# sci_alu_issue_queue

==> config.mk <==
export PLATFORM = sky130hd
export DESIGN_NAME = sci_alu_issue_queue
export DESIGN_NICKNAME = d
export VERILOG_FILES = /design/src/rtl/sci_alu_issue_queue.sv
export SDC_FILE = /design/constraint.sdc
export NUM_CORES = 1
export LEC_CHECK = 0
export ABC_CLOCK_PERIOD_IN_PS = 9350
export CORE_MARGIN = 2
export CORE_UTILIZATION = 33
export DETAILED_ROUTE_END_ITERATION = 16
export GPL_TIMING_DRIVEN = 0
export SLEW_MARGIN = 40
export SYNTH_ARGS = -nofsm -noshare
export SYNTH_HDL_FRONTEND = slang
export SYNTH_SLANG_ARGS = --single-unit
==> constraint.sdc <==
create_clock -name clock -period 9.35 [get_ports clock]
set_input_delay 1.4025 -clock clock [delete_from_list [all_inputs] [get_ports clock]]
set_output_delay 1.4025 -clock clock [all_outputs]
set_load 0.03 [all_outputs]
==> src/rtl/sci_alu_issue_queue.sv <==
// -----------------------------------------------------------------------------
// sci_alu_issue_queue
//
// Command stage in front of the scientific ALU. Requests {a, b, opcode} are
// buffered in a DEPTH-entry FIFO and issued one at a time. The issued operands
// are held on alu_a/alu_b/alu_opcode until the result is captured, and the
// captured result is offered on a valid/ready output port. Only one operation
// is in flight at any time.
//
// Ports:
//   clock, reset_n          rising-edge clock, synchronous active-low reset
//   in_valid/in_ready       request handshake; in_ready = (count != DEPTH)
//   in_a, in_b, in_opcode   request payload (IEEE-754 bit vectors, opcode)
//   alu_a, alu_b,
//   alu_opcode              registered operands/opcode to the ALU
//   alu_start               one-cycle issue strobe
//   alu_result, alu_excep,
//   alu_err                 ALU outputs, sampled once per operation
//   out_valid/out_ready     result handshake
//   out_result, out_excep,
//   out_err, out_opcode     captured result and the opcode that produced it
//   count                   FIFO occupancy, not counting the in-flight op
// -----------------------------------------------------------------------------
module sci_alu_issue_queue #(
    parameter int DEPTH       = 4,
    parameter int ALU_LATENCY = 1
) (
    input  logic                   clock,
    input  logic                   reset_n,
    input  logic                   in_valid,
    output logic                   in_ready,
    input  logic [63:0]            in_a,
    input  logic [63:0]            in_b,
    input  logic [3:0]             in_opcode,
    output logic [63:0]            alu_a,
    output logic [63:0]            alu_b,
    output logic [3:0]             alu_opcode,
    output logic                   alu_start,
    input  logic [63:0]            alu_result,
    input  logic                   alu_excep,
    input  logic                   alu_err,
    output logic                   out_valid,
    input  logic                   out_ready,
    output logic [63:0]            out_result,
    output logic                   out_excep,
    output logic                   out_err,
    output logic [3:0]             out_opcode,
    output logic [$clog2(DEPTH):0] count
);

    localparam int AW = $clog2(DEPTH);
    localparam int CW = AW + 1;
    localparam int LW = $clog2(ALU_LATENCY) + 1;

    localparam logic [LW-1:0] LAT_INIT = LW'(ALU_LATENCY - 1);
    localparam logic [CW-1:0] FULL_CNT = CW'(DEPTH);

    localparam logic [1:0] S_IDLE = 2'd0;
    localparam logic [1:0] S_WAIT = 2'd1;
    localparam logic [1:0] S_HOLD = 2'd2;

    // FIFO storage: contents need no reset, pointers/count define validity.
    logic [63:0] mem_a  [DEPTH];
    logic [63:0] mem_b  [DEPTH];
    logic [3:0]  mem_op [DEPTH];

    logic [1:0]    state_q,      state_d;
    logic [AW-1:0] wr_ptr_q,     wr_ptr_d;
    logic [AW-1:0] rd_ptr_q,     rd_ptr_d;
    logic [CW-1:0] count_q,      count_d;
    logic [LW-1:0] lat_q,        lat_d;
    logic [63:0]   alu_a_q,      alu_a_d;
    logic [63:0]   alu_b_q,      alu_b_d;
    logic [3:0]    alu_op_q,     alu_op_d;
    logic          start_q,      start_d;
    logic          out_valid_q,  out_valid_d;
    logic [63:0]   out_result_q, out_result_d;
    logic          out_excep_q,  out_excep_d;
    logic          out_err_q,    out_err_d;
    logic [3:0]    out_op_q,     out_op_d;

    logic push;
    logic issue;

    assign in_ready = (count_q != FULL_CNT);
    assign push     = in_valid && in_ready;

    always_comb begin
        state_d      = state_q;
        wr_ptr_d     = wr_ptr_q;
        rd_ptr_d     = rd_ptr_q;
        count_d      = count_q;
        lat_d        = lat_q;
        alu_a_d      = alu_a_q;
        alu_b_d      = alu_b_q;
        alu_op_d     = alu_op_q;
        start_d      = 1'b0;
        out_valid_d  = out_valid_q;
        out_result_d = out_result_q;
        out_excep_d  = out_excep_q;
        out_err_d    = out_err_q;
        out_op_d     = out_op_q;
        issue        = 1'b0;

        case (state_q)
            S_IDLE: begin
                if (count_q != '0) begin
                    issue = 1'b1;
                end
            end
            S_WAIT: begin
                // The strobe cycle itself is not counted: the ALU sees
                // alu_start at the edge after issue, and its result is valid
                // ALU_LATENCY clocks after that.
                if (!start_q) begin
                    if (lat_q == '0) begin
                        out_valid_d  = 1'b1;
                        out_result_d = alu_result;
                        out_excep_d  = alu_excep;
                        out_err_d    = alu_err;
                        out_op_d     = alu_op_q;
                        state_d      = S_HOLD;
                    end else begin
                        lat_d = lat_q - LW'(1);
                    end
                end
            end
            S_HOLD: begin
                if (out_ready) begin
                    out_valid_d = 1'b0;
                    state_d     = S_IDLE;
                    if (count_q != '0) begin
                        issue = 1'b1;
                    end
                end
            end
            default: begin
                state_d = S_IDLE;
            end
        endcase

        if (issue) begin
            alu_a_d  = mem_a[rd_ptr_q];
            alu_b_d  = mem_b[rd_ptr_q];
            alu_op_d = mem_op[rd_ptr_q];
            start_d  = 1'b1;
            lat_d    = LAT_INIT;
            rd_ptr_d = rd_ptr_q + AW'(1);
            state_d  = S_WAIT;
        end

        if (push) begin
            wr_ptr_d = wr_ptr_q + AW'(1);
        end

        // Push is blocked while full and issue requires a non-empty FIFO,
        // so count never over/underflows.
        case ({push, issue})
            2'b10:   count_d = count_q + CW'(1);
            2'b01:   count_d = count_q - CW'(1);
            default: count_d = count_q;
        endcase
    end

    always_ff @(posedge clock) begin
        if (push) begin
            mem_a[wr_ptr_q]  <= in_a;
            mem_b[wr_ptr_q]  <= in_b;
            mem_op[wr_ptr_q] <= in_opcode;
        end
    end

    always_ff @(posedge clock) begin
        if (!reset_n) begin
            state_q      <= S_IDLE;
            wr_ptr_q     <= '0;
            rd_ptr_q     <= '0;
            count_q      <= '0;
            lat_q        <= '0;
            alu_a_q      <= '0;
            alu_b_q      <= '0;
            alu_op_q     <= '0;
            start_q      <= 1'b0;
            out_valid_q  <= 1'b0;
            out_result_q <= '0;
            out_excep_q  <= 1'b0;
            out_err_q    <= 1'b0;
            out_op_q     <= '0;
        end else begin
            state_q      <= state_d;
            wr_ptr_q     <= wr_ptr_d;
            rd_ptr_q     <= rd_ptr_d;
            count_q      <= count_d;
            lat_q        <= lat_d;
            alu_a_q      <= alu_a_d;
            alu_b_q      <= alu_b_d;
            alu_op_q     <= alu_op_d;
            start_q      <= start_d;
            out_valid_q  <= out_valid_d;
            out_result_q <= out_result_d;
            out_excep_q  <= out_excep_d;
            out_err_q    <= out_err_d;
            out_op_q     <= out_op_d;
        end
    end

    assign alu_a      = alu_a_q;
    assign alu_b      = alu_b_q;
    assign alu_opcode = alu_op_q;
    assign alu_start  = start_q;
    assign out_valid  = out_valid_q;
    assign out_result = out_result_q;
    assign out_excep  = out_excep_q;
    assign out_err    = out_err_q;
    assign out_opcode = out_op_q;
    assign count      = count_q;

endmodule

==> sci_alu_issue_queue/pdn.png <==
Bar = 100 microns. Pins as bars on the die edge.
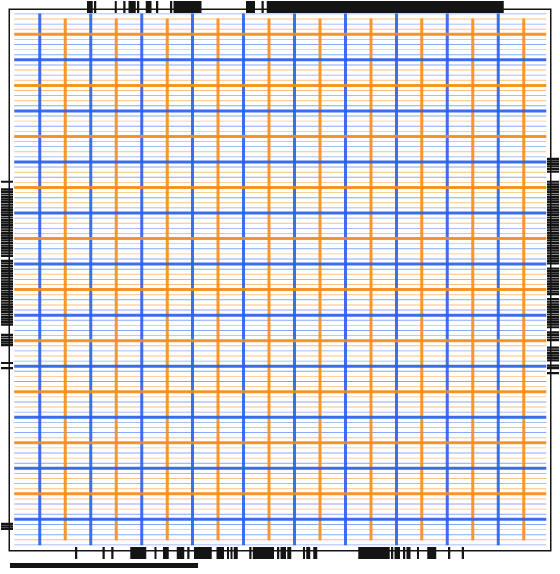
legend:
  orange:
    net: VDD
  blue:
    net: VSS
rows: 104
met5 straps: 20
met4 straps: 20
Die Span X: 287.7 microns
core footprint: 80160 sq um
Chip Height: 287.7 microns

==> sci_alu_issue_queue/cell_classes.png <==
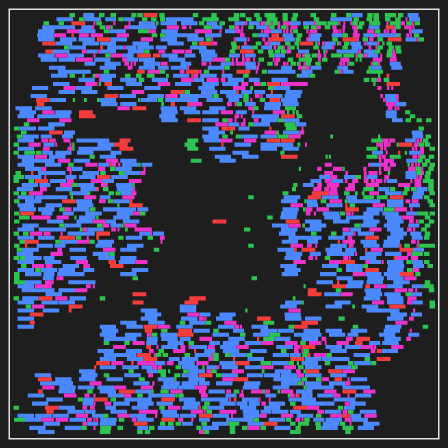
legend:
  magenta:
    class: all other logic
    cells: 669
    share_of_their_area: 18%
  green:
    class: other buffers and delay cells
    cells: 526
    share_of_their_area: 15%
  blue:
    class: flip-flops
    cells: 741
    share_of_their_area: 60%
  red:
    class: clock drivers and dummy loads
    cells: 152
    share_of_their_area: 8.2%
post-route cell area: 35150 sq um
proportion of cell area occupied by registers: 57.23%
number of rows in the core area: 104

==> sci_alu_issue_queue/clock_map.png <==
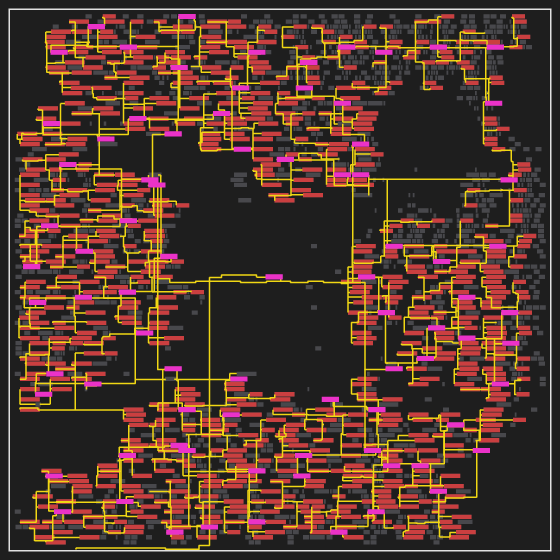
legend:
  yellow:
    item: clock wires
    length: 8970 microns
  magenta:
    item: cells driving clock nets
    count: 81
  red:
    item: flip-flops
    count: 741
routed clock nets: 82
clock network power: 3.24 mW
Layout Skew: 0.02324 ns
source-to-sink clock delay at the later pin of the worst-skew pair: 0.63 ns
part of the power in the clock network: 29.8%

==> summary.txt <==
Summary of implementation figures.

Route
The final route contains 15160 vias. Once iteration 0 of detailed routing completed, the report listed 839 DRC markers. In this run the remaining antenna-violating nets after routing total 0.

The final wirelength is 66860 microns. The DRC violation total left in the routed layout is recorded as 0.

Synthesis
The post-synthesis adder-cell area fraction is 0.4523%. Yosys reports that the most numerous cell types are 528 x edfxtp_1, 274 x nand2_1, 213 x dfxtp_1, 132 x mux4_2, 132 x o2bb2ai_1. Once synthesis finished, the tally of register bits stood at 741. The net count after synthesis is 1720. In this run the biggest area consumer among cell types represents 59.70% of the synthesized area. By area the synthesized netlist is led by edfxtp_1 60%, dfxtp_1 16%, mux4_2 11%. The leading register cell type out of synthesis is edfxtp_1. Sorting the synthesis cell report by count puts at the top edfxtp_1. Warnings reported by Yosys during synthesis add up to 0. Of all flip-flops after synthesis, the portion carrying an async set or reset was 0%.

Place
In this run the tool buffered the top-level ports with 407 buffer cells. The pre-CTS setup check shows a worst slack of 5.054 ns. The post-detailed-placement half-perimeter wirelength is 45000 microns.

Layout
After layout, the inverter instance count without clock inverters stands at 10. The number of sequential cells reported for the layout is 741. The most common logic cells in the final layout are 528 x edfxtp_1, 407 x clkdlybuf4s50_1, 274 x nand2_1. The total area of multi-input combinational cells is 5943 sq um. The number of antenna cells inserted is 6.

Clocking
After clock tree synthesis, the flow added hold-fix buffers numbering 0. The number of buffers inserted during clock tree synthesis is 81. On the reported timing paths, the clock transition at the registers reads 0.06 ns. The cell resize tally after clock tree synthesis is 0.

Final timing
The worst pin sits at a relative slew slack of 47.19%. At the pin with the least slew margin, the transition time is 0.7922 ns.

Floorplanning
At the floorplan stage, the core utilization is reported as 33.13%. The overall chip area is 82760 sq um.

Setup path
The kind of start point of the critical path is a register. Max fanout on the critical path was recorded as 10. The data required time at the worst endpoint is 7.95 ns.

In this run the critical path is formed by or3b_1 -> clkbuf_1 -> clkdlybuf4s50_1. The slowest cell on the critical path is clkdlybuf4s50_1. In this design, the largest share of critical-path delay is due to buffers and inverters.

Power and ir drop
The total power of the final layout is 10.86 mW. The static power due to leakage is 11.29 nW. In this run the power density over the cells is 309.0 nW/um^2.

Global route
The pin count of the biggest net entering global routing is 29. The total track usage is 15.92%. The initial antenna violation count is 12.

Run
The number of max-cap violations is 0.

Run status
The flow ran to the end, and the final reports show no timing, DRC or antenna violations.
## per-layer routing
metal	GRT usage [%]	wire length (microns)	up-vias
li1	-	-	6879
met1	20.12	27480	7744
met2	26.32	32820	393
met3	4.326	4744	125
met4	5.635	1705	14
met5	0	101	-
## path summary, 6_finish.rpt
check / to / slack [ns] / cells after the start / startpoint
min: out_result[63]$_SDFFE_PN0P_ / 0.45 / 2 / out_result[63]$_SDFFE_PN0P_
max reg2reg: count[2]$_SDFFE_PN0P_ / 6.38 / 11 / state_q[0]$_SDFFE_PN0P_
min reg2reg: out_result[63]$_SDFFE_PN0P_ / 0.45 / 2 / out_result[63]$_SDFFE_PN0P_
max: in_ready / 5.63 / 3 / count[0]$_SDFFE_PN0P_
## power by group through the flow
| stage | Combinational [mW] | Sequential, mW | Clock [mW] |
|---|---|---|---|
| finish | 3.34 | 4.29 | 3.24 |
| global route | 3.57 | 4.34 | 3.46 |
| CTS | 3.41 | 4.29 | 3.32 |
| detailed placement | 3.40 | 4.36 | 0 |
| global placement | 3.31 | 4.40 | 0 |
| floorplan | 1.42 | 4.94 | 0 |

# strip_xg_pon_header

[src/rtl/strip_xg_pon_header.sv]
// Burst receiver/delineator: hunts preamble and delimiter at any bit offset in the raw GTH word
// stream, locks alignment, and re-emits the payload as a push-only 32-bit AXI-Stream.
module strip_xg_pon_header #(
    parameter int unsigned MAX_BURST_WORDS = 4096,
    parameter int unsigned CNT_W           = 16
) (
    input  logic             axis_clk,
    input  logic             axis_resetn,
    input  logic             enable,
    input  logic [31:0]      rx_data,
    input  logic             rx_valid,
    input  logic [31:0]      preamble_pattern,
    input  logic [31:0]      delimiter_pattern,
    input  logic [31:0]      frtrail_pattern,
    input  logic [7:0]       preamble_min,
    output logic [31:0]      axis_TDATA_out,
    output logic             axis_TVALID_out,
    output logic [3:0]       axis_TKEEP_out,
    output logic             axis_TLAST_out,
    output logic             axis_TUSER_out,
    output logic             locked,
    output logic [4:0]       bit_offset,
    output logic             burst_done,
    output logic             burst_err,
    output logic [CNT_W-1:0] burst_count
);

    localparam int unsigned BeatW = $clog2(MAX_BURST_WORDS + 1);

    typedef enum logic [1:0] {StIdle, StHunt, StPayload} state_e;

    state_e             state_q, state_d;
    logic [31:0]        prev_q, prev_d;
    logic [7:0]         pre_cnt_q, pre_cnt_d;
    logic [4:0]         off_q, off_d;
    logic [31:0]        hold_q, hold_d;
    logic               hold_vld_q, hold_vld_d;
    logic [BeatW-1:0]   beat_q, beat_d;
    logic [CNT_W-1:0]   cnt_q, cnt_d;
    logic [31:0]        tdata_q, tdata_d;
    logic               tvalid_q, tvalid_d;
    logic               tlast_q, tlast_d;
    logic               tuser_q, tuser_d;
    logic               done_q, done_d;
    logic               err_q, err_d;

    logic [63:0]        win;
    logic [31:0]        w;
    logic               pre_hit, del_hit, trl_hit, accept, timeout;
    logic [4:0]         del_k;

    // prev_q holds the older word, so cand(0) is the previous valid word
    assign win     = {rx_data, prev_q};
    assign w       = win[off_q +: 32];
    assign trl_hit = (w == frtrail_pattern);
    assign accept  = (pre_cnt_q >= preamble_min) && del_hit;
    assign timeout = hold_vld_q && (beat_q == BeatW'(MAX_BURST_WORDS));

    // Descending scan so the lowest matching offset wins
    always_comb begin
        pre_hit = 1'b0;
        del_hit = 1'b0;
        del_k   = '0;
        for (int k = 31; k >= 0; k--) begin
            if (win[k +: 32] == preamble_pattern) pre_hit = 1'b1;
            if (win[k +: 32] == delimiter_pattern) begin
                del_hit = 1'b1;
                del_k   = 5'(k);
            end
        end
    end

    always_ff @(posedge axis_clk or negedge axis_resetn) begin
        if (!axis_resetn) state_q <= StIdle;
        else              state_q <= state_d;
    end

    always_comb begin
        state_d = state_q;
        if (!enable) begin
            state_d = StIdle;
        end else begin
            case (state_q)
                StIdle:    if (rx_valid && pre_hit) state_d = StHunt;
                StHunt: begin
                    if (!rx_valid)    state_d = StIdle;
                    else if (pre_hit) state_d = StHunt;
                    else if (accept)  state_d = StPayload;
                    else              state_d = StIdle;
                end
                StPayload: if (!rx_valid || trl_hit || timeout) state_d = StIdle;
                default:   state_d = StIdle;
            endcase
        end
    end

    always_comb begin
        prev_d     = rx_valid ? rx_data : prev_q;
        pre_cnt_d  = pre_cnt_q;
        off_d      = off_q;
        hold_d     = hold_q;
        hold_vld_d = hold_vld_q;
        beat_d     = beat_q;
        cnt_d      = cnt_q;
        tdata_d    = '0;
        tvalid_d   = 1'b0;
        tlast_d    = 1'b0;
        tuser_d    = 1'b0;
        done_d     = 1'b0;
        err_d      = 1'b0;
        case (state_q)
            StIdle: begin
                hold_vld_d = 1'b0;
                if (enable && rx_valid && pre_hit) pre_cnt_d = 8'd1;
            end
            StHunt: begin
                if (enable && rx_valid) begin
                    if (pre_hit) begin
                        pre_cnt_d = (pre_cnt_q == 8'hFF) ? pre_cnt_q : pre_cnt_q + 8'd1;
                    end else if (accept) begin
                        off_d      = del_k;
                        beat_d     = '0;
                        hold_vld_d = 1'b0;
                    end
                end
            end
            StPayload: begin
                tdata_d  = hold_vld_q ? hold_q : '0;
                tvalid_d = hold_vld_q;
                if (!enable || !rx_valid) begin
                    // Abort outranks a trailer seen in the same cycle
                    tlast_d    = hold_vld_q;
                    tuser_d    = hold_vld_q;
                    err_d      = 1'b1;
                    hold_vld_d = 1'b0;
                end else if (trl_hit) begin
                    tlast_d    = hold_vld_q;
                    done_d     = 1'b1;
                    cnt_d      = cnt_q + CNT_W'(1);
                    hold_vld_d = 1'b0;
                end else if (timeout) begin
                    tlast_d    = 1'b1;
                    tuser_d    = 1'b1;
                    err_d      = 1'b1;
                    hold_vld_d = 1'b0;
                end else begin
                    if (hold_vld_q) beat_d = beat_q + BeatW'(1);
                    hold_d     = w;
                    hold_vld_d = 1'b1;
                end
            end
            default: ;
        endcase
    end

    always_ff @(posedge axis_clk or negedge axis_resetn) begin
        if (!axis_resetn) begin
            prev_q     <= '0;
            pre_cnt_q  <= '0;
            off_q      <= '0;
            hold_q     <= '0;
            hold_vld_q <= 1'b0;
            beat_q     <= '0;
            cnt_q      <= '0;
            tdata_q    <= '0;
            tvalid_q   <= 1'b0;
            tlast_q    <= 1'b0;
            tuser_q    <= 1'b0;
            done_q     <= 1'b0;
            err_q      <= 1'b0;
        end else begin
            prev_q     <= prev_d;
            pre_cnt_q  <= pre_cnt_d;
            off_q      <= off_d;
            hold_q     <= hold_d;
            hold_vld_q <= hold_vld_d;
            beat_q     <= beat_d;
            cnt_q      <= cnt_d;
            tdata_q    <= tdata_d;
            tvalid_q   <= tvalid_d;
            tlast_q    <= tlast_d;
            tuser_q    <= tuser_d;
            done_q     <= done_d;
            err_q      <= err_d;
        end
    end

    always_comb begin
        axis_TDATA_out  = tdata_q;
        axis_TVALID_out = tvalid_q;
        axis_TKEEP_out  = {4{tvalid_q}};
        axis_TLAST_out  = tlast_q;
        axis_TUSER_out  = tuser_q;
        locked          = (state_q == StPayload);
        bit_offset      = off_q;
        burst_done      = done_q;
        burst_err       = err_q;
        burst_count     = cnt_q;
    end

endmodule

[config.mk]
export PLATFORM = sky130hd
export DESIGN_NAME = strip_xg_pon_header
export DESIGN_NICKNAME = d
export VERILOG_FILES = /design/src/rtl/strip_xg_pon_header.sv
export SDC_FILE = /design/constraint.sdc
export NUM_CORES = 2
export LEC_CHECK = 0
export CAP_MARGIN = 30
export CELL_PAD_IN_SITES_DETAIL_PLACEMENT = 1
export CELL_PAD_IN_SITES_GLOBAL_PLACEMENT = 1
export CORE_MARGIN = 1.5
export CORE_UTILIZATION = 40
export CTS_CLUSTER_DIAMETER = 120
export DETAILED_ROUTE_END_ITERATION = 7
export PLACE_DENSITY = 0.83
export SYNTH_ARGS = -nofsm -noshare
export SYNTH_HDL_FRONTEND = slang
export SYNTH_SLANG_ARGS = --single-unit
[constraint.sdc]
create_clock -name axis_clk -period 7.05 [get_ports axis_clk]
set_clock_uncertainty 0.1 [all_clocks]
set_input_delay 0.705 -clock axis_clk [delete_from_list [all_inputs] [get_ports axis_clk]]
set_output_delay 0.705 -clock axis_clk [all_outputs]
set_load 0.005 [all_outputs]
==> summary.txt <==
Summary of implementation figures.

Power and ir drop
The leakage power in the latest report is 13.50 nW. The flow reported a cell area power density of 126.4 nW/um^2.

Setup path
The data required time at the worst endpoint is 7.32 ns. STA puts the critical path data arrival time at 6.30 ns. The worst register-to-register path depth is 11.

Run status
The flow ran to the end, and the final reports show no timing, DRC or antenna violations.

Global route
The global-route congestion overflow total is 0.

Final timing
Setup repair after global routing left no endpoint under its margin.

Clocking
Once the clock tree was built, the setup fixing pass inserted 0 buffers. The timing report gives the clock slew at the launch and capture registers of the worst setup and hold paths as 0.07 ns.

Synthesis
Among all flip-flop cells after synthesis, the most frequent one is dfrtp_1.

Route
The detailed-route vias per instance is 7.209.

Layout
The share of layout cells above drive strength 1 is 10.62%. The layout filler cell count is 10480. The leading cell category by total area is logic gates.

Place
Counting tap cells, the placed design contains a total of 5268 instances.
-- worst paths after layout --
| path | end | start |
|---|---|---|
| max in group asynchronous | bit_offset[1]$_DFFE_PN0P_ | axis_resetn |
| min in group axis_clk | hold_q[3]$_DFFE_PN0P_ | hold_q[3]$_DFFE_PN0P_ |
| worst min-delay path | burst_count[7]$_DFFE_PN0P_ | axis_resetn |
| worst max-delay path | bit_offset[2]$_DFFE_PN0P_ | prev_q[27]$_DFFE_PN0P_ |
| worst min register to register | hold_q[3]$_DFFE_PN0P_ | hold_q[3]$_DFFE_PN0P_ |
| worst max register to register | bit_offset[2]$_DFFE_PN0P_ | prev_q[27]$_DFFE_PN0P_ |
-- per-layer routing --
layer / vias up / track usage, % / routed length, microns
li1: 14380 / - / -
met1: 18360 / 47.45 / 63030
met2: 3998 / 55.73 / 73340
met3: 1508 / 15.76 / 30250
met4: 13 / 28.25 / 15810
met5: - / 0 / 110
-- critical path: stages (launching register included) --
cell	delay, ns
dfrtp_4	0.84
buf_4	0.87
xor2_1	0.22
nor4_1	0.09
nand4_1	0.42
nor2_1	0.10
a2111oi_0	0.47
nand4_1	0.47
a311oi_1	0.92
nand4_1	0.66
or4_1	0.67
o21ai_0	0.08
==> strip_xg_pon_header/metal_stack.png <==
Bar = 100 microns.
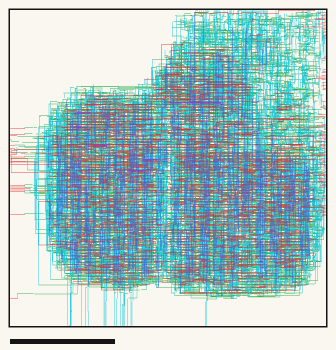
legend:
  cyan:
    layer: met2
    wire_length: 73.3 mm
  red:
    layer: met3
    wire_length: 30.2 mm
  blue:
    layer: met4
    wire_length: 15800 microns
  purple:
    layer: met5
    wire_length: 110 microns
  green:
    layer: met1
    wire_length: 63.0 mm
DRT Wirelength: 182500 microns
vias after detailed routing: 38260
wire per inst: 34.39 microns
total global routing track utilization: 39.15%

==> strip_xg_pon_header/clock_map.png <==
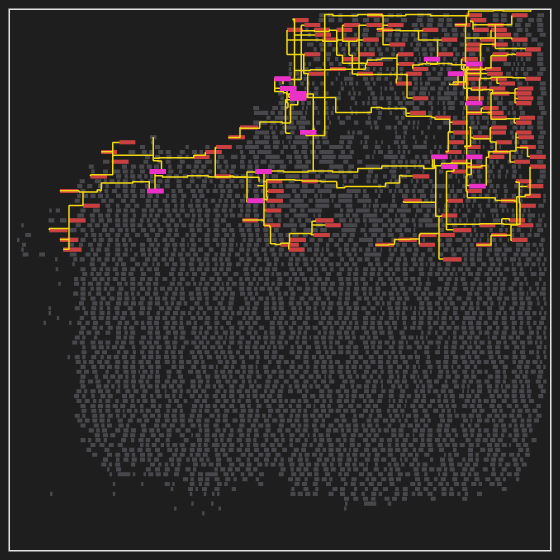
legend:
  red:
    item: flip-flops
    count: 146
  magenta:
    item: cells driving clock nets
    count: 17
  yellow:
    item: clock wires
    length: 2880 microns
routed clock nets: 18
source-to-sink clock delay at the later pin of the worst-skew pair: 0.46 ns
part of the power in the clock network: 19.7%
clock network power: 0.943 mW


# bitstream_byte_feeder_flat

==> bitstream_byte_feeder_flat/pdn.png <==
Bar = 20 microns. Pins as bars on the die edge.
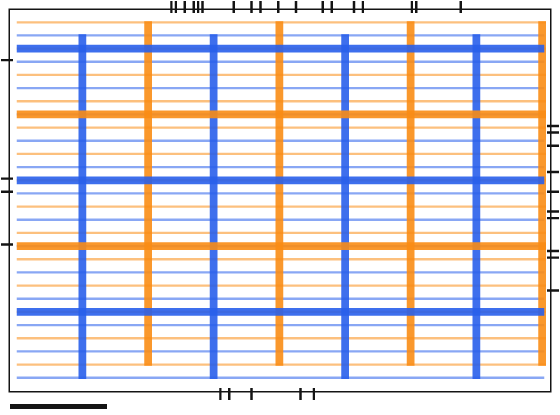
==> bitstream_byte_feeder_flat/cell_classes.png <==
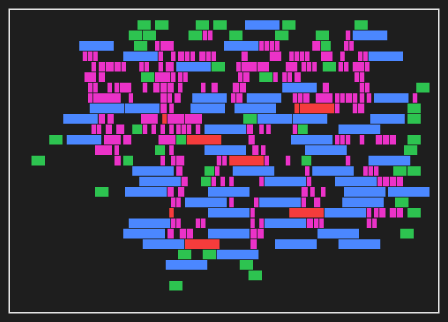
[config.mk]
export PLATFORM = sky130hd
export DESIGN_NAME = bitstream_byte_feeder_flat
export DESIGN_NICKNAME = d
export VERILOG_FILES = /design/src/rtl/bitstream_byte_feeder_pkg.sv /design/src/rtl/bitstream_byte_feeder_if.sv /design/src/rtl/bitstream_byte_feeder_fifo.sv /design/src/rtl/bitstream_byte_feeder.sv /design/src/flat_wrapper.sv
export SDC_FILE = /design/constraint.sdc
export NUM_CORES = 1
export LEC_CHECK = 0
export ABC_AREA = 1
export CAP_MARGIN = 20
export CORE_ASPECT_RATIO = 0.7
export CORE_UTILIZATION = 29
export CTS_CLUSTER_SIZE = 10
export DETAILED_ROUTE_END_ITERATION = 8
export REMOVE_ABC_BUFFERS = 1
export SLEW_MARGIN = 20
export SYNTH_ARGS = -nofsm -noshare
export SYNTH_HDL_FRONTEND = slang
export SYNTH_SLANG_ARGS = --single-unit
[constraint.sdc]
create_clock -name clk -period 2.7 [get_ports clk]
set_input_delay 0.27 -clock clk [delete_from_list [all_inputs] [get_ports clk]]
set_output_delay 0.27 -clock clk [all_outputs]
set_load 0.02 [all_outputs]
[src/rtl/bitstream_byte_feeder_pkg.sv]
// Shared constants for the CABAC byte feeder and its FIFO.
package cabac_pkg;
  localparam int          BYTE_W       = 8;
  localparam logic [7:0]  EPB_BYTE     = 8'h03;
  localparam logic [7:0]  PAD_BYTE     = 8'h00;
  localparam int          ZERO_RUN_MAX = 2;
endpackage

[src/rtl/bitstream_byte_feeder_if.sv]
// Stream-side (valid/ready) and decoder-side (request/data) signals of the feeder.
interface bitstream_byte_feeder_if;
  import cabac_pkg::*;
  logic [BYTE_W-1:0] in_data;
  logic              in_valid;
  logic              in_last;
  logic              in_ready;
  logic              request_byte;
  logic [BYTE_W-1:0] data;
  logic              data_valid;
  logic              stall;

  modport slave (
    input  in_data, in_valid, in_last, request_byte,
    output in_ready, data, data_valid, stall
  );
  modport master (
    output in_data, in_valid, in_last, request_byte,
    input  in_ready, data, data_valid, stall
  );
endinterface

[src/rtl/bitstream_byte_feeder_fifo.sv]
// Small synchronous FIFO: storage, wrapping pointers, occupancy, synchronous clear.
module sync_fifo #(
  parameter int WIDTH = 8,
  parameter int DEPTH = 4,
  localparam int AW = $clog2(DEPTH),
  localparam int LW = AW + 1
) (
  input  logic             clk,
  input  logic             reset,
  input  logic             clear,
  input  logic             push,
  input  logic [WIDTH-1:0] wr_data,
  input  logic             pop,
  output logic [WIDTH-1:0] rd_data,
  output logic [LW-1:0]    level
);
  localparam logic [LW-1:0] FULL = LW'(DEPTH);

  logic [WIDTH-1:0] mem [DEPTH];
  logic [AW-1:0]    wr_ptr;
  logic [AW-1:0]    rd_ptr;

  assign rd_data = mem[rd_ptr];

  // Storage write; contents need no reset since level gates visibility.
  always_ff @(posedge clk) begin
    if (push && !clear) mem[wr_ptr] <= wr_data;
  end

  // Pointer and occupancy update; pointers wrap naturally at DEPTH (power of 2).
  always_ff @(posedge clk or posedge reset) begin
    if (reset) begin
      wr_ptr <= '0;
      rd_ptr <= '0;
      level  <= '0;
    end else if (clear) begin
      wr_ptr <= '0;
      rd_ptr <= '0;
      level  <= '0;
    end else begin
      if (push) wr_ptr <= wr_ptr + 1'b1;
      if (pop)  rd_ptr <= rd_ptr + 1'b1;
      case ({push, pop})
        2'b10:   level <= level + 1'b1;
        2'b01:   level <= level - 1'b1;
        default: level <= level;
      endcase
    end
  end

  a_level_bound: assert property (@(posedge clk) disable iff (reset) level <= FULL);
  a_no_underflow: assert property (@(posedge clk) disable iff (reset || clear) !(pop && level == '0));
  a_no_overflow: assert property (@(posedge clk) disable iff (reset || clear) !(push && !pop && level == FULL));
endmodule

[src/rtl/bitstream_byte_feeder.sv]
// Byte feeder for the CABAC decoder: strips emulation-prevention bytes, buffers,
// and hands bytes out on request, padding with zeros once the slice is exhausted.
module bitstream_byte_feeder
  import cabac_pkg::*;
#(
  parameter int DEPTH      = 4,
  parameter bit EPB_REMOVE = 1'b1
) (
  input  logic                   clk,
  input  logic                   reset,
  input  logic                   start,
  bitstream_byte_feeder_if.slave bus,
  output logic                   eos,
  output logic [$clog2(DEPTH):0] level,
  output logic [7:0]             epb_count
);
  localparam int              LW     = $clog2(DEPTH) + 1;
  localparam logic [LW-1:0]   FULL   = LW'(DEPTH);
  localparam logic [1:0]      ZR_MAX = 2'(ZERO_RUN_MAX);

  logic [1:0]        zero_run;
  logic              last_seen;
  logic              accept;
  logic              is_epb;
  logic              push;
  logic              pop;
  logic [BYTE_W-1:0] head;

  // Handshake, EPB detection and decoder-side outputs from registered state.
  always_comb begin
    bus.in_ready   = (level < FULL) && !last_seen && !start;
    accept         = bus.in_valid && bus.in_ready;
    is_epb         = EPB_REMOVE && (zero_run == ZR_MAX) && (bus.in_data == EPB_BYTE);
    push           = accept && !is_epb;
    pop            = bus.request_byte && (level != '0) && !start;
    bus.data       = (level != '0) ? head : PAD_BYTE;
    bus.data_valid = (level != '0) || eos;
    bus.stall      = bus.request_byte && !bus.data_valid;
  end

  sync_fifo #(.WIDTH(BYTE_W), .DEPTH(DEPTH)) u_fifo (
    .clk     (clk),
    .reset   (reset),
    .clear   (start),
    .push    (push),
    .wr_data (bus.in_data),
    .pop     (pop),
    .rd_data (head),
    .level   (level)
  );

  // Zero-run tracking, slice-end latch, sticky eos and saturating EPB counter.
  always_ff @(posedge clk or posedge reset) begin
    if (reset) begin
      zero_run  <= '0;
      last_seen <= 1'b0;
      eos       <= 1'b0;
      epb_count <= '0;
    end else if (start) begin
      zero_run  <= '0;
      last_seen <= 1'b0;
      eos       <= 1'b0;
      epb_count <= '0;
    end else begin
      eos <= eos || (last_seen && level == '0);
      if (accept) begin
        if (is_epb) begin
          zero_run <= '0;
          if (epb_count != 8'hFF) epb_count <= epb_count + 8'd1;
        end else if (bus.in_data == 8'h00) begin
          zero_run <= (zero_run == ZR_MAX) ? ZR_MAX : zero_run + 2'd1;
        end else begin
          zero_run <= '0;
        end
        // A final byte ends the run regardless of its value.
        if (bus.in_last) begin
          last_seen <= 1'b1;
          zero_run  <= '0;
        end
      end
    end
  end
endmodule

[src/flat_wrapper.sv]
// flat-port wrapper written by rule: the top's interface ports become plain ports
module bitstream_byte_feeder_flat import cabac_pkg::*;
#(
  parameter int DEPTH      = 4,
  parameter bit EPB_REMOVE = 1'b1
)
  (clk, reset, start, eos, level, epb_count, bus_in_data, bus_in_valid, bus_in_last, bus_request_byte, bus_in_ready, bus_data, bus_data_valid, bus_stall);
  bitstream_byte_feeder_if bus_i ();
  input  logic clk;
  input  logic reset;
  input  logic start;
  output logic eos;
  output logic [$clog2(DEPTH):0] level;
  output logic [7:0] epb_count;
  input wire logic [$bits(bus_i.in_data)-1:0] bus_in_data;
  input wire logic [$bits(bus_i.in_valid)-1:0] bus_in_valid;
  input wire logic [$bits(bus_i.in_last)-1:0] bus_in_last;
  input wire logic [$bits(bus_i.request_byte)-1:0] bus_request_byte;
  output wire logic [$bits(bus_i.in_ready)-1:0] bus_in_ready;
  output wire logic [$bits(bus_i.data)-1:0] bus_data;
  output wire logic [$bits(bus_i.data_valid)-1:0] bus_data_valid;
  output wire logic [$bits(bus_i.stall)-1:0] bus_stall;
  assign bus_i.in_data = bus_in_data;
  assign bus_i.in_valid = bus_in_valid;
  assign bus_i.in_last = bus_in_last;
  assign bus_i.request_byte = bus_request_byte;
  assign bus_in_ready = bus_i.in_ready;
  assign bus_data = bus_i.data;
  assign bus_data_valid = bus_i.data_valid;
  assign bus_stall = bus_i.stall;
  bitstream_byte_feeder #(.DEPTH(DEPTH), .EPB_REMOVE(EPB_REMOVE)) u_core (.clk(clk), .reset(reset), .start(start), .bus(bus_i), .eos(eos), .level(level), .epb_count(epb_count));
endmodule
==> summary.txt <==
Summary of implementation figures.

Route
After detailed routing, the number of remaining DRC violations is 2. The met2 wire length is 2191 microns. Routed signal wires occupy layers up through met4. The number of detailed-routing iterations run before antenna repair is 8. The routed length on met3 is 196 microns.

Synthesis
In the post-synthesis netlist, the biggest area contributors are edfxtp_1 39%, dfrtp_1 20%, nor2_1 7.9%. The leading register cell type out of synthesis is edfxtp_1. Summed over all instances, the cell type with the most area after synthesis is edfxtp_1.

In this run, the synthesized area fraction spent on adder and majority cells is recorded as 4.415%. Ranked by instance count, the synthesized netlist is headed by 51 x nor2_1, 46 x nand2_1, 32 x edfxtp_1, 26 x inv_1, 21 x o21ai_0. The post-synthesis instance area is 2437 sq um.

The flip-flop and latch count after synthesis is 51.

Final timing
The time the final worst path needs with I/O delays and setup is 2.456 ns. Max-slew check failures listed in the final report amount to 0. Counting endpoints that fail hold in the final report gives 0.

The summed negative setup slack over all endpoints is 0 ns. Setup repair after global routing left no endpoint under its margin. The slew at the pin closest to its max-slew limit is 0.7590 ns. The final timing report lists clock skew as 0.006450 ns.

Clocking
The number of buffers inserted during clock tree synthesis is 5. The H-tree was split into 2 levels. Buffers added to address setup during post-CTS repair amount to 0. TritonCTS built the clock tree. The report puts the hold buffer count at CTS at 0.

Floorplanning
After floorplanning, the die was sized to cover 8781 sq um.

Setup path
Per STA, the worst path is made up of inv_1 -> o21ai_0 -> a21oi_1 -> clkdlybuf4s50_1. The stage delay of the slowest cell on the critical path is 0.64 ns. The critical path is of the register to output port type.

Data arrives at the worst endpoint at 2.19 ns.

Layout
Per the area breakdown, the dominant cell category is sequential cells. The layout report lists the multi-input gate area as 852.1 sq um. The number of antenna diodes in the final layout is 0. For this run, the post-layout net count is 329.

The proportion of cell area spent on the clock network is 4.392%. Non-clock buffers make up 13.78% of the layout cell area. The final-layout clock buffer total is 6.

The final report lists a non-filler cell total of 409. The number of flip-flops in the largest register is 32.

Global route
Recorded from the global router log, the overflow total was 0. Per the GRT log, the top usage layer is met2. The met3 usage in global routing is 3.130%. The total track usage is 13.25%. The met2 usage in global routing is 19.50%.

Run status
The flow ran to the end, but the final reports show violations. The checks that failed: design-rule violations.

Power and ir drop
Of the total power, the share spent switching nets is 26.41%. The script extracted a net switching power of 0.4781 mW. The clock network power consumption is 0.597 mW. The heaviest power group is sequential cells.

Place
The total instance count after detailed placement is 401.

Hold path
The worst hold-check path type is input port to asynchronous set/reset pin.
About bitstream_byte_feeder_flat/pdn.png:
legend:
  blue:
    net: VSS
  orange:
    net: VDD
met1 rails: 28
met4 straps: 8
met5 straps: 5
Chip Height: 78.70 microns
Die Span X: 111.6 microns
Peak VDD IR: 222.5 uV
core footprint: 8006 sq um

About bitstream_byte_feeder_flat/cell_classes.png:
legend:
  magenta:
    class: all other logic
    cells: 204
    share_of_their_area: 33%
  red:
    class: clock drivers and dummy loads
    cells: 8
    share_of_their_area: 4.6%
  blue:
    class: flip-flops
    cells: 51
    share_of_their_area: 48%
  green:
    class: other buffers and delay cells
    cells: 45
    share_of_their_area: 14%
number of rows in the core area: 27
proportion of cell area occupied by registers: 46.25%
post-route cell area: 3105 sq um

[path summary, 6_finish.rpt]
check | startpoint | end | slack, ns | depth (start not counted)
worst max-delay path | u_core.u_fifo.rd_ptr[0]$_DFFE_PP0P_ | bus_data[4] | 0.24 | 4
worst min-delay path | reset | u_core.epb_count[0]$_DFFE_PP0P_ | 0.42 | 2
worst max register to register | u_core.zero_run[0]$_DFFE_PP0P_ | u_core.u_fifo.level[2]$_DFFE_PP0P_ | 0.49 | 15
worst min register to register | u_core.last_seen$_DFFE_PP0P_ | u_core.eos$_DFF_PP0_ | 0.54 | 2
max in group asynchronous | reset | u_core.epb_count[7]$_DFFE_PP0P_ | 1.80 | 2
min in group clk | u_core.last_seen$_DFFE_PP0P_ | u_core.eos$_DFF_PP0_ | 0.54 | 2
[metrics by stage]
step	power [mW]	worst slack, ns	util, %	hold WS (ns)	cell area (sq um)
2_1_floorplan	1.073	0.7022	-	0.2211	2415
3_3_place_gp	1.227	0.2215	37.08	0.5208	2969
3_5_place_dp	1.231	0.1143	37.08	0.5375	2969
4_1_cts	1.825	0.2174	38.79	0.4599	3105
5_1_grt	1.893	0.09950	38.79	0.5174	3105
6_report	1.810	0.2443	38.79	0.4229	3105

# slot_core

### src/rtl/slot_pkg.sv
// Shared state type, default parameters and a counter-width helper for the slot machine core.
package slot_pkg;

    typedef enum logic [1:0] {IDLE, RUNNING, STOPPING, DONE} slot_state_e;

    localparam int unsigned DefNumReels    = 3;
    localparam int unsigned DefSymW        = 3;
    localparam int unsigned DefTickDiv     = 10_000_000;
    localparam int unsigned DefDebounceCyc = 5_000_000;
    localparam int unsigned DefStopGap     = 100_000_000;

    // Width of a counter running 0..n-1, never narrower than one bit.
    function automatic int unsigned cnt_width(input int unsigned n);
        return (n > 1) ? $clog2(n) : 1;
    endfunction

endpackage

### src/rtl/slot_debounce.sv
// Samples the active-low start/stop buttons once per DEBOUNCE_CYC cycles into held flags.
module slot_debounce
    import slot_pkg::*;
#(
    parameter int unsigned DEBOUNCE_CYC = DefDebounceCyc
) (
    input  logic clk_i,
    input  logic reset_i,
    input  logic start_ni,
    input  logic stop_ni,
    output logic start_flag_o,
    output logic stop_flag_o
);

    localparam int unsigned     CntW   = cnt_width(DEBOUNCE_CYC);
    localparam logic [CntW-1:0] CntMax = CntW'(DEBOUNCE_CYC - 1);

    logic [CntW-1:0] cnt_q;
    logic            start_flag_q;
    logic            stop_flag_q;

    always_ff @(posedge clk_i) begin
        if (reset_i) begin
            cnt_q        <= '0;
            start_flag_q <= 1'b0;
            stop_flag_q  <= 1'b0;
        end else if (cnt_q == CntMax) begin
            cnt_q        <= '0;
            start_flag_q <= ~start_ni;
            stop_flag_q  <= ~stop_ni;
        end else begin
            cnt_q <= cnt_q + 1'b1;
        end
    end

    assign start_flag_o = start_flag_q;
    assign stop_flag_o  = stop_flag_q;

endmodule

### src/rtl/slot_core.sv
// Slot machine core: reel tick, spin FSM, staggered reel stops and optional win detect.
// Define SLOT_WIN_DETECT_EN to build the all-reels-equal win comparator; otherwise win is 0.
module slot_core
    import slot_pkg::*;
#(
    parameter int unsigned NUM_REELS    = DefNumReels,
    parameter int unsigned SYM_W        = DefSymW,
    parameter int unsigned TICK_DIV     = DefTickDiv,
    parameter int unsigned DEBOUNCE_CYC = DefDebounceCyc,
    parameter int unsigned STOP_GAP     = DefStopGap
) (
    input  logic                       clk,
    input  logic                       reset,
    input  logic                       start,
    input  logic                       stop,
    input  logic [NUM_REELS*SYM_W-1:0] lfsr_in,
    output logic [NUM_REELS*SYM_W-1:0] out,
    output logic [NUM_REELS-1:0]       enable,
    output logic                       busy,
    output logic                       done,
    output logic                       win
);

    localparam int unsigned      TickW   = cnt_width(TICK_DIV);
    localparam logic [TickW-1:0] TickMax = TickW'(TICK_DIV - 1);
    localparam int unsigned      StopMax = NUM_REELS * STOP_GAP;
    localparam int unsigned      StopW   = $clog2(StopMax + 1);
    localparam logic [StopW-1:0] StopSat = StopW'(StopMax);

    logic start_flag;
    logic stop_flag;

    slot_debounce #(
        .DEBOUNCE_CYC(DEBOUNCE_CYC)
    ) u_debounce (
        .clk_i       (clk),
        .reset_i     (reset),
        .start_ni    (start),
        .stop_ni     (stop),
        .start_flag_o(start_flag),
        .stop_flag_o (stop_flag)
    );

    logic [TickW-1:0] tick_cnt_q;
    logic             tick;

    always_ff @(posedge clk) begin
        if (reset || tick) begin
            tick_cnt_q <= '0;
        end else begin
            tick_cnt_q <= tick_cnt_q + 1'b1;
        end
    end

    assign tick = (tick_cnt_q == TickMax);

    slot_state_e           state_q;
    logic [NUM_REELS-1:0]  enable_q;
    logic [StopW-1:0]      stop_cnt_q;
    logic                  busy_q;
    logic                  done_q;
    logic [NUM_REELS-1:0]  gap_hit;

    // Reel i has reached its stop point once the counter passes (i+1)*STOP_GAP.
    always_comb begin
        gap_hit = '0;
        for (int unsigned i = 0; i < NUM_REELS; i++) begin
            gap_hit[i] = (32'(stop_cnt_q) >= (i + 1) * STOP_GAP);
        end
    end

    always_ff @(posedge clk) begin
        if (reset) begin
            state_q    <= IDLE;
            enable_q   <= '0;
            stop_cnt_q <= '0;
            busy_q     <= 1'b0;
            done_q     <= 1'b0;
        end else begin
            case (state_q)
                IDLE: begin
                    if (start_flag) begin
                        state_q  <= RUNNING;
                        enable_q <= '1;
                        busy_q   <= 1'b1;
                    end
                end
                RUNNING: begin
                    if (stop_flag) begin
                        state_q    <= STOPPING;
                        stop_cnt_q <= '0;
                    end
                end
                STOPPING: begin
                    if (stop_cnt_q != StopSat) begin
                        stop_cnt_q <= stop_cnt_q + 1'b1;
                    end
                    enable_q <= enable_q & ~gap_hit;
                    if (gap_hit[NUM_REELS-1]) begin
                        state_q <= DONE;
                        busy_q  <= 1'b0;
                        done_q  <= 1'b1;
                    end
                end
                DONE: begin
                    state_q <= IDLE;
                    done_q  <= 1'b0;
                end
                default: begin
                    state_q  <= IDLE;
                    enable_q <= '0;
                    busy_q   <= 1'b0;
                    done_q   <= 1'b0;
                end
            endcase
        end
    end

    logic [NUM_REELS*SYM_W-1:0] out_q;

    always_ff @(posedge clk) begin
        if (reset) begin
            out_q <= '0;
        end else if (tick) begin
            for (int unsigned i = 0; i < NUM_REELS; i++) begin
                if (enable_q[i]) begin
                    out_q[i*SYM_W +: SYM_W] <= lfsr_in[i*SYM_W +: SYM_W];
                end
            end
        end
    end

`ifdef SLOT_WIN_DETECT_EN
    logic win_q;
    logic all_eq;

    always_comb begin
        all_eq = 1'b1;
        for (int unsigned i = 1; i < NUM_REELS; i++) begin
            if (out_q[i*SYM_W +: SYM_W] != out_q[SYM_W-1:0]) begin
                all_eq = 1'b0;
            end
        end
    end

    // Result is latched on the DONE cycle and held until the next spin begins.
    always_ff @(posedge clk) begin
        if (reset) begin
            win_q <= 1'b0;
        end else if (state_q == IDLE && start_flag) begin
            win_q <= 1'b0;
        end else if (state_q == DONE) begin
            win_q <= all_eq;
        end
    end

    assign win = win_q;
`else
    assign win = 1'b0;
`endif

    assign out    = out_q;
    assign enable = enable_q;
    assign busy   = busy_q;
    assign done   = done_q;

endmodule

### config.mk
export PLATFORM = sky130hd
export DESIGN_NAME = slot_core
export DESIGN_NICKNAME = d
export VERILOG_FILES = /design/src/rtl/slot_pkg.sv /design/src/rtl/slot_debounce.sv /design/src/rtl/slot_core.sv
export SDC_FILE = /design/constraint.sdc
export NUM_CORES = 1
export LEC_CHECK = 0
export CAP_MARGIN = 20
export CORE_ASPECT_RATIO = 0.8
export CORE_MARGIN = 2
export CORE_UTILIZATION = 55
export CTS_BUF_LIST = sky130_fd_sc_hd__clkbuf_16
export CTS_CLUSTER_DIAMETER = 50
export DETAILED_ROUTE_END_ITERATION = 6
export HOLD_SLACK_MARGIN = 0.1
export PLACE_DENSITY_LB_ADDON = 0.1
export SKIP_LAST_GASP = 1
export SLEW_MARGIN = 10
export SYNTH_ARGS = -nofsm -noshare
export SYNTH_HDL_FRONTEND = slang
export SYNTH_HIERARCHICAL = 1
export SYNTH_SLANG_ARGS = --single-unit
### constraint.sdc
create_clock -name clk -period 2.3 [get_ports clk]
set_clock_uncertainty 0.1 [all_clocks]
set_input_delay 0.23 -clock clk [delete_from_list [all_inputs] [get_ports clk]]
set_output_delay 0.23 -clock clk [all_outputs]
set_load 0.05 [all_outputs]
==> slot_core/pdn.png <==
Bar = 20 microns. Pins as bars on the die edge.
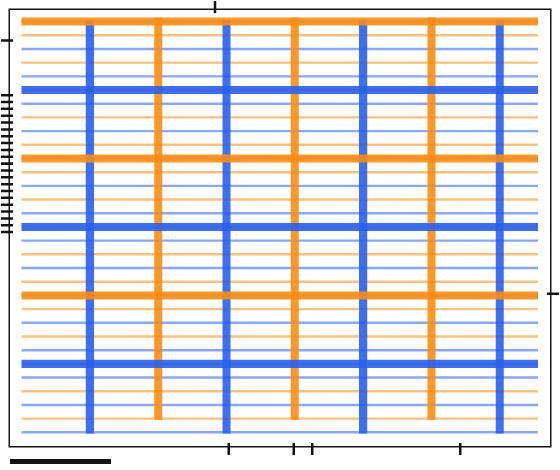
legend:
  blue:
    net: VSS
  orange:
    net: VDD
met4 straps: 7
signal pins: 28
met5 straps: 6
Peak VDD IR: 404.4 uV
Chip Height: 86.62 microns

==> summary.txt <==
Summary of implementation figures.

Run status
The flow ran to the end, and the final reports show no timing, DRC or antenna violations.

Global route
The global route stage reports its total congestion overflow as 0. Routing resource usage on met1 recorded by global route was 31.23%. The pin count of the biggest net entering global routing is 30.

Clocking
The later pin in the worst-skew pair is clocked with a latency of 0.34 ns. The post-cts hold-fix buffer tally is 0.

Route
The number of vias in the routed layout is 4043. After detailed routing, the wire length on met1 is 5035 microns. The number of detailed-routing iterations run before antenna repair is 5.

The met2 wire length is 4575 microns. Per the detail_route report, vias per standard cell equal 5.851. The starting DRC count in detailed routing is 294.

Synthesis
The biggest area contributor in the post-synthesis netlist is dfxtp_1. Per the post-synthesis report, the nets total 560. Sorting the synthesized cells by how often they occur yields 94 x dfxtp_1, 90 x nor2_1, 33 x xnor2_1, 32 x nand3_1, 29 x nand2_1.

The post-synthesis adder-cell area fraction is 2.133%. Each instance of the synthesized netlist takes up on average 8.707 sq um.

Final timing
In this run the tightest slew margin relative to its limit is 61.10%. Based on the critical path, the design can be clocked at up to 461.4 MHz. The final max-slew violation count recorded for this run is 0.

Layout
The final standard cell area without fillers is 5426 sq um. The final net count is 596.

Floorplanning
The overall chip area is 9293 sq um. The total I/O pin count is 28.

Hold path
The end of the worst hold path is u_debounce/cnt_q[0]$_SDFF_PP0_. The start point of the worst min-delay path is u_debounce/cnt_q[0]$_SDFF_PP0_.

Power and ir drop
The total internal power is 2.584 mW. The power report attributes to the sequential group a share of 49.8%. In this run the power spent charging and discharging nets is 0.7790 mW.

Setup path
The critical register-to-register path startpoint is state_q[1]$_SDFFE_PP0P_.

Place
The count of port buffers added during placement is 26. The final weighted congestion recorded by global placement is 0.8776.
==> slot_core/cell_classes.png <==
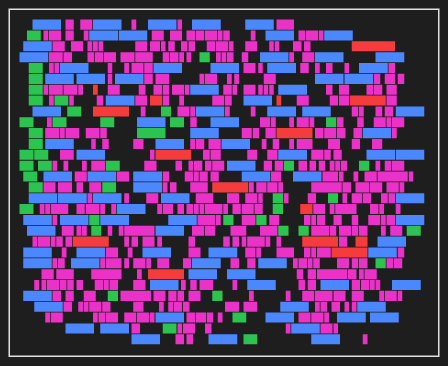
legend:
  blue:
    class: flip-flops
    cells: 94
    share_of_their_area: 36%
  magenta:
    class: all other logic
    cells: 426
    share_of_their_area: 51%
  red:
    class: clock drivers and dummy loads
    cells: 15
    share_of_their_area: 5.5%
  green:
    class: other buffers and delay cells
    cells: 44
    share_of_their_area: 7.7%
core footprint: 8371 sq um
number of rows in the core area: 30
proportion of cell area occupied by registers: 34.68%

[power groups by stage]
stage / Combinational [mW] / Clock [mW] / Sequential (mW)
final: 0.234 / 1.45 / 1.67
after floorplan: 0.146 / 0 / 1.72
after global placement: 0.228 / 0 / 1.71
after CTS: 0.236 / 1.49 / 1.67
after detailed placement: 0.235 / 0 / 1.71
after global routing: 0.256 / 1.56 / 1.68
[worst max-delay path, delay by kind of cell, from the launching register on]
| kind | cells | cell delay (ns) |
|---|---|---|
| compound gates | 1 | 0.16 |
| fa+ha+maj | 1 | 0.25 |
| buf+inv | 1 | 0.07 |
| flops | 1 | 0.37 |
| mux | 1 | 0.19 |
| simple gates | 3 | 0.95 |
[state kept, by name, indices dropped and copies added, names as in the netlist, 2 cells and up]
signal,count
stop_cnt_q,29
tick_cnt_q,24
out,9
enable,3
u_debounce/cnt_q,23
state_q,2
[cell type report]
class / instances / area [sq um] / share of cell area, %
multi-input combinational: 403 / 2621 / 48.31
sequential: 94 / 1882 / 34.68
timing repair buffer: 44 / 407.9 / 7.517
clock buffer: 9 / 225.2 / 4.150
tap: 112 / 140.1 / 2.582
inverter: 23 / 86.33 / 1.591
clock inverter: 6 / 63.81 / 1.176

# pipeline_hazard_ctrl

==> pipeline_hazard_ctrl/pdn.png <==
Bar = 20 microns. Pins as bars on the die edge.
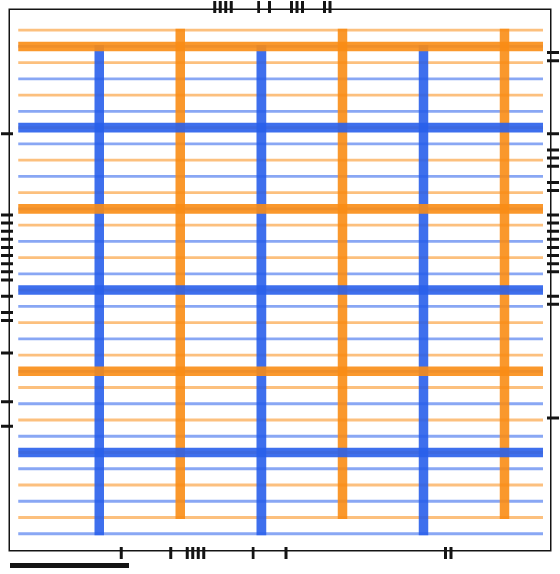
==> pipeline_hazard_ctrl/clock_map.png <==
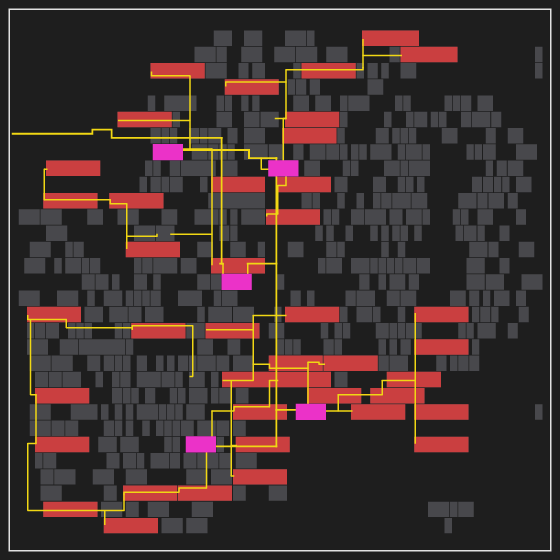
==> pipeline_hazard_ctrl/metal_stack.png <==
Bar = 20 microns.
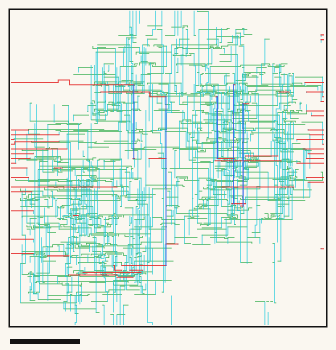
File: src/rtl/pipeline_hazard_ctrl.sv
// rtl/pipeline_hazard_ctrl.sv - scoreboard-based hazard, forwarding and stall/flush controller
// Entry e[s] mirrors the instruction held in pipeline register s, for s = 2..NUM_STAGES-1.
module pipeline_hazard_ctrl #(
  parameter int NUM_STAGES   = 5,
  parameter int REG_AW       = 5,
  parameter int BRANCH_STAGE = 3,
  parameter int MC_LAT       = 4,
  parameter int FWD_W        = $clog2(NUM_STAGES - 1)
) (
  input  logic                  clock,
  input  logic                  reset,
  input  logic                  d_valid,
  input  logic [REG_AW-1:0]     d_ra0,
  input  logic [REG_AW-1:0]     d_ra1,
  input  logic                  d_use0,
  input  logic                  d_use1,
  input  logic                  d_rf_we,
  input  logic [REG_AW-1:0]     d_wa,
  input  logic                  d_is_load,
  input  logic                  d_multicycle,
  input  logic                  branch_taken,
  input  logic                  clear_stats,
  output logic [NUM_STAGES-1:0] stall,
  output logic [NUM_STAGES-1:0] flush,
  output logic [FWD_W-1:0]      fwd_sel0,
  output logic [FWD_W-1:0]      fwd_sel1,
  output logic                  busy,
  output logic [15:0]           stall_cycles
);

  localparam int CNT_W = (MC_LAT > 1) ? $clog2(MC_LAT) : 1;
  localparam logic [CNT_W-1:0] CNT_INIT = CNT_W'(MC_LAT - 1);

  logic [NUM_STAGES-1:2] e_valid;
  logic [NUM_STAGES-1:2] e_we;
  logic [NUM_STAGES-1:2] e_load;
  logic [NUM_STAGES-1:2] e_mc;
  logic [NUM_STAGES-1:2] live;
  logic [REG_AW-1:0]     e_wa [2:NUM_STAGES-1];
  logic [CNT_W-1:0]      cnt;
  logic                  load_use;
  logic                  mc_enter;
  logic                  mc_cancel;

  // A writer to register 0 is never live, so $0 neither forwards nor hazards.
  always_comb begin
    live = '0;
    for (int s = 2; s < NUM_STAGES; s++)
      live[s] = e_valid[s] & e_we[s] & (e_wa[s] != '0);
  end

  // Scan oldest to youngest so the youngest matching writer wins.
  always_comb begin
    fwd_sel0 = '0;
    fwd_sel1 = '0;
    for (int s = NUM_STAGES - 1; s >= 2; s--) begin
      if (d_use0 && live[s] && (e_wa[s] == d_ra0)) fwd_sel0 = FWD_W'(s - 1);
      if (d_use1 && live[s] && (e_wa[s] == d_ra1)) fwd_sel1 = FWD_W'(s - 1);
    end
  end

  assign busy     = (cnt != '0);
  assign load_use = d_valid & live[2] & e_load[2] &
                    ((d_use0 & (d_ra0 == e_wa[2])) | (d_use1 & (d_ra1 == e_wa[2])));

  always_comb begin
    stall = '0;
    flush = '0;
    if (branch_taken) begin
      for (int s = 1; s <= BRANCH_STAGE; s++) flush[s] = 1'b1;
    end else if (busy) begin
      stall[2:0] = 3'b111;
      flush[3]   = 1'b1;
    end else if (load_use) begin
      stall[1:0] = 2'b11;
      flush[2]   = 1'b1;
    end
  end

  assign mc_enter  = d_valid & d_multicycle & ~flush[2] & ~stall[2];
  assign mc_cancel = branch_taken & (BRANCH_STAGE > 2) & e_valid[2] & e_mc[2];

  always_ff @(posedge clock or posedge reset) begin
    if (reset) begin
      e_valid      <= '0;
      e_we         <= '0;
      e_load       <= '0;
      e_mc         <= '0;
      for (int s = 2; s < NUM_STAGES; s++) e_wa[s] <= '0;
      cnt          <= '0;
      stall_cycles <= '0;
    end else begin
      if (flush[2]) begin
        e_valid[2] <= 1'b0;
      end else if (!stall[2]) begin
        e_valid[2] <= d_valid;
        e_we[2]    <= d_rf_we;
        e_wa[2]    <= d_wa;
        e_load[2]  <= d_is_load;
        e_mc[2]    <= d_multicycle;
      end
      for (int s = 3; s < NUM_STAGES; s++) begin
        if (flush[s]) begin
          e_valid[s] <= 1'b0;
        end else if (!stall[s]) begin
          e_valid[s] <= e_valid[s-1];
          e_we[s]    <= e_we[s-1];
          e_wa[s]    <= e_wa[s-1];
          e_load[s]  <= e_load[s-1];
          e_mc[s]    <= e_mc[s-1];
        end
      end

      if (mc_cancel)     cnt <= '0;
      else if (busy)     cnt <= cnt - CNT_W'(1);
      else if (mc_enter) cnt <= CNT_INIT;

      if (clear_stats)
        stall_cycles <= '0;
      else if ((|stall) && (stall_cycles != 16'hFFFF))
        stall_cycles <= stall_cycles + 16'd1;
    end
  end

endmodule

File: config.mk
export PLATFORM = sky130hd
export DESIGN_NAME = pipeline_hazard_ctrl
export DESIGN_NICKNAME = d
export VERILOG_FILES = /design/src/rtl/pipeline_hazard_ctrl.sv
export SDC_FILE = /design/constraint.sdc
export NUM_CORES = 1
export LEC_CHECK = 0
export ABC_AREA = 1
export CORE_UTILIZATION = 35
export CTS_BUF_LIST = sky130_fd_sc_hd__clkbuf_8
export CTS_CLUSTER_DIAMETER = 150
export DETAILED_ROUTE_END_ITERATION = 7
export PLACE_DENSITY = 0.68
export SLEW_MARGIN = 20
export SYNTH_ARGS = -nofsm -noshare
export SYNTH_HDL_FRONTEND = slang
export SYNTH_SLANG_ARGS = --single-unit
File: constraint.sdc
create_clock -name clock -period 2.5 [get_ports clock]
set_clock_uncertainty 0.1 [all_clocks]
set_input_delay 0.625 -clock clock [delete_from_list [all_inputs] [get_ports clock]]
set_output_delay 0.625 -clock clock [all_outputs]
set_load 0.02 [all_outputs]
==> summary.txt <==
Summary of implementation figures.

Layout
Fill cells in the final layout number 743. Leaving out fill and tap cells, the most frequent cell in the layout is nand2_1. In the final layout, the registers with the most flip-flops are stall_cycles (16), e_wa (15). The final non-filler cell total is 541. The share of layout cells above drive strength 1 is 26.02%. The total area of multi-input combinational cells is 1461 sq um. The area taken by sequential standard cells is reported as 1028 sq um.

Run status
The flow ran to the end, and the final reports show no timing, DRC or antenna violations.

Synthesis
For reference, the mux area share after synthesis is 0%. The unique cell type count in the Yosys netlist is 35. Per the synthesis report, the simple-gate share of the synthesized area is 37.86%. The number of synthesized flops with an enable pin is 0. For reference, the top cells by area after synthesis are dfrtp_1 37%, nand2_1 11%, inv_1 5.6%.

Clocking
The count of clock tree sinks is 41. The cell resize tally after clock tree synthesis is 71. In this run the post-CTS setup repair buffer count came out at 0.

The clock-pin slew on the worst setup and hold paths is 0.10 ns.

Place
The area after detailed placement is 3542 sq um. The setup slack at placement is -0.8121 ns. The count of buffers added on input and output ports is 51. The last weighted congestion value of the routability-driven placer is 0.8834.

Setup path
The worst endpoint data arrival time is 1.70 ns. In this run the critical register-to-register path is captured at stall_cycles[11]$_DFFE_PP0P_. STA lists the maximum fanout along the critical path as 3. The critical register-to-register path startpoint is stall_cycles[0]$_DFFE_PP0P_. By instance count, the cell type seen most on the critical path is inv_1.

Power and ir drop
The heaviest power group is combinational logic. The power report attributes to the combinational group a share of 43.5%. The switching component of the power was reported as 1.131 mW.

Route
The routed length on met1 is 3050 microns. The routed length on met3 is 387 microns. The met2 wire length is 3623 microns. The routed design shows a via density per instance of 4.830.

Detailed-route iteration 0 reported a violation count of 104.

Floorplanning
The chip occupies 8176 sq um.

Run
Warnings raised by the tools during the run amount to 26.

Global route
The number of global-route vias before repair came to 2574. Global routing finished with a remaining overflow of 0.

Final timing
The highest clock rate this design can be run at is 412.7 MHz. Across all hold checks on the routed design, the worst slack comes to 0.3033 ns.
About pipeline_hazard_ctrl/pdn.png:
legend:
  orange:
    net: VDD
  blue:
    net: VSS
met5 straps: 6
rows: 31
Chip Height: 90.42 microns
Peak VDD IR: 290.4 uV
Die Span X: 90.42 microns
core footprint: 7408 sq um

About pipeline_hazard_ctrl/clock_map.png:
legend:
  red:
    item: flip-flops
    count: 41
  magenta:
    item: cells driving clock nets
    count: 5
  yellow:
    item: clock wires
    length: 578 microns
flops lie: widely spread
clock network power: 0.468 mW
source-to-sink clock delay at the later pin of the worst-skew pair: 0.31 ns
part of the power in the clock network: 17.3%

About pipeline_hazard_ctrl/metal_stack.png:
legend:
  cyan:
    layer: met2
    wire_length: 3620 microns
  green:
    layer: met1
    wire_length: 3050 microns
  blue:
    layer: met4
    wire_length: 150 microns
  red:
    layer: met3
    wire_length: 388 microns
DRT Wirelength: 7211 microns
vias after detailed routing: 2613
wire per inst: 13.33 microns
total global routing track utilization: 18.62%

-- layout make-up --
cell class | count | area share (%)
well taps | 99 | 3.436
clock buffers | 5 | 1.909
clock inverters | 3 | 0.6942
repair buffers | 85 | 19.68
inverters | 50 | 5.207
multi-input cells | 258 | 40.54
flip-flops and latches | 41 | 28.53
-- worst min-delay path by stage --
stage,startpoint,cells past startpoint,slack [ns],end
after floorplan,e_valid[3]$_DFF_PP0_,0,0.25,e_valid[4]$_DFF_PP0_
after global placement,e_valid[3]$_DFF_PP0_,0,0.27,e_valid[4]$_DFF_PP0_
after detailed placement,e_valid[3]$_DFF_PP0_,0,0.27,e_valid[4]$_DFF_PP0_
after CTS,e_valid[3]$_DFF_PP0_,0,0.30,e_valid[4]$_DFF_PP0_
after global routing,e_valid[3]$_DFF_PP0_,0,0.32,e_valid[4]$_DFF_PP0_
final,e_valid[3]$_DFF_PP0_,0,0.30,e_valid[4]$_DFF_PP0_
-- critical path, delay by kind of cell (launching register included) --
kind | cells | cell delay, ns
buf+inv | 3 | 0.83
flops | 1 | 0.37
fa+ha+maj | 1 | 0.19

# mem_data_arbiter

## src/rtl/mem_arb_pkg.sv

```systemverilog
// Shared types and constants for the BRAM data-port arbiter.
//   state_e          : arbiter FSM states
//   ROM_BASE         : first address of the read-only upper half
//   READ_LATENCY_DEF : default cycles an address is held before read data is valid
//   WR_TIMEOUT_DEF   : default cycles after a write issue before it is declared lost
package mem_arb_pkg;

  typedef enum logic [2:0] {
    StIdle,
    StRdWait,
    StWrSetup,
    StWrIssue,
    StWrWait,
    StDone
  } state_e;

  localparam logic [15:0] ROM_BASE = 16'h8000;

  localparam int unsigned READ_LATENCY_DEF = 2;
  localparam int unsigned WR_TIMEOUT_DEF   = 8;

  function automatic int unsigned max2(input int unsigned a, input int unsigned b);
    return (a > b) ? a : b;
  endfunction

endpackage

```

## src/rtl/rr_arb2.sv

```systemverilog
// Combinational two-way round-robin picker.
//   req  in  2  request vector, bit n = port n
//   last in  1  index of the port that won the previous arbitration
//   gnt  out 2  one-hot grant (all zero when nothing requests)
module rr_arb2 (
  input  logic [1:0] req,
  input  logic       last,
  output logic [1:0] gnt
);

  always_comb begin
    gnt = 2'b00;
    unique case (req)
      2'b01:   gnt = 2'b01;
      2'b10:   gnt = 2'b10;
      // Conflict: the port that did not win last time goes first.
      2'b11:   gnt = last ? 2'b01 : 2'b10;
      default: gnt = 2'b00;
    endcase
  end

endmodule

```

## src/rtl/mem_data_arbiter.sv

```systemverilog
// Shares the byte-wide BRAM data port between port 0 (CPU LSU) and port 1 (loader/debug).
// One transaction outstanding at a time, round-robin on conflict. Reads hold the address
// for READ_LATENCY cycles before sampling; writes hold it for READ_LATENCY cycles (merge
// word), issue a one-cycle req/write strobe and wait for mem_data_done with a timeout.
// Writes to the upper half (>= ROM_BASE) are rejected without touching memory.
//   clock, reset_n           : clock, async active-low reset
//   req/write/addr/wdata 0,1 : requester side; fields latched at gnt
//   gnt, done, rdata, err 0,1: one-cycle grant, one-cycle completion, read byte, error flag
//   mem_data_*               : memory data port
module mem_data_arbiter
  import mem_arb_pkg::*;
#(
  parameter int unsigned READ_LATENCY = READ_LATENCY_DEF,
  parameter int unsigned WR_TIMEOUT   = WR_TIMEOUT_DEF
) (
  input  logic        clock,
  input  logic        reset_n,
  input  logic        req0,
  input  logic        write0,
  input  logic [15:0] addr0,
  input  logic [7:0]  wdata0,
  input  logic        req1,
  input  logic        write1,
  input  logic [15:0] addr1,
  input  logic [7:0]  wdata1,
  output logic        gnt0,
  output logic        gnt1,
  output logic        done0,
  output logic        done1,
  output logic [7:0]  rdata0,
  output logic [7:0]  rdata1,
  output logic        err0,
  output logic        err1,
  output logic [15:0] mem_data_addr,
  output logic [7:0]  mem_data_in,
  output logic        mem_data_write,
  output logic        mem_data_req,
  input  logic        mem_data_done,
  input  logic [7:0]  mem_data_out
);

  localparam int unsigned CntMax = max2(READ_LATENCY, WR_TIMEOUT);
  localparam int unsigned CntW   = $clog2(CntMax + 1);

  state_e            state_q;
  logic              owner_q;
  logic              last_q;
  logic              err_q;
  logic [15:0]       addr_q;
  logic [7:0]        wdata_q;
  logic [7:0]        rdata0_q;
  logic [7:0]        rdata1_q;
  logic [CntW-1:0]   cnt_q;

  logic [1:0]        arb_req;
  logic [1:0]        pick;
  logic              sel_write;
  logic [15:0]       sel_addr;
  logic [7:0]        sel_wdata;

  // Grants only in IDLE; reset_n gating keeps gnt low while reset is held.
  assign arb_req = (state_q == StIdle && reset_n) ? {req1, req0} : 2'b00;

  rr_arb2 u_rr_arb2 (
    .req  (arb_req),
    .last (last_q),
    .gnt  (pick)
  );

  assign sel_write = pick[1] ? write1 : write0;
  assign sel_addr  = pick[1] ? addr1  : addr0;
  assign sel_wdata = pick[1] ? wdata1 : wdata0;

  always_ff @(posedge clock or negedge reset_n) begin
    if (!reset_n) begin
      state_q  <= StIdle;
      owner_q  <= 1'b0;
      last_q   <= 1'b1;
      err_q    <= 1'b0;
      addr_q   <= '0;
      wdata_q  <= '0;
      rdata0_q <= '0;
      rdata1_q <= '0;
      cnt_q    <= '0;
    end else begin
      unique case (state_q)
        StIdle: begin
          if (|pick) begin
            owner_q <= pick[1];
            last_q  <= pick[1];
            addr_q  <= sel_addr;
            wdata_q <= sel_wdata;
            cnt_q   <= '0;
            err_q   <= 1'b0;
            if (!sel_write) begin
              state_q <= StRdWait;
            end else if (sel_addr >= ROM_BASE) begin
              state_q <= StDone;
              err_q   <= 1'b1;
            end else begin
              state_q <= StWrSetup;
            end
          end
        end
        StRdWait: begin
          if (cnt_q == CntW'(READ_LATENCY - 1)) begin
            if (owner_q) rdata1_q <= mem_data_out;
            else         rdata0_q <= mem_data_out;
            state_q <= StDone;
          end else begin
            cnt_q <= cnt_q + 1'b1;
          end
        end
        StWrSetup: begin
          if (cnt_q == CntW'(READ_LATENCY - 1)) begin
            state_q <= StWrIssue;
          end else begin
            cnt_q <= cnt_q + 1'b1;
          end
        end
        StWrIssue: begin
          cnt_q   <= '0;
          state_q <= StWrWait;
        end
        StWrWait: begin
          // Last wait cycle is WR_TIMEOUT-1 after the issue, so DONE lands exactly
          // WR_TIMEOUT cycles after it. A done in that last cycle still counts.
          if (mem_data_done) begin
            err_q   <= 1'b0;
            state_q <= StDone;
          end else if (cnt_q == CntW'(WR_TIMEOUT - 2)) begin
            err_q   <= 1'b1;
            state_q <= StDone;
          end else begin
            cnt_q <= cnt_q + 1'b1;
          end
        end
        StDone: begin
          state_q <= StIdle;
        end
        default: begin
          state_q <= StIdle;
        end
      endcase
    end
  end

  assign gnt0           = pick[0];
  assign gnt1           = pick[1];
  assign done0          = (state_q == StDone) && !owner_q;
  assign done1          = (state_q == StDone) && owner_q;
  assign err0           = done0 && err_q;
  assign err1           = done1 && err_q;
  assign rdata0         = rdata0_q;
  assign rdata1         = rdata1_q;
  assign mem_data_addr  = addr_q;
  assign mem_data_in    = wdata_q;
  assign mem_data_req   = (state_q == StWrIssue);
  assign mem_data_write = (state_q == StWrIssue);

endmodule

```

## config.mk

```make
export PLATFORM = sky130hd
export DESIGN_NAME = mem_data_arbiter
export DESIGN_NICKNAME = d
export VERILOG_FILES = /design/src/rtl/mem_arb_pkg.sv /design/src/rtl/rr_arb2.sv /design/src/rtl/mem_data_arbiter.sv
export SDC_FILE = /design/constraint.sdc
export NUM_CORES = 1
export LEC_CHECK = 0
export CORE_MARGIN = 5
export CORE_UTILIZATION = 35
export DETAILED_ROUTE_END_ITERATION = 8
export PLACE_DENSITY = 0.68
export REMOVE_ABC_BUFFERS = 1
export SKIP_LAST_GASP = 1
export SLEW_MARGIN = 15
export SYNTH_ARGS = -nofsm -noshare
export SYNTH_HDL_FRONTEND = slang
export SYNTH_HIERARCHICAL = 1
export SYNTH_SLANG_ARGS = --single-unit
```

## constraint.sdc

```tcl
create_clock -name clock -period 3.5 [get_ports clock]
set_clock_uncertainty 0.05 [all_clocks]
set_input_delay 0.875 -clock clock [delete_from_list [all_inputs] [get_ports clock]]
set_output_delay 0.875 -clock clock [all_outputs]
set_load 0.01 [all_outputs]
```

==> mem_data_arbiter/pdn.png <==
Bar = 20 microns. Pins as bars on the die edge.
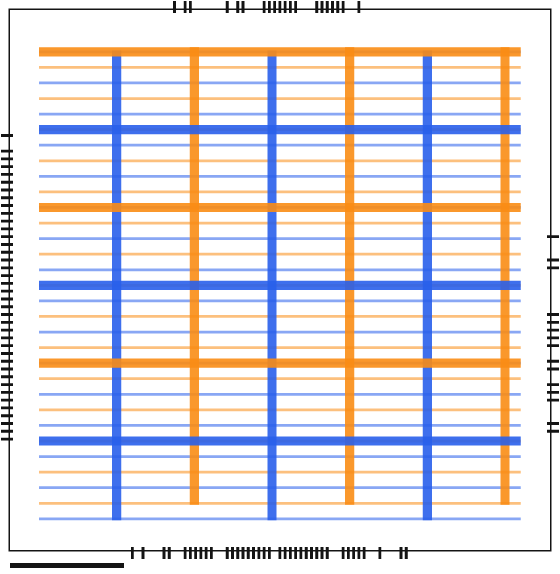
legend:
  orange:
    net: VDD
  blue:
    net: VSS
signal pins: 111
met4 straps: 6
core footprint: 6869 sq um
Die Span X: 94.35 microns
Chip Height: 94.35 microns
Peak VDD IR: 390.7 uV

==> summary.txt <==
Summary of implementation figures.

Layout
The final-layout clock buffer total is 5. The finished design was reported to have a net count of 405. By instance count after routing, the leading logic cell type is clkdlybuf4s50_1. Sequential cells placed in the final layout were counted as 50. The layout stage reports a final design area of 3829 sq um. In the final layout, flip-flops and latches take up 32.71% of the cell area. The multi-input combinational gate total is 157. The post-route utilization of the core is recorded as 55.74%. The leading cell category by total area is sequential cells. The share of layout cells above drive strength 1 is 13.24%.

Setup path
At the worst endpoint, the required time is 2.57 ns. STA lists the startpoint of the worst register-to-register path as state_q[2]$_DFFE_PN0P_. The worst setup path category is input port to output port. The cell seen most often among critical-path stages is clkdlybuf4s50_1.

The capture point of the critical path is gnt0. The highest net fanout along the worst path is 2. The launch point of the critical path is req0. The critical path goes through clkdlybuf4s50_1 -> and3_1 -> a21boi_1 -> clkdlybuf4s50_1. In this run the register-to-register setup slack is 1.11 ns.

Clocking
The count of clock tree sinks is 50. The tree is rooted in a clkbuf_8. Buffers inserted to repair hold after CTS numbered 0. CTS reports a maximum clock tree buffer depth of 2. The number of levels the H-tree was split into is 2. The clock-pin slew on the worst setup and hold paths is 0.08 ns.

Place
The total instance count after detailed placement is 428. The setup slack at placement is 0.1561 ns.

Final timing
The worst path needs 3.338 ns of the cycle, external delays included. After routing, the total negative slack on setup checks comes to 0 ns. Looking at the max-slew report, the worst-margin pin has a slew of 0.6262 ns. Timing would allow up to 299.5 MHz. The number of hold-slack violations in the final timing report is 0. After layout, the worst path uses 95.38% of the clock period. The worst relative slew slack is 58.25%. Endpoints with negative setup slack in the final report add up to 0.

Run status
The run finished with clean final reports.

Route
Detailed-route iteration 0 reported a violation count of 48. The final wirelength is 6206 microns. The number of detailed-routing iterations run before antenna repair is 4. The script logs the ratio of routed vias to standard cells as 4.683.

After detailed routing, the wire length on met1 is 2508 microns. The routed length on met3 is 482 microns. The number of vias in the routed layout is 2042.

Power and ir drop
The static power due to leakage is 1.589 nW. The total internal power is 1.864 mW. The total power of the final layout is 2.849 mW.

Global route
The total track usage is 14.73%. The initial antenna violation count is 0. The most utilized layer in the global route result is met2. The number of global-route vias before repair is 2167. The fraction of met1 tracks used by global routing is 17.24%.

The global routing report lists met3 layer usage as 5.100%. Entering global routing, the biggest net connects 51 pins. The global-route wire length before repair is 10380 microns.

Hold path
The end of the worst hold path is mem_data_in[0]$_DFFE_PN0P_. Checking hold timing, the worst path is listed with class register to register.

Floorplanning
The number of standard-cell rows in the floorplan is 30.

Synthesis
The sequential share of the synthesized area is 50.30%. The synthesis warning total is 6. The chip area line in the Yosys stat output reads 2490 sq um. The post-synthesis instance total is 228.

Run
In this run the tools logged warnings totalling 27.
## power by group through the flow
stage / registers [mW] / logic, mW / clock network (mW)
after global routing: 1.07 / 1.56 / 0.439
after floorplan: 1.14 / 0.583 / 0
after CTS: 1.03 / 1.46 / 0.409
after global placement: 1.03 / 1.42 / 0
after detailed placement: 1.04 / 1.45 / 0
final: 1.03 / 1.43 / 0.394
## cell families (layout without fill, tap and decap cells)
family,count (synthesis),count (layout),synth area share [%]
AND-OR/OR-AND,50,50,13.07
AND/OR/NAND/NOR,60,60,12.51
adder cells (fa/ha/maj),3,3,1.508
buffers and inverters,21,133,4.020
multiplexers,44,44,18.59
flip-flops,50,50,50.30
## cell usage after synthesis (3+ instances only)
master	count	area, sq um
and3_1	3	18.77
buf_2	7	35.03
clkbuf_1	5	18.77
dfrtp_1	49	1226
ha_1	3	37.54
inv_1	6	22.52
mux2_2	16	180.2
mux2i_1	26	260.3
nand2_1	28	105.1
nand3_1	3	15.01
nor2_1	9	33.78
o21ai_0	27	135.1
## worst max-delay path, delay by kind of cell
kind            cells  cell delay [ns]
buf+inv             2             1.05
compound gates      1             0.28
simple gates        1             0.21

# mcu_param_core

==> mcu_param_core/pdn.png <==
Bar = 20 microns. Pins as bars on the die edge.
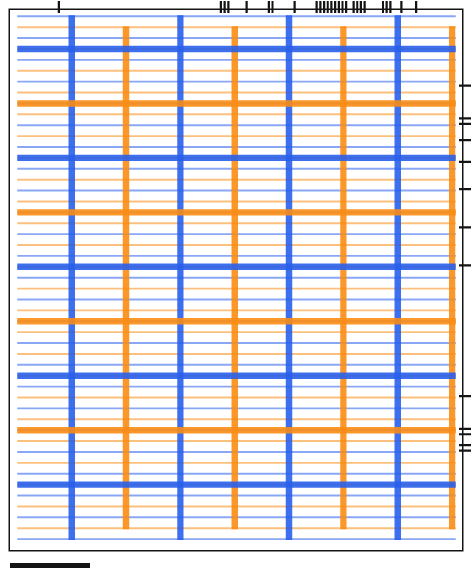
--- src/rtl/mcu_param_core.sv ---
// Parametrised accumulator MCU core: INIT/FETCH/EXEC/HALT controller with PC, IR,
// register file, ALU, accumulator and registered Z/C flags. Fetch uses a req/valid handshake.
module mcu_param_core #(
    parameter int DATA_W = 8,
    parameter int PC_W   = 8,
    parameter int OPD_W  = 4
) (
    input  logic                Clk,
    input  logic                Reset,
    input  logic [PC_W-1:0]     resetPC,
    output logic [PC_W-1:0]     currentPC,
    output logic                instr_req,
    input  logic                instr_valid,
    input  logic [OPD_W+3:0]    instr_data,
    output logic [DATA_W-1:0]   acc_out,
    output logic                flag_z,
    output logic                flag_c,
    output logic                halted
);

    localparam int NREG = 1 << OPD_W;

    typedef enum logic [1:0] {S_INIT, S_FETCH, S_EXEC, S_HALT} state_t;

    state_t              r_state, w_nextState;
    logic [PC_W-1:0]     r_pc, w_nextPc;
    logic [OPD_W+3:0]    r_ir;
    logic [DATA_W-1:0]   r_acc, w_nextAcc;
    logic                r_z, r_c, w_nextZ, w_nextC;
    logic                w_regWe, w_accWr;
    logic [DATA_W-1:0]   r_regs [NREG];

    logic [3:0]          w_opcode;
    logic [OPD_W-1:0]    w_opd;
    logic [DATA_W-1:0]   w_r;
    logic [DATA_W:0]     w_sum, w_diff;
    logic                w_handshake;

    assign w_opcode    = r_ir[OPD_W+3:OPD_W];
    assign w_opd       = r_ir[OPD_W-1:0];
    assign w_r         = r_regs[w_opd];
    assign w_sum       = {1'b0, r_acc} + {1'b0, w_r};
    assign w_diff      = {1'b0, r_acc} - {1'b0, w_r};
    assign w_handshake = (r_state == S_FETCH) && instr_valid;

    always_comb begin
        w_nextState = r_state;
        case (r_state)
            S_INIT:  w_nextState = S_FETCH;
            S_FETCH: if (instr_valid) w_nextState = S_EXEC;
            S_EXEC:  w_nextState = (w_opcode == 4'hF) ? S_HALT : S_FETCH;
            default: w_nextState = S_HALT;
        endcase
    end

    // Datapath: a jump in EXEC simply replaces the PC already incremented during FETCH
    always_comb begin
        w_nextPc  = r_pc;
        w_nextAcc = r_acc;
        w_nextZ   = r_z;
        w_nextC   = r_c;
        w_regWe   = 1'b0;
        w_accWr   = 1'b0;
        case (r_state)
            S_INIT:  w_nextPc = resetPC;
            S_FETCH: if (instr_valid) w_nextPc = r_pc + PC_W'(1);
            S_EXEC: begin
                case (w_opcode)
                    4'h1: begin w_nextAcc = DATA_W'(w_opd); w_accWr = 1'b1; end
                    4'h2: begin w_nextAcc = w_r; w_accWr = 1'b1; end
                    4'h3: w_regWe = 1'b1;
                    4'h4: begin w_nextAcc = w_sum[DATA_W-1:0]; w_nextC = w_sum[DATA_W]; w_accWr = 1'b1; end
                    4'h5: begin w_nextAcc = w_diff[DATA_W-1:0]; w_nextC = w_diff[DATA_W]; w_accWr = 1'b1; end
                    4'h6: begin w_nextAcc = r_acc & w_r; w_accWr = 1'b1; end
                    4'h7: begin w_nextAcc = r_acc | w_r; w_accWr = 1'b1; end
                    4'h8: begin w_nextAcc = r_acc ^ w_r; w_accWr = 1'b1; end
                    4'h9: begin w_nextAcc = ~r_acc; w_accWr = 1'b1; end
                    4'hA: begin w_nextC = r_acc[DATA_W-1]; w_nextAcc = r_acc << 1; w_accWr = 1'b1; end
                    4'hB: begin w_nextC = r_acc[0]; w_nextAcc = r_acc >> 1; w_accWr = 1'b1; end
                    4'hC: w_nextPc = PC_W'(w_opd);
                    4'hD: w_nextPc = PC_W'(w_r);
                    4'hE: if (r_z) w_nextPc = PC_W'(w_opd);
                    default: ;
                endcase
                if (w_accWr) w_nextZ = (w_nextAcc == '0);
            end
            default: ;
        endcase
    end

    always_ff @(posedge Clk or posedge Reset) begin
        if (Reset) begin
            r_state <= S_INIT;
            r_pc    <= '0;
            r_ir    <= '0;
            r_acc   <= '0;
            r_z     <= 1'b0;
            r_c     <= 1'b0;
            for (int i = 0; i < NREG; i++) r_regs[i] <= '0;
        end else begin
            r_state <= w_nextState;
            r_pc    <= w_nextPc;
            r_acc   <= w_nextAcc;
            r_z     <= w_nextZ;
            r_c     <= w_nextC;
            if (w_handshake) r_ir <= instr_data;
            if (w_regWe) r_regs[w_opd] <= r_acc;
        end
    end

    assign currentPC = r_pc;
    assign instr_req = (r_state == S_FETCH);
    assign acc_out   = r_acc;
    assign flag_z    = r_z;
    assign flag_c    = r_c;
    assign halted    = (r_state == S_HALT);

endmodule

--- config.mk ---
export PLATFORM = sky130hd
export DESIGN_NAME = mcu_param_core
export DESIGN_NICKNAME = d
export VERILOG_FILES = /design/src/rtl/mcu_param_core.sv
export SDC_FILE = /design/constraint.sdc
export NUM_CORES = 1
export LEC_CHECK = 0
export CORE_ASPECT_RATIO = 1.2
export CORE_MARGIN = 1.5
export CORE_UTILIZATION = 61
export CTS_CLUSTER_SIZE = 12
export DETAILED_ROUTE_END_ITERATION = 8
export MAX_ROUTING_LAYER = met4
export PLACE_DENSITY_LB_ADDON = 0.25
export SLEW_MARGIN = 20
export SYNTH_ARGS = -nofsm -noshare
export SYNTH_HDL_FRONTEND = slang
export SYNTH_SLANG_ARGS = --single-unit
--- constraint.sdc ---
create_clock -name Clk -period 6.5 [get_ports Clk]
set_clock_uncertainty 0.15 [all_clocks]
set_input_delay 1.3 -clock Clk [delete_from_list [all_inputs] [get_ports Clk]]
set_output_delay 1.3 -clock Clk [all_outputs]
set_load 0.005 [all_outputs]
==> summary.txt <==
Summary of implementation figures.

Clocking
The clock tree from TritonCTS is done. The later-pin clock latency in the skew report is 0.44 ns. The post-CTS setup buffer count is 0. The clock-pin slew on the worst setup and hold paths is 0.06 ns. Clock tree synthesis found a total of 156 sinks.

Run
The tool flagged a number of max-cap violations equal to 0.

Synthesis
Post-synth the commonest register cell is dfrtp_1. In the synthesized netlist, the number of instances is 880. The largest area contributor in the netlist is dfrtp_1. Yosys stat counts 880 cells in the synthesized netlist. The net count after synthesis is 931. The post-synthesis adder-cell area fraction is 4.701%. For reference, compound AND-OR and OR-AND cells occupy 14.87% of the area reported after synthesis.

The summed standard-cell area reported by yosys is 8837 sq um. The share of synthesized area in the top cell type comes to 44.17%. The proportion of synthesized flip-flops having asynchronous set or reset is 100.0%.

The post-synth register bit count is 156. The post-synthesis instance area is 8837 sq um.

Route
For this block, the initial DRC count from the detailed router was 810. Per the detailed-route log, wirelength across all metal layers totals 24710 microns. The number of routed nets with antenna violations is 0. For this run, design rule violations remaining after detail routing come to 0. The number of vias in the routed layout is 7127. For this run, the detailed router's first-pass iteration total came to 6.

Power and ir drop
The total power of the final layout is 1.983 mW. The share of power burned in combinational logic is 1.6%. Total power normalized to cell area comes to 202.4 nW/um^2. The portion of total power attributed to sequential cells is 48.9%. Combinational cells consume a total of 0.0313 mW.

The net switching power in the latest report is 0.4457 mW. Per report_power, the Sequential row totals 0.971 mW. The internal portion of the total power is 1.538 mW.

The clock share of power is 49.5%.

Final timing
The summed negative setup slack over all endpoints is 0 ns. Endpoints with negative setup slack in the final report add up to 0. The number of hold-slack violations in the final timing report is 0. The highest achievable clock rate is 197.3 MHz.

The worst hold slack after final layout is 0.3312 ns. The slew at the pin closest to its max-slew limit is 1.042 ns.

Layout
Ranking logic cells in the layout by count gives the top entries 154 x dfrtp_1, 141 x nand2_1, 105 x o21ai_0. The layout filler cell count is 1048. The fraction of the core area covered by cells at the end of the flow is 68.55%. From synthesis to final layout, the design area changed by 10.87%.

The register ranked first by flip-flop count is r_regs.

Setup path
The highest net fanout along the worst path is 32. The data required time at the worst endpoint is 6.72 ns. The worst setup path category is register to register. The stage delay of the slowest cell on the critical path is 0.98 ns. On the critical path the data arrives at 5.29 ns. The kind of start point of the critical path is a register.

Place
The area after detailed placement is 9216 sq um. The total instance count after detailed placement is 1040. The congestion estimate from routability-driven global placement came to 0.9204.

Port buffering added 38 buffers.

Run status
The run finished with clean final reports.

Floorplanning
The number of standard-cell rows in the floorplan is 48. During I/O placement, the number of pins put on the boundary was 39.

Global route
Entering global routing, the biggest net connects 109 pins. The first global-routing pass estimated 38970 microns of wire.
About mcu_param_core/pdn.png:
legend:
  blue:
    net: VSS
  orange:
    net: VDD
rows: 48
met5 straps: 9
Peak VDD IR: 275.1 uV
Chip Height: 134.9 microns
Die Span X: 112.9 microns
core footprint: 14290 sq um

path summary, 6_finish.rpt:
kind	from	endpoint	slack, ns	cells after the start
min in group asynchronous	Reset	r_regs[74]$_DFFE_PP0P_	1.31	2
setup / recovery	r_ir[0]$_DFFE_PP0P_	flag_z$_DFFE_PP0P_	1.43	13
max in group asynchronous	Reset	r_regs[37]$_DFFE_PP0P_	3.68	3
setup reg to reg	r_ir[0]$_DFFE_PP0P_	flag_z$_DFFE_PP0P_	1.43	13
hold / removal	r_regs[76]$_DFFE_PP0P_	r_regs[76]$_DFFE_PP0P_	0.33	2
hold reg to reg	r_regs[76]$_DFFE_PP0P_	r_regs[76]$_DFFE_PP0P_	0.33	2
layer usage:
layer / track usage, % / up-vias / routed length [microns]
met2: 55.25 / 347 / 12230
met3: 6.329 / 83 / 1724
met5: - / - / 0
li1: - / 3148 / -
met4: 15.56 / 0 / 1031
met1: 44.16 / 3549 / 9720
final cells by class:
cell class	count	area, sq um	share of cell area, %
clock inverters	13	128.9	1.315
flip-flops and latches	156	3906	39.87
inverters	36	140.1	1.430
clock buffers	19	452.9	4.623
well taps	175	219.0	2.235
multi-input cells	628	4518	46.11
repair buffers	45	432.9	4.418

# fb_rect_writer_flat

==> fb_rect_writer_flat/final_congestion.png <==
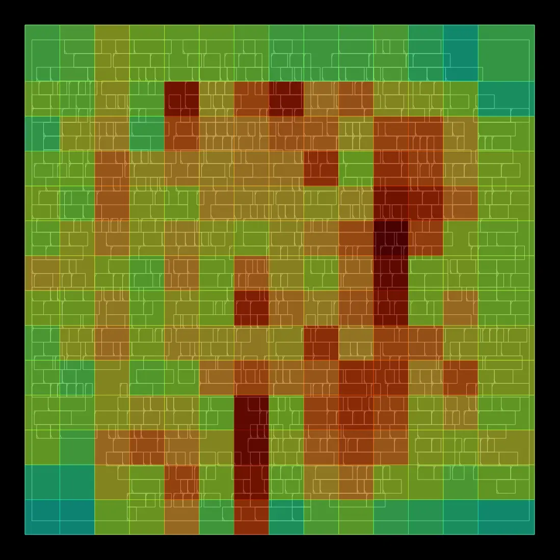
==> fb_rect_writer_flat/pdn.png <==
Bar = 20 microns. Pins as bars on the die edge.
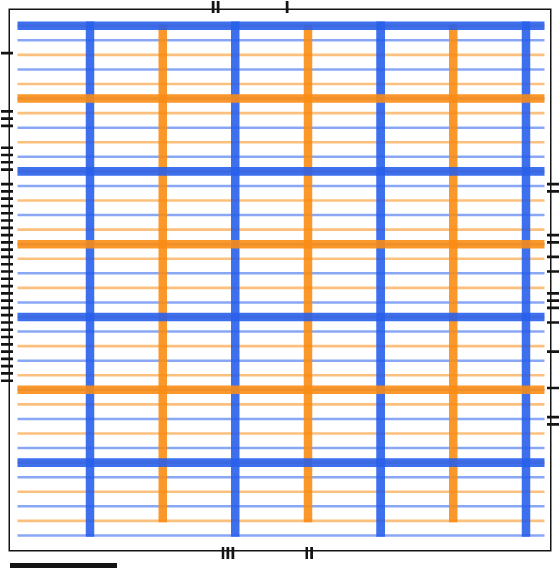
===== src/rtl/fb_pkg.sv =====
// Shared frame-buffer constants: geometry, pixel format, colours, and writer FSM encoding.
// Sized for a 128x96 buffer with 3-bit RGB111 pixels.
package fb_pkg;

  localparam int SCREEN_X = 128;
  localparam int SCREEN_Y = 96;
  localparam int AW       = 14;
  localparam int DW       = 3;
  localparam int XW       = 8;
  localparam int YW       = 7;

  localparam logic [DW-1:0] COL_BLACK = 3'b000;
  localparam logic [DW-1:0] COL_RED   = 3'b100;
  localparam logic [DW-1:0] COL_GREEN = 3'b010;
  localparam logic [DW-1:0] COL_BLUE  = 3'b001;
  localparam logic [DW-1:0] COL_WHITE = 3'b111;

  localparam logic [1:0] ST_IDLE = 2'd0;
  localparam logic [1:0] ST_CLIP = 2'd1;
  localparam logic [1:0] ST_DRAW = 2'd2;
  localparam logic [1:0] ST_DONE = 2'd3;

  // The row stride is a power of two, so a row base is a shift rather than a multiply.
  function automatic logic [AW-1:0] row_base_of(input logic [YW-1:0] y);
    return AW'(y) << $clog2(SCREEN_X);
  endfunction

endpackage


===== src/rtl/fb_rect_writer_if.sv =====
// Command handshake plus frame-buffer write port of the rectangle writer.
// master = command issuer / RAM side, slave = the writer engine.
interface fb_rect_writer_if;
  import fb_pkg::*;

  logic          cmd_valid;
  logic          cmd_ready;
  logic          cmd_clear;
  logic [XW-1:0] cmd_x;
  logic [YW-1:0] cmd_y;
  logic [XW-1:0] cmd_w;
  logic [YW-1:0] cmd_h;
  logic [DW-1:0] cmd_color;
  logic          busy;
  logic          done;
  logic [AW-1:0] mem_px_addr;
  logic [DW-1:0] mem_px_data;
  logic          px_wr;

  modport master (
    output cmd_valid, cmd_clear, cmd_x, cmd_y, cmd_w, cmd_h, cmd_color,
    input  cmd_ready, busy, done, mem_px_addr, mem_px_data, px_wr
  );

  modport slave (
    input  cmd_valid, cmd_clear, cmd_x, cmd_y, cmd_w, cmd_h, cmd_color,
    output cmd_ready, busy, done, mem_px_addr, mem_px_data, px_wr
  );

endinterface


===== src/rtl/fb_addr_gen.sv =====
// Raster walker over a clipped rectangle: cx/cy/row_base counters, buffer address and last-pixel flag.
// Loaded once per command, then advanced one pixel per step.
module fb_addr_gen
  import fb_pkg::*;
(
  input  logic          clk,
  input  logic          rst,
  input  logic          load,
  input  logic          step,
  input  logic [XW-1:0] x0,
  input  logic [YW-1:0] y0,
  input  logic [XW-1:0] x_last,
  input  logic [YW-1:0] y_last,
  output logic [AW-1:0] addr,
  output logic          last
);

  logic [XW-1:0] cx, x0_q, xl_q;
  logic [YW-1:0] cy, yl_q;
  logic [AW-1:0] row_base;
  logic          eol;

  assign eol  = (cx == xl_q);
  assign last = eol && (cy == yl_q);
  assign addr = row_base + AW'(cx);

  always_ff @(posedge clk) begin
    if (rst) begin
      cx       <= '0;
      cy       <= '0;
      row_base <= '0;
      x0_q     <= '0;
      xl_q     <= '0;
      yl_q     <= '0;
    end else if (load) begin
      cx       <= x0;
      cy       <= y0;
      row_base <= row_base_of(y0);
      x0_q     <= x0;
      xl_q     <= x_last;
      yl_q     <= y_last;
    end else if (step) begin
      if (eol) begin
        cx       <= x0_q;
        cy       <= cy + 1'b1;
        row_base <= row_base + AW'(SCREEN_X);
      end else begin
        cx <= cx + 1'b1;
      end
    end
  end

endmodule


===== src/rtl/fb_rect_writer.sv =====
// Rectangle-fill / screen-clear engine driving the frame-buffer write port, one clipped pixel per cycle.
// All outputs registered, so each one trails the FSM state by one cycle.
module fb_rect_writer
  import fb_pkg::*;
(
  input logic             clk,
  input logic             rst,
  fb_rect_writer_if.slave bus
);

  logic [1:0]    state;
  logic [XW-1:0] x_q, w_q;
  logic [YW-1:0] y_q, h_q;
  logic [DW-1:0] color_q;
  logic          cmd_ready_q, busy_q, done_q, px_wr_q;
  logic [AW-1:0] addr_q;
  logic [DW-1:0] data_q;

  logic          accept, degen, ag_last;
  logic [8:0]    x_sum, x_end;
  logic [7:0]    y_sum, y_end;
  logic [AW-1:0] ag_addr;

  assign accept = (state == ST_IDLE) && bus.cmd_valid && cmd_ready_q;

  assign x_sum = {1'b0, x_q} + {1'b0, w_q};
  assign y_sum = {1'b0, y_q} + {1'b0, h_q};
  assign x_end = (x_sum > 9'(SCREEN_X)) ? 9'(SCREEN_X) : x_sum;
  assign y_end = (y_sum > 8'(SCREEN_Y)) ? 8'(SCREEN_Y) : y_sum;
  assign degen = (w_q == '0) || (h_q == '0) ||
                 (x_q >= 8'(SCREEN_X)) || (y_q >= 7'(SCREEN_Y));

  fb_addr_gen u_addr_gen (
    .clk    (clk),
    .rst    (rst),
    .load   ((state == ST_CLIP) && !degen),
    .step   (state == ST_DRAW),
    .x0     (x_q),
    .y0     (y_q),
    .x_last (8'(x_end - 9'd1)),
    .y_last (7'(y_end - 8'd1)),
    .addr   (ag_addr),
    .last   (ag_last)
  );

  always_ff @(posedge clk) begin
    if (rst) begin
      state       <= ST_IDLE;
      cmd_ready_q <= 1'b1;
      busy_q      <= 1'b0;
      done_q      <= 1'b0;
      px_wr_q     <= 1'b0;
      addr_q      <= '0;
      data_q      <= '0;
      x_q         <= '0;
      y_q         <= '0;
      w_q         <= '0;
      h_q         <= '0;
      color_q     <= '0;
    end else begin
      // ready re-opens only one cycle after IDLE is re-entered, after the done pulse
      cmd_ready_q <= (state == ST_IDLE) && !accept;
      busy_q      <= !((state == ST_IDLE) && !accept);
      done_q      <= (state == ST_DONE);
      px_wr_q     <= (state == ST_DRAW);
      if (state == ST_DRAW) begin
        addr_q <= ag_addr;
        data_q <= color_q;
      end

      case (state)
        ST_IDLE: begin
          if (accept) begin
            color_q <= bus.cmd_color;
            if (bus.cmd_clear) begin
              x_q <= '0;
              y_q <= '0;
              w_q <= 8'(SCREEN_X);
              h_q <= 7'(SCREEN_Y);
            end else begin
              x_q <= bus.cmd_x;
              y_q <= bus.cmd_y;
              w_q <= bus.cmd_w;
              h_q <= bus.cmd_h;
            end
            state <= ST_CLIP;
          end
        end
        ST_CLIP: state <= degen ? ST_DONE : ST_DRAW;
        ST_DRAW: if (ag_last) state <= ST_DONE;
        default: state <= ST_IDLE;
      endcase
    end
  end

  assign bus.cmd_ready   = cmd_ready_q;
  assign bus.busy        = busy_q;
  assign bus.done        = done_q;
  assign bus.px_wr       = px_wr_q;
  assign bus.mem_px_addr = addr_q;
  assign bus.mem_px_data = data_q;

endmodule


===== src/flat_wrapper.sv =====
// flat-port wrapper written by rule: the top's interface ports become plain ports
module fb_rect_writer_flat import fb_pkg::*;
  (clk, rst, bus_cmd_valid, bus_cmd_clear, bus_cmd_x, bus_cmd_y, bus_cmd_w, bus_cmd_h, bus_cmd_color, bus_cmd_ready, bus_busy, bus_done, bus_mem_px_addr, bus_mem_px_data, bus_px_wr);
  fb_rect_writer_if bus_i ();
  input logic clk;
  input logic rst;
  input wire logic [$bits(bus_i.cmd_valid)-1:0] bus_cmd_valid;
  input wire logic [$bits(bus_i.cmd_clear)-1:0] bus_cmd_clear;
  input wire logic [$bits(bus_i.cmd_x)-1:0] bus_cmd_x;
  input wire logic [$bits(bus_i.cmd_y)-1:0] bus_cmd_y;
  input wire logic [$bits(bus_i.cmd_w)-1:0] bus_cmd_w;
  input wire logic [$bits(bus_i.cmd_h)-1:0] bus_cmd_h;
  input wire logic [$bits(bus_i.cmd_color)-1:0] bus_cmd_color;
  output wire logic [$bits(bus_i.cmd_ready)-1:0] bus_cmd_ready;
  output wire logic [$bits(bus_i.busy)-1:0] bus_busy;
  output wire logic [$bits(bus_i.done)-1:0] bus_done;
  output wire logic [$bits(bus_i.mem_px_addr)-1:0] bus_mem_px_addr;
  output wire logic [$bits(bus_i.mem_px_data)-1:0] bus_mem_px_data;
  output wire logic [$bits(bus_i.px_wr)-1:0] bus_px_wr;
  assign bus_i.cmd_valid = bus_cmd_valid;
  assign bus_i.cmd_clear = bus_cmd_clear;
  assign bus_i.cmd_x = bus_cmd_x;
  assign bus_i.cmd_y = bus_cmd_y;
  assign bus_i.cmd_w = bus_cmd_w;
  assign bus_i.cmd_h = bus_cmd_h;
  assign bus_i.cmd_color = bus_cmd_color;
  assign bus_cmd_ready = bus_i.cmd_ready;
  assign bus_busy = bus_i.busy;
  assign bus_done = bus_i.done;
  assign bus_mem_px_addr = bus_i.mem_px_addr;
  assign bus_mem_px_data = bus_i.mem_px_data;
  assign bus_px_wr = bus_i.px_wr;
  fb_rect_writer u_core (.clk(clk), .rst(rst), .bus(bus_i));
endmodule

===== config.mk =====
export PLATFORM = sky130hd
export DESIGN_NAME = fb_rect_writer_flat
export DESIGN_NICKNAME = d
export VERILOG_FILES = /design/src/rtl/fb_pkg.sv /design/src/rtl/fb_rect_writer_if.sv /design/src/rtl/fb_addr_gen.sv /design/src/rtl/fb_rect_writer.sv /design/src/flat_wrapper.sv
export SDC_FILE = /design/constraint.sdc
export NUM_CORES = 1
export LEC_CHECK = 0
export CORE_UTILIZATION = 59
export CTS_BUF_LIST = sky130_fd_sc_hd__clkbuf_8
export DETAILED_ROUTE_END_ITERATION = 8
export PLACE_DENSITY = 0.82
export SYNTH_ARGS = -nofsm -noshare
export SYNTH_HDL_FRONTEND = slang
export SYNTH_HIERARCHICAL = 1
export SYNTH_SLANG_ARGS = --single-unit

===== constraint.sdc =====
create_clock -name clk -period 4 [get_ports clk]
set_input_delay 1 -clock clk [delete_from_list [all_inputs] [get_ports clk]]
set_output_delay 1 -clock clk [all_outputs]
set_load 0.01 [all_outputs]

==> summary.txt <==
Summary of implementation figures.

Run status
The flow ran to the end, and the final reports show no timing, DRC or antenna violations.

Setup path
The longest incremental delay of any stage on the critical path is reported as 0.42 ns. The data required time at the worst endpoint is 4.31 ns. The capture point of the critical path is u_core/u_addr_gen/yl_q[6]$_SDFFE_PP0P_. Per STA, the worst path accumulates the most delay in the family AND-OR/OR-AND gates. The largest individual stage delay along the critical path comes from the cell or4_4.

Power and ir drop
The net switching power is 1.487 mW. The reported combinational group power is 1.63 mW. In the power breakdown, the biggest contributor is combinational logic. The power of the sequential group is 1.32 mW. The clock network burns 19.3% of the power.

Synthesis
The area fraction in mux cells is 8.874%. The main area contributors are dfxtp_1 35%, mux2i_1 8.7%, ha_1 5.6%. After synthesis, the design contains 666 cells according to Yosys. The sequential share of the synthesized area is 35.06%. The post-synthesis instance total is 666.

Place
Per the placement log, port buffering inserted 57 buffers. The last weighted congestion value of the routability-driven placer is 0.8842.

Layout
For this run, the script counts the antenna cells in the layout as 0. The non-clock inverter total of the final layout is 21. In the final layout, clock buffers and inverters account for 3.239% of the cell area. After the last flow step, the layout net total stands at 764. Multi-input gates account for 52.52% of the area.

The finished cells cover 6528 sq um.

Final timing
Setup repair after global routing left no endpoint under its margin. The time the final worst path needs with I/O delays and setup is 3.485 ns.

Route
The highest metal layer used by the detailed router is met4. The met2 wire length is 6397 microns.
About fb_rect_writer_flat/final_congestion.png:
Top Usage Layer GRT: met2
wire per inst: 16.30 microns
global routing usage on met3: 6.380%
global routing met1 resource utilization: 35.22%
total global routing track utilization: 28.34%

About fb_rect_writer_flat/pdn.png:
legend:
  orange:
    net: VDD
  blue:
    net: VSS
met5 straps: 7
met1 rails: 36
signal pins: 58
rows: 35
met4 straps: 7
Chip Height: 100.9 microns
Die Span X: 100.9 microns
core footprint: 9371 sq um

-- synthesized netlist by cell type (3+ instances only) --
library cell / number
o22ai_1: 7
or2_2: 3
and4_1: 3
a21boi_0: 8
nand2_1: 56
xnor2_1: 28
o31a_1: 5
ha_1: 26
buf_4: 8
inv_1: 21
nand3_1: 18
dfxtp_1: 101
o21ai_0: 19
buf_2: 3
a21o_1: 4
a21oi_1: 53
a31oi_1: 6
nand3b_1: 30
nor3_1: 15
mux2i_1: 50
nand4_1: 8
a22oi_1: 6
buf_1: 3
o21bai_1: 3
o31ai_1: 3
xor2_1: 14
nor4_1: 10
and3_1: 5
or3_1: 8
clkbuf_1: 26
nor2_1: 65
o21a_1: 5
-- flip-flops by register name (all words and copies together), names as in the netlist, 7 cells and up --
| register | flops |
|---|---|
| u_core/bus.mem_px_addr | 14 |
| u_core/u_addr_gen/cx | 8 |
| u_core/u_addr_gen/x0_q | 8 |
| u_core/u_addr_gen/xl_q | 8 |
| u_core/w_q | 8 |
| u_core/x_q | 8 |
| u_core/h_q | 7 |
| u_core/u_addr_gen/cy | 7 |
| u_core/u_addr_gen/row_base | 7 |
| u_core/u_addr_gen/yl_q | 7 |
| u_core/y_q | 7 |

# fp_accum_seq

==> fp_accum_seq/pdn.png <==
Bar = 50 microns. Pins as bars on the die edge.
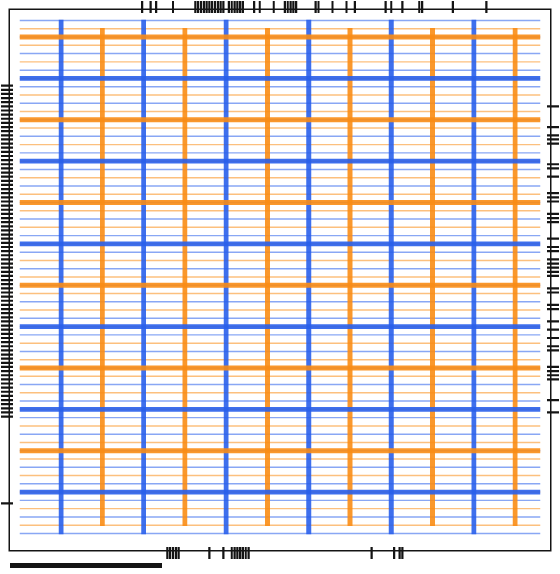
==> fp_accum_seq/cell_classes.png <==
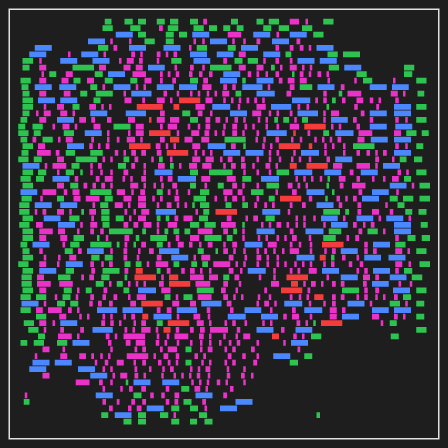
==> fp_accum_seq/clock_map.png <==
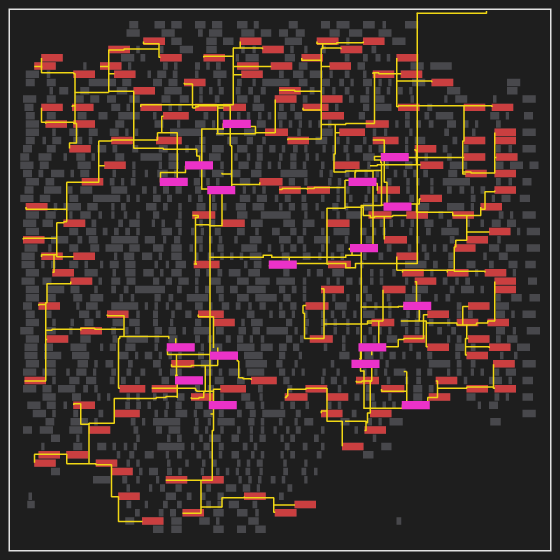
$ cat config.mk
export PLATFORM = sky130hd
export DESIGN_NAME = fp_accum_seq
export DESIGN_NICKNAME = d
export VERILOG_FILES = /design/src/rtl/fp_accum_seq.sv
export SDC_FILE = /design/constraint.sdc
export NUM_CORES = 1
export LEC_CHECK = 0
export ABC_AREA = 1
export CELL_PAD_IN_SITES_DETAIL_PLACEMENT = 2
export CELL_PAD_IN_SITES_GLOBAL_PLACEMENT = 2
export CORE_MARGIN = 3
export CORE_UTILIZATION = 24
export DETAILED_ROUTE_END_ITERATION = 8
export GPL_TIMING_DRIVEN = 0
export PLACE_DENSITY = 0.74
export SLEW_MARGIN = 0
export SYNTH_ARGS = -nofsm -noshare
export SYNTH_HDL_FRONTEND = slang
export SYNTH_SLANG_ARGS = --single-unit
$ cat constraint.sdc
create_clock -name clk -period 1.77 [get_ports clk]
set_input_delay 0.354 -clock clk [delete_from_list [all_inputs] [get_ports clk]]
set_output_delay 0.354 -clock clk [all_outputs]
set_load 0.02 [all_outputs]
$ cat src/rtl/fp_accum_seq.sv
// Initiator-side sequencer that folds a stream of IEEE-754 singles through a multi-cycle adder.
// Optional watchdog on the adder handshake is enabled with the FP_ACC_TIMEOUT_EN macro.
module fp_accum_seq #(
    parameter int CNT_W       = 8,
    parameter int TIMEOUT_CYC = 255
) (
    input  logic             clk,
    input  logic             reset,
    input  logic             go,
    input  logic [CNT_W-1:0] cfg_len,
    input  logic             in_valid,
    input  logic [31:0]      in_data,
    output logic             in_ready,
    output logic             add_start,
    output logic [31:0]      add_a,
    output logic [31:0]      add_b,
    input  logic [31:0]      add_sum,
    input  logic             add_done,
    output logic [31:0]      acc_out,
    output logic             acc_valid,
    output logic             busy,
    output logic             err
);

    typedef enum logic [2:0] {
        S_IDLE      = 3'd0,
        S_WAIT_IN   = 3'd1,
        S_ISSUE     = 3'd2,
        S_ARM       = 3'd3,
        S_WAIT_DONE = 3'd4,
        S_FINISH    = 3'd5
    } state_t;

    state_t           state_r;
    state_t           state_s;
    logic [CNT_W-1:0] len_r;
    logic [CNT_W-1:0] cnt_r;
    logic [CNT_W-1:0] cnt_inc_s;
    logic [31:0]      acc_r;
    logic [31:0]      add_a_r;
    logic [31:0]      add_b_r;
    logic [31:0]      acc_out_r;
    logic             acc_valid_r;
    logic             add_start_r;
    logic             in_ready_r;
    logic             busy_r;
    logic             err_r;
    logic             accept_s;
    logic             bypass_s;
    logic             last_s;
    logic             acc_zero_s;
    logic             timeout_s;

    assign cnt_inc_s  = cnt_r + CNT_W'(1);
    assign last_s     = (cnt_inc_s == len_r);
    assign accept_s   = (state_r == S_WAIT_IN) && in_valid && in_ready_r;
    // The adder forces the hidden bit, so any zero operand must skip it.
    assign acc_zero_s = (acc_r[30:0] == 31'd0);
    assign bypass_s   = (cnt_r == CNT_W'(0)) || (in_data[30:0] == 31'd0) || acc_zero_s;

`ifdef FP_ACC_TIMEOUT_EN
    localparam int WD_W = ($clog2(TIMEOUT_CYC + 1) > 8) ? $clog2(TIMEOUT_CYC + 1) : 8;

    logic [WD_W-1:0] wd_r;

    // Watchdog: counts cycles spent in WAIT_DONE, zero on every entry.
    always_ff @(posedge clk) begin
        if (reset) begin
            wd_r <= {WD_W{1'b0}};
        end else if (state_r == S_WAIT_DONE) begin
            wd_r <= wd_r + WD_W'(1);
        end else begin
            wd_r <= {WD_W{1'b0}};
        end
    end

    assign timeout_s = (state_r == S_WAIT_DONE) && !add_done &&
                       (wd_r == WD_W'(TIMEOUT_CYC - 1));
`else
    // No watchdog: the handshake may wait forever, so the abort path never fires.
    assign timeout_s = (TIMEOUT_CYC < 0);
`endif

    // Next-state decode.
    always_comb begin
        state_s = state_r;
        case (state_r)
            S_IDLE: begin
                if (go) begin
                    state_s = (cfg_len == CNT_W'(0)) ? S_FINISH : S_WAIT_IN;
                end else begin
                    state_s = S_IDLE;
                end
            end
            S_WAIT_IN: begin
                if (accept_s) begin
                    if (bypass_s) begin
                        state_s = last_s ? S_FINISH : S_WAIT_IN;
                    end else begin
                        state_s = S_ISSUE;
                    end
                end else begin
                    state_s = S_WAIT_IN;
                end
            end
            S_ISSUE: begin
                state_s = S_ARM;
            end
            // A stale done from the previous transaction may still be visible here.
            S_ARM: begin
                state_s = S_WAIT_DONE;
            end
            S_WAIT_DONE: begin
                if (add_done) begin
                    state_s = last_s ? S_FINISH : S_WAIT_IN;
                end else if (timeout_s) begin
                    state_s = S_FINISH;
                end else begin
                    state_s = S_WAIT_DONE;
                end
            end
            S_FINISH: begin
                state_s = S_IDLE;
            end
            default: begin
                state_s = S_IDLE;
            end
        endcase
    end

    // State register, registered handshake outputs and accumulator datapath.
    always_ff @(posedge clk) begin
        if (reset) begin
            state_r     <= S_IDLE;
            len_r       <= CNT_W'(0);
            cnt_r       <= CNT_W'(0);
            acc_r       <= 32'h0000_0000;
            add_a_r     <= 32'h0000_0000;
            add_b_r     <= 32'h0000_0000;
            acc_out_r   <= 32'h0000_0000;
            acc_valid_r <= 1'b0;
            add_start_r <= 1'b0;
            in_ready_r  <= 1'b0;
            busy_r      <= 1'b0;
            err_r       <= 1'b0;
        end else begin
            state_r     <= state_s;
            in_ready_r  <= (state_s == S_WAIT_IN);
            add_start_r <= (state_s == S_ISSUE);
            busy_r      <= (state_s != S_IDLE);
            acc_valid_r <= (state_r == S_FINISH);
            case (state_r)
                S_IDLE: begin
                    if (go) begin
                        len_r <= cfg_len;
                        cnt_r <= CNT_W'(0);
                        acc_r <= 32'h0000_0000;
                        err_r <= 1'b0;
                    end
                end
                S_WAIT_IN: begin
                    if (accept_s) begin
                        if (bypass_s) begin
                            if (acc_zero_s) begin
                                acc_r <= in_data;
                            end
                            cnt_r <= cnt_inc_s;
                        end else begin
                            // Operands are loaded here so they are valid together with start.
                            add_a_r <= acc_r;
                            add_b_r <= in_data;
                        end
                    end
                end
                S_WAIT_DONE: begin
                    if (add_done) begin
                        acc_r <= add_sum;
                        cnt_r <= cnt_inc_s;
                    end else if (timeout_s) begin
                        err_r <= 1'b1;
                    end
                end
                S_FINISH: begin
                    acc_out_r <= acc_r;
                end
                default: begin
                    acc_out_r <= acc_out_r;
                end
            endcase
        end
    end

    assign in_ready  = in_ready_r;
    assign add_start = add_start_r;
    assign add_a     = add_a_r;
    assign add_b     = add_b_r;
    assign acc_out   = acc_out_r;
    assign acc_valid = acc_valid_r;
    assign busy      = busy_r;
    assign err       = err_r;

endmodule

==> summary.txt <==
Summary of implementation figures.

Synthesis
The most used flip-flop cell after synthesis is dfxtp_1. The synthesis stats list as the most numerous cell inv_1. The flip-flop and latch count after synthesis is 151. Post-synthesis, Yosys gives the total cell area as 7062 sq um. The post-synthesis instance total is 1047. The synthesis run shows the most used standard cells to be 201 x inv_1, 179 x nand2_1, 151 x dfxtp_1, 115 x a21oi_1, 91 x nor2_1. The number of synthesized flops with an enable pin is 0. The cell-mix breakdown from Yosys lists the XOR/XNOR area share as 0.2481%. The synthesized area per cell is 6.745 sq um. The sequential share of the synthesized area is 42.81%.

After Yosys synthesis, full adders, half adders and majority gates account for 0.3544% of the synthesized area. The synthesis warning total is 0. The largest area contributor in the netlist is dfxtp_1. Ranked by total cell area, the synthesized netlist is headed by dfxtp_1 43%, inv_1 11%, nand2_1 9.5%.

Route
Dividing the detail-routed wire length by the instance count gives 20.60 microns. In the routed design, unresolved DRC markers number 0. The number of routed nets with antenna violations is 0.

For this run, the detailed router's first-pass iteration total came to 4. The detailed-route vias per instance is 4.806. The detailed router placed 8055 vias in this run.

The first routing iteration left 310 violations.

Final timing
The time the final worst path needs with I/O delays and setup is 1.901 ns. The number of hold-slack violations in the final timing report is 0. The highest achievable clock rate is 526.1 MHz. Once routing completed, OpenROAD measured the worst setup slack at -0.1308 ns. The pin closest to its max-slew limit shows a slew of 0.9608 ns. The worst relative slew slack is 35.95%.

The final setup violation count is 99.

Hold path
The end of the worst hold path is add_b[7]$_SDFFE_PP0P_. The start point of the worst min-delay path is in_data[7].

Layout
The layout report lists the multi-input gate area as 3844 sq um. In the final layout, the share of cells above drive strength 1 is 26.63%. Among logic cells in the layout, the one with the most instances is inv_1. By instance count after routing, the leading logic cell types are 171 x inv_1, 153 x nand2_1, 114 x dfxtp_1.

The clock buffers instantiated in the layout total 19. After the last flow step, the layout net total stands at 1358. The layout report gives the register share of total cell area as 26.46%. The leading cell category by total area is logic gates. Per the layout area report, the combinational fraction of cell area is 32.79%.

Clocking
TritonCTS built the clock tree. In this run the number of H-tree levels came out at 4. On the worst setup and hold paths after CTS, the clock-pin slew comes to 0.08 ns. The cell resize tally after clock tree synthesis is 278.

Power and ir drop
The portion of total power attributed to sequential cells is 39.6%. The reported combinational group power is 1.99 mW. The power of the sequential group is 3.73 mW. Internal power comes to 6.318 mW. The net switching power is 3.113 mW. The largest part of the power goes to sequential cells. The switching power share of the total is 33.01%.

Summed over all cells, the static leakage comes to 5.707 nW.

Floorplanning
The chip width is 177.5 microns. The effective utilization at floorplan is 24.47%. The flow inserted 384 tap cells. According to the floorplan report, the total die area is 31520 sq um.

Setup path
The stage delay of the slowest cell on the critical path is 0.38 ns. The critical register-to-register path startpoint is state_r[0]$_SDFF_PP0_. The data required time at the worst endpoint is 2.14 ns.

The cell sequence reported for the critical path is inv_4 -> nor3_4 -> inv_2 -> nand2_4 -> inv_8 -> a21oi_4 -> buf_12 -> nand3_4 -> clkbuf_16 -> nand2_1 -> inv_1 -> nor2_1. The setup check on the worst reg-to-reg path leaves a slack of -0.13 ns.

Global route
The total track usage is 19.95%. The pin count of the biggest net entering global routing is 17. The number of global-route vias before repair came to 8430. Global routing finished with a remaining overflow of 0.

Run
The tool flagged a number of max-cap violations equal to 0. In this run the tools logged warnings totalling 29.

Run status
The final reports fail on negative setup slack. The run finished, with violations left.

Place
The count of port buffers added during placement is 175. The congestion estimate from routability-driven global placement came to 0.8357.
## Picture notes: fp_accum_seq/pdn.png
legend:
  orange:
    net: VDD
  blue:
    net: VSS
met5 straps: 12
signal pins: 178
rows: 62
Chip Height: 177.5 microns
Peak VDD IR: 596.8 uV

## Picture notes: fp_accum_seq/cell_classes.png
legend:
  blue:
    class: flip-flops
    cells: 151
    share_of_their_area: 28%
  red:
    class: clock drivers and dummy loads
    cells: 32
    share_of_their_area: 5.1%
  green:
    class: other buffers and delay cells
    cells: 280
    share_of_their_area: 26%
  magenta:
    class: all other logic
    cells: 829
    share_of_their_area: 41%
post-route cell area: 11720 sq um
core footprint: 28860 sq um
post-layout util: 40.62%

## Picture notes: fp_accum_seq/clock_map.png
legend:
  magenta:
    item: cells driving clock nets
    count: 17
  red:
    item: flip-flops
    count: 151
  yellow:
    item: clock wires
    length: 2490 microns
routed clock nets: 18
part of the power in the clock network: 39.4%
source-to-sink clock delay at the later pin of the worst-skew pair: 0.44 ns
Layout Skew: 0.01654 ns
clock network power: 3.71 mW

==> state kept, by name, summed over array words and instances, names as in the netlist <==
| name | cells |
|---|---|
| acc_out | 32 |
| acc_r | 32 |
| add_a | 32 |
| add_b | 32 |
| cnt_r | 8 |
| len_r | 8 |
| state_r | 3 |
| acc_valid | 1 |
| add_start | 1 |
| busy | 1 |
| in_ready | 1 |
==> worst reg2reg max path, stage by stage (launching register included) <==
cell and delay [ns]:
dfxtp_4 0.38, inv_4 0.05, nor3_4 0.25, inv_2 0.15, nand2_4 0.12, inv_8 0.05, a21oi_4 0.13, buf_12 0.14
nand3_4 0.14, clkbuf_16 0.21, nand2_1 0.06, inv_1 0.05, nor2_1 0.11
==> layer usage <==
metal  GRT usage (%)  share of wire [%]
met5               0                  0
met4           4.712                2.0
met3           4.985                5.7
met2           33.35                 49
met1           25.85                 44
==> through the flow <==
step	util, %	instances	setup TNS (ns)	setup WS (ns)
floorplan	-	1047	0	0.05736
global route	40.62	1676	-16.25	-0.2617
CTS	36.70	1652	-0.08256	-0.02480
global placement	32.21	1606	-125.47	-1.428
finish	40.62	1676	-6.689	-0.1308
detailed placement	32.21	1606	-130.60	-1.455

# alu_issue_ctrl

==> alu_issue_ctrl/clock_map.png <==
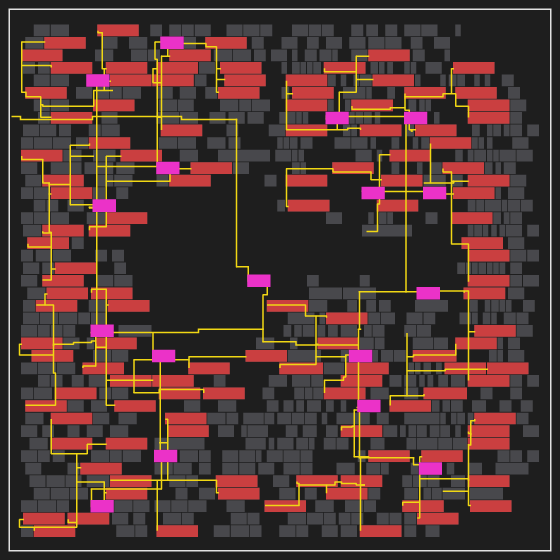
===== src/rtl/alu_issue_ctrl.sv =====
// alu_issue_ctrl
//   Issue/control wrapper around a combinational 32-bit ALU. Accepts one request over a
//   valid/ready handshake, decodes ALUOp/funct to the 4-bit ALU control code, drives the
//   ALU from registers for one EXEC cycle, captures result/zero and presents them over a
//   second valid/ready handshake. Also resolves BEQ taken/not-taken and counts completed
//   legal operations.
// Ports
//   clk, rst_n              clock (rising edge), asynchronous active-low reset
//   in_valid/in_ready       request handshake; in_aluop, in_funct, in_a, in_b request fields
//   alu_a/alu_b/alu_ctrl    registered ALU operands and control code
//   alu_result/alu_zero     combinational ALU outputs
//   out_valid/out_ready     response handshake; out_result, out_zero, out_branch, out_illegal
//   op_count                completed legal operations, wraps silently

module alu_issue_ctrl #(
  parameter int unsigned DATA_W = 32,
  parameter int unsigned CNT_W  = 16
) (
  input  logic              clk,
  input  logic              rst_n,
  input  logic              in_valid,
  output logic              in_ready,
  input  logic [1:0]        in_aluop,
  input  logic [5:0]        in_funct,
  input  logic [DATA_W-1:0] in_a,
  input  logic [DATA_W-1:0] in_b,
  output logic [DATA_W-1:0] alu_a,
  output logic [DATA_W-1:0] alu_b,
  output logic [3:0]        alu_ctrl,
  input  logic [DATA_W-1:0] alu_result,
  input  logic              alu_zero,
  output logic              out_valid,
  input  logic              out_ready,
  output logic [DATA_W-1:0] out_result,
  output logic              out_zero,
  output logic              out_branch,
  output logic              out_illegal,
  output logic [CNT_W-1:0]  op_count
);

  typedef enum logic [1:0] {StIdle, StExec, StDone} state_e;

  state_e              r_state;
  state_e              w_state_next;
  logic [DATA_W-1:0]   r_alu_a;
  logic [DATA_W-1:0]   r_alu_b;
  logic [3:0]          r_alu_ctrl;
  logic                r_branch_op;
  logic [DATA_W-1:0]   r_out_result;
  logic                r_out_zero;
  logic                r_out_branch;
  logic                r_out_illegal;
  logic [CNT_W-1:0]    r_op_count;

  logic [3:0]          w_dec_ctrl;
  logic                w_dec_illegal;
  logic                w_accept;
  logic                w_release;

  // Request decode
  always_comb begin
    w_dec_ctrl    = 4'b0010;
    w_dec_illegal = 1'b0;
    case (in_aluop)
      2'b00: w_dec_ctrl = 4'b0010;
      2'b01: w_dec_ctrl = 4'b0110;
      2'b10: begin
        case (in_funct)
          6'b100000: w_dec_ctrl = 4'b0010;
          6'b100010: w_dec_ctrl = 4'b0110;
          6'b100100: w_dec_ctrl = 4'b0000;
          6'b100101: w_dec_ctrl = 4'b0001;
          6'b101010: w_dec_ctrl = 4'b0111;
          default:   w_dec_illegal = 1'b1;
        endcase
      end
      default: w_dec_illegal = 1'b1;
    endcase
  end

  assign w_accept  = in_valid && (r_state == StIdle);
  assign w_release = out_ready && (r_state == StDone);

  // Next-state logic
  always_comb begin
    w_state_next = r_state;
    unique case (r_state)
      StIdle: begin
        if (w_accept) w_state_next = w_dec_illegal ? StDone : StExec;
      end
      StExec: w_state_next = StDone;
      StDone: begin
        if (out_ready) w_state_next = StIdle;
      end
      default: w_state_next = StIdle;
    endcase
  end

  always_ff @(posedge clk or negedge rst_n) begin
    if (!rst_n) r_state <= StIdle;
    else        r_state <= w_state_next;
  end

  always_ff @(posedge clk or negedge rst_n) begin
    if (!rst_n) begin
      r_alu_a       <= '0;
      r_alu_b       <= '0;
      r_alu_ctrl    <= 4'b0010;
      r_branch_op   <= 1'b0;
      r_out_result  <= '0;
      r_out_zero    <= 1'b0;
      r_out_branch  <= 1'b0;
      r_out_illegal <= 1'b0;
      r_op_count    <= '0;
    end else begin
      if (w_accept) begin
        r_alu_a       <= in_a;
        r_alu_b       <= in_b;
        r_branch_op   <= (in_aluop == 2'b01);
        r_out_illegal <= w_dec_illegal;
        // An undecodable request keeps the last legal code on the ALU bus
        if (!w_dec_illegal) begin
          r_alu_ctrl <= w_dec_ctrl;
        end else begin
          r_out_result <= '0;
          r_out_zero   <= 1'b0;
          r_out_branch <= 1'b0;
        end
      end
      if (r_state == StExec) begin
        r_out_result  <= alu_result;
        r_out_zero    <= alu_zero;
        r_out_branch  <= r_branch_op & alu_zero;
        r_out_illegal <= 1'b0;
      end
      if (w_release && !r_out_illegal) r_op_count <= r_op_count + 1'b1;
    end
  end

  assign in_ready    = (r_state == StIdle);
  assign out_valid   = (r_state == StDone);
  assign alu_a       = r_alu_a;
  assign alu_b       = r_alu_b;
  assign alu_ctrl    = r_alu_ctrl;
  assign out_result  = r_out_result;
  assign out_zero    = r_out_zero;
  assign out_branch  = r_out_branch;
  assign out_illegal = r_out_illegal;
  assign op_count    = r_op_count;

endmodule


===== config.mk =====
export PLATFORM = sky130hd
export DESIGN_NAME = alu_issue_ctrl
export DESIGN_NICKNAME = d
export VERILOG_FILES = /design/src/rtl/alu_issue_ctrl.sv
export SDC_FILE = /design/constraint.sdc
export NUM_CORES = 1
export LEC_CHECK = 0
export CAP_MARGIN = 20
export CORE_MARGIN = 2
export CORE_UTILIZATION = 38
export CTS_BUF_LIST = sky130_fd_sc_hd__clkbuf_2 sky130_fd_sc_hd__clkbuf_4 sky130_fd_sc_hd__clkbuf_8
export DETAILED_ROUTE_END_ITERATION = 8
export PLACE_DENSITY = 0.78
export SLEW_MARGIN = 10
export SYNTH_ARGS = -nofsm -noshare
export SYNTH_HDL_FRONTEND = slang
export SYNTH_SLANG_ARGS = --single-unit

===== constraint.sdc =====
create_clock -name clk -period 1.7 [get_ports clk]
set_input_delay 0.255 -clock clk [delete_from_list [all_inputs] [get_ports clk]]
set_output_delay 0.255 -clock clk [all_outputs]
set_load 0.05 [all_outputs]

==> summary.txt <==
Summary of implementation figures.

Synthesis
The flip-flop and latch count after synthesis is 121. The summed standard-cell area reported by yosys is 4877 sq um. The top-area cell type share of the netlist area is 61.57%. The most popular library cell in the synthesized design by count is dfrtp_1.

Final timing
The final layout reports a setup TNS of 0 ns. Setup repair after global routing left no endpoint under its margin. The clock skew after layout is 0.005726 ns.

Floorplanning
The number of standard-cell rows in the floorplan is 41. For this floorplan the total number of well-tap instances is 172.

Layout
The final standard cell area without fillers is 7771 sq um. The final layout report lists a non-clock inverter count of 7. The logic share of the area is 22.43%. Leaving out fill and tap cells, the most frequent cell in the layout is buf_4.

Counting the clock-network buffers in the layout gives 25. Counting the fill cells in the layout gives 1015.

Hold path
The end of the worst hold path is out_result[26]$_DFFE_PN0P_. The start point of the worst min-delay path is alu_result[26].

Run status
The flow ran to the end, and the final reports show no timing, DRC or antenna violations.

Setup path
Looking at the reg2reg group, the worst path ends at op_count[11]$_DFFE_PN0P_. The highest net fanout along the worst path is 33.

Power and ir drop
The power per unit of standard cell area is 2013 nW/um^2.

Clocking
The buffer cell driving the clock tree root is clkbuf_8. TritonCTS reports the number of clock sinks as 121.

Run
The stage-log warning count is 28.

Place
The number of placed instances, taps included, is 804. Once detailed placement completed, the half-perimeter wirelength came to 9355 microns.
Notes on alu_issue_ctrl/clock_map.png above:
legend:
  yellow:
    item: clock wires
    length: 1480 microns
  red:
    item: flip-flops
    count: 121
  magenta:
    item: cells driving clock nets
    count: 17
routed clock nets: 18
flops lie: widely spread
clock network power: 2.64 mW
source-to-sink clock delay at the later pin of the worst-skew pair: 0.44 ns

metal layers:
layer / vias to the layer above / track usage [%] / part of all wire, %
met5: - / 0 / 0
met4: 0 / 8.471 / 2.1
met3: 21 / 7.467 / 8.4
met2: 158 / 31.99 / 52
met1: 1892 / 20.16 / 37
li1: 1856 / - / -
cells by family after synthesis:
family / Yosys count / share of synthesized area (%)
buffers and inverters: 28 / 2.720
DFF: 121 / 62.11
xor gates and xnor gates: 15 / 2.694
muxes: 67 / 15.44
adders and majority gates: 4 / 1.026
AOI/OAI and AO/OA: 44 / 4.823
other: 1 / 0.07689
and+or+nand+nor: 114 / 11.11
critical path, cell delays in order:
cell and delay, ns:
clkdlybuf4s50_1 0.49, inv_1 0.06, ha_1 0.20, and3b_1 0.20
a32o_2 0.29, nor3_4 0.16, buf_12 0.21, a21oi_1 0.06
timing repair:
item | in CTS | in global routing
endpoints found under the hold margin | 120 | 0
gates cloned | 0 | 0
gates resized | 1 | 2
hold buffers | 1 | 0
endpoints found under the setup margin | 1 | 11
flip-flops by register name, indices dropped and copies added (netlist names):
name and count:
out_result 32, alu_b 32, op_count 16, r_branch_op 1, out_branch 1, alu_ctrl 3
alu_a 32, r_state 2, out_zero 1, out_illegal 1

# postcode_buffered_flat

===== src/rtl/postcode_buffered_pkg.sv =====
// rtl/postcode_buffered_pkg.sv - shared state encoding, sync depth and timeout helper for the POST engine
package postcode_pkg;

  typedef enum logic [2:0] {
    S_IDLE,
    S_P1,
    S_P2,
    S_P3,
    S_INPOLL,
    S_INBIT,
    S_IGNORE
  } post_state_e;

  // testreq synchroniser stages; testack qualifies on the last one
  localparam int ACK_DELAY = 3;

  function automatic int unsigned timeout_limit(input int unsigned base,
                                                input int unsigned mult,
                                                input logic        extended);
    return extended ? base * mult : base;
  endfunction

endpackage


===== src/rtl/postcode_buffered_if.sv =====
// rtl/postcode_buffered_if.sv - host-side rx/tx valid/ready bundle for postcode_buffered
interface postcode_buffered_if #(
  parameter int DEPTH = 4
);
  logic [7:0]                   rx_data;
  logic                         rx_valid;
  logic                         rx_ready;
  logic [$clog2(DEPTH+1)-1:0]   rx_count;
  logic [7:0]                   tx_data;
  logic                         tx_valid;
  logic                         tx_ready;
  logic [$clog2(DEPTH+1)-1:0]   tx_count;

  modport master (
    input  rx_data, rx_valid, rx_count, tx_ready, tx_count,
    output rx_ready, tx_data, tx_valid
  );

  modport slave (
    output rx_data, rx_valid, rx_count, tx_ready, tx_count,
    input  rx_ready, tx_data, tx_valid
  );
endinterface


===== src/rtl/post_fifo.sv =====
// rtl/post_fifo.sv - synchronous first-word-fall-through FIFO, DEPTH a power of two
module post_fifo #(
  parameter int WIDTH = 8,
  parameter int DEPTH = 4
) (
  input  logic                       clk,
  input  logic                       reset,
  input  logic                       push,
  input  logic [WIDTH-1:0]           din,
  input  logic                       pop,
  output logic [WIDTH-1:0]           dout,
  output logic                       full,
  output logic                       empty,
  output logic [$clog2(DEPTH+1)-1:0] count
);
  localparam int AW = $clog2(DEPTH);
  localparam int CW = $clog2(DEPTH + 1);

  logic [WIDTH-1:0] mem [DEPTH];
  logic [AW-1:0]    wptr;
  logic [AW-1:0]    rptr;
  logic             do_push;
  logic             do_pop;

  assign full    = (count == CW'(DEPTH));
  assign empty   = (count == '0);
  assign do_push = push && !full;
  assign do_pop  = pop && !empty;
  // head reads as zero while empty so the output is defined straight out of reset
  assign dout    = empty ? '0 : mem[rptr];

  always_ff @(posedge clk) begin
    if (reset) begin
      wptr  <= '0;
      rptr  <= '0;
      count <= '0;
    end else begin
      if (do_push) wptr <= wptr + AW'(1);
      if (do_pop)  rptr <= rptr + AW'(1);
      count <= count + CW'(do_push) - CW'(do_pop);
    end
  end

  always_ff @(posedge clk) begin
    if (do_push) mem[wptr] <= din;
  end
endmodule


===== src/rtl/postcode_buffered.sv =====
// rtl/postcode_buffered.sv - POST TESTREQ/TESTACK engine with rx/tx FIFOs; POSTCODE_STATS_EN builds the stat counters
module postcode_buffered
  import postcode_pkg::*;
#(
  parameter int REFCLK_FREQ     = 48000000,
  parameter int TIMER_MAX       = 480,
  parameter int POST_INPUT_MULT = 2,
  parameter int IGNORE_PULSES   = 4,
  parameter int DEPTH           = 4
) (
  input  logic               refclk,
  input  logic               reset,
  input  logic               testreq,
  output logic               testack,
  postcode_buffered_if.slave host,
  output logic [15:0]        stat_rx_bytes,
  output logic [15:0]        stat_tx_bytes,
  output logic [15:0]        stat_nacks
);
  localparam int CW = $clog2(DEPTH + 1);
  localparam int TW = $clog2(TIMER_MAX * POST_INPUT_MULT + 1) + ((REFCLK_FREQ > 0) ? 0 : 1);

  localparam logic [2:0] IDLE   = 3'(S_IDLE);
  localparam logic [2:0] P1     = 3'(S_P1);
  localparam logic [2:0] P2     = 3'(S_P2);
  localparam logic [2:0] P3     = 3'(S_P3);
  localparam logic [2:0] INPOLL = 3'(S_INPOLL);
  localparam logic [2:0] INBIT  = 3'(S_INBIT);
  localparam logic [2:0] IGNORE = 3'(S_IGNORE);

  logic [ACK_DELAY-1:0] req_sync;
  logic                 rise;
  logic [TW-1:0]        timer;
  logic [TW-1:0]        limit;
  logic                 timeout;
  logic [2:0]           state;
  logic [2:0]           idx;
  logic [2:0]           rxbits;
  logic [3:0]           ign_cnt;
  logic                 ack_int;
  logic                 ext;
  logic [6:0]           rxshift;
  logic [7:0]           txshift;
  logic [7:0]           tx_dout;
  logic [7:0]           rx_din;
  logic [CW:0]          rx_need;
  logic                 rx_space, rx_push, rx_empty, rx_full;
  logic                 tx_poll, tx_pop, tx_empty, tx_full;

  assign rise    = req_sync[1] && !req_sync[2];
  assign limit   = TW'(timeout_limit(TIMER_MAX, POST_INPUT_MULT, ext));
  assign timeout = !req_sync[1] && (timer >= limit);
  assign testack = testreq & ack_int & req_sync[2];

  // pulse-3 ack reserves a slot, counting a byte already part-assembled
  assign rx_need  = {1'b0, host.rx_count} + {{CW{1'b0}}, (rxbits != 3'd0)};
  assign rx_space = !rx_full && (rx_need < (CW+1)'(DEPTH));
  assign rx_din   = {rxshift, (state == P1)};
  assign rx_push  = timeout && (state == P1 || state == P2) && (rxbits == 3'd7);

  assign tx_poll = (state == P3) || (state == INPOLL && !ack_int) ||
                   (state == IGNORE && ign_cnt == 4'(IGNORE_PULSES));
  assign tx_pop  = rise && tx_poll && !tx_empty;

  always_ff @(posedge refclk) begin
    if (reset) begin
      req_sync <= '0;
      timer    <= '0;
    end else begin
      req_sync <= {req_sync[ACK_DELAY-2:0], testreq};
      if (req_sync[1])        timer <= '0;
      else if (timer < limit) timer <= timer + TW'(1);
    end
  end

  always_ff @(posedge refclk) begin
    if (reset) begin
      state   <= IDLE;
      ack_int <= 1'b0;
      ext     <= 1'b0;
      idx     <= '0;
      ign_cnt <= '0;
      rxbits  <= '0;
      rxshift <= '0;
      txshift <= '0;
    end else if (rise) begin
      if (tx_poll) begin
        ack_int <= !tx_empty;
        if (!tx_empty) txshift <= tx_dout;
        ext   <= 1'b0;
        state <= INPOLL;
      end else begin
        case (state)
          IDLE: begin ack_int <= 1'b1; state <= P1; end
          P1:   begin ack_int <= 1'b1; state <= P2; end
          P2: begin
            ack_int <= rx_space;
            rxbits  <= '0;
            rxshift <= '0;
            state   <= P3;
          end
          INPOLL: begin
            ack_int <= txshift[7];
            idx     <= 3'd6;
            state   <= INBIT;
          end
          INBIT: begin
            ack_int <= txshift[idx];
            if (idx == 3'd0) begin
              ext     <= 1'b1;
              ign_cnt <= '0;
              state   <= IGNORE;
            end else begin
              idx <= idx - 3'd1;
            end
          end
          IGNORE: begin
            ack_int <= 1'b0;
            ign_cnt <= ign_cnt + 4'd1;
          end
          default: state <= IDLE;
        endcase
      end
    end else if (timeout) begin
      state <= IDLE;
      ext   <= 1'b0;
      if (state == P1 || state == P2) begin
        rxshift <= rx_din[6:0];
        rxbits  <= rxbits + 3'd1;
      end
    end
  end

  post_fifo #(.WIDTH(8), .DEPTH(DEPTH)) u_rx_fifo (
    .clk(refclk), .reset(reset),
    .push(rx_push), .din(rx_din),
    .pop(host.rx_ready), .dout(host.rx_data),
    .full(rx_full), .empty(rx_empty), .count(host.rx_count)
  );

  post_fifo #(.WIDTH(8), .DEPTH(DEPTH)) u_tx_fifo (
    .clk(refclk), .reset(reset),
    .push(host.tx_valid && host.tx_ready), .din(host.tx_data),
    .pop(tx_pop), .dout(tx_dout),
    .full(tx_full), .empty(tx_empty), .count(host.tx_count)
  );

  assign host.rx_valid = !rx_empty;
  assign host.tx_ready = !tx_full && !reset;

`ifdef POSTCODE_STATS_EN
  logic poll_nack;
  assign poll_nack = rise && ((state == P2 && !rx_space) || (tx_poll && tx_empty));

  always_ff @(posedge refclk) begin
    if (reset) begin
      stat_rx_bytes <= '0;
      stat_tx_bytes <= '0;
      stat_nacks    <= '0;
    end else begin
      if (rx_push)   stat_rx_bytes <= stat_rx_bytes + 16'd1;
      if (tx_pop)    stat_tx_bytes <= stat_tx_bytes + 16'd1;
      if (poll_nack) stat_nacks    <= stat_nacks + 16'd1;
    end
  end
`else
  assign stat_rx_bytes = '0;
  assign stat_tx_bytes = '0;
  assign stat_nacks    = '0;
`endif
endmodule


===== src/flat_wrapper.sv =====
// flat-port wrapper written by rule: the top's interface ports become plain ports
module postcode_buffered_flat import postcode_pkg::*;
#(
  parameter int REFCLK_FREQ     = 48000000,
  parameter int TIMER_MAX       = 480,
  parameter int POST_INPUT_MULT = 2,
  parameter int IGNORE_PULSES   = 4,
  parameter int DEPTH           = 4
)
  (refclk, reset, testreq, testack, stat_rx_bytes, stat_tx_bytes, stat_nacks, host_rx_data, host_rx_valid, host_rx_count, host_tx_ready, host_tx_count, host_rx_ready, host_tx_data, host_tx_valid);
  postcode_buffered_if #(.DEPTH(DEPTH)) host_i ();
  input  logic refclk;
  input  logic reset;
  input  logic testreq;
  output logic testack;
  output logic [15:0] stat_rx_bytes;
  output logic [15:0] stat_tx_bytes;
  output logic [15:0] stat_nacks;
  output wire logic [$bits(host_i.rx_data)-1:0] host_rx_data;
  output wire logic [$bits(host_i.rx_valid)-1:0] host_rx_valid;
  output wire logic [$bits(host_i.rx_count)-1:0] host_rx_count;
  output wire logic [$bits(host_i.tx_ready)-1:0] host_tx_ready;
  output wire logic [$bits(host_i.tx_count)-1:0] host_tx_count;
  input wire logic [$bits(host_i.rx_ready)-1:0] host_rx_ready;
  input wire logic [$bits(host_i.tx_data)-1:0] host_tx_data;
  input wire logic [$bits(host_i.tx_valid)-1:0] host_tx_valid;
  assign host_rx_data = host_i.rx_data;
  assign host_rx_valid = host_i.rx_valid;
  assign host_rx_count = host_i.rx_count;
  assign host_tx_ready = host_i.tx_ready;
  assign host_tx_count = host_i.tx_count;
  assign host_i.rx_ready = host_rx_ready;
  assign host_i.tx_data = host_tx_data;
  assign host_i.tx_valid = host_tx_valid;
  postcode_buffered #(.REFCLK_FREQ(REFCLK_FREQ), .TIMER_MAX(TIMER_MAX), .POST_INPUT_MULT(POST_INPUT_MULT), .IGNORE_PULSES(IGNORE_PULSES), .DEPTH(DEPTH)) u_core (.refclk(refclk), .reset(reset), .testreq(testreq), .testack(testack), .host(host_i), .stat_rx_bytes(stat_rx_bytes), .stat_tx_bytes(stat_tx_bytes), .stat_nacks(stat_nacks));
endmodule

===== config.mk =====
export PLATFORM = sky130hd
export DESIGN_NAME = postcode_buffered_flat
export DESIGN_NICKNAME = d
export VERILOG_FILES = /design/src/rtl/postcode_buffered_pkg.sv /design/src/rtl/postcode_buffered_if.sv /design/src/rtl/post_fifo.sv /design/src/rtl/postcode_buffered.sv /design/src/flat_wrapper.sv
export SDC_FILE = /design/constraint.sdc
export NUM_CORES = 1
export LEC_CHECK = 0
export CAP_MARGIN = 0
export CORE_MARGIN = 5
export CORE_UTILIZATION = 40
export CTS_CLUSTER_SIZE = 16
export DETAILED_ROUTE_END_ITERATION = 6
export PLACE_DENSITY = 0.61
export SLEW_MARGIN = 10
export SYNTH_ARGS = -nofsm -noshare
export SYNTH_HDL_FRONTEND = slang
export SYNTH_SLANG_ARGS = --single-unit

===== constraint.sdc =====
create_clock -name refclk -period 3.1 [get_ports refclk]
set_input_delay 0.62 -clock refclk [delete_from_list [all_inputs] [get_ports refclk]]
set_output_delay 0.62 -clock refclk [all_outputs]
set_load 0.005 [all_outputs]

==> postcode_buffered_flat/metal_stack.png <==
Bar = 50 microns.
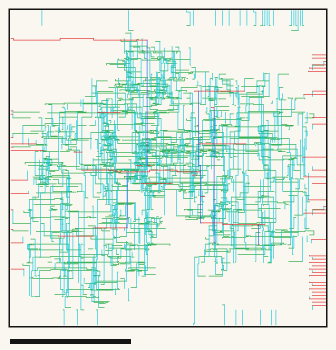
legend:
  cyan:
    layer: met2
    wire_length: 5130 microns
  red:
    layer: met3
    wire_length: 492 microns
  green:
    layer: met1
    wire_length: 4420 microns
  blue:
    layer: met4
    wire_length: 194 microns
wire per inst: 14.17 microns
DRT Wirelength: 10230 microns
total global routing track utilization: 13.01%
vias after detailed routing: 3496

==> postcode_buffered_flat/final_congestion.png <==
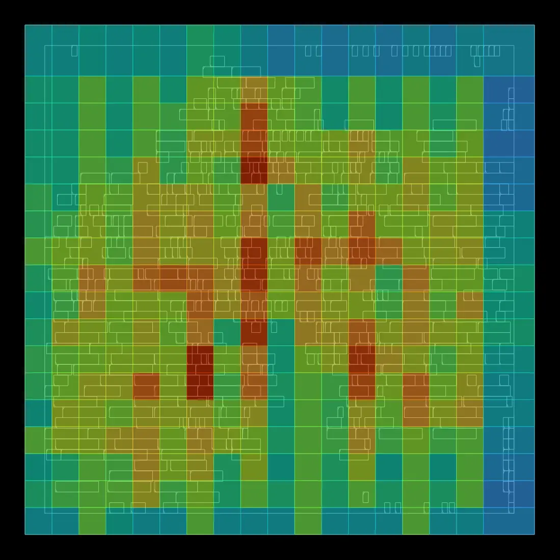
global routing met1 resource utilization: 15.29%
Top Usage Layer GRT: met2

==> summary.txt <==
Summary of implementation figures.

Run status
The flow ran to the end, and the final reports show no timing, DRC or antenna violations.

Setup path
The slowest cell on the critical path is or4b_1. The endpoint identified for the worst register-to-register timing path is u_core.u_rx_fifo.count[2]$_SDFF_PP0_. STA puts the critical path data arrival time at 3.25 ns. The nature of the critical path endpoint is a register. The buffer-and-inverter tally for the worst setup path is 3.

Layout
The final standard cell area without fillers is 6704 sq um. The non-clock buffer contribution to total cell area is 5.002%. The layout filler cell count is 1280.

Leaving out fill and tap cells, the most frequent cell in the layout is edfxtp_1. In the final layout, clock buffers and inverters account for 8.884% of the cell area. The leading cell category by total area is sequential cells. The number of sequential cells is 123. For this run, combinational gates with multiple inputs come to 319.

Final timing
After layout, the minimum clock period comes to 2.963 ns. The ratio of final minimum period to clock period is 95.57%. Per the final timing report, the hold violations number 0.

Place
The wire-length estimate of the detail-placed layout is 7351 microns.

Floorplanning
The area of the core is 14370 sq um. The inserted tap cell count is 184. The die is 130.4 microns tall. The overall chip area is 17000 sq um. For this design the top-level I/O count stands at 78.

Clocking
Counting along the longest clock path gives a buffer depth of 2. The number of setup buffers added after CTS is 0.

Hold path
Counting instances, the worst hold path has a depth of 1. The launch point of the worst min-delay path is recorded as u_core.req_sync[0]$_SDFF_PP0_.

Synthesis
The most popular library cell in the synthesized design by count is edfxtp_1. A synthesized cell averages 11.88 sq um. The top-area cell type share of the netlist area is 33.16%.

Global route
The global-route wire length before repair is 16910 microns. The total overflow left after global routing is 0.

Route
The detailed router used layers up to and including met4. The number of routed nets with antenna violations is 0. The met2 wire length is 5128 microns.

Power and ir drop
The power per unit of standard cell area is 661.5 nW/um^2.
[cell families (layout without fill, tap and decap cells)]
group                      after synthesis  in the layout  share of synthesized area (%)
AOI/OAI and AO/OA                       57             57                          6.823
muxes                                   29             29                          8.916
buffers and inverters                   93             96                          9.348
other                                    1             48                        0.06470
adders and majority gates               26             26                          5.872
xor gates and xnor gates                16             16                          2.418
DFF                                    123            123                          53.54
and+or+nand+nor                        143            143                          13.02
[metrics by stage]
| step | utilization, % | hold WS (ns) | power, mW |
|---|---|---|---|
| after CTS | 46.66 | 0.4546 | 4.497 |
| after detailed placement | 42.51 | 0.4388 | 2.507 |
| after global routing | 46.66 | 0.4676 | 4.653 |
| final | 46.66 | 0.4523 | 4.435 |
| after global placement | 42.51 | 0.4205 | 2.492 |
| after floorplan | - | 0.4138 | 2.230 |
[report_power, final]
group          switching, mW  total [mW]  internal [mW]
Sequential            0.0831        1.85           1.77
Clock                  0.719        1.98           1.26
Combinational          0.245       0.605          0.360

# pc_unit

==> pc_unit/pdn.png <==
Bar = 50 microns. Pins as bars on the die edge.
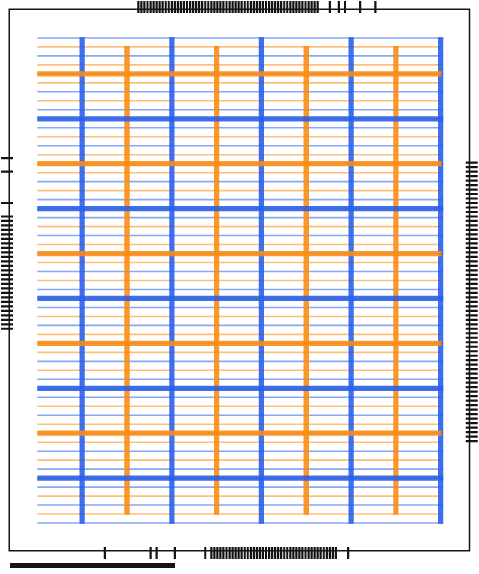
==> pc_unit/cell_classes.png <==
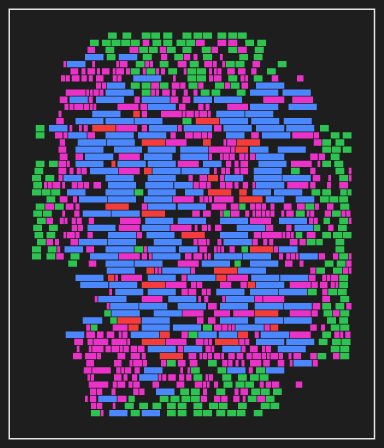
==> pc_unit/clock_map.png <==
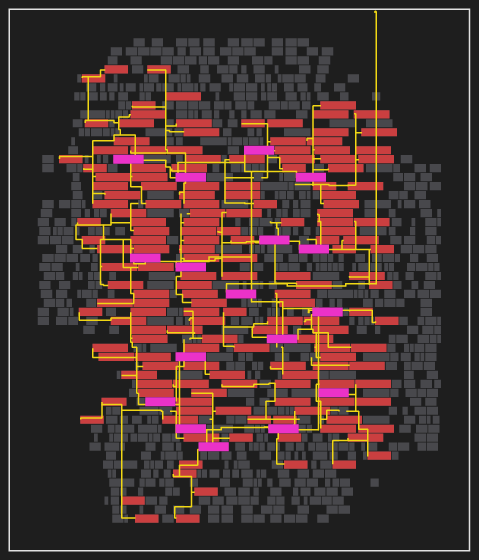
<file path="config.mk">
export PLATFORM = sky130hd
export DESIGN_NAME = pc_unit
export DESIGN_NICKNAME = d
export VERILOG_FILES = /design/src/rtl/pc_pkg.sv /design/src/rtl/ras_stack.sv /design/src/rtl/pc_unit.sv
export SDC_FILE = /design/constraint.sdc
export NUM_CORES = 1
export LEC_CHECK = 0
export CORE_ASPECT_RATIO = 1.2
export CORE_MARGIN = 8
export CORE_UTILIZATION = 47
export DETAILED_ROUTE_END_ITERATION = 7
export PLACE_DENSITY = 0.76
export SYNTH_ARGS = -nofsm -noshare
export SYNTH_HDL_FRONTEND = slang
export SYNTH_HIERARCHICAL = 1
export SYNTH_SLANG_ARGS = --single-unit
</file>
<file path="constraint.sdc">
create_clock -name clk -period 5.8 [get_ports clk]
set_input_delay 0.87 -clock clk [delete_from_list [all_inputs] [get_ports clk]]
set_output_delay 0.87 -clock clk [all_outputs]
set_load 0.03 [all_outputs]
</file>
<file path="src/rtl/pc_pkg.sv">
// Shared defaults and the next-PC source encoding for the program-counter unit.
package pc_pkg;

    localparam int unsigned PC_INC          = 4;
    localparam logic [31:0] PC_RESET_VECTOR = 32'h0000_0000;
    localparam logic [31:0] PC_EXC_VECTOR   = 32'h0000_0080;

    // Next-PC source after priority resolution; a stall is handled as a hold on top of this.
    typedef enum logic [2:0] {
        SEL_SEQ,
        SEL_BR,
        SEL_J,
        SEL_JR,
        SEL_EXC
    } pc_sel_e;

endpackage

</file>
<file path="src/rtl/ras_stack.sv">
// Return-address stack: circular buffer with a saturating count.
// A push on a full stack overwrites the oldest entry; push+pop together replaces the top.
module ras_stack #(
    parameter int unsigned WIDTH     = 32,
    parameter int unsigned RAS_DEPTH = 4
) (
    input  logic             clk,
    input  logic             rst_n,
    input  logic             push,
    input  logic             pop,
    input  logic [WIDTH-1:0] din,
    output logic [WIDTH-1:0] top,
    output logic             empty,
    output logic             full
);

    localparam int unsigned PW = $clog2(RAS_DEPTH);
    localparam int unsigned CW = $clog2(RAS_DEPTH + 1);

    logic [WIDTH-1:0] mem_q [RAS_DEPTH];
    logic [PW-1:0]    ptr_q, ptr_d;   // index of the most recent entry
    logic [CW-1:0]    cnt_q, cnt_d;
    logic             wr_en;
    logic [PW-1:0]    wr_idx;

    assign empty = (cnt_q == '0);
    assign full  = (cnt_q == CW'(RAS_DEPTH));
    assign top   = empty ? '0 : mem_q[ptr_q];

    // Pointer/count next state and write slot selection
    always_comb begin
        ptr_d  = ptr_q;
        cnt_d  = cnt_q;
        wr_en  = 1'b0;
        wr_idx = ptr_q;
        if (push && pop && !empty) begin
            wr_en  = 1'b1;
            wr_idx = ptr_q;
        end else if (push) begin
            // Empty push+pop lands here as well: it simply pushes one entry.
            ptr_d  = ptr_q + PW'(1);
            wr_en  = 1'b1;
            wr_idx = ptr_q + PW'(1);
            if (!full) begin
                cnt_d = cnt_q + CW'(1);
            end
        end else if (pop && !empty) begin
            ptr_d = ptr_q - PW'(1);
            cnt_d = cnt_q - CW'(1);
        end
    end

    // Pointer and count registers
    always_ff @(posedge clk) begin
        if (!rst_n) begin
            ptr_q <= '0;
            cnt_q <= '0;
        end else begin
            ptr_q <= ptr_d;
            cnt_q <= cnt_d;
        end
    end

    // Entry storage; no reset needed since top is masked while the count is zero
    always_ff @(posedge clk) begin
        if (wr_en) begin
            mem_q[wr_idx] <= din;
        end
    end

endmodule

</file>
<file path="src/rtl/pc_unit.sv">
// Program-counter unit: prioritised next-PC mux, PC register, target alignment check
// and return-address prediction check against a small RAS.
module pc_unit
    import pc_pkg::*;
#(
    parameter int unsigned     WIDTH        = 32,
    parameter int unsigned     INC          = PC_INC,
    parameter logic [WIDTH-1:0] RESET_VECTOR = WIDTH'(PC_RESET_VECTOR),
    parameter logic [WIDTH-1:0] EXC_VECTOR   = WIDTH'(PC_EXC_VECTOR),
    parameter int unsigned     RAS_DEPTH    = 4
) (
    input  logic             clk,
    input  logic             rst_n,
    input  logic             stall,
    input  logic             exc,
    input  logic             branch_taken,
    input  logic [WIDTH-1:0] branch_target,
    input  logic             jump,
    input  logic [WIDTH-1:0] jump_target,
    input  logic             jr,
    input  logic [WIDTH-1:0] jr_target,
    input  logic             ras_push,
    input  logic             ras_pop,
    output logic [WIDTH-1:0] pc,
    output logic [WIDTH-1:0] pc_plus,
    output logic [WIDTH-1:0] ras_top,
    output logic             ras_empty,
    output logic             ras_full,
    output logic             ras_mispredict,
    output logic             misalign
);

    logic [WIDTH-1:0] pc_q, pc_d;
    logic             misalign_q, misalign_d;
    logic             mispredict_q, mispredict_d;
    logic [WIDTH-1:0] target;
    logic             hold;
    logic             push_en, pop_en;
    pc_sel_e          sel;

    assign pc_plus = pc_q + WIDTH'(INC);

    // An exception beats a stall; otherwise a stall freezes the PC and the RAS.
    assign hold    = stall & ~exc;
    assign push_en = ras_push & ~stall;
    assign pop_en  = ras_pop & ~stall;

    // Resolve the next-PC source by priority
    always_comb begin
        sel = SEL_SEQ;
        if (exc) begin
            sel = SEL_EXC;
        end else if (jr) begin
            sel = SEL_JR;
        end else if (jump) begin
            sel = SEL_J;
        end else if (branch_taken) begin
            sel = SEL_BR;
        end
    end

    // Next PC, with redirect targets forced to word alignment
    always_comb begin
        target     = pc_plus;
        pc_d       = pc_plus;
        misalign_d = 1'b0;
        unique case (sel)
            SEL_JR:  target = jr_target;
            SEL_J:   target = jump_target;
            SEL_BR:  target = branch_target;
            default: target = pc_plus;
        endcase
        if (hold) begin
            pc_d = pc_q;
        end else if (sel == SEL_EXC) begin
            pc_d = EXC_VECTOR;
        end else if (sel != SEL_SEQ) begin
            pc_d       = {target[WIDTH-1:2], 2'b00};
            misalign_d = |target[1:0];
        end
    end

    // Compare the predicted return address before the stack is updated
    always_comb begin
        mispredict_d = pop_en & (ras_empty | (ras_top != jr_target));
    end

    // PC and pulse registers
    always_ff @(posedge clk) begin
        if (!rst_n) begin
            pc_q         <= RESET_VECTOR;
            misalign_q   <= 1'b0;
            mispredict_q <= 1'b0;
        end else begin
            pc_q         <= pc_d;
            misalign_q   <= misalign_d;
            mispredict_q <= mispredict_d;
        end
    end

    ras_stack #(
        .WIDTH     (WIDTH),
        .RAS_DEPTH (RAS_DEPTH)
    ) u_ras (
        .clk   (clk),
        .rst_n (rst_n),
        .push  (push_en),
        .pop   (pop_en),
        .din   (pc_plus),
        .top   (ras_top),
        .empty (ras_empty),
        .full  (ras_full)
    );

    assign pc             = pc_q;
    assign misalign       = misalign_q;
    assign ras_mispredict = mispredict_q;

endmodule
</file>
==> summary.txt <==
Summary of implementation figures.

Place
The setup slack at placement is 1.370 ns. The last weighted congestion value of the routability-driven placer is 0.8213. The area after detailed placement is 10760 sq um.

Layout
More flip-flops sit in one register than any other, and that register is u_ras/mem_q. The fraction of area in registers is 40.85%. The final layout report lists a non-clock buffer count of 213. Ranking logic cells in the layout by count gives the top entries 199 x clkdlybuf4s50_1, 128 x edfxtp_1, 65 x nand2_1. Fill cells in the final layout number 1397.

The non-clock buffer contribution to total cell area is 18.50%. The finished layout holds 1134 standard cells, fillers aside. The number of antenna cells inserted is 0.

Counting the clock-network buffers in the layout gives 18.

Final timing
The summed negative setup slack over all endpoints is 0 ns. Hold is met by 0.5217 ns. The slew at the pin closest to its max-slew limit is 1.259 ns. The number of hold-slack violations in the final timing report is 0.

For the finished layout, the period the worst path requires is 4.333 ns. For reference, the final report shows the max-slew violation count at 0. The worst relative slew slack is 15.78%.

Route
The wire length recorded after detailed routing is 25960 microns. The routed length per placed instance is 22.89 microns. The number of detailed-routing iterations run before antenna repair is 5.

Synthesis
The proportion of synthesized flip-flops having asynchronous set or reset is 0%. For reference, XOR and XNOR gates occupy 6.270% of the area reported after synthesis. The number of synthesized flops with an enable pin is 128. Summing the sequential cell areas from Yosys gives 54.27% of the chip area.

The synthesized instance count is 699. The portion of synthesized area spent on multiplexers is 9.868%. The post-synthesis simple-gate area fraction is 14.13%. The synthesized area per cell is 12.19 sq um. The leading register cell type out of synthesis is edfxtp_1.

The warning tally printed by Yosys for this design is 6. The post-synthesis instance area is 8521 sq um. Yosys reported a register bit count of 167. The count of instantiated cells in the yosys netlist is 699.

Floorplanning
Before placement the cells fill 47.41% of the core. The inserted tap cell count is 224.

Setup path
Per the post-run analysis, buffers plus inverters along the critical path come to 1. The data required time at the worst endpoint is 4.93 ns. In this design, the stage delay of the slowest critical-path cell is 0.76 ns. The highest net fanout along the worst path is 9. Listed in order, past its start point the critical path passes ha_1 -> nand3_2 -> nor4_4 -> nand4_1 -> xnor2_1 -> clkdlybuf4s50_1.

The slowest cell on the critical path is clkdlybuf4s50_1. The nature of the critical path endpoint is an output port. The kind of cell adding the most delay to the critical path is simple AND/OR/NAND/NOR gates. In this run the worst setup path begins at pc[2]$_SDFFE_PN0N_. The kind of start point of the critical path is a register. Per STA, the endpoint of the critical path is pc_plus[24]. The worst register-to-register path ends at ras_mispredict$_SDFF_PN0_. The timing report gives the worst reg2reg path a setup slack of 2.31 ns.

The report puts the cell count of the worst reg-to-reg path at 8.

Global route
The number of global-route vias before repair was 6651. The initial antenna violation count is 0. The global-route congestion overflow total is 0. After global routing, the most crowded layer is met2. In the global route stage, met2 resource usage came out at 38.37%.

Clocking
Looking at the worst setup and hold paths, the clock pins of their registers show a slew of 0.07 ns. The clock tree from TritonCTS is done. The number of levels the H-tree was split into is 4. The count of clock tree sinks is 167.

Power and ir drop
The static power due to leakage is 3.986 nW. The total power of the final layout is 3.064 mW. The net switching power is 0.8798 mW.

Run status
The flow ran to the end, and the final reports show no timing, DRC or antenna violations.

Hold path
Counting instances, the worst hold path has a depth of 2. The worst hold-check path type is register to register. The start point of the worst min-delay path is pc[3]$_SDFFE_PN0N_.
Notes on pc_unit/pdn.png above:
legend:
  orange:
    net: VDD
  blue:
    net: VSS
rows: 54
signal pins: 205
met4 straps: 9
met1 rails: 55
met5 straps: 10
Chip Height: 163.5 microns
Die Span X: 138.9 microns
core footprint: 17970 sq um
Peak VDD IR: 202.6 uV

Notes on pc_unit/cell_classes.png above:
legend:
  green:
    class: other buffers and delay cells
    cells: 213
    share_of_their_area: 19%
  blue:
    class: flip-flops
    cells: 167
    share_of_their_area: 42%
  red:
    class: clock drivers and dummy loads
    cells: 32
    share_of_their_area: 5.1%
  magenta:
    class: all other logic
    cells: 498
    share_of_their_area: 34%
number of rows in the core area: 54
post-layout util: 63.01%

Notes on pc_unit/clock_map.png above:
legend:
  red:
    item: flip-flops
    count: 167
  magenta:
    item: cells driving clock nets
    count: 17
  yellow:
    item: clock wires
    length: 1750 microns
routed clock nets: 18
part of the power in the clock network: 35.3%
source-to-sink clock delay at the later pin of the worst-skew pair: 0.43 ns
Layout Skew: 0.01101 ns
clock network power: 1.08 mW

power groups by stage:
stage / combinational [mW] / clock [mW] / sequential (mW)
2_1_floorplan: 0.350 / 0 / 1.39
3_3_place_gp: 0.616 / 0 / 1.39
3_5_place_dp: 0.620 / 0 / 1.39
4_1_cts: 0.622 / 1.09 / 1.36
5_1_grt: 0.654 / 1.13 / 1.37
6_report: 0.618 / 1.08 / 1.36
cells in the mapped netlist, drive strengths merged (10+ instances only):
cell / n / area [sq um]
a31oi: 12 / 75.07
o311ai: 13 / 113.9
dfxtp: 39 / 780.8
nand3: 21 / 127.6
xnor2: 36 / 315.3
nor2: 19 / 71.32
mux4: 32 / 720.7
buf: 25 / 143.9
edfxtp: 128 / 3844
o21ai: 59 / 295.3
clkbuf: 20 / 76.32
a22oi: 19 / 142.6
nand2: 65 / 244.0
xor2: 25 / 219.0
inv: 10 / 37.53
nor3: 15 / 101.4
nor2b: 25 / 156.4
a21oi: 19 / 95.09
mux2i: 12 / 120.1
and2b: 16 / 120.1
nand4: 11 / 83.83
routing by layer:
layer  up-vias  wire, microns
met2       295          13100
li1       3067              -
met3        40           2010
met4         0            756
met5         -              0
met1      3222          10090

# fp_norm_pack

==> fp_norm_pack/pdn.png <==
Bar = 50 microns. Pins as bars on the die edge.
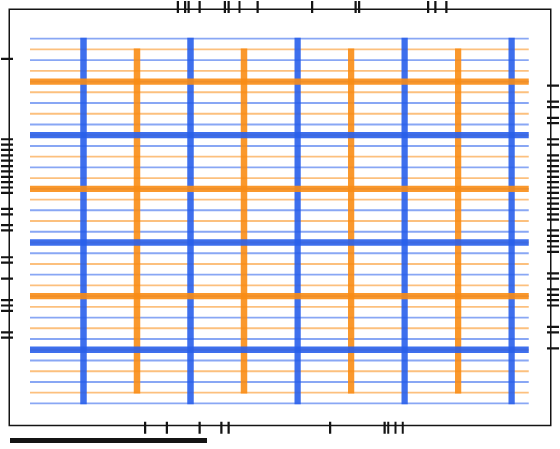
==> fp_norm_pack/cell_classes.png <==
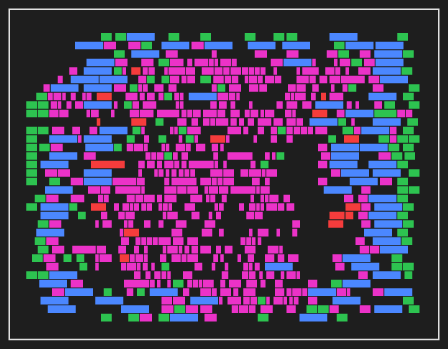
==> fp_norm_pack/clock_map.png <==
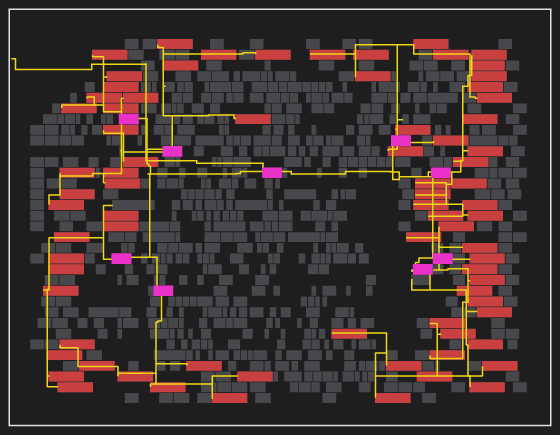
===== config.mk =====
export PLATFORM = sky130hd
export DESIGN_NAME = fp_norm_pack
export DESIGN_NICKNAME = d
export VERILOG_FILES = /design/src/rtl/fp_norm_pack.sv
export SDC_FILE = /design/constraint.sdc
export NUM_CORES = 1
export LEC_CHECK = 0
export CORE_ASPECT_RATIO = 0.75
export CORE_MARGIN = 5
export CORE_UTILIZATION = 46
export CTS_BUF_LIST = sky130_fd_sc_hd__clkbuf_8
export DETAILED_ROUTE_END_ITERATION = 12
export GPL_TIMING_DRIVEN = 1
export MAX_ROUTING_LAYER = met4
export PLACE_DENSITY = 0.72
export SYNTH_ARGS = -nofsm -noshare
export SYNTH_HDL_FRONTEND = slang
export SYNTH_SLANG_ARGS = --single-unit

===== constraint.sdc =====
create_clock -name clk -period 3.8 [get_ports clk]
set_clock_uncertainty 0.15 [all_clocks]
set_input_delay 1.14 -clock clk [delete_from_list [all_inputs] [get_ports clk]]
set_output_delay 1.14 -clock clk [all_outputs]
set_load 0.005 [all_outputs]

===== src/rtl/fp_norm_pack.sv =====
// Purpose: post-normalise, round and pack the FP add/sub raw sum into IEEE-754 binary32 with overflow/underflow flags.
// Latency: 2 cycles from accept to out_valid; one result per cycle sustained, order preserved.
// Backpressure: valid/ready on both sides; a stalled output holds steady and stage 1 refills only when stage 2 can advance.
module fp_norm_pack #(
    parameter bit ROUND_EN = 1'b1,
    parameter bit FLUSH_UF = 1'b1
) (
    input  logic        clk,
    input  logic        rst_n,
    input  logic        in_valid,
    output logic        in_ready,
    input  logic        sign_i,
    input  logic [7:0]  exp_i,
    input  logic [24:0] mant_i,
    input  logic [7:0]  sfr_i,
    output logic        out_valid,
    input  logic        out_ready,
    output logic [31:0] result_o,
    output logic        ovf_o,
    output logic        unf_o
);

    // Normalisation action selected by the leading-one shift code
    typedef enum logic [1:0] {
        K_ZERO = 2'd0,
        K_NOSH = 2'd1,
        K_RSH  = 2'd2,
        K_LSH  = 2'd3
    } kind_e;

    typedef struct packed {
        logic        sign;
        logic [7:0]  exp;
        logic [24:0] mant;
        kind_e       kind;
        logic [4:0]  lsh;
    } s1_t;

    logic        s1_valid;
    logic        s1_advance;
    s1_t         s1_q;
    s1_t         s1_d;

    kind_e       dec_kind;
    logic [4:0]  dec_lsh;

    logic [22:0]       frac;
    logic signed [9:0] exp_adj;
    logic              rnd_up;
    logic [23:0]       rsum;
    logic              is_zero;
    logic [31:0]       nxt_res;
    logic              nxt_ovf;
    logic              nxt_unf;

    assign s1_advance = !out_valid || out_ready;
    assign in_ready   = !s1_valid || s1_advance;

    // Decode the shift code; unreachable codes fall back to a zero result
    always_comb begin
        dec_kind = K_ZERO;
        dec_lsh  = 5'd0;
        if (sfr_i == 8'h01) begin
            dec_kind = K_RSH;
        end else if (sfr_i == 8'h00) begin
            dec_kind = K_NOSH;
        end else if ((sfr_i >= 8'hE8) && (sfr_i <= 8'hFE)) begin
            dec_kind = K_LSH;
            // L = -sfr - 1 is the bitwise inverse of the code; 1..23 fits in 5 bits
            dec_lsh  = ~sfr_i[4:0];
        end
    end

    // Stage-1 payload assembled from the input operand and decoded shift
    always_comb begin
        s1_d.sign = sign_i;
        s1_d.exp  = exp_i;
        s1_d.mant = mant_i;
        s1_d.kind = dec_kind;
        s1_d.lsh  = dec_lsh;
    end

    // Stage 1 register: load whenever the slot is free or draining into stage 2
    always_ff @(posedge clk or negedge rst_n) begin
        if (!rst_n) begin
            s1_valid <= 1'b0;
            s1_q     <= '0;
        end else if (in_ready) begin
            s1_valid <= in_valid;
            if (in_valid) begin
                s1_q <= s1_d;
            end
        end
    end

    // Stage 2 datapath: shift, round, adjust exponent in 10-bit signed, pack
    always_comb begin
        frac    = 23'd0;
        exp_adj = $signed({2'b00, s1_q.exp});
        rnd_up  = 1'b0;
        rsum    = 24'd0;
        is_zero = 1'b0;
        nxt_res = 32'd0;
        nxt_ovf = 1'b0;
        nxt_unf = 1'b0;

        case (s1_q.kind)
            K_RSH: begin
                // One dropped bit is always an exact half: round to even
                rnd_up = ROUND_EN & s1_q.mant[0] & s1_q.mant[1];
                rsum   = {1'b0, s1_q.mant[23:1]} + {23'd0, rnd_up};
                if (rsum[23] && s1_q.mant[24]) begin
                    // Rounding carried past the hidden bit: mantissa becomes 1.0
                    frac    = 23'd0;
                    exp_adj = exp_adj + 10'sd2;
                end else begin
                    frac    = rsum[22:0];
                    exp_adj = exp_adj + 10'sd1;
                end
            end
            K_NOSH: begin
                frac = s1_q.mant[22:0];
            end
            K_LSH: begin
                // Left shift is exact; bits above the hidden position fall off
                frac    = s1_q.mant[22:0] << s1_q.lsh;
                exp_adj = exp_adj - $signed({5'd0, s1_q.lsh});
            end
            default: begin
                is_zero = 1'b1;
            end
        endcase

        if (is_zero) begin
            nxt_res = {s1_q.sign, 31'd0};
        end else if (exp_adj >= 10'sd255) begin
            nxt_res = {s1_q.sign, 8'hFF, 23'd0};
            nxt_ovf = 1'b1;
        end else if (exp_adj <= 10'sd0) begin
            // No denormal support: underflow flushes to signed zero
            nxt_res = {s1_q.sign, 31'd0};
            nxt_unf = FLUSH_UF;
        end else begin
            nxt_res = {s1_q.sign, exp_adj[7:0], frac};
        end
    end

    // Stage 2 register: outputs only move when downstream is not stalling
    always_ff @(posedge clk or negedge rst_n) begin
        if (!rst_n) begin
            out_valid <= 1'b0;
            result_o  <= 32'd0;
            ovf_o     <= 1'b0;
            unf_o     <= 1'b0;
        end else if (s1_advance) begin
            out_valid <= s1_valid;
            if (s1_valid) begin
                result_o <= nxt_res;
                ovf_o    <= nxt_ovf;
                unf_o    <= nxt_unf;
            end
        end
    end

endmodule


==> summary.txt <==
Summary of implementation figures.

Power and ir drop
The net switching power in the latest report is 0.9372 mW. The total internal power is 1.741 mW.

Setup path
The cell seen most often among critical-path stages is clkdlybuf4s50_1. The worst setup path category is input port to output port. The critical register-to-register path startpoint is s1_q[10]$_DFFE_PN0P_. The buffer-and-inverter tally for the worst setup path is 2. The capture point of the critical path is in_ready.

Final timing
After layout, the worst setup slack is 0.2115 ns. Hold timing on the final database bottoms out at a slack of 0.3395 ns.

Clocking
The number of levels the H-tree was split into is 3. After clock tree synthesis, the flow added hold-fix buffers numbering 0.

Place
The area after detailed placement is 6585 sq um.

Run status
The flow ran to the end, and the final reports show no timing, DRC or antenna violations.

Hold path
The start point of the worst min-delay path is unf_o$_DFFE_PN0P_.

Synthesis
The sequential share of the synthesized area is 34.67%.
## Picture notes: fp_norm_pack/pdn.png
legend:
  orange:
    net: VDD
  blue:
    net: VSS
met5 straps: 6
met1 rails: 35
signal pins: 82
met4 straps: 9
rows: 34
Chip Height: 105.2 microns
Die Span X: 136.9 microns
core footprint: 11700 sq um

## Picture notes: fp_norm_pack/cell_classes.png
legend:
  blue:
    class: flip-flops
    cells: 77
    share_of_their_area: 29%
  magenta:
    class: all other logic
    cells: 465
    share_of_their_area: 52%
  green:
    class: other buffers and delay cells
    cells: 112
    share_of_their_area: 16%
  red:
    class: clock drivers and dummy loads
    cells: 16
    share_of_their_area: 3.1%
post-route cell area: 6787 sq um
post-layout util: 58.01%

## Picture notes: fp_norm_pack/clock_map.png
legend:
  yellow:
    item: clock wires
    length: 1050 microns
  magenta:
    item: cells driving clock nets
    count: 9
  red:
    item: flip-flops
    count: 77
flops lie: widely spread
part of the power in the clock network: 23.5%
clock network power: 0.630 mW

## synthesized netlist by cell type (all sizes together), types with 4 or more instances
cell	number	area [sq um]
o221ai	6	58.80
a22o	23	204.0
mux2	45	506.7
a21oi	27	135.1
mux4	6	135.1
nand3	20	100.1
nor3	19	95.09
inv	11	41.29
o22ai	8	50.05
clkbuf	34	130.1
o211ai	5	37.54
nand2b	11	68.82
nor2	35	138.9
and3	6	37.54
nor4	5	61.31
o21ai	32	160.2
a31oi	4	25.02
nand4	9	77.57
dfrtp	77	1927
mux2i	24	240.2
nor2b	8	50.05
or3	6	43.79
xor2	11	96.34
ha	9	112.6
a211oi	13	102.6
o31ai	6	45.04
nand2	49	183.9
buf	19	101.4
xnor2	8	70.07
o311ai	4	35.03
a22oi	7	52.55
a221o	7	71.32
## worst register-to-register path, cell delays in order, from the launching register on
cell	delay (ns)
dfrtp_1	0.48
nand4_1	0.29
nor4_4	0.48
a21oi_1	0.13
o31ai_1	0.63
o2111ai_1	0.27
nor4b_2	0.42
a211oi_2	0.06
buf_4	0.22
a22o_2	0.23
## flip-flops by register name, summed over array words and instances, names as in the netlist
register / cells
s1_q: 41
result_o: 32
out_valid: 1
ovf_o: 1
s1_valid: 1
unf_o: 1

# bus_gate_arbiter

==> config.mk <==
export PLATFORM = sky130hd
export DESIGN_NAME = bus_gate_arbiter
export DESIGN_NICKNAME = d
export VERILOG_FILES = /design/src/rtl/bus_gate_arbiter.sv
export SDC_FILE = /design/constraint.sdc
export NUM_CORES = 1
export LEC_CHECK = 0
export ABC_AREA = 1
export CAP_MARGIN = 20
export CORE_MARGIN = 3
export CORE_UTILIZATION = 30
export CTS_CLUSTER_DIAMETER = 120
export CTS_CLUSTER_SIZE = 30
export DETAILED_ROUTE_END_ITERATION = 12
export SETUP_SLACK_MARGIN = 0.05
export SLEW_MARGIN = 20
export SYNTH_ARGS = -nofsm -noshare
export SYNTH_HDL_FRONTEND = slang
export SYNTH_SLANG_ARGS = --single-unit
==> constraint.sdc <==
create_clock -name Clk -period 1.7 [get_ports Clk]
set_input_delay 0.34 -clock Clk [delete_from_list [all_inputs] [get_ports Clk]]
set_output_delay 0.34 -clock Clk [all_outputs]
set_load 0.02 [all_outputs]
==> src/rtl/bus_gate_arbiter.sv <==
// Round-robin owner of the four shared-bus gate selects (PC, MDR, ALU, MARMUX).
// Grants one gate at a time, with a hold limit, per-owner lock and a turnaround gap.
module bus_gate_arbiter #(
  parameter int unsigned MAX_HOLD   = 8,
  parameter int unsigned TURNAROUND = 1
) (
  input  logic       Clk,
  input  logic       Reset_n,
  input  logic [3:0] req,
  input  logic [3:0] lock,
  output logic       GatePC,
  output logic       GateMDR,
  output logic       GateALU,
  output logic       GateMARMUX,
  output logic [1:0] owner_id,
  output logic       bus_busy,
  output logic       preempt
);

  localparam int unsigned N_REQ  = 4;
  localparam int unsigned OWN_W  = 2;
  localparam int unsigned HOLD_W = 8;
  localparam int unsigned TURN_W = 2;

  localparam logic [HOLD_W-1:0] HOLD_LAST = HOLD_W'(MAX_HOLD - 1);
  localparam logic [TURN_W-1:0] TURN_LAST =
    (TURNAROUND > 0) ? TURN_W'(TURNAROUND - 1) : TURN_W'(0);

  localparam logic [1:0] ST_IDLE  = 2'd0;
  localparam logic [1:0] ST_GRANT = 2'd1;
  localparam logic [1:0] ST_TURN  = 2'd2;

  logic [1:0]        state_q,    state_d;
  logic [N_REQ-1:0]  gate_q,     gate_d;
  logic [OWN_W-1:0]  owner_q,    owner_d;
  logic [HOLD_W-1:0] hold_cnt_q, hold_cnt_d;
  logic [TURN_W-1:0] turn_cnt_q, turn_cnt_d;
  logic              busy_q,     busy_d;
  logic              preempt_q,  preempt_d;

  logic [OWN_W-1:0]  win_c;
  logic [OWN_W-1:0]  idx_c;
  logic [N_REQ-1:0]  owner_bit_c;
  logic              others_wait_c;
  logic              owner_lock_c;

  // Round-robin search starting one past the current owner; the nearest hit wins.
  always_comb begin
    win_c = owner_q;
    idx_c = owner_q;
    for (int k = N_REQ; k >= 1; k--) begin
      idx_c = owner_q + OWN_W'(k);
      if (req[idx_c]) win_c = idx_c;
    end
  end

  assign owner_bit_c   = 4'b0001 << owner_q;
  assign others_wait_c = |(req & ~owner_bit_c);
  assign owner_lock_c  = lock[owner_q] & req[owner_q];

  always_comb begin
    state_d    = state_q;
    gate_d     = gate_q;
    owner_d    = owner_q;
    hold_cnt_d = hold_cnt_q;
    turn_cnt_d = turn_cnt_q;
    preempt_d  = 1'b0;

    case (state_q)
      ST_IDLE: begin
        if (|req) begin
          gate_d     = 4'b0001 << win_c;
          owner_d    = win_c;
          hold_cnt_d = '0;
          state_d    = ST_GRANT;
        end
      end

      ST_GRANT: begin
        if (!req[owner_q] ||
            (hold_cnt_q == HOLD_LAST && others_wait_c && !owner_lock_c)) begin
          gate_d     = '0;
          preempt_d  = req[owner_q];
          turn_cnt_d = '0;
          state_d    = (TURNAROUND > 0) ? ST_TURN : ST_IDLE;
        end else if (hold_cnt_q != HOLD_LAST) begin
          // Saturating at the limit lets a lock release preempt on the very next edge.
          hold_cnt_d = hold_cnt_q + HOLD_W'(1);
        end
      end

      ST_TURN: begin
        if (turn_cnt_q == TURN_LAST) begin
          state_d = ST_IDLE;
        end else begin
          turn_cnt_d = turn_cnt_q + TURN_W'(1);
        end
      end

      default: begin
        gate_d  = '0;
        state_d = ST_IDLE;
      end
    endcase

    busy_d = |gate_d;
  end

  always_ff @(posedge Clk or negedge Reset_n) begin
    if (!Reset_n) begin
      state_q    <= ST_IDLE;
      gate_q     <= '0;
      owner_q    <= OWN_W'(N_REQ - 1);
      hold_cnt_q <= '0;
      turn_cnt_q <= '0;
      busy_q     <= 1'b0;
      preempt_q  <= 1'b0;
    end else begin
      state_q    <= state_d;
      gate_q     <= gate_d;
      owner_q    <= owner_d;
      hold_cnt_q <= hold_cnt_d;
      turn_cnt_q <= turn_cnt_d;
      busy_q     <= busy_d;
      preempt_q  <= preempt_d;
    end
  end

  assign GatePC     = gate_q[0];
  assign GateMDR    = gate_q[1];
  assign GateALU    = gate_q[2];
  assign GateMARMUX = gate_q[3];
  assign owner_id   = owner_q;
  assign bus_busy   = busy_q;
  assign preempt    = preempt_q;

endmodule

==> bus_gate_arbiter/pdn.png <==
Bar = 20 microns. Pins as bars on the die edge.
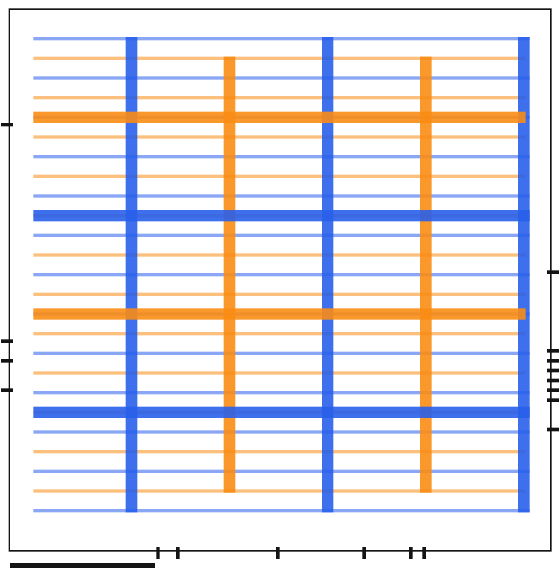
legend:
  blue:
    net: VSS
  orange:
    net: VDD
met1 rails: 25
rows: 24
met5 straps: 4
signal pins: 18
met4 straps: 5
Chip Height: 74.68 microns
core footprint: 4444 sq um

==> bus_gate_arbiter/cell_classes.png <==
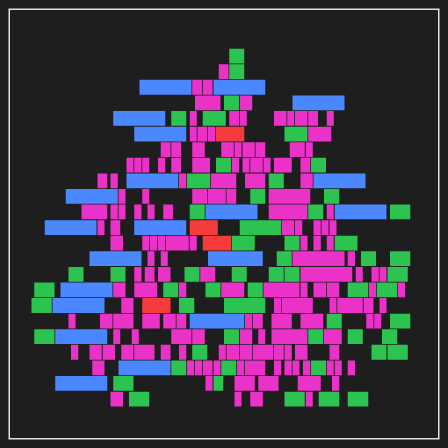
legend:
  blue:
    class: flip-flops
    cells: 20
    share_of_their_area: 24%
  red:
    class: clock drivers and dummy loads
    cells: 4
    share_of_their_area: 2.7%
  magenta:
    class: all other logic
    cells: 161
    share_of_their_area: 48%
  green:
    class: other buffers and delay cells
    cells: 57
    share_of_their_area: 25%
number of rows in the core area: 24
proportion of cell area occupied by registers: 23.74%
post-layout util: 47.66%

-- metrics by stage --
| step | std cells | setup slack, ns | TNS (ns) |
|---|---|---|---|
| CTS | 288 | -0.1140 | -0.4309 |
| global route | 294 | -0.2350 | -2.187 |
| detailed placement | 278 | -0.2352 | -2.400 |
| finish | 294 | -0.1305 | -0.8047 |
| floorplan | 183 | -0.1683 | -0.3204 |
| global placement | 278 | -0.2180 | -2.290 |
-- power by group --
group / internal [mW] / switching [mW]
clock network: 0.206 / 0.156
logic: 1.44 / 1.51
registers: 0.624 / 0.108
total: 2.26 / 1.77
-- final cells by class --
type | count | area (sq um)
inverters | 33 | 136.4
clock buffers | 4 | 55.05
repair buffers | 57 | 506.7
fillers | 440 | 2326
multi-input cells | 128 | 852.1
flip-flops and latches | 20 | 503.0
well taps | 52 | 65.06
-- state kept, by name, indices dropped and copies added (netlist names) --
signal and cells:
turn_cnt_q 2, hold_cnt_q 8, owner_id 2, gate_q 4, bus_busy 1, preempt 1, state_q 2
-- what timing repair did --
action | 4_1_cts | 5_1_grt
resized | 11 | 24
buffers inserted | 6 | 8
endpoints found under the hold margin | 0 | 0
setup endpoints to repair | 18 | 21
pin swaps | 1 | 26
==> summary.txt <==
Summary of implementation figures.

Floorplanning
Per the OpenROAD floorplan log, the width of the die is 74.68 microns. Before placement the cells fill 31.84% of the core.

Clocking
Per the CTS log, the buffer count on the longest clock path is 2. The clock-pin slew on the worst setup and hold paths is 0.08 ns. The clock tree has to reach 20 sinks. The later-pin clock latency in the skew report is 0.26 ns. TritonCTS built the clock tree.

Global route
The met2 usage in global routing is 20.98%. Summed over all layers, the global routing overflow is 0. The number of global-route vias before repair came to 1258. Entering global routing, the biggest net connects 21 pins. Global routing consumed, on the met3 layer, 2.670% of the routing resources. The most utilized layer in the global route result is met2. The total track usage is 12.78%.

Run status
The run finished, with violations left. The checks that failed: negative setup slack.

Synthesis
The synth_stat.txt file lists the number of cells as 183. The number of synthesized flops with an enable pin is 0. After Yosys synthesis, full adders, half adders and majority gates account for 5.305% of the synthesized area. The cell area that synthesis handed to floorplanning was 1415 sq um. The proportion of synthesized flip-flops having asynchronous set or reset is 100.0%. The area fraction in mux cells is 0%. The synthesized area per cell is 7.733 sq um. Ranked by total cell area, the synthesized netlist is headed by dfrtp_1 32%, nand2_1 12%, inv_1 8.0%. The post-synthesis simple-gate area fraction is 39.26%. The top-area cell type share of the netlist area is 31.83%. The synthesis run identifies the leading combinational cell family as simple AND/OR/NAND/NOR gates. The synthesized netlist devotes 1.238% of its cell area to XOR and XNOR gates.

Route
Detailed-route iteration 0 reported a violation count of 39. The number of routed nets with antenna violations is 0. Per the detail_route log, met3 wirelength is 95 microns.

The met2 wire length is 1591 microns. The detailed-route vias per instance is 4.486. In the routed design, unresolved DRC markers number 0.

The final wirelength is 3329 microns. In the final routed layout, each cell accounts on average for 11.32 microns.

Setup path
The data required time at the worst endpoint is 1.85 ns. The launch point of the critical path is owner_id[0]$_DFFE_PN1P_. The signal on the critical path passes through inv_8 -> ha_4 -> inv_4 -> nand3_2 -> nand2_2 -> nand2_2 -> nand2_1 -> nand2_1 -> nand2_2 -> inv_2 -> nand2_2 -> nand2_2 -> nor2_2 -> nand2_1. The capture point of the critical path is bus_busy$_DFF_PN0_. The worst endpoint data arrival time is 1.98 ns.

The highest net fanout along the worst path is 6. The slowest cell on the critical path is dfstp_2. The worst setup path is launched from a register. The critical register-to-register path startpoint is owner_id[0]$_DFFE_PN1P_.

Final timing
The ratio of final minimum period to clock period is 107.7%. The count of pins over their slew limit is 0. Clock skew on the completed layout was measured at 0.004352 ns. Per the finish-stage timing summary, setup violations number 13. At the pin with the least slew margin, the transition time is 0.2650 ns. Once routing completed, OpenROAD measured the worst setup slack at -0.1305 ns. The worst path in the final design needs a cycle of 1.830 ns, including I/O delays and setup.

Layout
The number of antenna cells inserted is 0. The top cell types in the final layout, fill and taps aside, are 37 x nand2_1, 34 x buf_4, 26 x inv_1. In the final layout, the share of cells above drive strength 1 is 40.91%. The most common logic cell in the final layout is nand2_1. The synthesis-to-finish area growth is 49.69%.

Hold path
The worst hold-check path type is input port to asynchronous set/reset pin.

Place
Detailed placement reports a standard cell area of 1902 sq um. According to the dpl log, the detail-placed design has an HPWL of 2352 microns.

Power and ir drop
In this run the power density over the cells is 1905 nW/um^2. The static power due to leakage is 1.072 nW. The maximum ir drop on the vdd rail is 1019 uV.

# serial_add_sub

**src/rtl/serial_arith_pkg.sv**
```systemverilog
// Shared definitions for the bit-serial arithmetic units:
// controller state encoding and counter sizing helper.
package serial_arith_pkg;

   localparam logic [1:0] ST_IDLE = 2'd0;
   localparam logic [1:0] ST_RUN  = 2'd1;
   localparam logic [1:0] ST_DONE = 2'd2;

   typedef enum logic [1:0] {
      S_IDLE = ST_IDLE,
      S_RUN  = ST_RUN,
      S_DONE = ST_DONE
   } state_t;

   // One spare bit so power-of-two widths do not wrap to zero.
   function automatic int cnt_width(input int w);
      return $clog2(w) + 1;
   endfunction

endpackage

```
**src/rtl/serial_add_sub_full_adder_cell.sv**
```systemverilog
// Single-bit full adder assembled from two half-adder cells
// and an OR gate on the two partial carries.
module half_adder_cell (
   input  logic a,
   input  logic b,
   output logic s,
   output logic c
);

   assign s = a ^ b;
   assign c = a & b;

endmodule

module full_adder_cell (
   input  logic a,
   input  logic b,
   input  logic cin,
   output logic s,
   output logic cout
);

   logic w_s0;
   logic w_c0;
   logic w_c1;

   half_adder_cell u_ha0 (
      .a (a),
      .b (b),
      .s (w_s0),
      .c (w_c0)
   );

   half_adder_cell u_ha1 (
      .a (w_s0),
      .b (cin),
      .s (s),
      .c (w_c1)
   );

   assign cout = w_c0 | w_c1;

endmodule

```
**src/rtl/serial_add_sub.sv**
```systemverilog
// Bit-serial adder/subtractor: one full-adder cell, LSB first,
// WIDTH clocks per operation, result and flags registered at the end.
module serial_add_sub
   import serial_arith_pkg::*;
#(
   parameter int WIDTH = 8
) (
   input  logic             clk,
   input  logic             rst,
   input  logic             start,
   input  logic             sub,
   input  logic [WIDTH-1:0] a,
   input  logic [WIDTH-1:0] b,
   output logic             busy,
   output logic             done,
   output logic [WIDTH-1:0] sum,
   output logic             cout,
   output logic             overflow
);

   localparam int            CW   = cnt_width(WIDTH);
   localparam logic [CW-1:0] LAST = CW'(WIDTH - 1);

   state_t           r_state;
   logic [WIDTH-1:0] r_opa;
   logic [WIDTH-1:0] r_opb;
   logic [WIDTH-1:0] r_res;
   logic [WIDTH-1:0] r_sum;
   logic [CW-1:0]    r_cnt;
   logic             r_carry;
   logic             r_busy;
   logic             r_done;
   logic             r_cout;
   logic             r_ovf;

   logic             w_s;
   logic             w_c;
   logic [WIDTH-1:0] w_res_next;

   full_adder_cell u_fa (
      .a    (r_opa[0]),
      .b    (r_opb[0]),
      .cin  (r_carry),
      .s    (w_s),
      .cout (w_c)
   );

   assign w_res_next = {w_s, r_res[WIDTH-1:1]};

   // Controller, operand shifters and result registers.
   always_ff @(posedge clk) begin
      if (rst) begin
         r_state <= S_IDLE;
         r_opa   <= '0;
         r_opb   <= '0;
         r_res   <= '0;
         r_sum   <= '0;
         r_cnt   <= '0;
         r_carry <= 1'b0;
         r_busy  <= 1'b0;
         r_done  <= 1'b0;
         r_cout  <= 1'b0;
         r_ovf   <= 1'b0;
      end else begin
         r_done <= 1'b0;
         unique case (r_state)
            S_IDLE, S_DONE: begin
               if (start) begin
                  r_opa   <= a;
                  r_opb   <= b ^ {WIDTH{sub}};
                  r_carry <= sub;
                  r_cnt   <= '0;
                  r_busy  <= 1'b1;
                  r_state <= S_RUN;
               end else begin
                  r_busy  <= 1'b0;
                  r_state <= S_IDLE;
               end
            end
            S_RUN: begin
               r_opa   <= r_opa >> 1;
               r_opb   <= r_opb >> 1;
               r_res   <= w_res_next;
               r_carry <= w_c;
               r_cnt   <= r_cnt + 1'b1;
               if (r_cnt == LAST) begin
                  // r_carry here is the carry into the MSB.
                  r_sum   <= w_res_next;
                  r_cout  <= w_c;
                  r_ovf   <= r_carry ^ w_c;
                  r_done  <= 1'b1;
                  r_busy  <= 1'b0;
                  r_state <= S_DONE;
               end
            end
            default: begin
               r_busy  <= 1'b0;
               r_state <= S_IDLE;
            end
         endcase
      end
   end

   assign busy     = r_busy;
   assign done     = r_done;
   assign sum      = r_sum;
   assign cout     = r_cout;
   assign overflow = r_ovf;

endmodule

```
**config.mk**
```make
export PLATFORM = sky130hd
export DESIGN_NAME = serial_add_sub
export DESIGN_NICKNAME = d
export VERILOG_FILES = /design/src/rtl/serial_arith_pkg.sv /design/src/rtl/serial_add_sub_full_adder_cell.sv /design/src/rtl/serial_add_sub.sv
export SDC_FILE = /design/constraint.sdc
export NUM_CORES = 1
export LEC_CHECK = 0
export ABC_AREA = 1
export CORE_MARGIN = 4
export CORE_UTILIZATION = 30
export DETAILED_ROUTE_END_ITERATION = 6
export HOLD_SLACK_MARGIN = 0.05
export PLACE_DENSITY = 0.53
export SLEW_MARGIN = 20
export SYNTH_ARGS = -nofsm -noshare
export SYNTH_HDL_FRONTEND = slang
export SYNTH_HIERARCHICAL = 1
export SYNTH_SLANG_ARGS = --single-unit
```
**constraint.sdc**
```tcl
create_clock -name clk -period 1.61 [get_ports clk]
set_input_delay 0.322 -clock clk [delete_from_list [all_inputs] [get_ports clk]]
set_output_delay 0.322 -clock clk [all_outputs]
set_load 0.1 [all_outputs]
```
==> serial_add_sub/pdn.png <==
Bar = 20 microns. Pins as bars on the die edge.
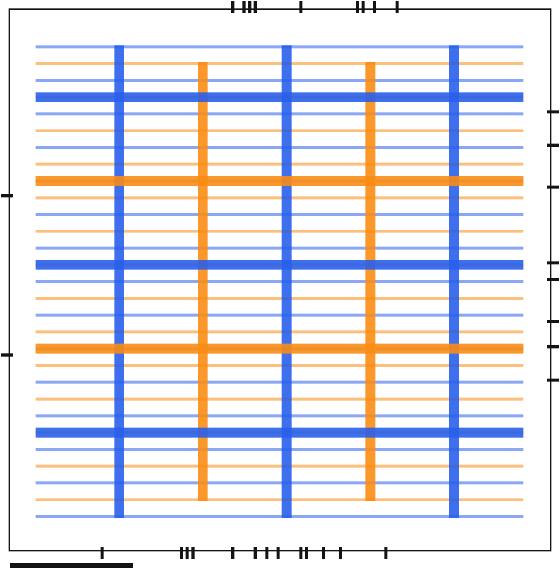
legend:
  blue:
    net: VSS
  orange:
    net: VDD
met4 straps: 5
signal pins: 32
met5 straps: 5
rows: 28
Peak VDD IR: 401.6 uV
Die Span X: 87.57 microns
core footprint: 6026 sq um
Chip Height: 87.57 microns

==> serial_add_sub/cell_classes.png <==
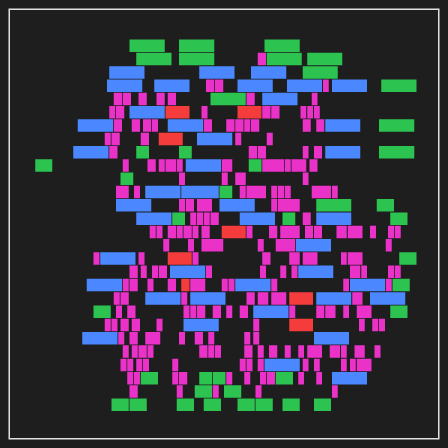
legend:
  red:
    class: clock drivers and dummy loads
    cells: 8
    share_of_their_area: 4.2%
  green:
    class: other buffers and delay cells
    cells: 41
    share_of_their_area: 21%
  blue:
    class: flip-flops
    cells: 41
    share_of_their_area: 34%
  magenta:
    class: all other logic
    cells: 208
    share_of_their_area: 41%
post-route cell area: 2535 sq um
post-layout util: 42.07%
number of rows in the core area: 28

==> summary.txt <==
Summary of implementation figures.

Synthesis
Per the post-synthesis stats, the area per cell is 7.305 sq um. For reference, the top cells by area after synthesis are dfxtp_1 43%, nand2_1 13%, nand3_1 8.2%. After synthesis, the chip area reported by Yosys is 1899 sq um. After synthesis, the largest area contributor takes up 43.21% of total cell area. The main combinational cell family by area after synthesis is simple AND/OR/NAND/NOR gates.

Layout
Per the final layout report, the fraction of cells sized above drive strength 1 comes to 19.13%.

Global route
The first global-routing pass estimated 7362 microns of wire. Overall routing resource usage recorded by global route was 12.09%. Recorded from the global router log, the overflow total was 0.

Setup path
The slowest cell on the critical path is dfxtp_1. STA classifies the critical path startpoint as a register. The highest net fanout along the worst path is 3.

The buffer-and-inverter tally for the worst setup path is 1. Per the OpenROAD timing report, the critical path contains 7 cells.

Hold path
The path with the worst hold slack has its endpoint at r_opa[5]$_SDFFE_PP0P_.

Clocking
The report puts the hold buffer count at CTS at 0. The cell resize tally after clock tree synthesis is 0.

Final timing
The final setup violation count is 0. Timing would allow up to 732.8 MHz. Setup repair after global routing left no endpoint under its margin.

Power and ir drop
The power per unit of standard cell area is 856.1 nW/um^2. The script extracted a net switching power of 0.5676 mW.

Place
In this run the cell area measured after placement is 2431 sq um.

Run status
The run finished with clean final reports.

Route
The number of detailed-routing iterations run before antenna repair is 6.
## routing by layer
layer / track usage (%) / wire [microns] / share of wire (%)
met1: 14.74 / 1915 / 47
met2: 20.21 / 1967 / 48
met3: 2.540 / 145 / 3.6
met4: 5.858 / 51 / 1.3
met5: 0 / 0 / 0
## state kept, by name, summed over array words and instances, names as in the netlist, 4 cells and up
register / cells
r_cnt: 4
r_opa: 8
sum: 8
r_opb: 8
r_res: 7
## layout by cell type (no fill, tap or decap), drive strengths merged
cell type and count:
clkbuf 7, clkdlybuf4s50 19, inv 40, nand3 31, ha 3, nor2 11
a21oi 21, clkinv 3, o21ai 17, buf 22, nand2 80, dfxtp 41
a211oi 1, xor2 2
## stage by stage
step                      hold slack, ns  util [%]  setup slack (ns)  power (mW)
after floorplan                   0.3911         -            0.1741       1.349
after global placement            0.4560     40.34           0.06520       1.464
after detailed placement          0.4559     40.34           0.05083       1.467
after CTS                         0.4679     42.03            0.1438       2.207
after global routing              0.4895     42.07           0.09098       2.290
final                             0.4645     42.07            0.2453       2.170
## cell type report
cell class	count	share of cell area, %
multi-input combinational	166	33.17
timing repair buffer	41	20.43
tap	75	3.702
clock buffer	7	3.801
inverter	42	6.268
sequential	41	32.43
clock inverter	1	0.1974

# sfr_shift_apply

==> sfr_shift_apply/pdn.png <==
Bar = 20 microns. Pins as bars on the die edge.
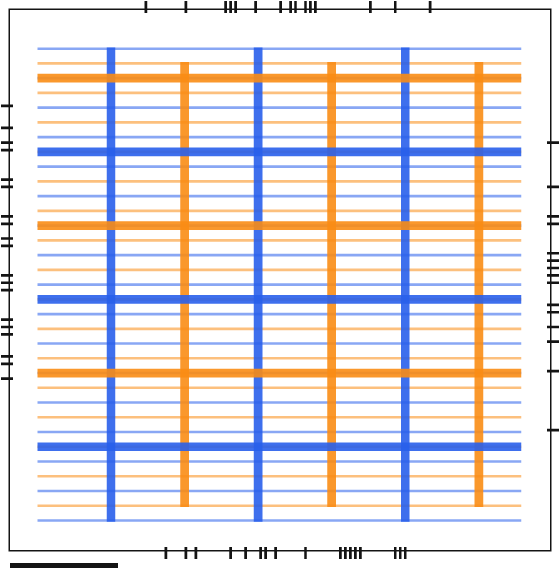
==> sfr_shift_apply/cell_classes.png <==
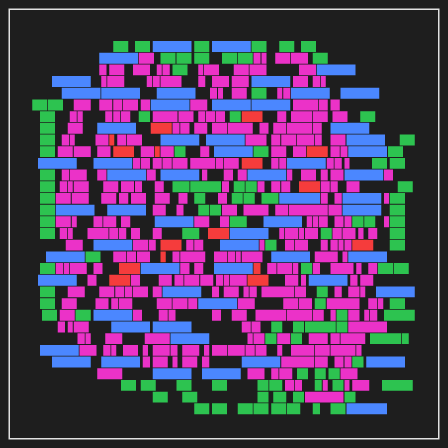
===== config.mk =====
export PLATFORM = sky130hd
export DESIGN_NAME = sfr_shift_apply
export DESIGN_NICKNAME = d
export VERILOG_FILES = /design/src/rtl/sfr_shift_apply.sv
export SDC_FILE = /design/constraint.sdc
export NUM_CORES = 1
export LEC_CHECK = 0
export CAP_MARGIN = 20
export CORE_MARGIN = 5
export CORE_UTILIZATION = 49
export CTS_CLUSTER_DIAMETER = 100
export DETAILED_ROUTE_END_ITERATION = 8
export PLACE_DENSITY = 0.77
export SYNTH_ARGS = -nofsm -noshare
export SYNTH_HDL_FRONTEND = slang
export SYNTH_SLANG_ARGS = --single-unit

===== constraint.sdc =====
create_clock -name clk -period 2.2 [get_ports clk]
set_input_delay 0.44 -clock clk [delete_from_list [all_inputs] [get_ports clk]]
set_output_delay 0.44 -clock clk [all_outputs]
set_load 0.005 [all_outputs]

===== src/rtl/sfr_shift_apply.sv =====
// Sequential mantissa shifter applying a signed shift factor (+n right, -n left), one bit per cycle.
// Define SHIFT4_EN to take 4-bit steps while at least 4 positions remain.
module sfr_shift_apply #(
  parameter int unsigned W  = 25,
  parameter int unsigned SW = 8
) (
  input  logic          clk,
  input  logic          rst_n,
  input  logic          in_valid,
  output logic          in_ready,
  input  logic [W-1:0]  mant_in,
  input  logic [SW-1:0] sfr_in,
  output logic          out_valid,
  input  logic          out_ready,
  output logic [W-1:0]  mant_out,
  output logic          sticky_out,
  output logic          ovf_out
);

  localparam int unsigned CW = $clog2(W + 1);

  typedef enum logic [1:0] {IDLE, SHIFT, DONE} state_e;

  state_e         state_q, state_d;
  logic [W-1:0]   mant_q, mant_d;
  logic [W-1:0]   res_q, res_d;
  logic [CW-1:0]  cnt_q, cnt_d;
  logic           dir_q, dir_d;
  logic           sticky_q, sticky_d;
  logic           ovf_q, ovf_d;
  logic [SW-1:0]  mag;
  logic [CW-1:0]  cnt_init;

  // Magnitude is taken as unsigned so that the most negative factor maps to 2^(SW-1).
  always_comb begin
    mag      = sfr_in[SW-1] ? (~sfr_in + SW'(1)) : sfr_in;
    cnt_init = (32'(mag) > W) ? CW'(W) : CW'(mag);
  end

  always_comb begin
    state_d  = state_q;
    mant_d   = mant_q;
    res_d    = res_q;
    cnt_d    = cnt_q;
    dir_d    = dir_q;
    sticky_d = sticky_q;
    ovf_d    = ovf_q;
    unique case (state_q)
      IDLE: begin
        if (in_valid) begin
          mant_d   = mant_in;
          dir_d    = sfr_in[SW-1];
          cnt_d    = cnt_init;
          sticky_d = 1'b0;
          ovf_d    = 1'b0;
          if (cnt_init == '0) begin
            state_d = DONE;
            res_d   = mant_in;
          end else begin
            state_d = SHIFT;
          end
        end
      end
      SHIFT: begin
        if (dir_q) begin
          mant_d = {mant_q[W-2:0], 1'b0};
          ovf_d  = ovf_q | mant_q[W-1];
        end else begin
          mant_d   = {1'b0, mant_q[W-1:1]};
          sticky_d = sticky_q | mant_q[0];
        end
        cnt_d = cnt_q - CW'(1);
`ifdef SHIFT4_EN
        if (cnt_q >= CW'(4)) begin
          if (dir_q) begin
            mant_d = {mant_q[W-5:0], 4'b0000};
            ovf_d  = ovf_q | (|mant_q[W-1:W-4]);
          end else begin
            mant_d   = {4'b0000, mant_q[W-1:4]};
            sticky_d = sticky_q | (|mant_q[3:0]);
          end
          cnt_d = cnt_q - CW'(4);
        end
`endif
        if (cnt_d == '0) begin
          state_d = DONE;
          res_d   = mant_d;
        end
      end
      DONE: begin
        if (out_ready) state_d = IDLE;
      end
      default: state_d = IDLE;
    endcase
  end

  always_ff @(posedge clk or negedge rst_n) begin
    if (!rst_n) begin
      state_q  <= IDLE;
      mant_q   <= '0;
      res_q    <= '0;
      cnt_q    <= '0;
      dir_q    <= 1'b0;
      sticky_q <= 1'b0;
      ovf_q    <= 1'b0;
    end else begin
      state_q  <= state_d;
      mant_q   <= mant_d;
      res_q    <= res_d;
      cnt_q    <= cnt_d;
      dir_q    <= dir_d;
      sticky_q <= sticky_d;
      ovf_q    <= ovf_d;
    end
  end

  assign in_ready   = (state_q == IDLE);
  assign out_valid  = (state_q == DONE);
  assign mant_out   = res_q;
  assign sticky_out = sticky_q;
  assign ovf_out    = ovf_q;

endmodule


==> summary.txt <==
Summary of implementation figures.

Synthesis
In this run, the synthesized area fraction spent on AND-OR/OR-AND gates is recorded as 17.11%. The top cell type by area accounts for 38.16% of the synthesized area. The post-synthesis adder-cell area fraction is 0.9539%. The sequential share of the synthesized area is 38.16%.

The post-synthesis simple-gate area fraction is 18.86%. The flip-flop and latch count after synthesis is 60. A synthesized cell averages 9.668 sq um.

Before any placement, the netlist area is recorded as 3935 sq um. The net count after synthesis is 447. The synthesis run shows the most used standard cells to be 60 x dfrtp_1, 52 x nor2b_1, 49 x mux2i_1, 43 x o21ai_0, 31 x nand2_1.

The warning tally printed by Yosys for this design is 0.

Route
Before antenna repair, the detailed router went through 4 iterations. The number of routed nets with antenna violations is 0. Across all layers, the routed design uses 3487 vias. Per the log, the first TritonRoute iteration ended with a DRC count of 133.

Global route
The initial antenna violation count is 0.

Final timing
The clock skew after layout is 0.007791 ns. Setup repair after global routing could not meet its margin everywhere. The post-route worst setup slack is 0.02158 ns.

The slew at the pin closest to its max-slew limit is 0.4020 ns.

Place
The post-detailed-placement half-perimeter wirelength is 7223 microns. Per the post-place timing report, worst setup slack is -0.6791 ns.

Power and ir drop
Combinational cells consume a total of 4.84 mW. Per the OpenROAD power report, leakage power amounts to 2.142 nW. In this run the power density over the cells is 1512 nW/um^2. The clock network consumes a total of 0.920 mW.

Net switching is 40.52% of the power.

Layout
The final antenna diode tally reported by the flow is 0. The most frequently placed logic cell in the final layout is clkdlybuf4s50_1. The layout filler cell count is 600.

Clocking
The tree is rooted in a clkbuf_8. Looking at the clock tree report, the H-tree level count equals 3. The post-cts hold-fix buffer tally is 0. The later-pin clock latency in the skew report is 0.33 ns. The cell resize tally after clock tree synthesis is 25. The post-CTS setup buffer count is 0.

Setup path
For reference, the critical path is captured by cnt_q[0]$_DFFE_PN0P_. The nature of the critical path endpoint is a register.

Run status
The flow ran to the end, and the final reports show no timing, DRC or antenna violations.
## Picture notes: sfr_shift_apply/pdn.png
legend:
  orange:
    net: VDD
  blue:
    net: VSS
rows: 32
met1 rails: 33
met5 straps: 6
met4 straps: 6
core footprint: 7767 sq um
Chip Height: 99.62 microns
Peak VDD IR: 801.4 uV
Die Span X: 99.62 microns

## Picture notes: sfr_shift_apply/cell_classes.png
legend:
  blue:
    class: flip-flops
    cells: 60
    share_of_their_area: 29%
  red:
    class: clock drivers and dummy loads
    cells: 16
    share_of_their_area: 3.5%
  magenta:
    class: all other logic
    cells: 314
    share_of_their_area: 48%
  green:
    class: other buffers and delay cells
    cells: 106
    share_of_their_area: 20%
post-route cell area: 5300 sq um
number of rows in the core area: 32
post-layout util: 68.23%
proportion of cell area occupied by registers: 28.38%

==> sequential cells by signal (all words and copies together) (netlist names) <==
| signal | cells |
|---|---|
| cnt_q | 5 |
| dir_q | 1 |
| mant_out | 25 |
| mant_q | 25 |
| ovf_out | 1 |
| state_q | 2 |
| sticky_out | 1 |
==> layout make-up <==
cell class / instances / area, sq um / area share, %
multi-input combinational: 305 / 2436 / 45.96
sequential: 60 / 1504 / 28.38
timing repair buffer: 106 / 1017 / 19.19
clock buffer: 15 / 176.4 / 3.329
tap: 102 / 127.6 / 2.408
inverter: 9 / 33.78 / 0.6374
clock inverter: 1 / 5.005 / 0.09443
==> metal layers <==
layer | GRT usage (%) | up-vias | wire length (microns)
met5 | 0 | - | 0
met1 | 28.99 | 1714 | 4478
met4 | 5.252 | 0 | 165
met2 | 36.11 | 100 | 5475
li1 | - | 1657 | -
met3 | 5.119 | 16 | 574
==> critical path, stage by stage <==
cell and delay [ns]:
clkdlybuf4s50_1 0.42, or3_4 0.40, o31a_1 0.30, buf_4 0.15
nor3_2 0.19, buf_4 0.16, o31ai_1 0.08, a32oi_1 0.26

# captura_operandos

File: config.mk
export PLATFORM = sky130hd
export DESIGN_NAME = captura_operandos
export DESIGN_NICKNAME = d
export VERILOG_FILES = /design/src/rtl/captura_operandos.sv
export SDC_FILE = /design/constraint.sdc
export NUM_CORES = 1
export LEC_CHECK = 0
export CAP_MARGIN = 20
export CORE_ASPECT_RATIO = 1.4
export CORE_MARGIN = 2
export CORE_UTILIZATION = 35
export DETAILED_ROUTE_END_ITERATION = 12
export SETUP_SLACK_MARGIN = 0.2
export SYNTH_ARGS = -nofsm -noshare
export SYNTH_HDL_FRONTEND = slang
export SYNTH_SLANG_ARGS = --single-unit
export TNS_END_PERCENT = 1
File: constraint.sdc
create_clock -name clk -period 6 [get_ports clk]
set_clock_uncertainty 0.2 [all_clocks]
set_input_delay 1.2 -clock clk [delete_from_list [all_inputs] [get_ports clk]]
set_output_delay 1.2 -clock clk [all_outputs]
set_load 0.01 [all_outputs]
File: src/rtl/captura_operandos.sv
// Keypad operand capture: builds num1/num2 from decimal digits and pulses suma_btn.
// Optional CAPTURA_SYNC_EDGE_EN: synchronize key_valid as a level and act on its rising edge.
module captura_operandos #(
    parameter int MAX_DIGITS = 3
) (
    input  logic        clk,
    input  logic        rst,
    input  logic [3:0]  key_code,
    input  logic        key_valid,
    output logic [11:0] num1,
    output logic [11:0] num2,
    output logic        suma_btn,
    output logic [1:0]  estado,
    output logic [1:0]  digitos
);

    typedef enum logic [1:0] {
        ENTRADA1 = 2'b00,
        ENTRADA2 = 2'b01,
        LISTO    = 2'b10
    } estado_t;

    localparam logic [1:0] MAX_D = 2'(MAX_DIGITS);

    logic        key_ev;
    logic [3:0]  key_cd;

`ifdef CAPTURA_SYNC_EDGE_EN
    logic sync1_q, sync1_d;
    logic sync2_q, sync2_d;
    logic edge_q, edge_d;

    always_comb begin
        sync1_d = key_valid;
        sync2_d = sync1_q;
        edge_d  = sync2_q;
    end

    always_ff @(posedge clk or posedge rst) begin
        if (rst) begin
            sync1_q <= 1'b0;
            sync2_q <= 1'b0;
            edge_q  <= 1'b0;
        end else begin
            sync1_q <= sync1_d;
            sync2_q <= sync2_d;
            edge_q  <= edge_d;
        end
    end

    assign key_ev = sync2_q & ~edge_q;
`else
    assign key_ev = key_valid;
`endif

    assign key_cd = key_code;

    estado_t     estado_q, estado_d;
    logic [11:0] num1_q, num1_d;
    logic [11:0] num2_q, num2_d;
    logic        suma_q, suma_d;
    logic [1:0]  dig_q, dig_d;

    logic        is_digit;
    logic        key_a;
    logic        key_b;
    logic        key_c;
    logic [11:0] op;
    logic [11:0] op_next;

    assign is_digit = (key_cd <= 4'd9);
    assign key_a    = (key_cd == 4'hA);
    assign key_b    = (key_cd == 4'hB);
    assign key_c    = (key_cd == 4'hC);

    // operand*10 + d as shift-add, 12-bit wrap
    assign op      = (estado_q == ENTRADA2) ? num2_q : num1_q;
    assign op_next = (op << 3) + (op << 1) + {8'd0, key_cd};

    always_comb begin
        estado_d = estado_q;
        num1_d   = num1_q;
        num2_d   = num2_q;
        dig_d    = dig_q;
        suma_d   = 1'b0;
        case (estado_q)
            ENTRADA1, ENTRADA2: begin
                if (key_ev) begin
                    unique case (1'b1)
                        is_digit: begin
                            if (dig_q < MAX_D) begin
                                if (estado_q == ENTRADA1) num1_d = op_next;
                                else                      num2_d = op_next;
                                dig_d = dig_q + 2'd1;
                            end
                        end
                        key_a: begin
                            if (dig_q != 2'd0) begin
                                if (estado_q == ENTRADA1) begin
                                    estado_d = ENTRADA2;
                                    dig_d    = 2'd0;
                                end else begin
                                    estado_d = LISTO;
                                end
                            end
                        end
                        key_c: begin
                            num1_d   = 12'd0;
                            num2_d   = 12'd0;
                            dig_d    = 2'd0;
                            estado_d = ENTRADA1;
                        end
                        default: ;
                    endcase
                end
            end
            LISTO: begin
                if (key_ev) begin
                    unique case (1'b1)
                        is_digit: begin
                            num1_d   = {8'd0, key_cd};
                            num2_d   = 12'd0;
                            dig_d    = 2'd1;
                            estado_d = ENTRADA1;
                        end
                        key_b: suma_d = 1'b1;
                        key_c: begin
                            num1_d   = 12'd0;
                            num2_d   = 12'd0;
                            dig_d    = 2'd0;
                            estado_d = ENTRADA1;
                        end
                        default: ;
                    endcase
                end
            end
            default: begin
                num1_d   = 12'd0;
                num2_d   = 12'd0;
                dig_d    = 2'd0;
                estado_d = ENTRADA1;
            end
        endcase
    end

    always_ff @(posedge clk or posedge rst) begin
        if (rst) begin
            estado_q <= ENTRADA1;
            num1_q   <= 12'd0;
            num2_q   <= 12'd0;
            dig_q    <= 2'd0;
            suma_q   <= 1'b0;
        end else begin
            estado_q <= estado_d;
            num1_q   <= num1_d;
            num2_q   <= num2_d;
            dig_q    <= dig_d;
            suma_q   <= suma_d;
        end
    end

    assign num1     = num1_q;
    assign num2     = num2_q;
    assign suma_btn = suma_q;
    assign estado   = estado_q;
    assign digitos  = dig_q;

endmodule
==> captura_operandos/metal_stack.png <==
Bar = 20 microns.
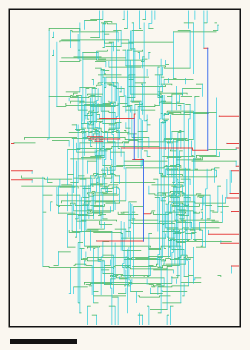
legend:
  blue:
    layer: met4
    wire_length: 67.3 microns
  green:
    layer: met1
    wire_length: 2030 microns
  red:
    layer: met3
    wire_length: 125 microns
  cyan:
    layer: met2
    wire_length: 2490 microns
DRT Wirelength: 4713 microns
total global routing track utilization: 15.83%
wire per inst: 15.40 microns

==> captura_operandos/final_congestion.png <==
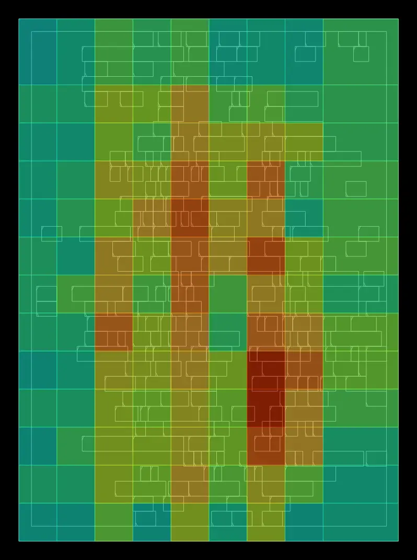
Top Usage Layer GRT: met2
global routing usage on met3: 3.218%
post-layout util: 44.09%
global routing met1 resource utilization: 18.22%
met2 Track Usage GR: 28.04%

==> captura_operandos/cell_classes.png <==
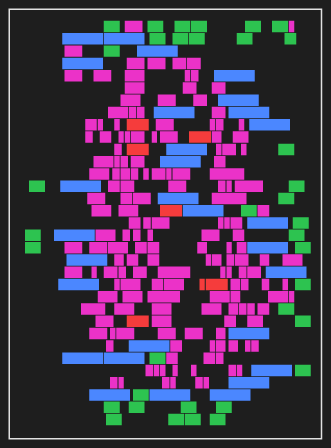
legend:
  blue:
    class: flip-flops
    cells: 29
    share_of_their_area: 29%
  green:
    class: other buffers and delay cells
    cells: 36
    share_of_their_area: 15%
  magenta:
    class: all other logic
    cells: 164
    share_of_their_area: 52%
  red:
    class: clock drivers and dummy loads
    cells: 7
    share_of_their_area: 3.5%
number of rows in the core area: 33
core footprint: 5781 sq um
post-route cell area: 2549 sq um
proportion of cell area occupied by registers: 28.47%

## per-layer routing
| metal | GRT usage (%) | up-vias | wire length [microns] |
|---|---|---|---|
| li1 | - | 793 | - |
| met1 | 18.22 | 793 | 2029 |
| met2 | 28.04 | 27 | 2492 |
| met3 | 3.218 | 7 | 124 |
| met4 | 5.882 | 0 | 67 |
| met5 | 0 | - | 0 |
## worst max path at each step
stage                                      end  slack [ns]  cells past startpoint
after floorplan           num1[10]$_DFFE_PP0P_        2.07                     12
after global placement    num1[10]$_DFFE_PP0P_        1.64                      9
after detailed placement  num1[10]$_DFFE_PP0P_        1.58                      9
after CTS                 num1[10]$_DFFE_PP0P_        1.76                     10
after global routing      num1[10]$_DFFE_PP0P_        1.55                     10
final                     num1[10]$_DFFE_PP0P_        1.76                     10
==> summary.txt <==
Summary of implementation figures.

Route
The number of detailed-routing iterations run before antenna repair is 4.

Synthesis
The post-synthesis adder-cell area fraction is 14.09%. Per the synthesis report, the number of distinct cell types is 45. The synthesized area per cell is 10.30 sq um.

The synthesis report gives the async set-or-reset register share as 100.0%. The post-synthesis instance total is 200. Ranked by total cell area, the synthesized netlist is headed by dfrtp_1 35%, ha_1 12%, mux2_2 12%. The area fraction in compound gates after synthesis is 18.28%.

Of the synthesized area, sequential elements account for 35.22%. The number of synthesized flops with an enable pin is 0. The synthesis warning total is 0. Sorting the synthesized cells by how often they occur yields 29 x dfrtp_1, 22 x mux2_2, 20 x ha_1, 17 x nand2_1, 14 x nor2_1.

Layout
The non-clock buffer contribution to total cell area is 14.04%. The final non-filler cell total is 306. The layout report gives the multi-input gate share of total cell area as 49.78%.

In the final layout, the share of cells above drive strength 1 is 14.83%. In the final design database the tool counted 265 nets. For this run, the script counts the antenna cells in the layout as 0. Counting the fill cells in the layout gives 585. The design has 29 sequential cells. The area taken by multi-input combinational cells is reported as 1269 sq um. The area taken by sequential standard cells is reported as 725.7 sq um.

Setup path
The nature of the critical path endpoint is a register. The stage delay of the slowest cell on the critical path is 0.61 ns. Per the post-run analysis, buffers plus inverters along the critical path come to 0. The kind of start point of the critical path is a register.

Per STA, the worst path is made up of nand2b_1 -> mux2_2 -> fa_1 -> fa_1 -> a211oi_1 -> nor2_1 -> a221oi_1 -> xor2_1 -> nor2_1 -> mux2_1. Among cell families on the critical path, the largest total delay comes from adder cells. The launch point of the critical path is estado[1]$_DFFE_PP0P_.

Floorplanning
The overall chip area is 6526 sq um. The chip width is 68.85 microns. The die height is 94.79 microns. In the floorplan report the effective utilization is 35.65%.

Final timing
After routing, the total negative slack on setup checks comes to 0 ns. The final report lists the setup-violating endpoint count as 0. For reference, the final report shows the max-slew violation count at 0. Per the final timing report, the hold violations number 0.

Clocking
TritonCTS built the clock tree. Buffers inserted during clock tree synthesis total 5. The maximum buffer depth of the clock tree is 2. The cell resize tally after clock tree synthesis is 0.

The later-pin clock latency in the skew report is 0.27 ns. Per the post-CTS timing run, clock transition at the registers of the reported paths is 0.06 ns.

Global route
The global-route congestion overflow total is 0. The first global-routing pass estimated 7555 microns of wire.

Run status
The run finished with clean final reports.

Place
The area after detailed placement is 2462 sq um. Including well taps, the total number of placed cells is 299.

Hold path
The worst hold-check path type is register to register.

# wm8731_i2c_responder

==> wm8731_i2c_responder/pdn.png <==
Bar = 20 microns. Pins as bars on the die edge.
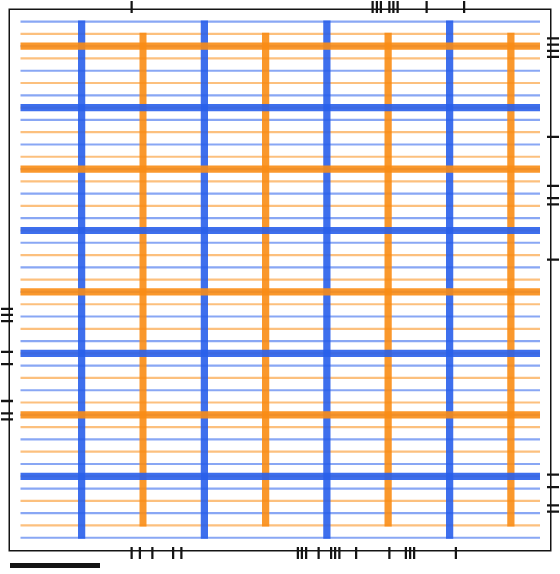
[src/rtl/wm8731_i2c_responder.sv]
// wm8731_i2c_responder
//   Write-only I2C responder that models the WM8731 control port. It decodes
//   3-byte writes {dev_addr+W, reg[6:0]+data[8], data[7:0]}, ACKs them, and
//   updates a 9-bit x 10 register file (R0..R9). Writing register 15 restores
//   all register defaults.
//
// Optional build macro: I2C_RESP_ERR_CNT_EN enables the saturating 8-bit
//   protocol error counter on err_cnt. Without it, err_cnt is tied to zero.
//
// Ports
//   clk, rst       system clock; asynchronous active-high reset
//   scl_in/sda_in  asynchronous bus inputs (synchronized internally)
//   sda_oe         1 = pull SDA low (open-drain), 0 = release
//   reg_wr         one-clk pulse when a register write commits
//   reg_wr_addr    register address of the committed write (held)
//   reg_wr_data    9-bit data of the committed write (held)
//   rd_addr        combinational read select; rd_data = R[rd_addr], 0 if >9
//   codec_active   R9[0]
//   busy           high between START and STOP
//   err_cnt        protocol error count
//   state_dbg      current FSM state, for checkers
//
// Handshake: reg_wr is a single-cycle strobe with no back-pressure; addr and
// data are valid in the same cycle as the strobe and held until the next one.
module wm8731_i2c_responder #(
  parameter logic [6:0] DEV_ADDR    = 7'h1A,
  parameter int         SYNC_STAGES = 2
) (
  input  logic       clk,
  input  logic       rst,
  input  logic       scl_in,
  input  logic       sda_in,
  output logic       sda_oe,
  output logic       reg_wr,
  output logic [6:0] reg_wr_addr,
  output logic [8:0] reg_wr_data,
  input  logic [3:0] rd_addr,
  output logic [8:0] rd_data,
  output logic       codec_active,
  output logic       busy,
  output logic [7:0] err_cnt,
  output logic [2:0] state_dbg
);

  localparam logic [2:0] S_IDLE   = 3'd0;
  localparam logic [2:0] S_ADDR   = 3'd1;
  localparam logic [2:0] S_ACK0   = 3'd2;
  localparam logic [2:0] S_HI     = 3'd3;
  localparam logic [2:0] S_ACK1   = 3'd4;
  localparam logic [2:0] S_LO     = 3'd5;
  localparam logic [2:0] S_ACK2   = 3'd6;
  localparam logic [2:0] S_IGNORE = 3'd7;

  function automatic logic [8:0] rf_default(input logic [3:0] idx);
    case (idx)
      4'd0, 4'd1: rf_default = 9'h097;
      4'd2, 4'd3: rf_default = 9'h079;
      4'd4:       rf_default = 9'h00A;
      4'd5:       rf_default = 9'h008;
      4'd6:       rf_default = 9'h09F;
      4'd7:       rf_default = 9'h00A;
      default:    rf_default = 9'h000;
    endcase
  endfunction

  logic [SYNC_STAGES-1:0] scl_sync_q, scl_sync_d, sda_sync_q, sda_sync_d;
  logic       scl_prev_q, scl_prev_d, sda_prev_q, sda_prev_d;
  logic [2:0] state_q, state_d;
  logic [3:0] bit_cnt_q, bit_cnt_d;
  logic [7:0] shift_q, shift_d;
  logic [6:0] addr_q, addr_d;
  logic       d8_q, d8_d;
  logic       sda_oe_q, sda_oe_d;
  logic       reg_wr_q, reg_wr_d;
  logic [6:0] reg_wr_addr_q, reg_wr_addr_d;
  logic [8:0] reg_wr_data_q, reg_wr_data_d;
  logic       busy_q, busy_d;
  logic [8:0] rf_q [10];
  logic [8:0] rf_d [10];
  logic       err_inc;

  logic scl_s, sda_s, scl_rise, scl_fall, start_det, stop_det, partial_word;
  logic [8:0] wr_word;

  assign scl_s     = scl_sync_q[SYNC_STAGES-1];
  assign sda_s     = sda_sync_q[SYNC_STAGES-1];
  assign scl_rise  = scl_s & ~scl_prev_q;
  assign scl_fall  = ~scl_s & scl_prev_q;
  assign start_det = scl_s & scl_prev_q & sda_prev_q & ~sda_s;
  assign stop_det  = scl_s & scl_prev_q & ~sda_prev_q & sda_s;
  // Address byte was ACKed but the data byte has not yet been fully sampled.
  assign partial_word = (state_q == S_HI) || (state_q == S_ACK1) ||
                        ((state_q == S_LO) && (bit_cnt_q != 4'd8));
  assign wr_word = {d8_q, shift_q[6:0], sda_s};

  always_comb begin
    scl_sync_d    = {scl_sync_q[SYNC_STAGES-2:0], scl_in};
    sda_sync_d    = {sda_sync_q[SYNC_STAGES-2:0], sda_in};
    scl_prev_d    = scl_s;
    sda_prev_d    = sda_s;
    state_d       = state_q;
    bit_cnt_d     = bit_cnt_q;
    shift_d       = shift_q;
    addr_d        = addr_q;
    d8_d          = d8_q;
    sda_oe_d      = sda_oe_q;
    reg_wr_d      = 1'b0;
    reg_wr_addr_d = reg_wr_addr_q;
    reg_wr_data_d = reg_wr_data_q;
    busy_d        = busy_q;
    rf_d          = rf_q;
    err_inc       = 1'b0;

    if (start_det) begin
      state_d   = S_ADDR;
      bit_cnt_d = 4'd0;
      sda_oe_d  = 1'b0;
      busy_d    = 1'b1;
      err_inc   = partial_word;
    end else if (stop_det) begin
      state_d  = S_IDLE;
      sda_oe_d = 1'b0;
      busy_d   = 1'b0;
      err_inc  = partial_word;
    end else if (scl_rise) begin
      if (((state_q == S_ADDR) || (state_q == S_HI) || (state_q == S_LO)) &&
          (bit_cnt_q != 4'd8)) begin
        shift_d   = {shift_q[6:0], sda_s};
        bit_cnt_d = bit_cnt_q + 4'd1;
        // Last data bit: commit now so the strobe lands one clk later.
        if ((state_q == S_LO) && (bit_cnt_q == 4'd7)) begin
          if (addr_q <= 7'd9) begin
            rf_d[addr_q[3:0]] = wr_word;
            reg_wr_d          = 1'b1;
          end else if (addr_q == 7'd15) begin
            for (int i = 0; i < 10; i++) rf_d[i] = rf_default(4'(i));
            reg_wr_d = 1'b1;
          end else begin
            err_inc = 1'b1;
          end
          if (reg_wr_d) begin
            reg_wr_addr_d = addr_q;
            reg_wr_data_d = wr_word;
          end
        end
      end
    end else if (scl_fall) begin
      case (state_q)
        S_ADDR: if (bit_cnt_q == 4'd8) begin
          bit_cnt_d = 4'd0;
          if (shift_q == {DEV_ADDR, 1'b0}) begin
            sda_oe_d = 1'b1;
            state_d  = S_ACK0;
          end else begin
            state_d = S_IGNORE;
            err_inc = 1'b1;
          end
        end
        S_HI: if (bit_cnt_q == 4'd8) begin
          addr_d   = shift_q[7:1];
          d8_d     = shift_q[0];
          sda_oe_d = 1'b1;
          state_d  = S_ACK1;
        end
        S_LO: if (bit_cnt_q == 4'd8) begin
          sda_oe_d = 1'b1;
          state_d  = S_ACK2;
        end
        S_ACK0: begin
          sda_oe_d  = 1'b0;
          bit_cnt_d = 4'd0;
          state_d   = S_HI;
        end
        S_ACK1: begin
          sda_oe_d  = 1'b0;
          bit_cnt_d = 4'd0;
          state_d   = S_LO;
        end
        S_ACK2: begin
          sda_oe_d = 1'b0;
          state_d  = S_IGNORE;
        end
        default: ;
      endcase
    end
  end

  always_ff @(posedge clk or posedge rst) begin
    if (rst) begin
      scl_sync_q    <= '1;
      sda_sync_q    <= '1;
      scl_prev_q    <= 1'b1;
      sda_prev_q    <= 1'b1;
      state_q       <= S_IDLE;
      bit_cnt_q     <= 4'd0;
      shift_q       <= 8'd0;
      addr_q        <= 7'd0;
      d8_q          <= 1'b0;
      sda_oe_q      <= 1'b0;
      reg_wr_q      <= 1'b0;
      reg_wr_addr_q <= 7'd0;
      reg_wr_data_q <= 9'd0;
      busy_q        <= 1'b0;
      for (int i = 0; i < 10; i++) rf_q[i] <= rf_default(4'(i));
    end else begin
      scl_sync_q    <= scl_sync_d;
      sda_sync_q    <= sda_sync_d;
      scl_prev_q    <= scl_prev_d;
      sda_prev_q    <= sda_prev_d;
      state_q       <= state_d;
      bit_cnt_q     <= bit_cnt_d;
      shift_q       <= shift_d;
      addr_q        <= addr_d;
      d8_q          <= d8_d;
      sda_oe_q      <= sda_oe_d;
      reg_wr_q      <= reg_wr_d;
      reg_wr_addr_q <= reg_wr_addr_d;
      reg_wr_data_q <= reg_wr_data_d;
      busy_q        <= busy_d;
      rf_q          <= rf_d;
    end
  end

`ifdef I2C_RESP_ERR_CNT_EN
  logic [7:0] err_cnt_q, err_cnt_d;
  always_comb begin
    err_cnt_d = err_cnt_q;
    if (err_inc && (err_cnt_q != 8'hFF)) err_cnt_d = err_cnt_q + 8'd1;
  end
  always_ff @(posedge clk or posedge rst) begin
    if (rst) err_cnt_q <= 8'd0;
    else     err_cnt_q <= err_cnt_d;
  end
  assign err_cnt = err_cnt_q;
`else
  logic unused_err_inc;
  assign unused_err_inc = err_inc;
  assign err_cnt        = 8'h00;
`endif

  assign sda_oe       = sda_oe_q;
  assign reg_wr       = reg_wr_q;
  assign reg_wr_addr  = reg_wr_addr_q;
  assign reg_wr_data  = reg_wr_data_q;
  assign busy         = busy_q;
  assign rd_data      = (rd_addr <= 4'd9) ? rf_q[rd_addr] : 9'h000;
  assign codec_active = rf_q[9][0];
  assign state_dbg    = state_q;

endmodule

[config.mk]
export PLATFORM = sky130hd
export DESIGN_NAME = wm8731_i2c_responder
export DESIGN_NICKNAME = d
export VERILOG_FILES = /design/src/rtl/wm8731_i2c_responder.sv
export SDC_FILE = /design/constraint.sdc
export NUM_CORES = 1
export LEC_CHECK = 0
export CAP_MARGIN = 20
export CORE_MARGIN = 2
export CORE_UTILIZATION = 48
export CTS_CLUSTER_DIAMETER = 30
export DETAILED_ROUTE_END_ITERATION = 16
export PLACE_DENSITY = 0.7
export SLEW_MARGIN = 25
export SYNTH_ARGS = -nofsm -noshare
export SYNTH_HDL_FRONTEND = slang
export SYNTH_SLANG_ARGS = --single-unit
[constraint.sdc]
create_clock -name clk -period 3.87 [get_ports clk]
set_input_delay 0.5805 -clock clk [delete_from_list [all_inputs] [get_ports clk]]
set_output_delay 0.5805 -clock clk [all_outputs]
set_load 0.05 [all_outputs]
==> summary.txt <==
Summary of implementation figures.

Setup path
The endpoint identified for the worst register-to-register timing path is rf_q[75]$_DFFE_PP0P_. The worst register-to-register path has a depth of 7. The register-to-register setup slack is 0.98 ns. The highest net fanout along the worst path is 13. Per STA, the startpoint of the critical path is rd_addr[1]. The arrival time of data at the worst endpoint is listed as 2.73 ns. The worst register-to-register path begins at scl_sync_q[1]$_DFF_PP1_.

Route
The first detailed-routing pass took 6 iterations. After the first detailed-routing iteration, the DRC count stood at 433. Summing over every cut layer, the via total after detailed routing is 4383. The routed length per placed instance is 20.65 microns. The detailed-route vias per instance is 5.971.

Clocking
The timing report gives the clock slew at the launch and capture registers of the worst setup and hold paths as 0.06 ns. The cell resize tally after clock tree synthesis is 0. The post-cts hold-fix buffer tally is 0.

Counting the buffers created by CTS gives 17. The clock passes through at most 2 buffers. The buffer cell driving the clock tree root is clkbuf_16. Looking at the post-CTS report, the setup buffer insertion count equals 0. The count of clock tree sinks is 138.

The H-tree generated during clock tree synthesis spans 4 levels.

Synthesis
Synthesis produced 515 cells. The leading register cell type out of synthesis is dfrtp_1. In the synthesized netlist, the cells that appear most often are 101 x dfrtp_1, 52 x a22o_1, 46 x mux2_2, 44 x nand2_1, 37 x dfstp_2. Averaged over all synthesized cells, the footprint is 12.44 sq um. The sequential share of the synthesized area is 54.63%.

The main area contributors are dfrtp_1 39%, dfstp_2 15%, mux2_2 8.1%. Counting flops and latches in the post-synthesis netlist gives 138. The synthesized netlist contains 58 unique library cells. Per the Yosys statistics, synthesis produced 515 cells.

Floorplanning
The floorplan step defined a core boundary enclosing 13140 sq um. From left edge to right edge, the die measures 119.5 microns. After floorplanning, the core was divided into 42 placement rows.

The effective utilization at floorplan is 48.76%.

Power and ir drop
The power report puts the leakage power at 3.347 nW. The power report shows net switching accounting for 26.60% of the total. Combinational power for this build is 0.318 mW. The design draws 3.625 mW. The biggest slice of the total power is consumed by sequential cells. The portion of total power attributed to sequential cells is 47.2%.

Final timing
The number of hold-slack violations in the final timing report is 0. The post-route worst setup slack is 0.5607 ns. The pin closest to its max-slew limit shows a slew of 0.9318 ns. The max-slew check reports its worst relative slack as 37.46%. Post-route period utilization is reported as 85.51%.

Global route
The global-route congestion overflow total is 0. met2 is the most crowded layer. Global routing used 22.60% of the available tracks. Global routing consumed, on the met2 layer, 34.64% of the routing resources. The global-route wire length before repair is 24490 microns. The met3 usage in global routing is 4.183%. The number of global-route vias before repair is 4419.

Hold path
The path class of the tightest hold or removal check is register to register. The instance count along the most critical hold path is 0.

Layout
The synthesis-to-finish area growth is 17.52%. The finished cells cover 7528 sq um. In the layout the commonest cells are 101 x dfrtp_1, 52 x a22o_1, 46 x mux2_2. The final report gives the core utilization as 57.30%.

Run status
The run finished with clean final reports.

Place
The total instance count after detailed placement is 702. The area after detailed placement is 6943 sq um.
Notes on wm8731_i2c_responder/pdn.png above:
legend:
  blue:
    net: VSS
  orange:
    net: VDD
met1 rails: 43
rows: 42
met5 straps: 8
met4 straps: 8
Peak VDD IR: 299.5 uV
Chip Height: 119.5 microns

[cell families after synthesis]
group | Yosys count | synth area share [%]
compound gates | 111 | 13.40
buf+inv | 52 | 3.594
mux | 74 | 16.05
xor+xnor | 2 | 0.2735
fa+ha+maj | 5 | 0.9766
flops | 138 | 54.63
simple gates | 132 | 11.02
other cells | 1 | 0.05854
[metal layers]
metal	vias up	routed length (microns)
li1	1948	-
met1	2243	6850
met2	155	7147
met3	37	737
met4	0	423
met5	-	0
[critical path, cell delays in order]
cell and delay [ns]:
clkdlybuf4s50_1 1.00, buf_4 0.31, mux4_2 0.30, nand3_1 0.09
o21ai_0 0.21, buf_12 0.23
[sequential cells by signal, summed over array words and instances, names as in the netlist, 2 cells and up]
signal,flops
state_dbg,3
sda_sync_q,2
shift_q,8
addr_q,7
reg_wr_addr,7
rf_q,89
reg_wr_data,9
scl_sync_q,2
bit_cnt_q,4
[area by class of cell]
| cell class | instances | area (sq um) |
|---|---|---|
| sequential | 138 | 3500 |
| timing repair buffer | 43 | 467.9 |
| clock inverter | 7 | 90.09 |
| inverter | 13 | 52.55 |
| clock buffer | 25 | 495.5 |
| tap | 176 | 220.2 |
| fill | 1098 | 5609 |
| multi-input combinational | 332 | 2703 |

# chan_sel_mux

==> chan_sel_mux/pdn.png <==
Bar = 20 microns. Pins as bars on the die edge.
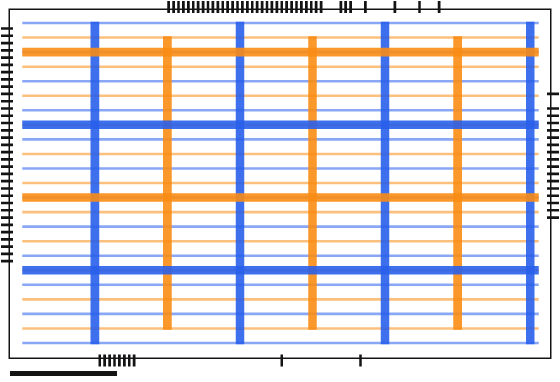
### src/rtl/chan_sel_mux.sv
// N-to-1 channel selector with valid/ready on every channel and one registered output stage.
// The grant comes from an external select (fixed mode) or from a round-robin search over the valid channels.
module chan_sel_mux #(
  parameter  int N    = 8,
  parameter  int W    = 8,
  localparam int SELW = $clog2(N)
) (
  input  logic            clk,
  input  logic            rst,
  input  logic [N*W-1:0]  in_data,
  input  logic [N-1:0]    in_valid,
  output logic [N-1:0]    in_ready,
  input  logic            mode,
  input  logic [SELW-1:0] sel,
  output logic [W-1:0]    out_data,
  output logic [SELW-1:0] out_ch,
  output logic            out_valid,
  input  logic            out_ready
);

  logic [W-1:0]    out_data_q, out_data_d;
  logic [SELW-1:0] out_ch_q, out_ch_d;
  logic            out_valid_q, out_valid_d;
  logic [SELW-1:0] ptr_q, ptr_d;

  logic [SELW-1:0] grant;
  logic [SELW-1:0] cand;
  logic            grant_valid;
  logic            load_en;
  logic            xfer_in;

  // ptr + k is always below 2N, so a single conditional subtract wraps it for any N.
  function automatic logic [SELW-1:0] wrap_idx(input int v);
    return (v >= N) ? SELW'(v - N) : SELW'(v);
  endfunction

  // NOTE: every signal written in a combinational block gets a default first,
  // so no path leaves it unassigned and no latch is inferred.
  always_comb begin
    grant_valid = 1'b0;
    grant       = '0;
    cand        = '0;
    if (!mode) begin
      if (int'(sel) < N) begin
        grant_valid = 1'b1;
        grant       = sel;
      end
    end else begin
      for (int k = 0; k < N; k++) begin
        cand = wrap_idx(int'(ptr_q) + k);
        if (!grant_valid && in_valid[cand]) begin
          grant_valid = 1'b1;
          grant       = cand;
        end
      end
    end
  end

  // Ready is forced low during reset even though the empty register would otherwise allow a load.
  assign load_en = !out_valid_q || out_ready;

  always_comb begin
    in_ready = '0;
    if (grant_valid && load_en && !rst) in_ready[grant] = 1'b1;
  end

  assign xfer_in = grant_valid && load_en && in_valid[grant] && !rst;

  always_comb begin
    out_data_d  = out_data_q;
    out_ch_d    = out_ch_q;
    out_valid_d = out_valid_q;
    ptr_d       = ptr_q;
    if (xfer_in) begin
      out_data_d  = in_data[int'(grant)*W +: W];
      out_ch_d    = grant;
      out_valid_d = 1'b1;
      if (mode) ptr_d = (int'(grant) == N - 1) ? '0 : grant + 1'b1;
    end else if (out_valid_q && out_ready) begin
      out_valid_d = 1'b0;
    end
  end

  // NOTE: state registers use non-blocking assignments so every flop samples
  // pre-edge values, independent of the order the processes are evaluated in.
  always_ff @(posedge clk or posedge rst) begin
    if (rst) begin
      out_data_q  <= '0;
      out_ch_q    <= '0;
      out_valid_q <= 1'b0;
      ptr_q       <= '0;
    end else begin
      out_data_q  <= out_data_d;
      out_ch_q    <= out_ch_d;
      out_valid_q <= out_valid_d;
      ptr_q       <= ptr_d;
    end
  end

  assign out_data  = out_data_q;
  assign out_ch    = out_ch_q;
  assign out_valid = out_valid_q;

endmodule

### config.mk
export PLATFORM = sky130hd
export DESIGN_NAME = chan_sel_mux
export DESIGN_NICKNAME = d
export VERILOG_FILES = /design/src/rtl/chan_sel_mux.sv
export SDC_FILE = /design/constraint.sdc
export NUM_CORES = 1
export LEC_CHECK = 0
export CAP_MARGIN = 20
export CORE_AREA = 2 2 99 63
export DETAILED_ROUTE_END_ITERATION = 16
export DIE_AREA = 0 0 101 65
export GPL_ROUTABILITY_DRIVEN = 0
export GPL_TIMING_DRIVEN = 0
export MAX_ROUTING_LAYER = met4
export PLACE_DENSITY = 0.82
export SKIP_CTS_REPAIR_TIMING = 1
export SYNTH_ARGS = -nofsm -noshare
export SYNTH_HDL_FRONTEND = slang
export SYNTH_SLANG_ARGS = --single-unit
### constraint.sdc
create_clock -name clk -period 13.4 [get_ports clk]
set_input_delay 2.01 -clock clk [delete_from_list [all_inputs] [get_ports clk]]
set_output_delay 2.01 -clock clk [all_outputs]
set_load 0.01 [all_outputs]
==> summary.txt <==
Summary of implementation figures.

Clocking
In this run, CTS created clock tree buffers numbering 3. The clock reaches the later pin of the worst-skew pair after 0.24 ns.

Route
The final wirelength is 9338 microns. The detailed-route vias per instance is 6.569. Nets still carrying antenna violations after routing amount to 0.

Setup path
By instance count, the cell type seen most on the critical path is clkdlybuf4s50_1. The number of buffers and inverters on the critical path is 5.

Layout
The non-clock buffer contribution to total cell area is 28.83%. The layout filler cell count is 490. The multi-input combinational cells in the finished layout cover a total of 2097 sq um. The final layout report lists a non-clock buffer count of 120. The proportion of cell area spent on the clock network is 1.208%. The final non-filler cell total is 478.

Compared with the post-synthesis result, the final layout area differs by 40.12%. The fraction of the core area covered by cells at the end of the flow is 66.30%.

Place
The total instance count after detailed placement is 474.

Global route
Global routing used 29.22% of the available tracks across all layers. The global-route congestion overflow total is 0.

Final timing
The clock arrives with 0.004675 ns of skew. The ratio of final minimum period to clock period is 62.16%.

Synthesis
For this run, the register share of the synthesized area comes to 13.72%. The cell-mix breakdown from Yosys lists the XOR/XNOR area share as 0.9607%.

Run status
The run finished with clean final reports.

Floorplanning
The chip occupies 6565 sq um.

Run
The number of max-cap violations is 0.
Notes on chan_sel_mux/pdn.png above:
legend:
  blue:
    net: VSS
  orange:
    net: VDD
signal pins: 99
met5 straps: 4
met1 rails: 23
rows: 22
Peak VDD IR: 108.1 uV
core footprint: 5781 sq um

## report_power, final
part           internal [mW]  total, mW  switching, mW
logic                  0.363      0.850          0.487
clock network         0.0205     0.0362         0.0156
registers             0.0693     0.0821         0.0128
## flip-flops by register name (all words and copies together) (netlist names)
register	cells
out_data	8
out_ch	3
ptr_q	3
out_valid	1
## placed cells by master, fill, tap and decap left out, types with 3 or more instances in the layout
cell	n
clkdlybuf4s50_1	96
o211ai_1	53
inv_1	27
mux2_2	26
nand2_1	16
dfrtp_1	15
nor2_1	14
clkbuf_1	13
mux4_2	13
mux2i_1	9
o21ai_0	9
a221oi_1	9
a31oi_1	8
a21oi_1	7
nor3_1	6
a22o_1	5
buf_2	4
buf_6	4
ha_1	4
nor2b_1	3
and2_1	3
a21o_1	3
o211ai_2	3
o32a_1	3
nand2b_1	3
clkbuf_8	3
## metal layers
layer / GRT usage (%) / wire [microns] / vias to the layer above
met2: 40.75 / 3916 / 217
li1: - / - / 1444
met5: - / 0 / -
met1: 43.02 / 4254 / 1465
met3: 7.659 / 1096 / 14
met4: 4.561 / 71 / 0

# disparity_wta

==> disparity_wta/pdn.png <==
Bar = 20 microns. Pins as bars on the die edge.
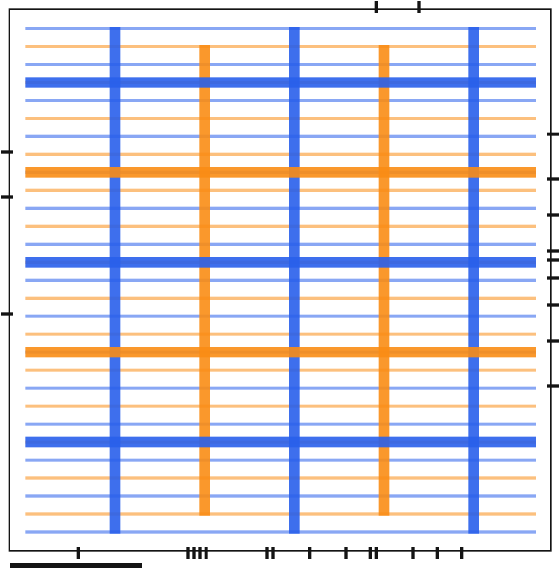
==> disparity_wta/cell_classes.png <==
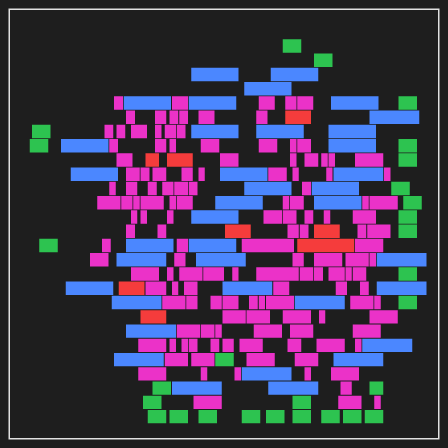
**config.mk**
```make
export PLATFORM = sky130hd
export DESIGN_NAME = disparity_wta
export DESIGN_NICKNAME = d
export VERILOG_FILES = /design/src/rtl/disparity_wta.sv
export SDC_FILE = /design/constraint.sdc
export NUM_CORES = 1
export LEC_CHECK = 0
export CORE_MARGIN = 2
export CORE_UTILIZATION = 35
export CTS_BUF_LIST = sky130_fd_sc_hd__clkbuf_4 sky130_fd_sc_hd__clkbuf_8 sky130_fd_sc_hd__clkbuf_16
export DETAILED_ROUTE_END_ITERATION = 16
export PLACE_DENSITY = 0.64
export SLEW_MARGIN = 20
export SYNTH_ARGS = -nofsm -noshare
export SYNTH_HDL_FRONTEND = slang
export SYNTH_SLANG_ARGS = --single-unit
export TNS_END_PERCENT = 5
```
**constraint.sdc**
```tcl
create_clock -name clock -period 6.8 [get_ports clock]
set_input_delay 1.36 -clock clock [delete_from_list [all_inputs] [get_ports clock]]
set_output_delay 1.36 -clock clock [all_outputs]
set_load 0.005 [all_outputs]
```
**src/rtl/disparity_wta.sv**
```systemverilog
// Winner-take-all disparity selector: serial per-candidate costs in, index of the minimum out.
// Optional uniqueness check enabled by defining WTA_UNIQUENESS_EN.
module disparity_wta #(
    parameter int NUM_DISP    = 64,
    parameter int COST_W      = 16,
    parameter int UNIQ_MARGIN = 8
) (
    input  logic              clock,
    input  logic              reset,
    input  logic              valid_in,
    input  logic              first_in,
    input  logic [COST_W-1:0] cost_in,
    output logic              valid_out,
    output logic [5:0]        data_out,
    output logic              sweep_err
);

    typedef enum logic {
        IDLE,
        SWEEP
    } state_t;

    localparam logic [5:0] LAST_IDX = 6'(NUM_DISP - 1);

    state_t            state, state_n;
    logic [5:0]        d_cnt, d_cnt_n;
    logic [5:0]        best_idx, best_idx_n;
    logic [COST_W-1:0] best_cost, best_cost_n;
    logic [5:0]        data_n;
    logic              valid_n, err_n;

`ifdef WTA_UNIQUENESS_EN
    localparam logic [COST_W-1:0] MARGIN = COST_W'(UNIQ_MARGIN);
    logic [COST_W-1:0] second_cost, second_cost_n;
`endif

    always_ff @(posedge clock or posedge reset) begin
        if (reset) begin
            state     <= IDLE;
            d_cnt     <= '0;
            best_idx  <= '0;
            best_cost <= '1;
            valid_out <= 1'b0;
            data_out  <= '0;
            sweep_err <= 1'b0;
        end else begin
            state     <= state_n;
            d_cnt     <= d_cnt_n;
            best_idx  <= best_idx_n;
            best_cost <= best_cost_n;
            valid_out <= valid_n;
            data_out  <= data_n;
            sweep_err <= err_n;
        end
    end

`ifdef WTA_UNIQUENESS_EN
    always_ff @(posedge clock or posedge reset) begin
        if (reset) second_cost <= '1;
        else       second_cost <= second_cost_n;
    end
`endif

    always_comb begin
        state_n     = state;
        d_cnt_n     = d_cnt;
        best_idx_n  = best_idx;
        best_cost_n = best_cost;
        data_n      = data_out;
        valid_n     = 1'b0;
        err_n       = 1'b0;
`ifdef WTA_UNIQUENESS_EN
        second_cost_n = second_cost;
`endif
        if (valid_in) begin
            if (first_in) begin
                // A new sweep always wins; a half-finished one is dropped and flagged.
                err_n       = (state == SWEEP) && (d_cnt != 6'd0);
                best_cost_n = cost_in;
                best_idx_n  = 6'd0;
                d_cnt_n     = 6'd1;
                state_n     = SWEEP;
`ifdef WTA_UNIQUENESS_EN
                second_cost_n = '1;
`endif
            end else if (state == SWEEP) begin
                if (cost_in < best_cost) begin
                    best_cost_n = cost_in;
                    best_idx_n  = d_cnt;
`ifdef WTA_UNIQUENESS_EN
                    second_cost_n = best_cost;
                end else if (cost_in < second_cost) begin
                    second_cost_n = cost_in;
`endif
                end
                if (d_cnt == LAST_IDX) begin
                    valid_n = 1'b1;
                    data_n  = best_idx_n;
`ifdef WTA_UNIQUENESS_EN
                    if ((second_cost_n - best_cost_n) < MARGIN) data_n = 6'd0;
`endif
                    d_cnt_n = 6'd0;
                    state_n = IDLE;
                end else begin
                    d_cnt_n = d_cnt + 6'd1;
                end
            end
        end
    end

endmodule

```
==> summary.txt <==
Summary of implementation figures.

Power and ir drop
For the combinational group, total power comes out at 0.198 mW. The total power of the final layout is 0.7006 mW. The script extracted a total leakage power of 1.143 nW.

The power of the sequential group is 0.301 mW. The share of power burned in combinational logic is 28.3%. The share of total power dissipated in sequential elements is 43.0%. The group that draws the most power in this run is sequential cells. The clock network power consumption is 0.201 mW. The flow reports that the clock network draws 28.7% of the design power. The switching component of the power was reported as 0.2032 mW.

Clocking
The buffer cell driving the clock tree root is clkbuf_8. Counting along the longest clock path gives a buffer depth of 2. On the reported timing paths, the clock transition at the registers reads 0.08 ns. Per the repair_timing log after CTS, setup buffers inserted total 0.

The number of buffers inserted during clock tree synthesis is 5. For this design, the CTS-stage hold fixing added 0 buffers. CTS built an H-tree with a depth of 2. The clock reaches the later pin of the worst-skew pair after 0.29 ns.

Floorplanning
The total I/O pin count is 28.

Setup path
The number of buffers and inverters on the critical path is 1. Grouping stages by cell kind, the critical path spends the most delay in AND-OR/OR-AND gates. In this run the number of cells on the critical path is 7.

STA classifies the critical path startpoint as an input port. STA reports a reg2reg setup slack of 3.74 ns. For reference, the critical path is captured by best_cost[9]$_DFFE_PP1P_. The endpoint of the worst-slack reg-to-reg timing path is best_cost[9]$_DFFE_PP1P_.

The worst register-to-register path has a depth of 7.

Synthesis
The unique cell type count in the Yosys netlist is 38. The proportion of synthesized flip-flops having asynchronous set or reset is 100.0%. The sequential share of the synthesized area is 44.79%. The synthesized area per cell is 11.54 sq um. The flip-flop and latch count after synthesis is 37. The warning tally printed by Yosys for this design is 0.

Yosys stat counts 183 cells in the synthesized netlist. At floorplan, the net count of the design was reported as 220.

Final timing
The tightest hold path in the finished design has a slack of 0.4893 ns. For the finished layout, the period the worst path requires is 4.008 ns. The flow reports an fmax of 249.5 MHz. Per the slew report, the remaining headroom to the max-slew limit stands at 32.23%. The post-route worst setup slack is 2.792 ns. The summed negative setup slack over all endpoints is 0 ns. Per the finish-stage timing summary, setup violations number 0. The count of pins over their slew limit is 0.

Place
The detailed placer reported the number of placed instances as 281. After its last routability iteration, the placer logged a weighted congestion of 0.7961. The count of port buffers added during placement is 27.

Global route
The initial antenna violation count is 0. Routing resource usage on met1 recorded by global route was 18.81%. The most utilized layer in the global route result is met2.

The first global-routing pass estimated 7176 microns of wire. Overall routing resource usage recorded by global route was 14.28%. The met3 usage in global routing is 3.297%. The pin count of the biggest net entering global routing is 38. For met2 alone, demand over resource in global routing was 21.89%.

Route
The number of vias in the routed layout is 1488. The final wirelength is 4028 microns. Signal routing reaches up to met4. The number of routed nets with antenna violations is 0.

Hold path
The launch point of the worst min-delay path is recorded as data_out[1]$_DFFE_PP0P_. The worst hold-check path type is register to register.

Layout
Per the final layout report, the fraction of cells sized above drive strength 1 comes to 21.03%. The synthesis-to-finish area growth is 21.21%. The final non-filler cell total is 289.

The sequential cell area is 945.9 sq um. The number of flip-flops in the largest register is 16.

Run status
The run finished with clean final reports.

Run
The stage-log warning count is 27.
Notes on disparity_wta/pdn.png above:
legend:
  orange:
    net: VDD
  blue:
    net: VSS
signal pins: 28
met4 straps: 5
met1 rails: 29
rows: 28
met5 straps: 5
Chip Height: 81.68 microns
Die Span X: 81.68 microns
Peak VDD IR: 156.5 uV
core footprint: 5886 sq um

Notes on disparity_wta/cell_classes.png above:
legend:
  green:
    class: other buffers and delay cells
    cells: 28
    share_of_their_area: 11%
  red:
    class: clock drivers and dummy loads
    cells: 8
    share_of_their_area: 4.9%
  blue:
    class: flip-flops
    cells: 37
    share_of_their_area: 38%
  magenta:
    class: all other logic
    cells: 141
    share_of_their_area: 46%
post-route cell area: 2560 sq um
proportion of cell area occupied by registers: 36.95%
post-layout util: 43.49%
number of rows in the core area: 28

cell type report:
class | count | area share (%)
multi-input combinational | 121 | 40.91
sequential | 37 | 36.95
timing repair buffer | 28 | 10.85
tap | 75 | 3.666
clock buffer | 6 | 3.226
inverter | 20 | 2.933
clock inverter | 2 | 1.466
kinds of logic (layout without fill, tap and decap cells):
family / Yosys count / in the layout / synth area share [%]
flops: 37 / 37 / 44.79
simple gates: 43 / 43 / 10.66
buf+inv: 25 / 56 / 5.628
fa+ha+maj: 17 / 17 / 10.07
mux: 16 / 16 / 11.02
compound gates: 45 / 45 / 17.83
synthesized netlist by cell type (all sizes together) (2+ instances only):
library cell	instances	area share, %
nor4	2	0.59
a21o	2	0.71
a21oi	7	1.7
dfrtp	21	25
and2	3	0.89
and3	3	0.89
o211ai	4	1.4
nand3	7	1.7
ha	17	10
buf	3	1.7
clkbuf	2	0.36
inv	20	3.6
o22a	2	0.83
nand2b	4	1.2
dfstp	16	20
a32o	6	2.8
nand4	5	1.5
o21ai	7	1.7
o21a	4	1.4
a22oi	2	0.71
nand2	12	2.1
nor3	2	0.47
mux2	16	11
nor2	3	0.53
o2bb2ai	3	1.2

# tree_walker

==> tree_walker/pdn.png <==
Bar = 100 microns. Pins as bars on the die edge.
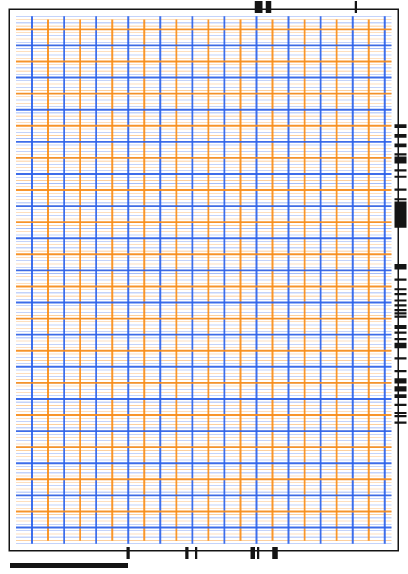
==> tree_walker/cell_classes.png <==
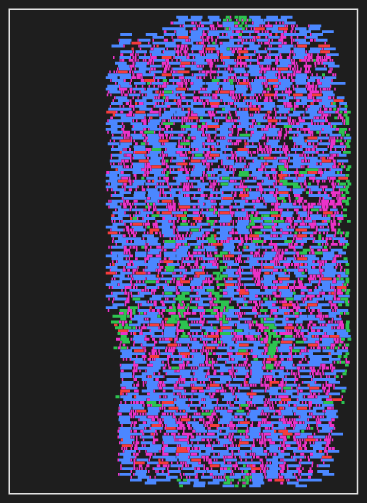
File: src/rtl/tree_pkg.sv
// Shared types and sizing for the message-hierarchy tree walker and its per-level table.
package tree_pkg;
    localparam int MAX_NODES_PER_LEVEL = 8;
    localparam int NUM_MSG_HIERARCHY   = 4;
    localparam int NODE_ID_W           = 16;
    localparam int FIELD_ID_W          = 8;
    localparam int LVL_W               = $clog2(NUM_MSG_HIERARCHY);
    localparam int SLOT_W              = $clog2(MAX_NODES_PER_LEVEL);

    localparam logic [SLOT_W-1:0] SLOT_LAST = SLOT_W'(MAX_NODES_PER_LEVEL - 1);
    localparam logic [LVL_W-1:0]  LVL_TOP   = LVL_W'(NUM_MSG_HIERARCHY - 1);

    typedef struct packed {
        logic [NODE_ID_W-1:0]  node_id;
        logic [NODE_ID_W-1:0]  parent_node_id;
        logic [FIELD_ID_W-1:0] field_id;
    } tree_entry_t;

    typedef enum logic [1:0] {
        TOK_FIELD = 2'd0,
        TOK_OPEN  = 2'd1,
        TOK_CLOSE = 2'd2
    } tok_kind_e;

    typedef enum logic [1:0] {
        ERR_NONE      = 2'd0,
        ERR_MISS      = 2'd1,
        ERR_UNDERFLOW = 2'd2,
        ERR_OVERFLOW  = 2'd3
    } walk_err_e;

    typedef enum logic [1:0] {
        ST_IDLE = 2'd0,
        ST_SCAN = 2'd1,
        ST_EMIT = 2'd2,
        ST_ERR  = 2'd3
    } walk_state_e;
endpackage

File: src/rtl/tree_level_table.sv
// Flop-based tree table: one entry per (level, slot), single write port and one
// combinational read port.
module tree_level_table
    import tree_pkg::*;
(
    input  logic              clk,
    input  logic              rst_n,
    input  logic              we,
    input  logic [LVL_W-1:0]  wr_level,
    input  logic [SLOT_W-1:0] wr_slot,
    input  tree_entry_t       wr_entry,
    input  logic [LVL_W-1:0]  rd_level,
    input  logic [SLOT_W-1:0] rd_slot,
    output tree_entry_t       rd_entry
);
    tree_entry_t mem_q [NUM_MSG_HIERARCHY][MAX_NODES_PER_LEVEL];

    always_ff @(posedge clk) begin
        if (!rst_n) begin
            for (int l = 0; l < NUM_MSG_HIERARCHY; l++) begin
                for (int s = 0; s < MAX_NODES_PER_LEVEL; s++) begin
                    mem_q[l][s] <= '0;
                end
            end
        end else if (we) begin
            mem_q[wr_level][wr_slot] <= wr_entry;
        end
    end

    assign rd_entry = mem_q[rd_level][rd_slot];
endmodule

File: src/rtl/tree_walker.sv
// Resolves incoming field tokens to unique node ids by scanning the current tree
// level one slot per cycle, tracking nesting depth and the open-node path.
module tree_walker
    import tree_pkg::*;
(
    input  logic                  clk,
    input  logic                  rst_n,
    input  logic                  clr,
    input  logic                  cfg_we,
    input  logic [LVL_W-1:0]      cfg_level,
    input  logic [SLOT_W-1:0]     cfg_slot,
    input  tree_entry_t           cfg_entry,
    input  logic                  in_valid,
    output logic                  in_ready,
    input  tok_kind_e             in_kind,
    input  logic [FIELD_ID_W-1:0] in_field_id,
    output logic                  out_valid,
    input  logic                  out_ready,
    output logic [NODE_ID_W-1:0]  out_node_id,
    output logic [LVL_W-1:0]      out_level,
    output logic                  out_is_open,
    output logic                  err,
    output walk_err_e             err_code
);
    walk_state_e           state_q, state_d;
    logic [LVL_W-1:0]      level_q;
    logic [NODE_ID_W-1:0]  cur_node_q;
    logic [NODE_ID_W-1:0]  path_q [NUM_MSG_HIERARCHY];
    logic [SLOT_W-1:0]     slot_q;
    logic [FIELD_ID_W-1:0] fid_q;
    logic                  open_q;
    logic [NODE_ID_W-1:0]  node_q;
    logic [LVL_W-1:0]      node_lvl_q;
    logic                  node_open_q;
    logic                  err_q;
    walk_err_e             err_code_q;

    tree_entry_t           rd_entry;
    logic                  accept, cfg_ok, hit, scan_end, is_close, is_open_tok;
    walk_err_e             new_err;
    logic [LVL_W-1:0]      lvl_dec, lvl_dec2;

    tree_level_table u_table (
        .clk      (clk),
        .rst_n    (rst_n),
        .we       (cfg_ok),
        .wr_level (cfg_level),
        .wr_slot  (cfg_slot),
        .wr_entry (cfg_entry),
        .rd_level (level_q),
        .rd_slot  (slot_q),
        .rd_entry (rd_entry)
    );

    assign lvl_dec  = level_q - LVL_W'(1);
    assign lvl_dec2 = level_q - LVL_W'(2);

    always_comb begin
        state_d     = state_q;
        in_ready    = 1'b0;
        accept      = 1'b0;
        cfg_ok      = 1'b0;
        new_err     = ERR_NONE;
        is_close    = (in_kind == TOK_CLOSE);
        is_open_tok = (in_kind == TOK_OPEN);
        hit         = (rd_entry.node_id != '0) &&
                      (rd_entry.parent_node_id == cur_node_q) &&
                      (rd_entry.field_id == fid_q);
        // Slots fill contiguously, so the first empty slot ends the search.
        scan_end    = (rd_entry.node_id == '0) || (slot_q == SLOT_LAST);
        case (state_q)
            ST_IDLE: begin
                in_ready = 1'b1;
                accept   = in_valid;
                cfg_ok   = cfg_we && !in_valid;
                if (in_valid) begin
                    if (is_close) begin
                        if (level_q == '0) new_err = ERR_UNDERFLOW;
                    end else if (is_open_tok && (level_q == LVL_TOP)) begin
                        new_err = ERR_OVERFLOW;
                    end else begin
                        state_d = ST_SCAN;
                    end
                end
            end
            ST_SCAN: begin
                if (hit)           state_d = ST_EMIT;
                else if (scan_end) new_err = ERR_MISS;
            end
            ST_EMIT: begin
                if (out_ready) state_d = ST_IDLE;
            end
            ST_ERR: begin
                in_ready = 1'b1;
            end
            default: state_d = ST_IDLE;
        endcase
        if (new_err != ERR_NONE) state_d = ST_ERR;
    end

    always_ff @(posedge clk) begin
        if (!rst_n || clr) state_q <= ST_IDLE;
        else               state_q <= state_d;
    end

    always_ff @(posedge clk) begin
        if (!rst_n || clr) begin
            level_q     <= '0;
            cur_node_q  <= '0;
            for (int i = 0; i < NUM_MSG_HIERARCHY; i++) path_q[i] <= '0;
            slot_q      <= '0;
            fid_q       <= '0;
            open_q      <= 1'b0;
            node_q      <= '0;
            node_lvl_q  <= '0;
            node_open_q <= 1'b0;
            err_q       <= 1'b0;
            err_code_q  <= ERR_NONE;
        end else begin
            if ((state_q == ST_IDLE) && accept) begin
                if (is_close) begin
                    if (level_q != '0) begin
                        level_q    <= lvl_dec;
                        cur_node_q <= (lvl_dec == '0) ? '0 : path_q[lvl_dec2];
                    end
                end else begin
                    fid_q  <= in_field_id;
                    open_q <= is_open_tok;
                    slot_q <= '0;
                end
            end
            if (state_q == ST_SCAN) begin
                if (hit) begin
                    node_q      <= rd_entry.node_id;
                    node_lvl_q  <= level_q;
                    node_open_q <= open_q;
                end else begin
                    slot_q <= slot_q + SLOT_W'(1);
                end
            end
            // Descend only once the downstream stage has taken the OPEN node.
            if ((state_q == ST_EMIT) && out_ready && node_open_q) begin
                path_q[level_q] <= node_q;
                cur_node_q      <= node_q;
                level_q         <= level_q + LVL_W'(1);
            end
            if (new_err != ERR_NONE) begin
                err_q      <= 1'b1;
                err_code_q <= new_err;
            end
        end
    end

    assign out_valid   = (state_q == ST_EMIT);
    assign out_node_id = node_q;
    assign out_level   = node_lvl_q;
    assign out_is_open = node_open_q;
    assign err         = err_q;
    assign err_code    = err_code_q;
endmodule

File: config.mk
export PLATFORM = sky130hd
export DESIGN_NAME = tree_walker
export DESIGN_NICKNAME = d
export VERILOG_FILES = /design/src/rtl/tree_pkg.sv /design/src/rtl/tree_level_table.sv /design/src/rtl/tree_walker.sv
export SDC_FILE = /design/constraint.sdc
export NUM_CORES = 2
export LEC_CHECK = 0
export ABC_AREA = 1
export CORE_AREA = 5 5 323 452
export DETAILED_ROUTE_END_ITERATION = 6
export DIE_AREA = 0 0 328 457
export PLACE_DENSITY = 0.72
export SYNTH_ARGS = -nofsm -noshare
export SYNTH_HDL_FRONTEND = slang
export SYNTH_HIERARCHICAL = 1
export SYNTH_SLANG_ARGS = --single-unit
File: constraint.sdc
create_clock -name clk -period 3.4 [get_ports clk]
set_input_delay 1.02 -clock clk [delete_from_list [all_inputs] [get_ports clk]]
set_output_delay 1.02 -clock clk [all_outputs]
set_load 0.005 [all_outputs]
==> summary.txt <==
Summary of implementation figures.

Place
At the placement stage, the worst setup path has a slack of -0.1114 ns.

Floorplanning
The overall chip area is 149900 sq um. The total I/O pin count is 85.

Setup path
The buffer-and-inverter tally for the worst setup path is 4. The worst endpoint data arrival time is 3.93 ns.

Power and ir drop
The static power due to leakage is 28.53 nW.

Run status
The run finished, with violations left. The final reports fail on design-rule violations.

Clocking
Looking at the clock tree report, the H-tree level count equals 3.

Layout
The flow measured a signed area growth from synthesis to layout of 13.79%. Non-clock inverters in the final layout number 117. The final net count is 6609.

The layout filler cell count is 12280. The number of antenna cells inserted is 1.

Synthesis
After synthesis, flip-flops and latches occupy 65.68% of the total area. The count of instantiated cells in the yosys netlist is 6580.

Route
Nets still carrying antenna violations after routing amount to 0. The number of vias in the routed layout is 48610. The count of unresolved DRC violations after routing is 2.

Final timing
The post-route worst setup slack is 0.1059 ns. The worst path uses 96.89% of the clock period. The count of pins over their slew limit is 0. The final layout reports a setup TNS of 0 ns.
## Picture notes: tree_walker/pdn.png
legend:
  orange:
    net: VDD
  blue:
    net: VSS
met1 rails: 165
signal pins: 85
met5 straps: 32
rows: 164
Chip Height: 457 microns
core footprint: 141800 sq um
Peak VDD IR: 465.7 uV
Die Span X: 328 microns

## Picture notes: tree_walker/cell_classes.png
legend:
  green:
    class: other buffers and delay cells
    cells: 390
    share_of_their_area: 6.8%
  magenta:
    class: all other logic
    cells: 4632
    share_of_their_area: 28%
  blue:
    class: flip-flops
    cells: 1398
    share_of_their_area: 60%
  red:
    class: clock drivers and dummy loads
    cells: 218
    share_of_their_area: 5.4%
post-route cell area: 71800 sq um
number of rows in the core area: 164
proportion of cell area occupied by registers: 57.74%
post-layout util: 50.63%

==> per-layer routing <==
| metal | track usage [%] | part of all wire [%] | up-vias |
|---|---|---|---|
| met5 | 0 | 0 | - |
| met4 | 12.06 | 5.1 | 0 |
| met3 | 3.734 | 10 | 557 |
| met2 | 42.32 | 50 | 3136 |
| met1 | 28.72 | 34 | 23200 |
| li1 | - | - | 21710 |
==> path summary, 6_finish.rpt <==
kind                        startpoint                            to  slack (ns)  cells after the start
min reg2reg  out_level[1]$_SDFFE_PP0P_     out_level[1]$_SDFFE_PP0P_        0.45                      2
max            level_q[1]$_SDFFE_PP0P_  out_node_id[15]$_SDFFE_PP0P_        0.11                     19
min          out_level[1]$_SDFFE_PP0P_     out_level[1]$_SDFFE_PP0P_        0.45                      2
max reg2reg    level_q[1]$_SDFFE_PP0P_  out_node_id[15]$_SDFFE_PP0P_        0.11                     19
==> cells by family after synthesis <==
family	share of synthesized area, %
and+or+nand+nor	28.16
DFF	65.68
buffers and inverters	4.625
AOI/OAI and AO/OA	1.093
xor gates and xnor gates	0.2638
adders and majority gates	0.1785
==> report_power, final <==
group	switching [mW]	internal (mW)	total, mW
clock network	6.18	7.39	13.6
registers	0.175	19.4	19.6
logic	1.43	0.546	1.97


==> notes/layouts.md <==
Pictures saved along the way, in no particular order.

Placed cells, one color a class.
(a)
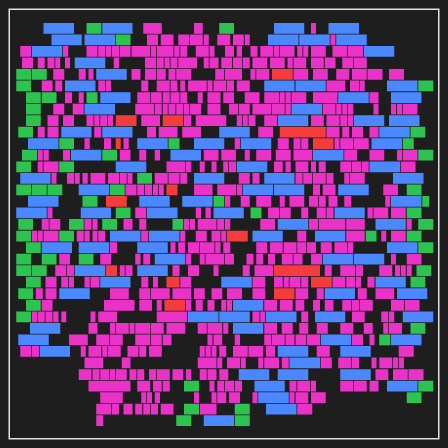
(b)
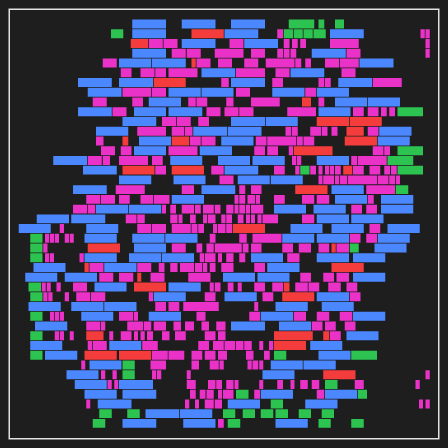
(c)
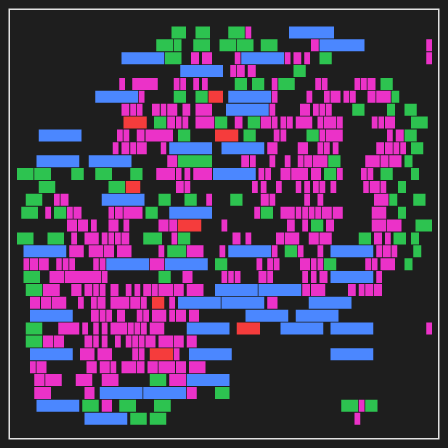
(d)
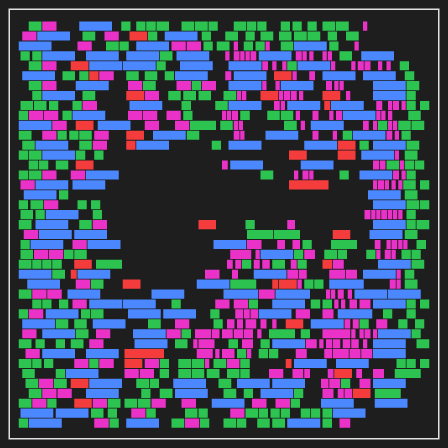
(e)
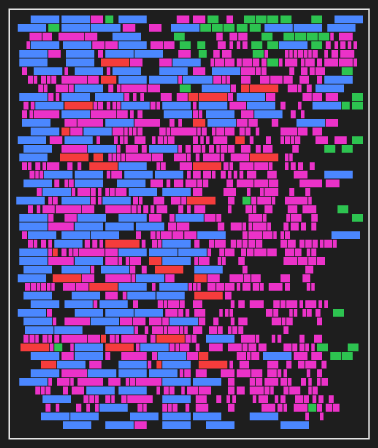
(f)
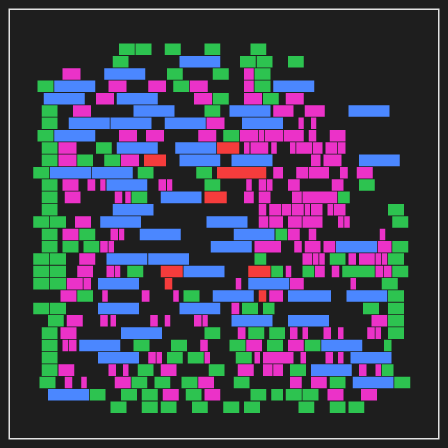
For pipeline_hazard_ctrl, see (c).
For alu_issue_ctrl, see (d).
For wm8731_i2c_responder, see (b).
For mem_data_arbiter, see (f).
For fb_rect_writer_flat, see (a).
For mcu_param_core, see (e).
- fewest cells: (f)


==> gallery <==
Track usage over the die.
picture 1
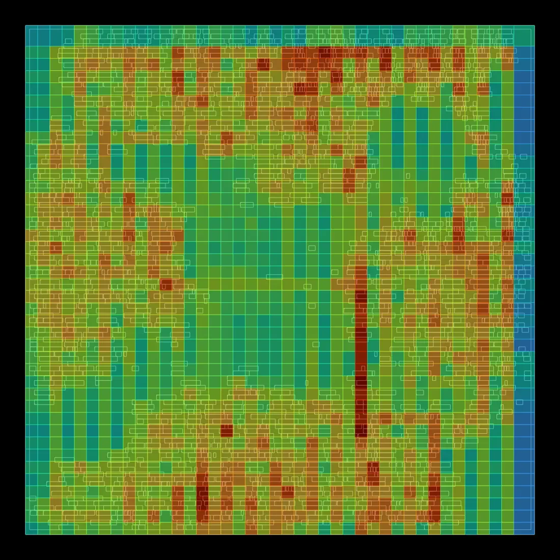
picture 2
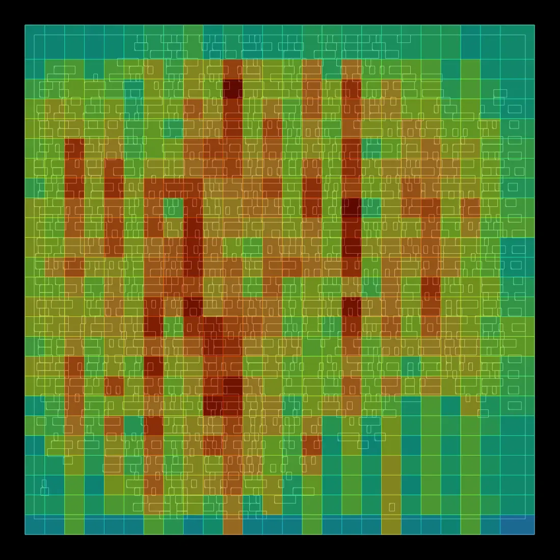
picture 3
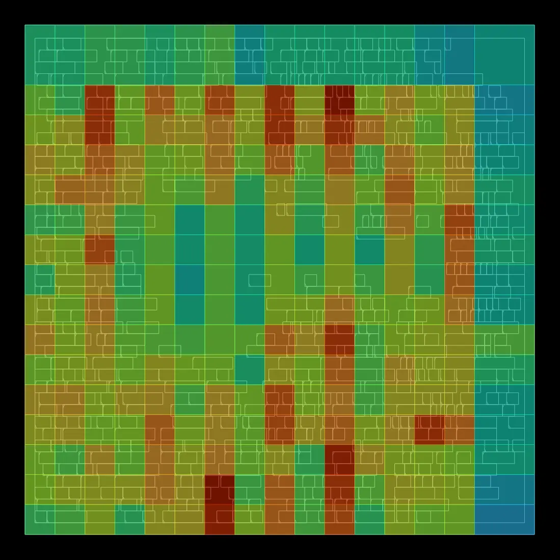
picture 4
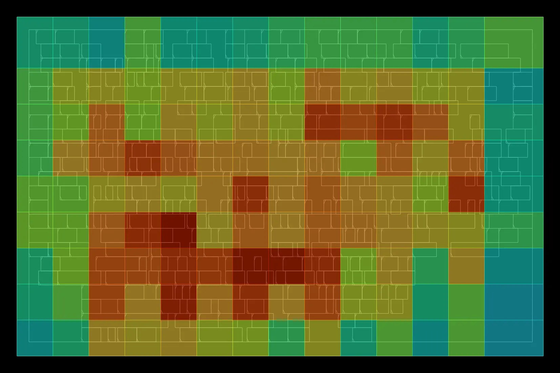
picture 5
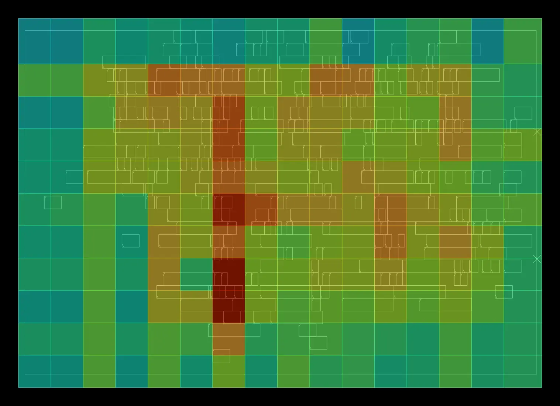
picture 6
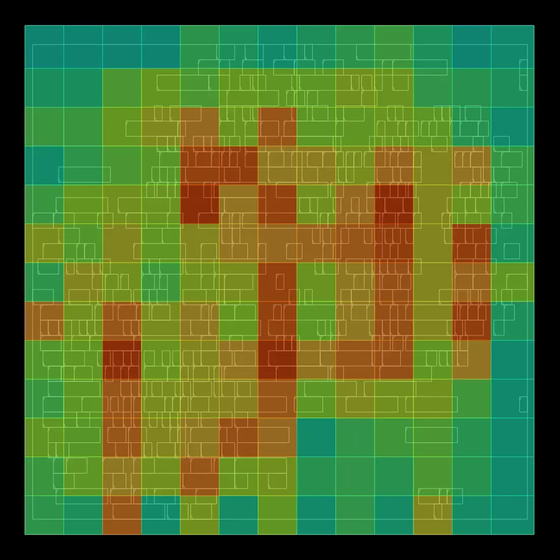
- pipeline_hazard_ctrl = picture 6
- chan_sel_mux = picture 4
- alu_issue_ctrl = picture 3
- fp_accum_seq = picture 2
- bitstream_byte_feeder_flat = picture 5
- sci_alu_issue_queue = picture 1

Power is estimated from default activity; no workload was simulated.
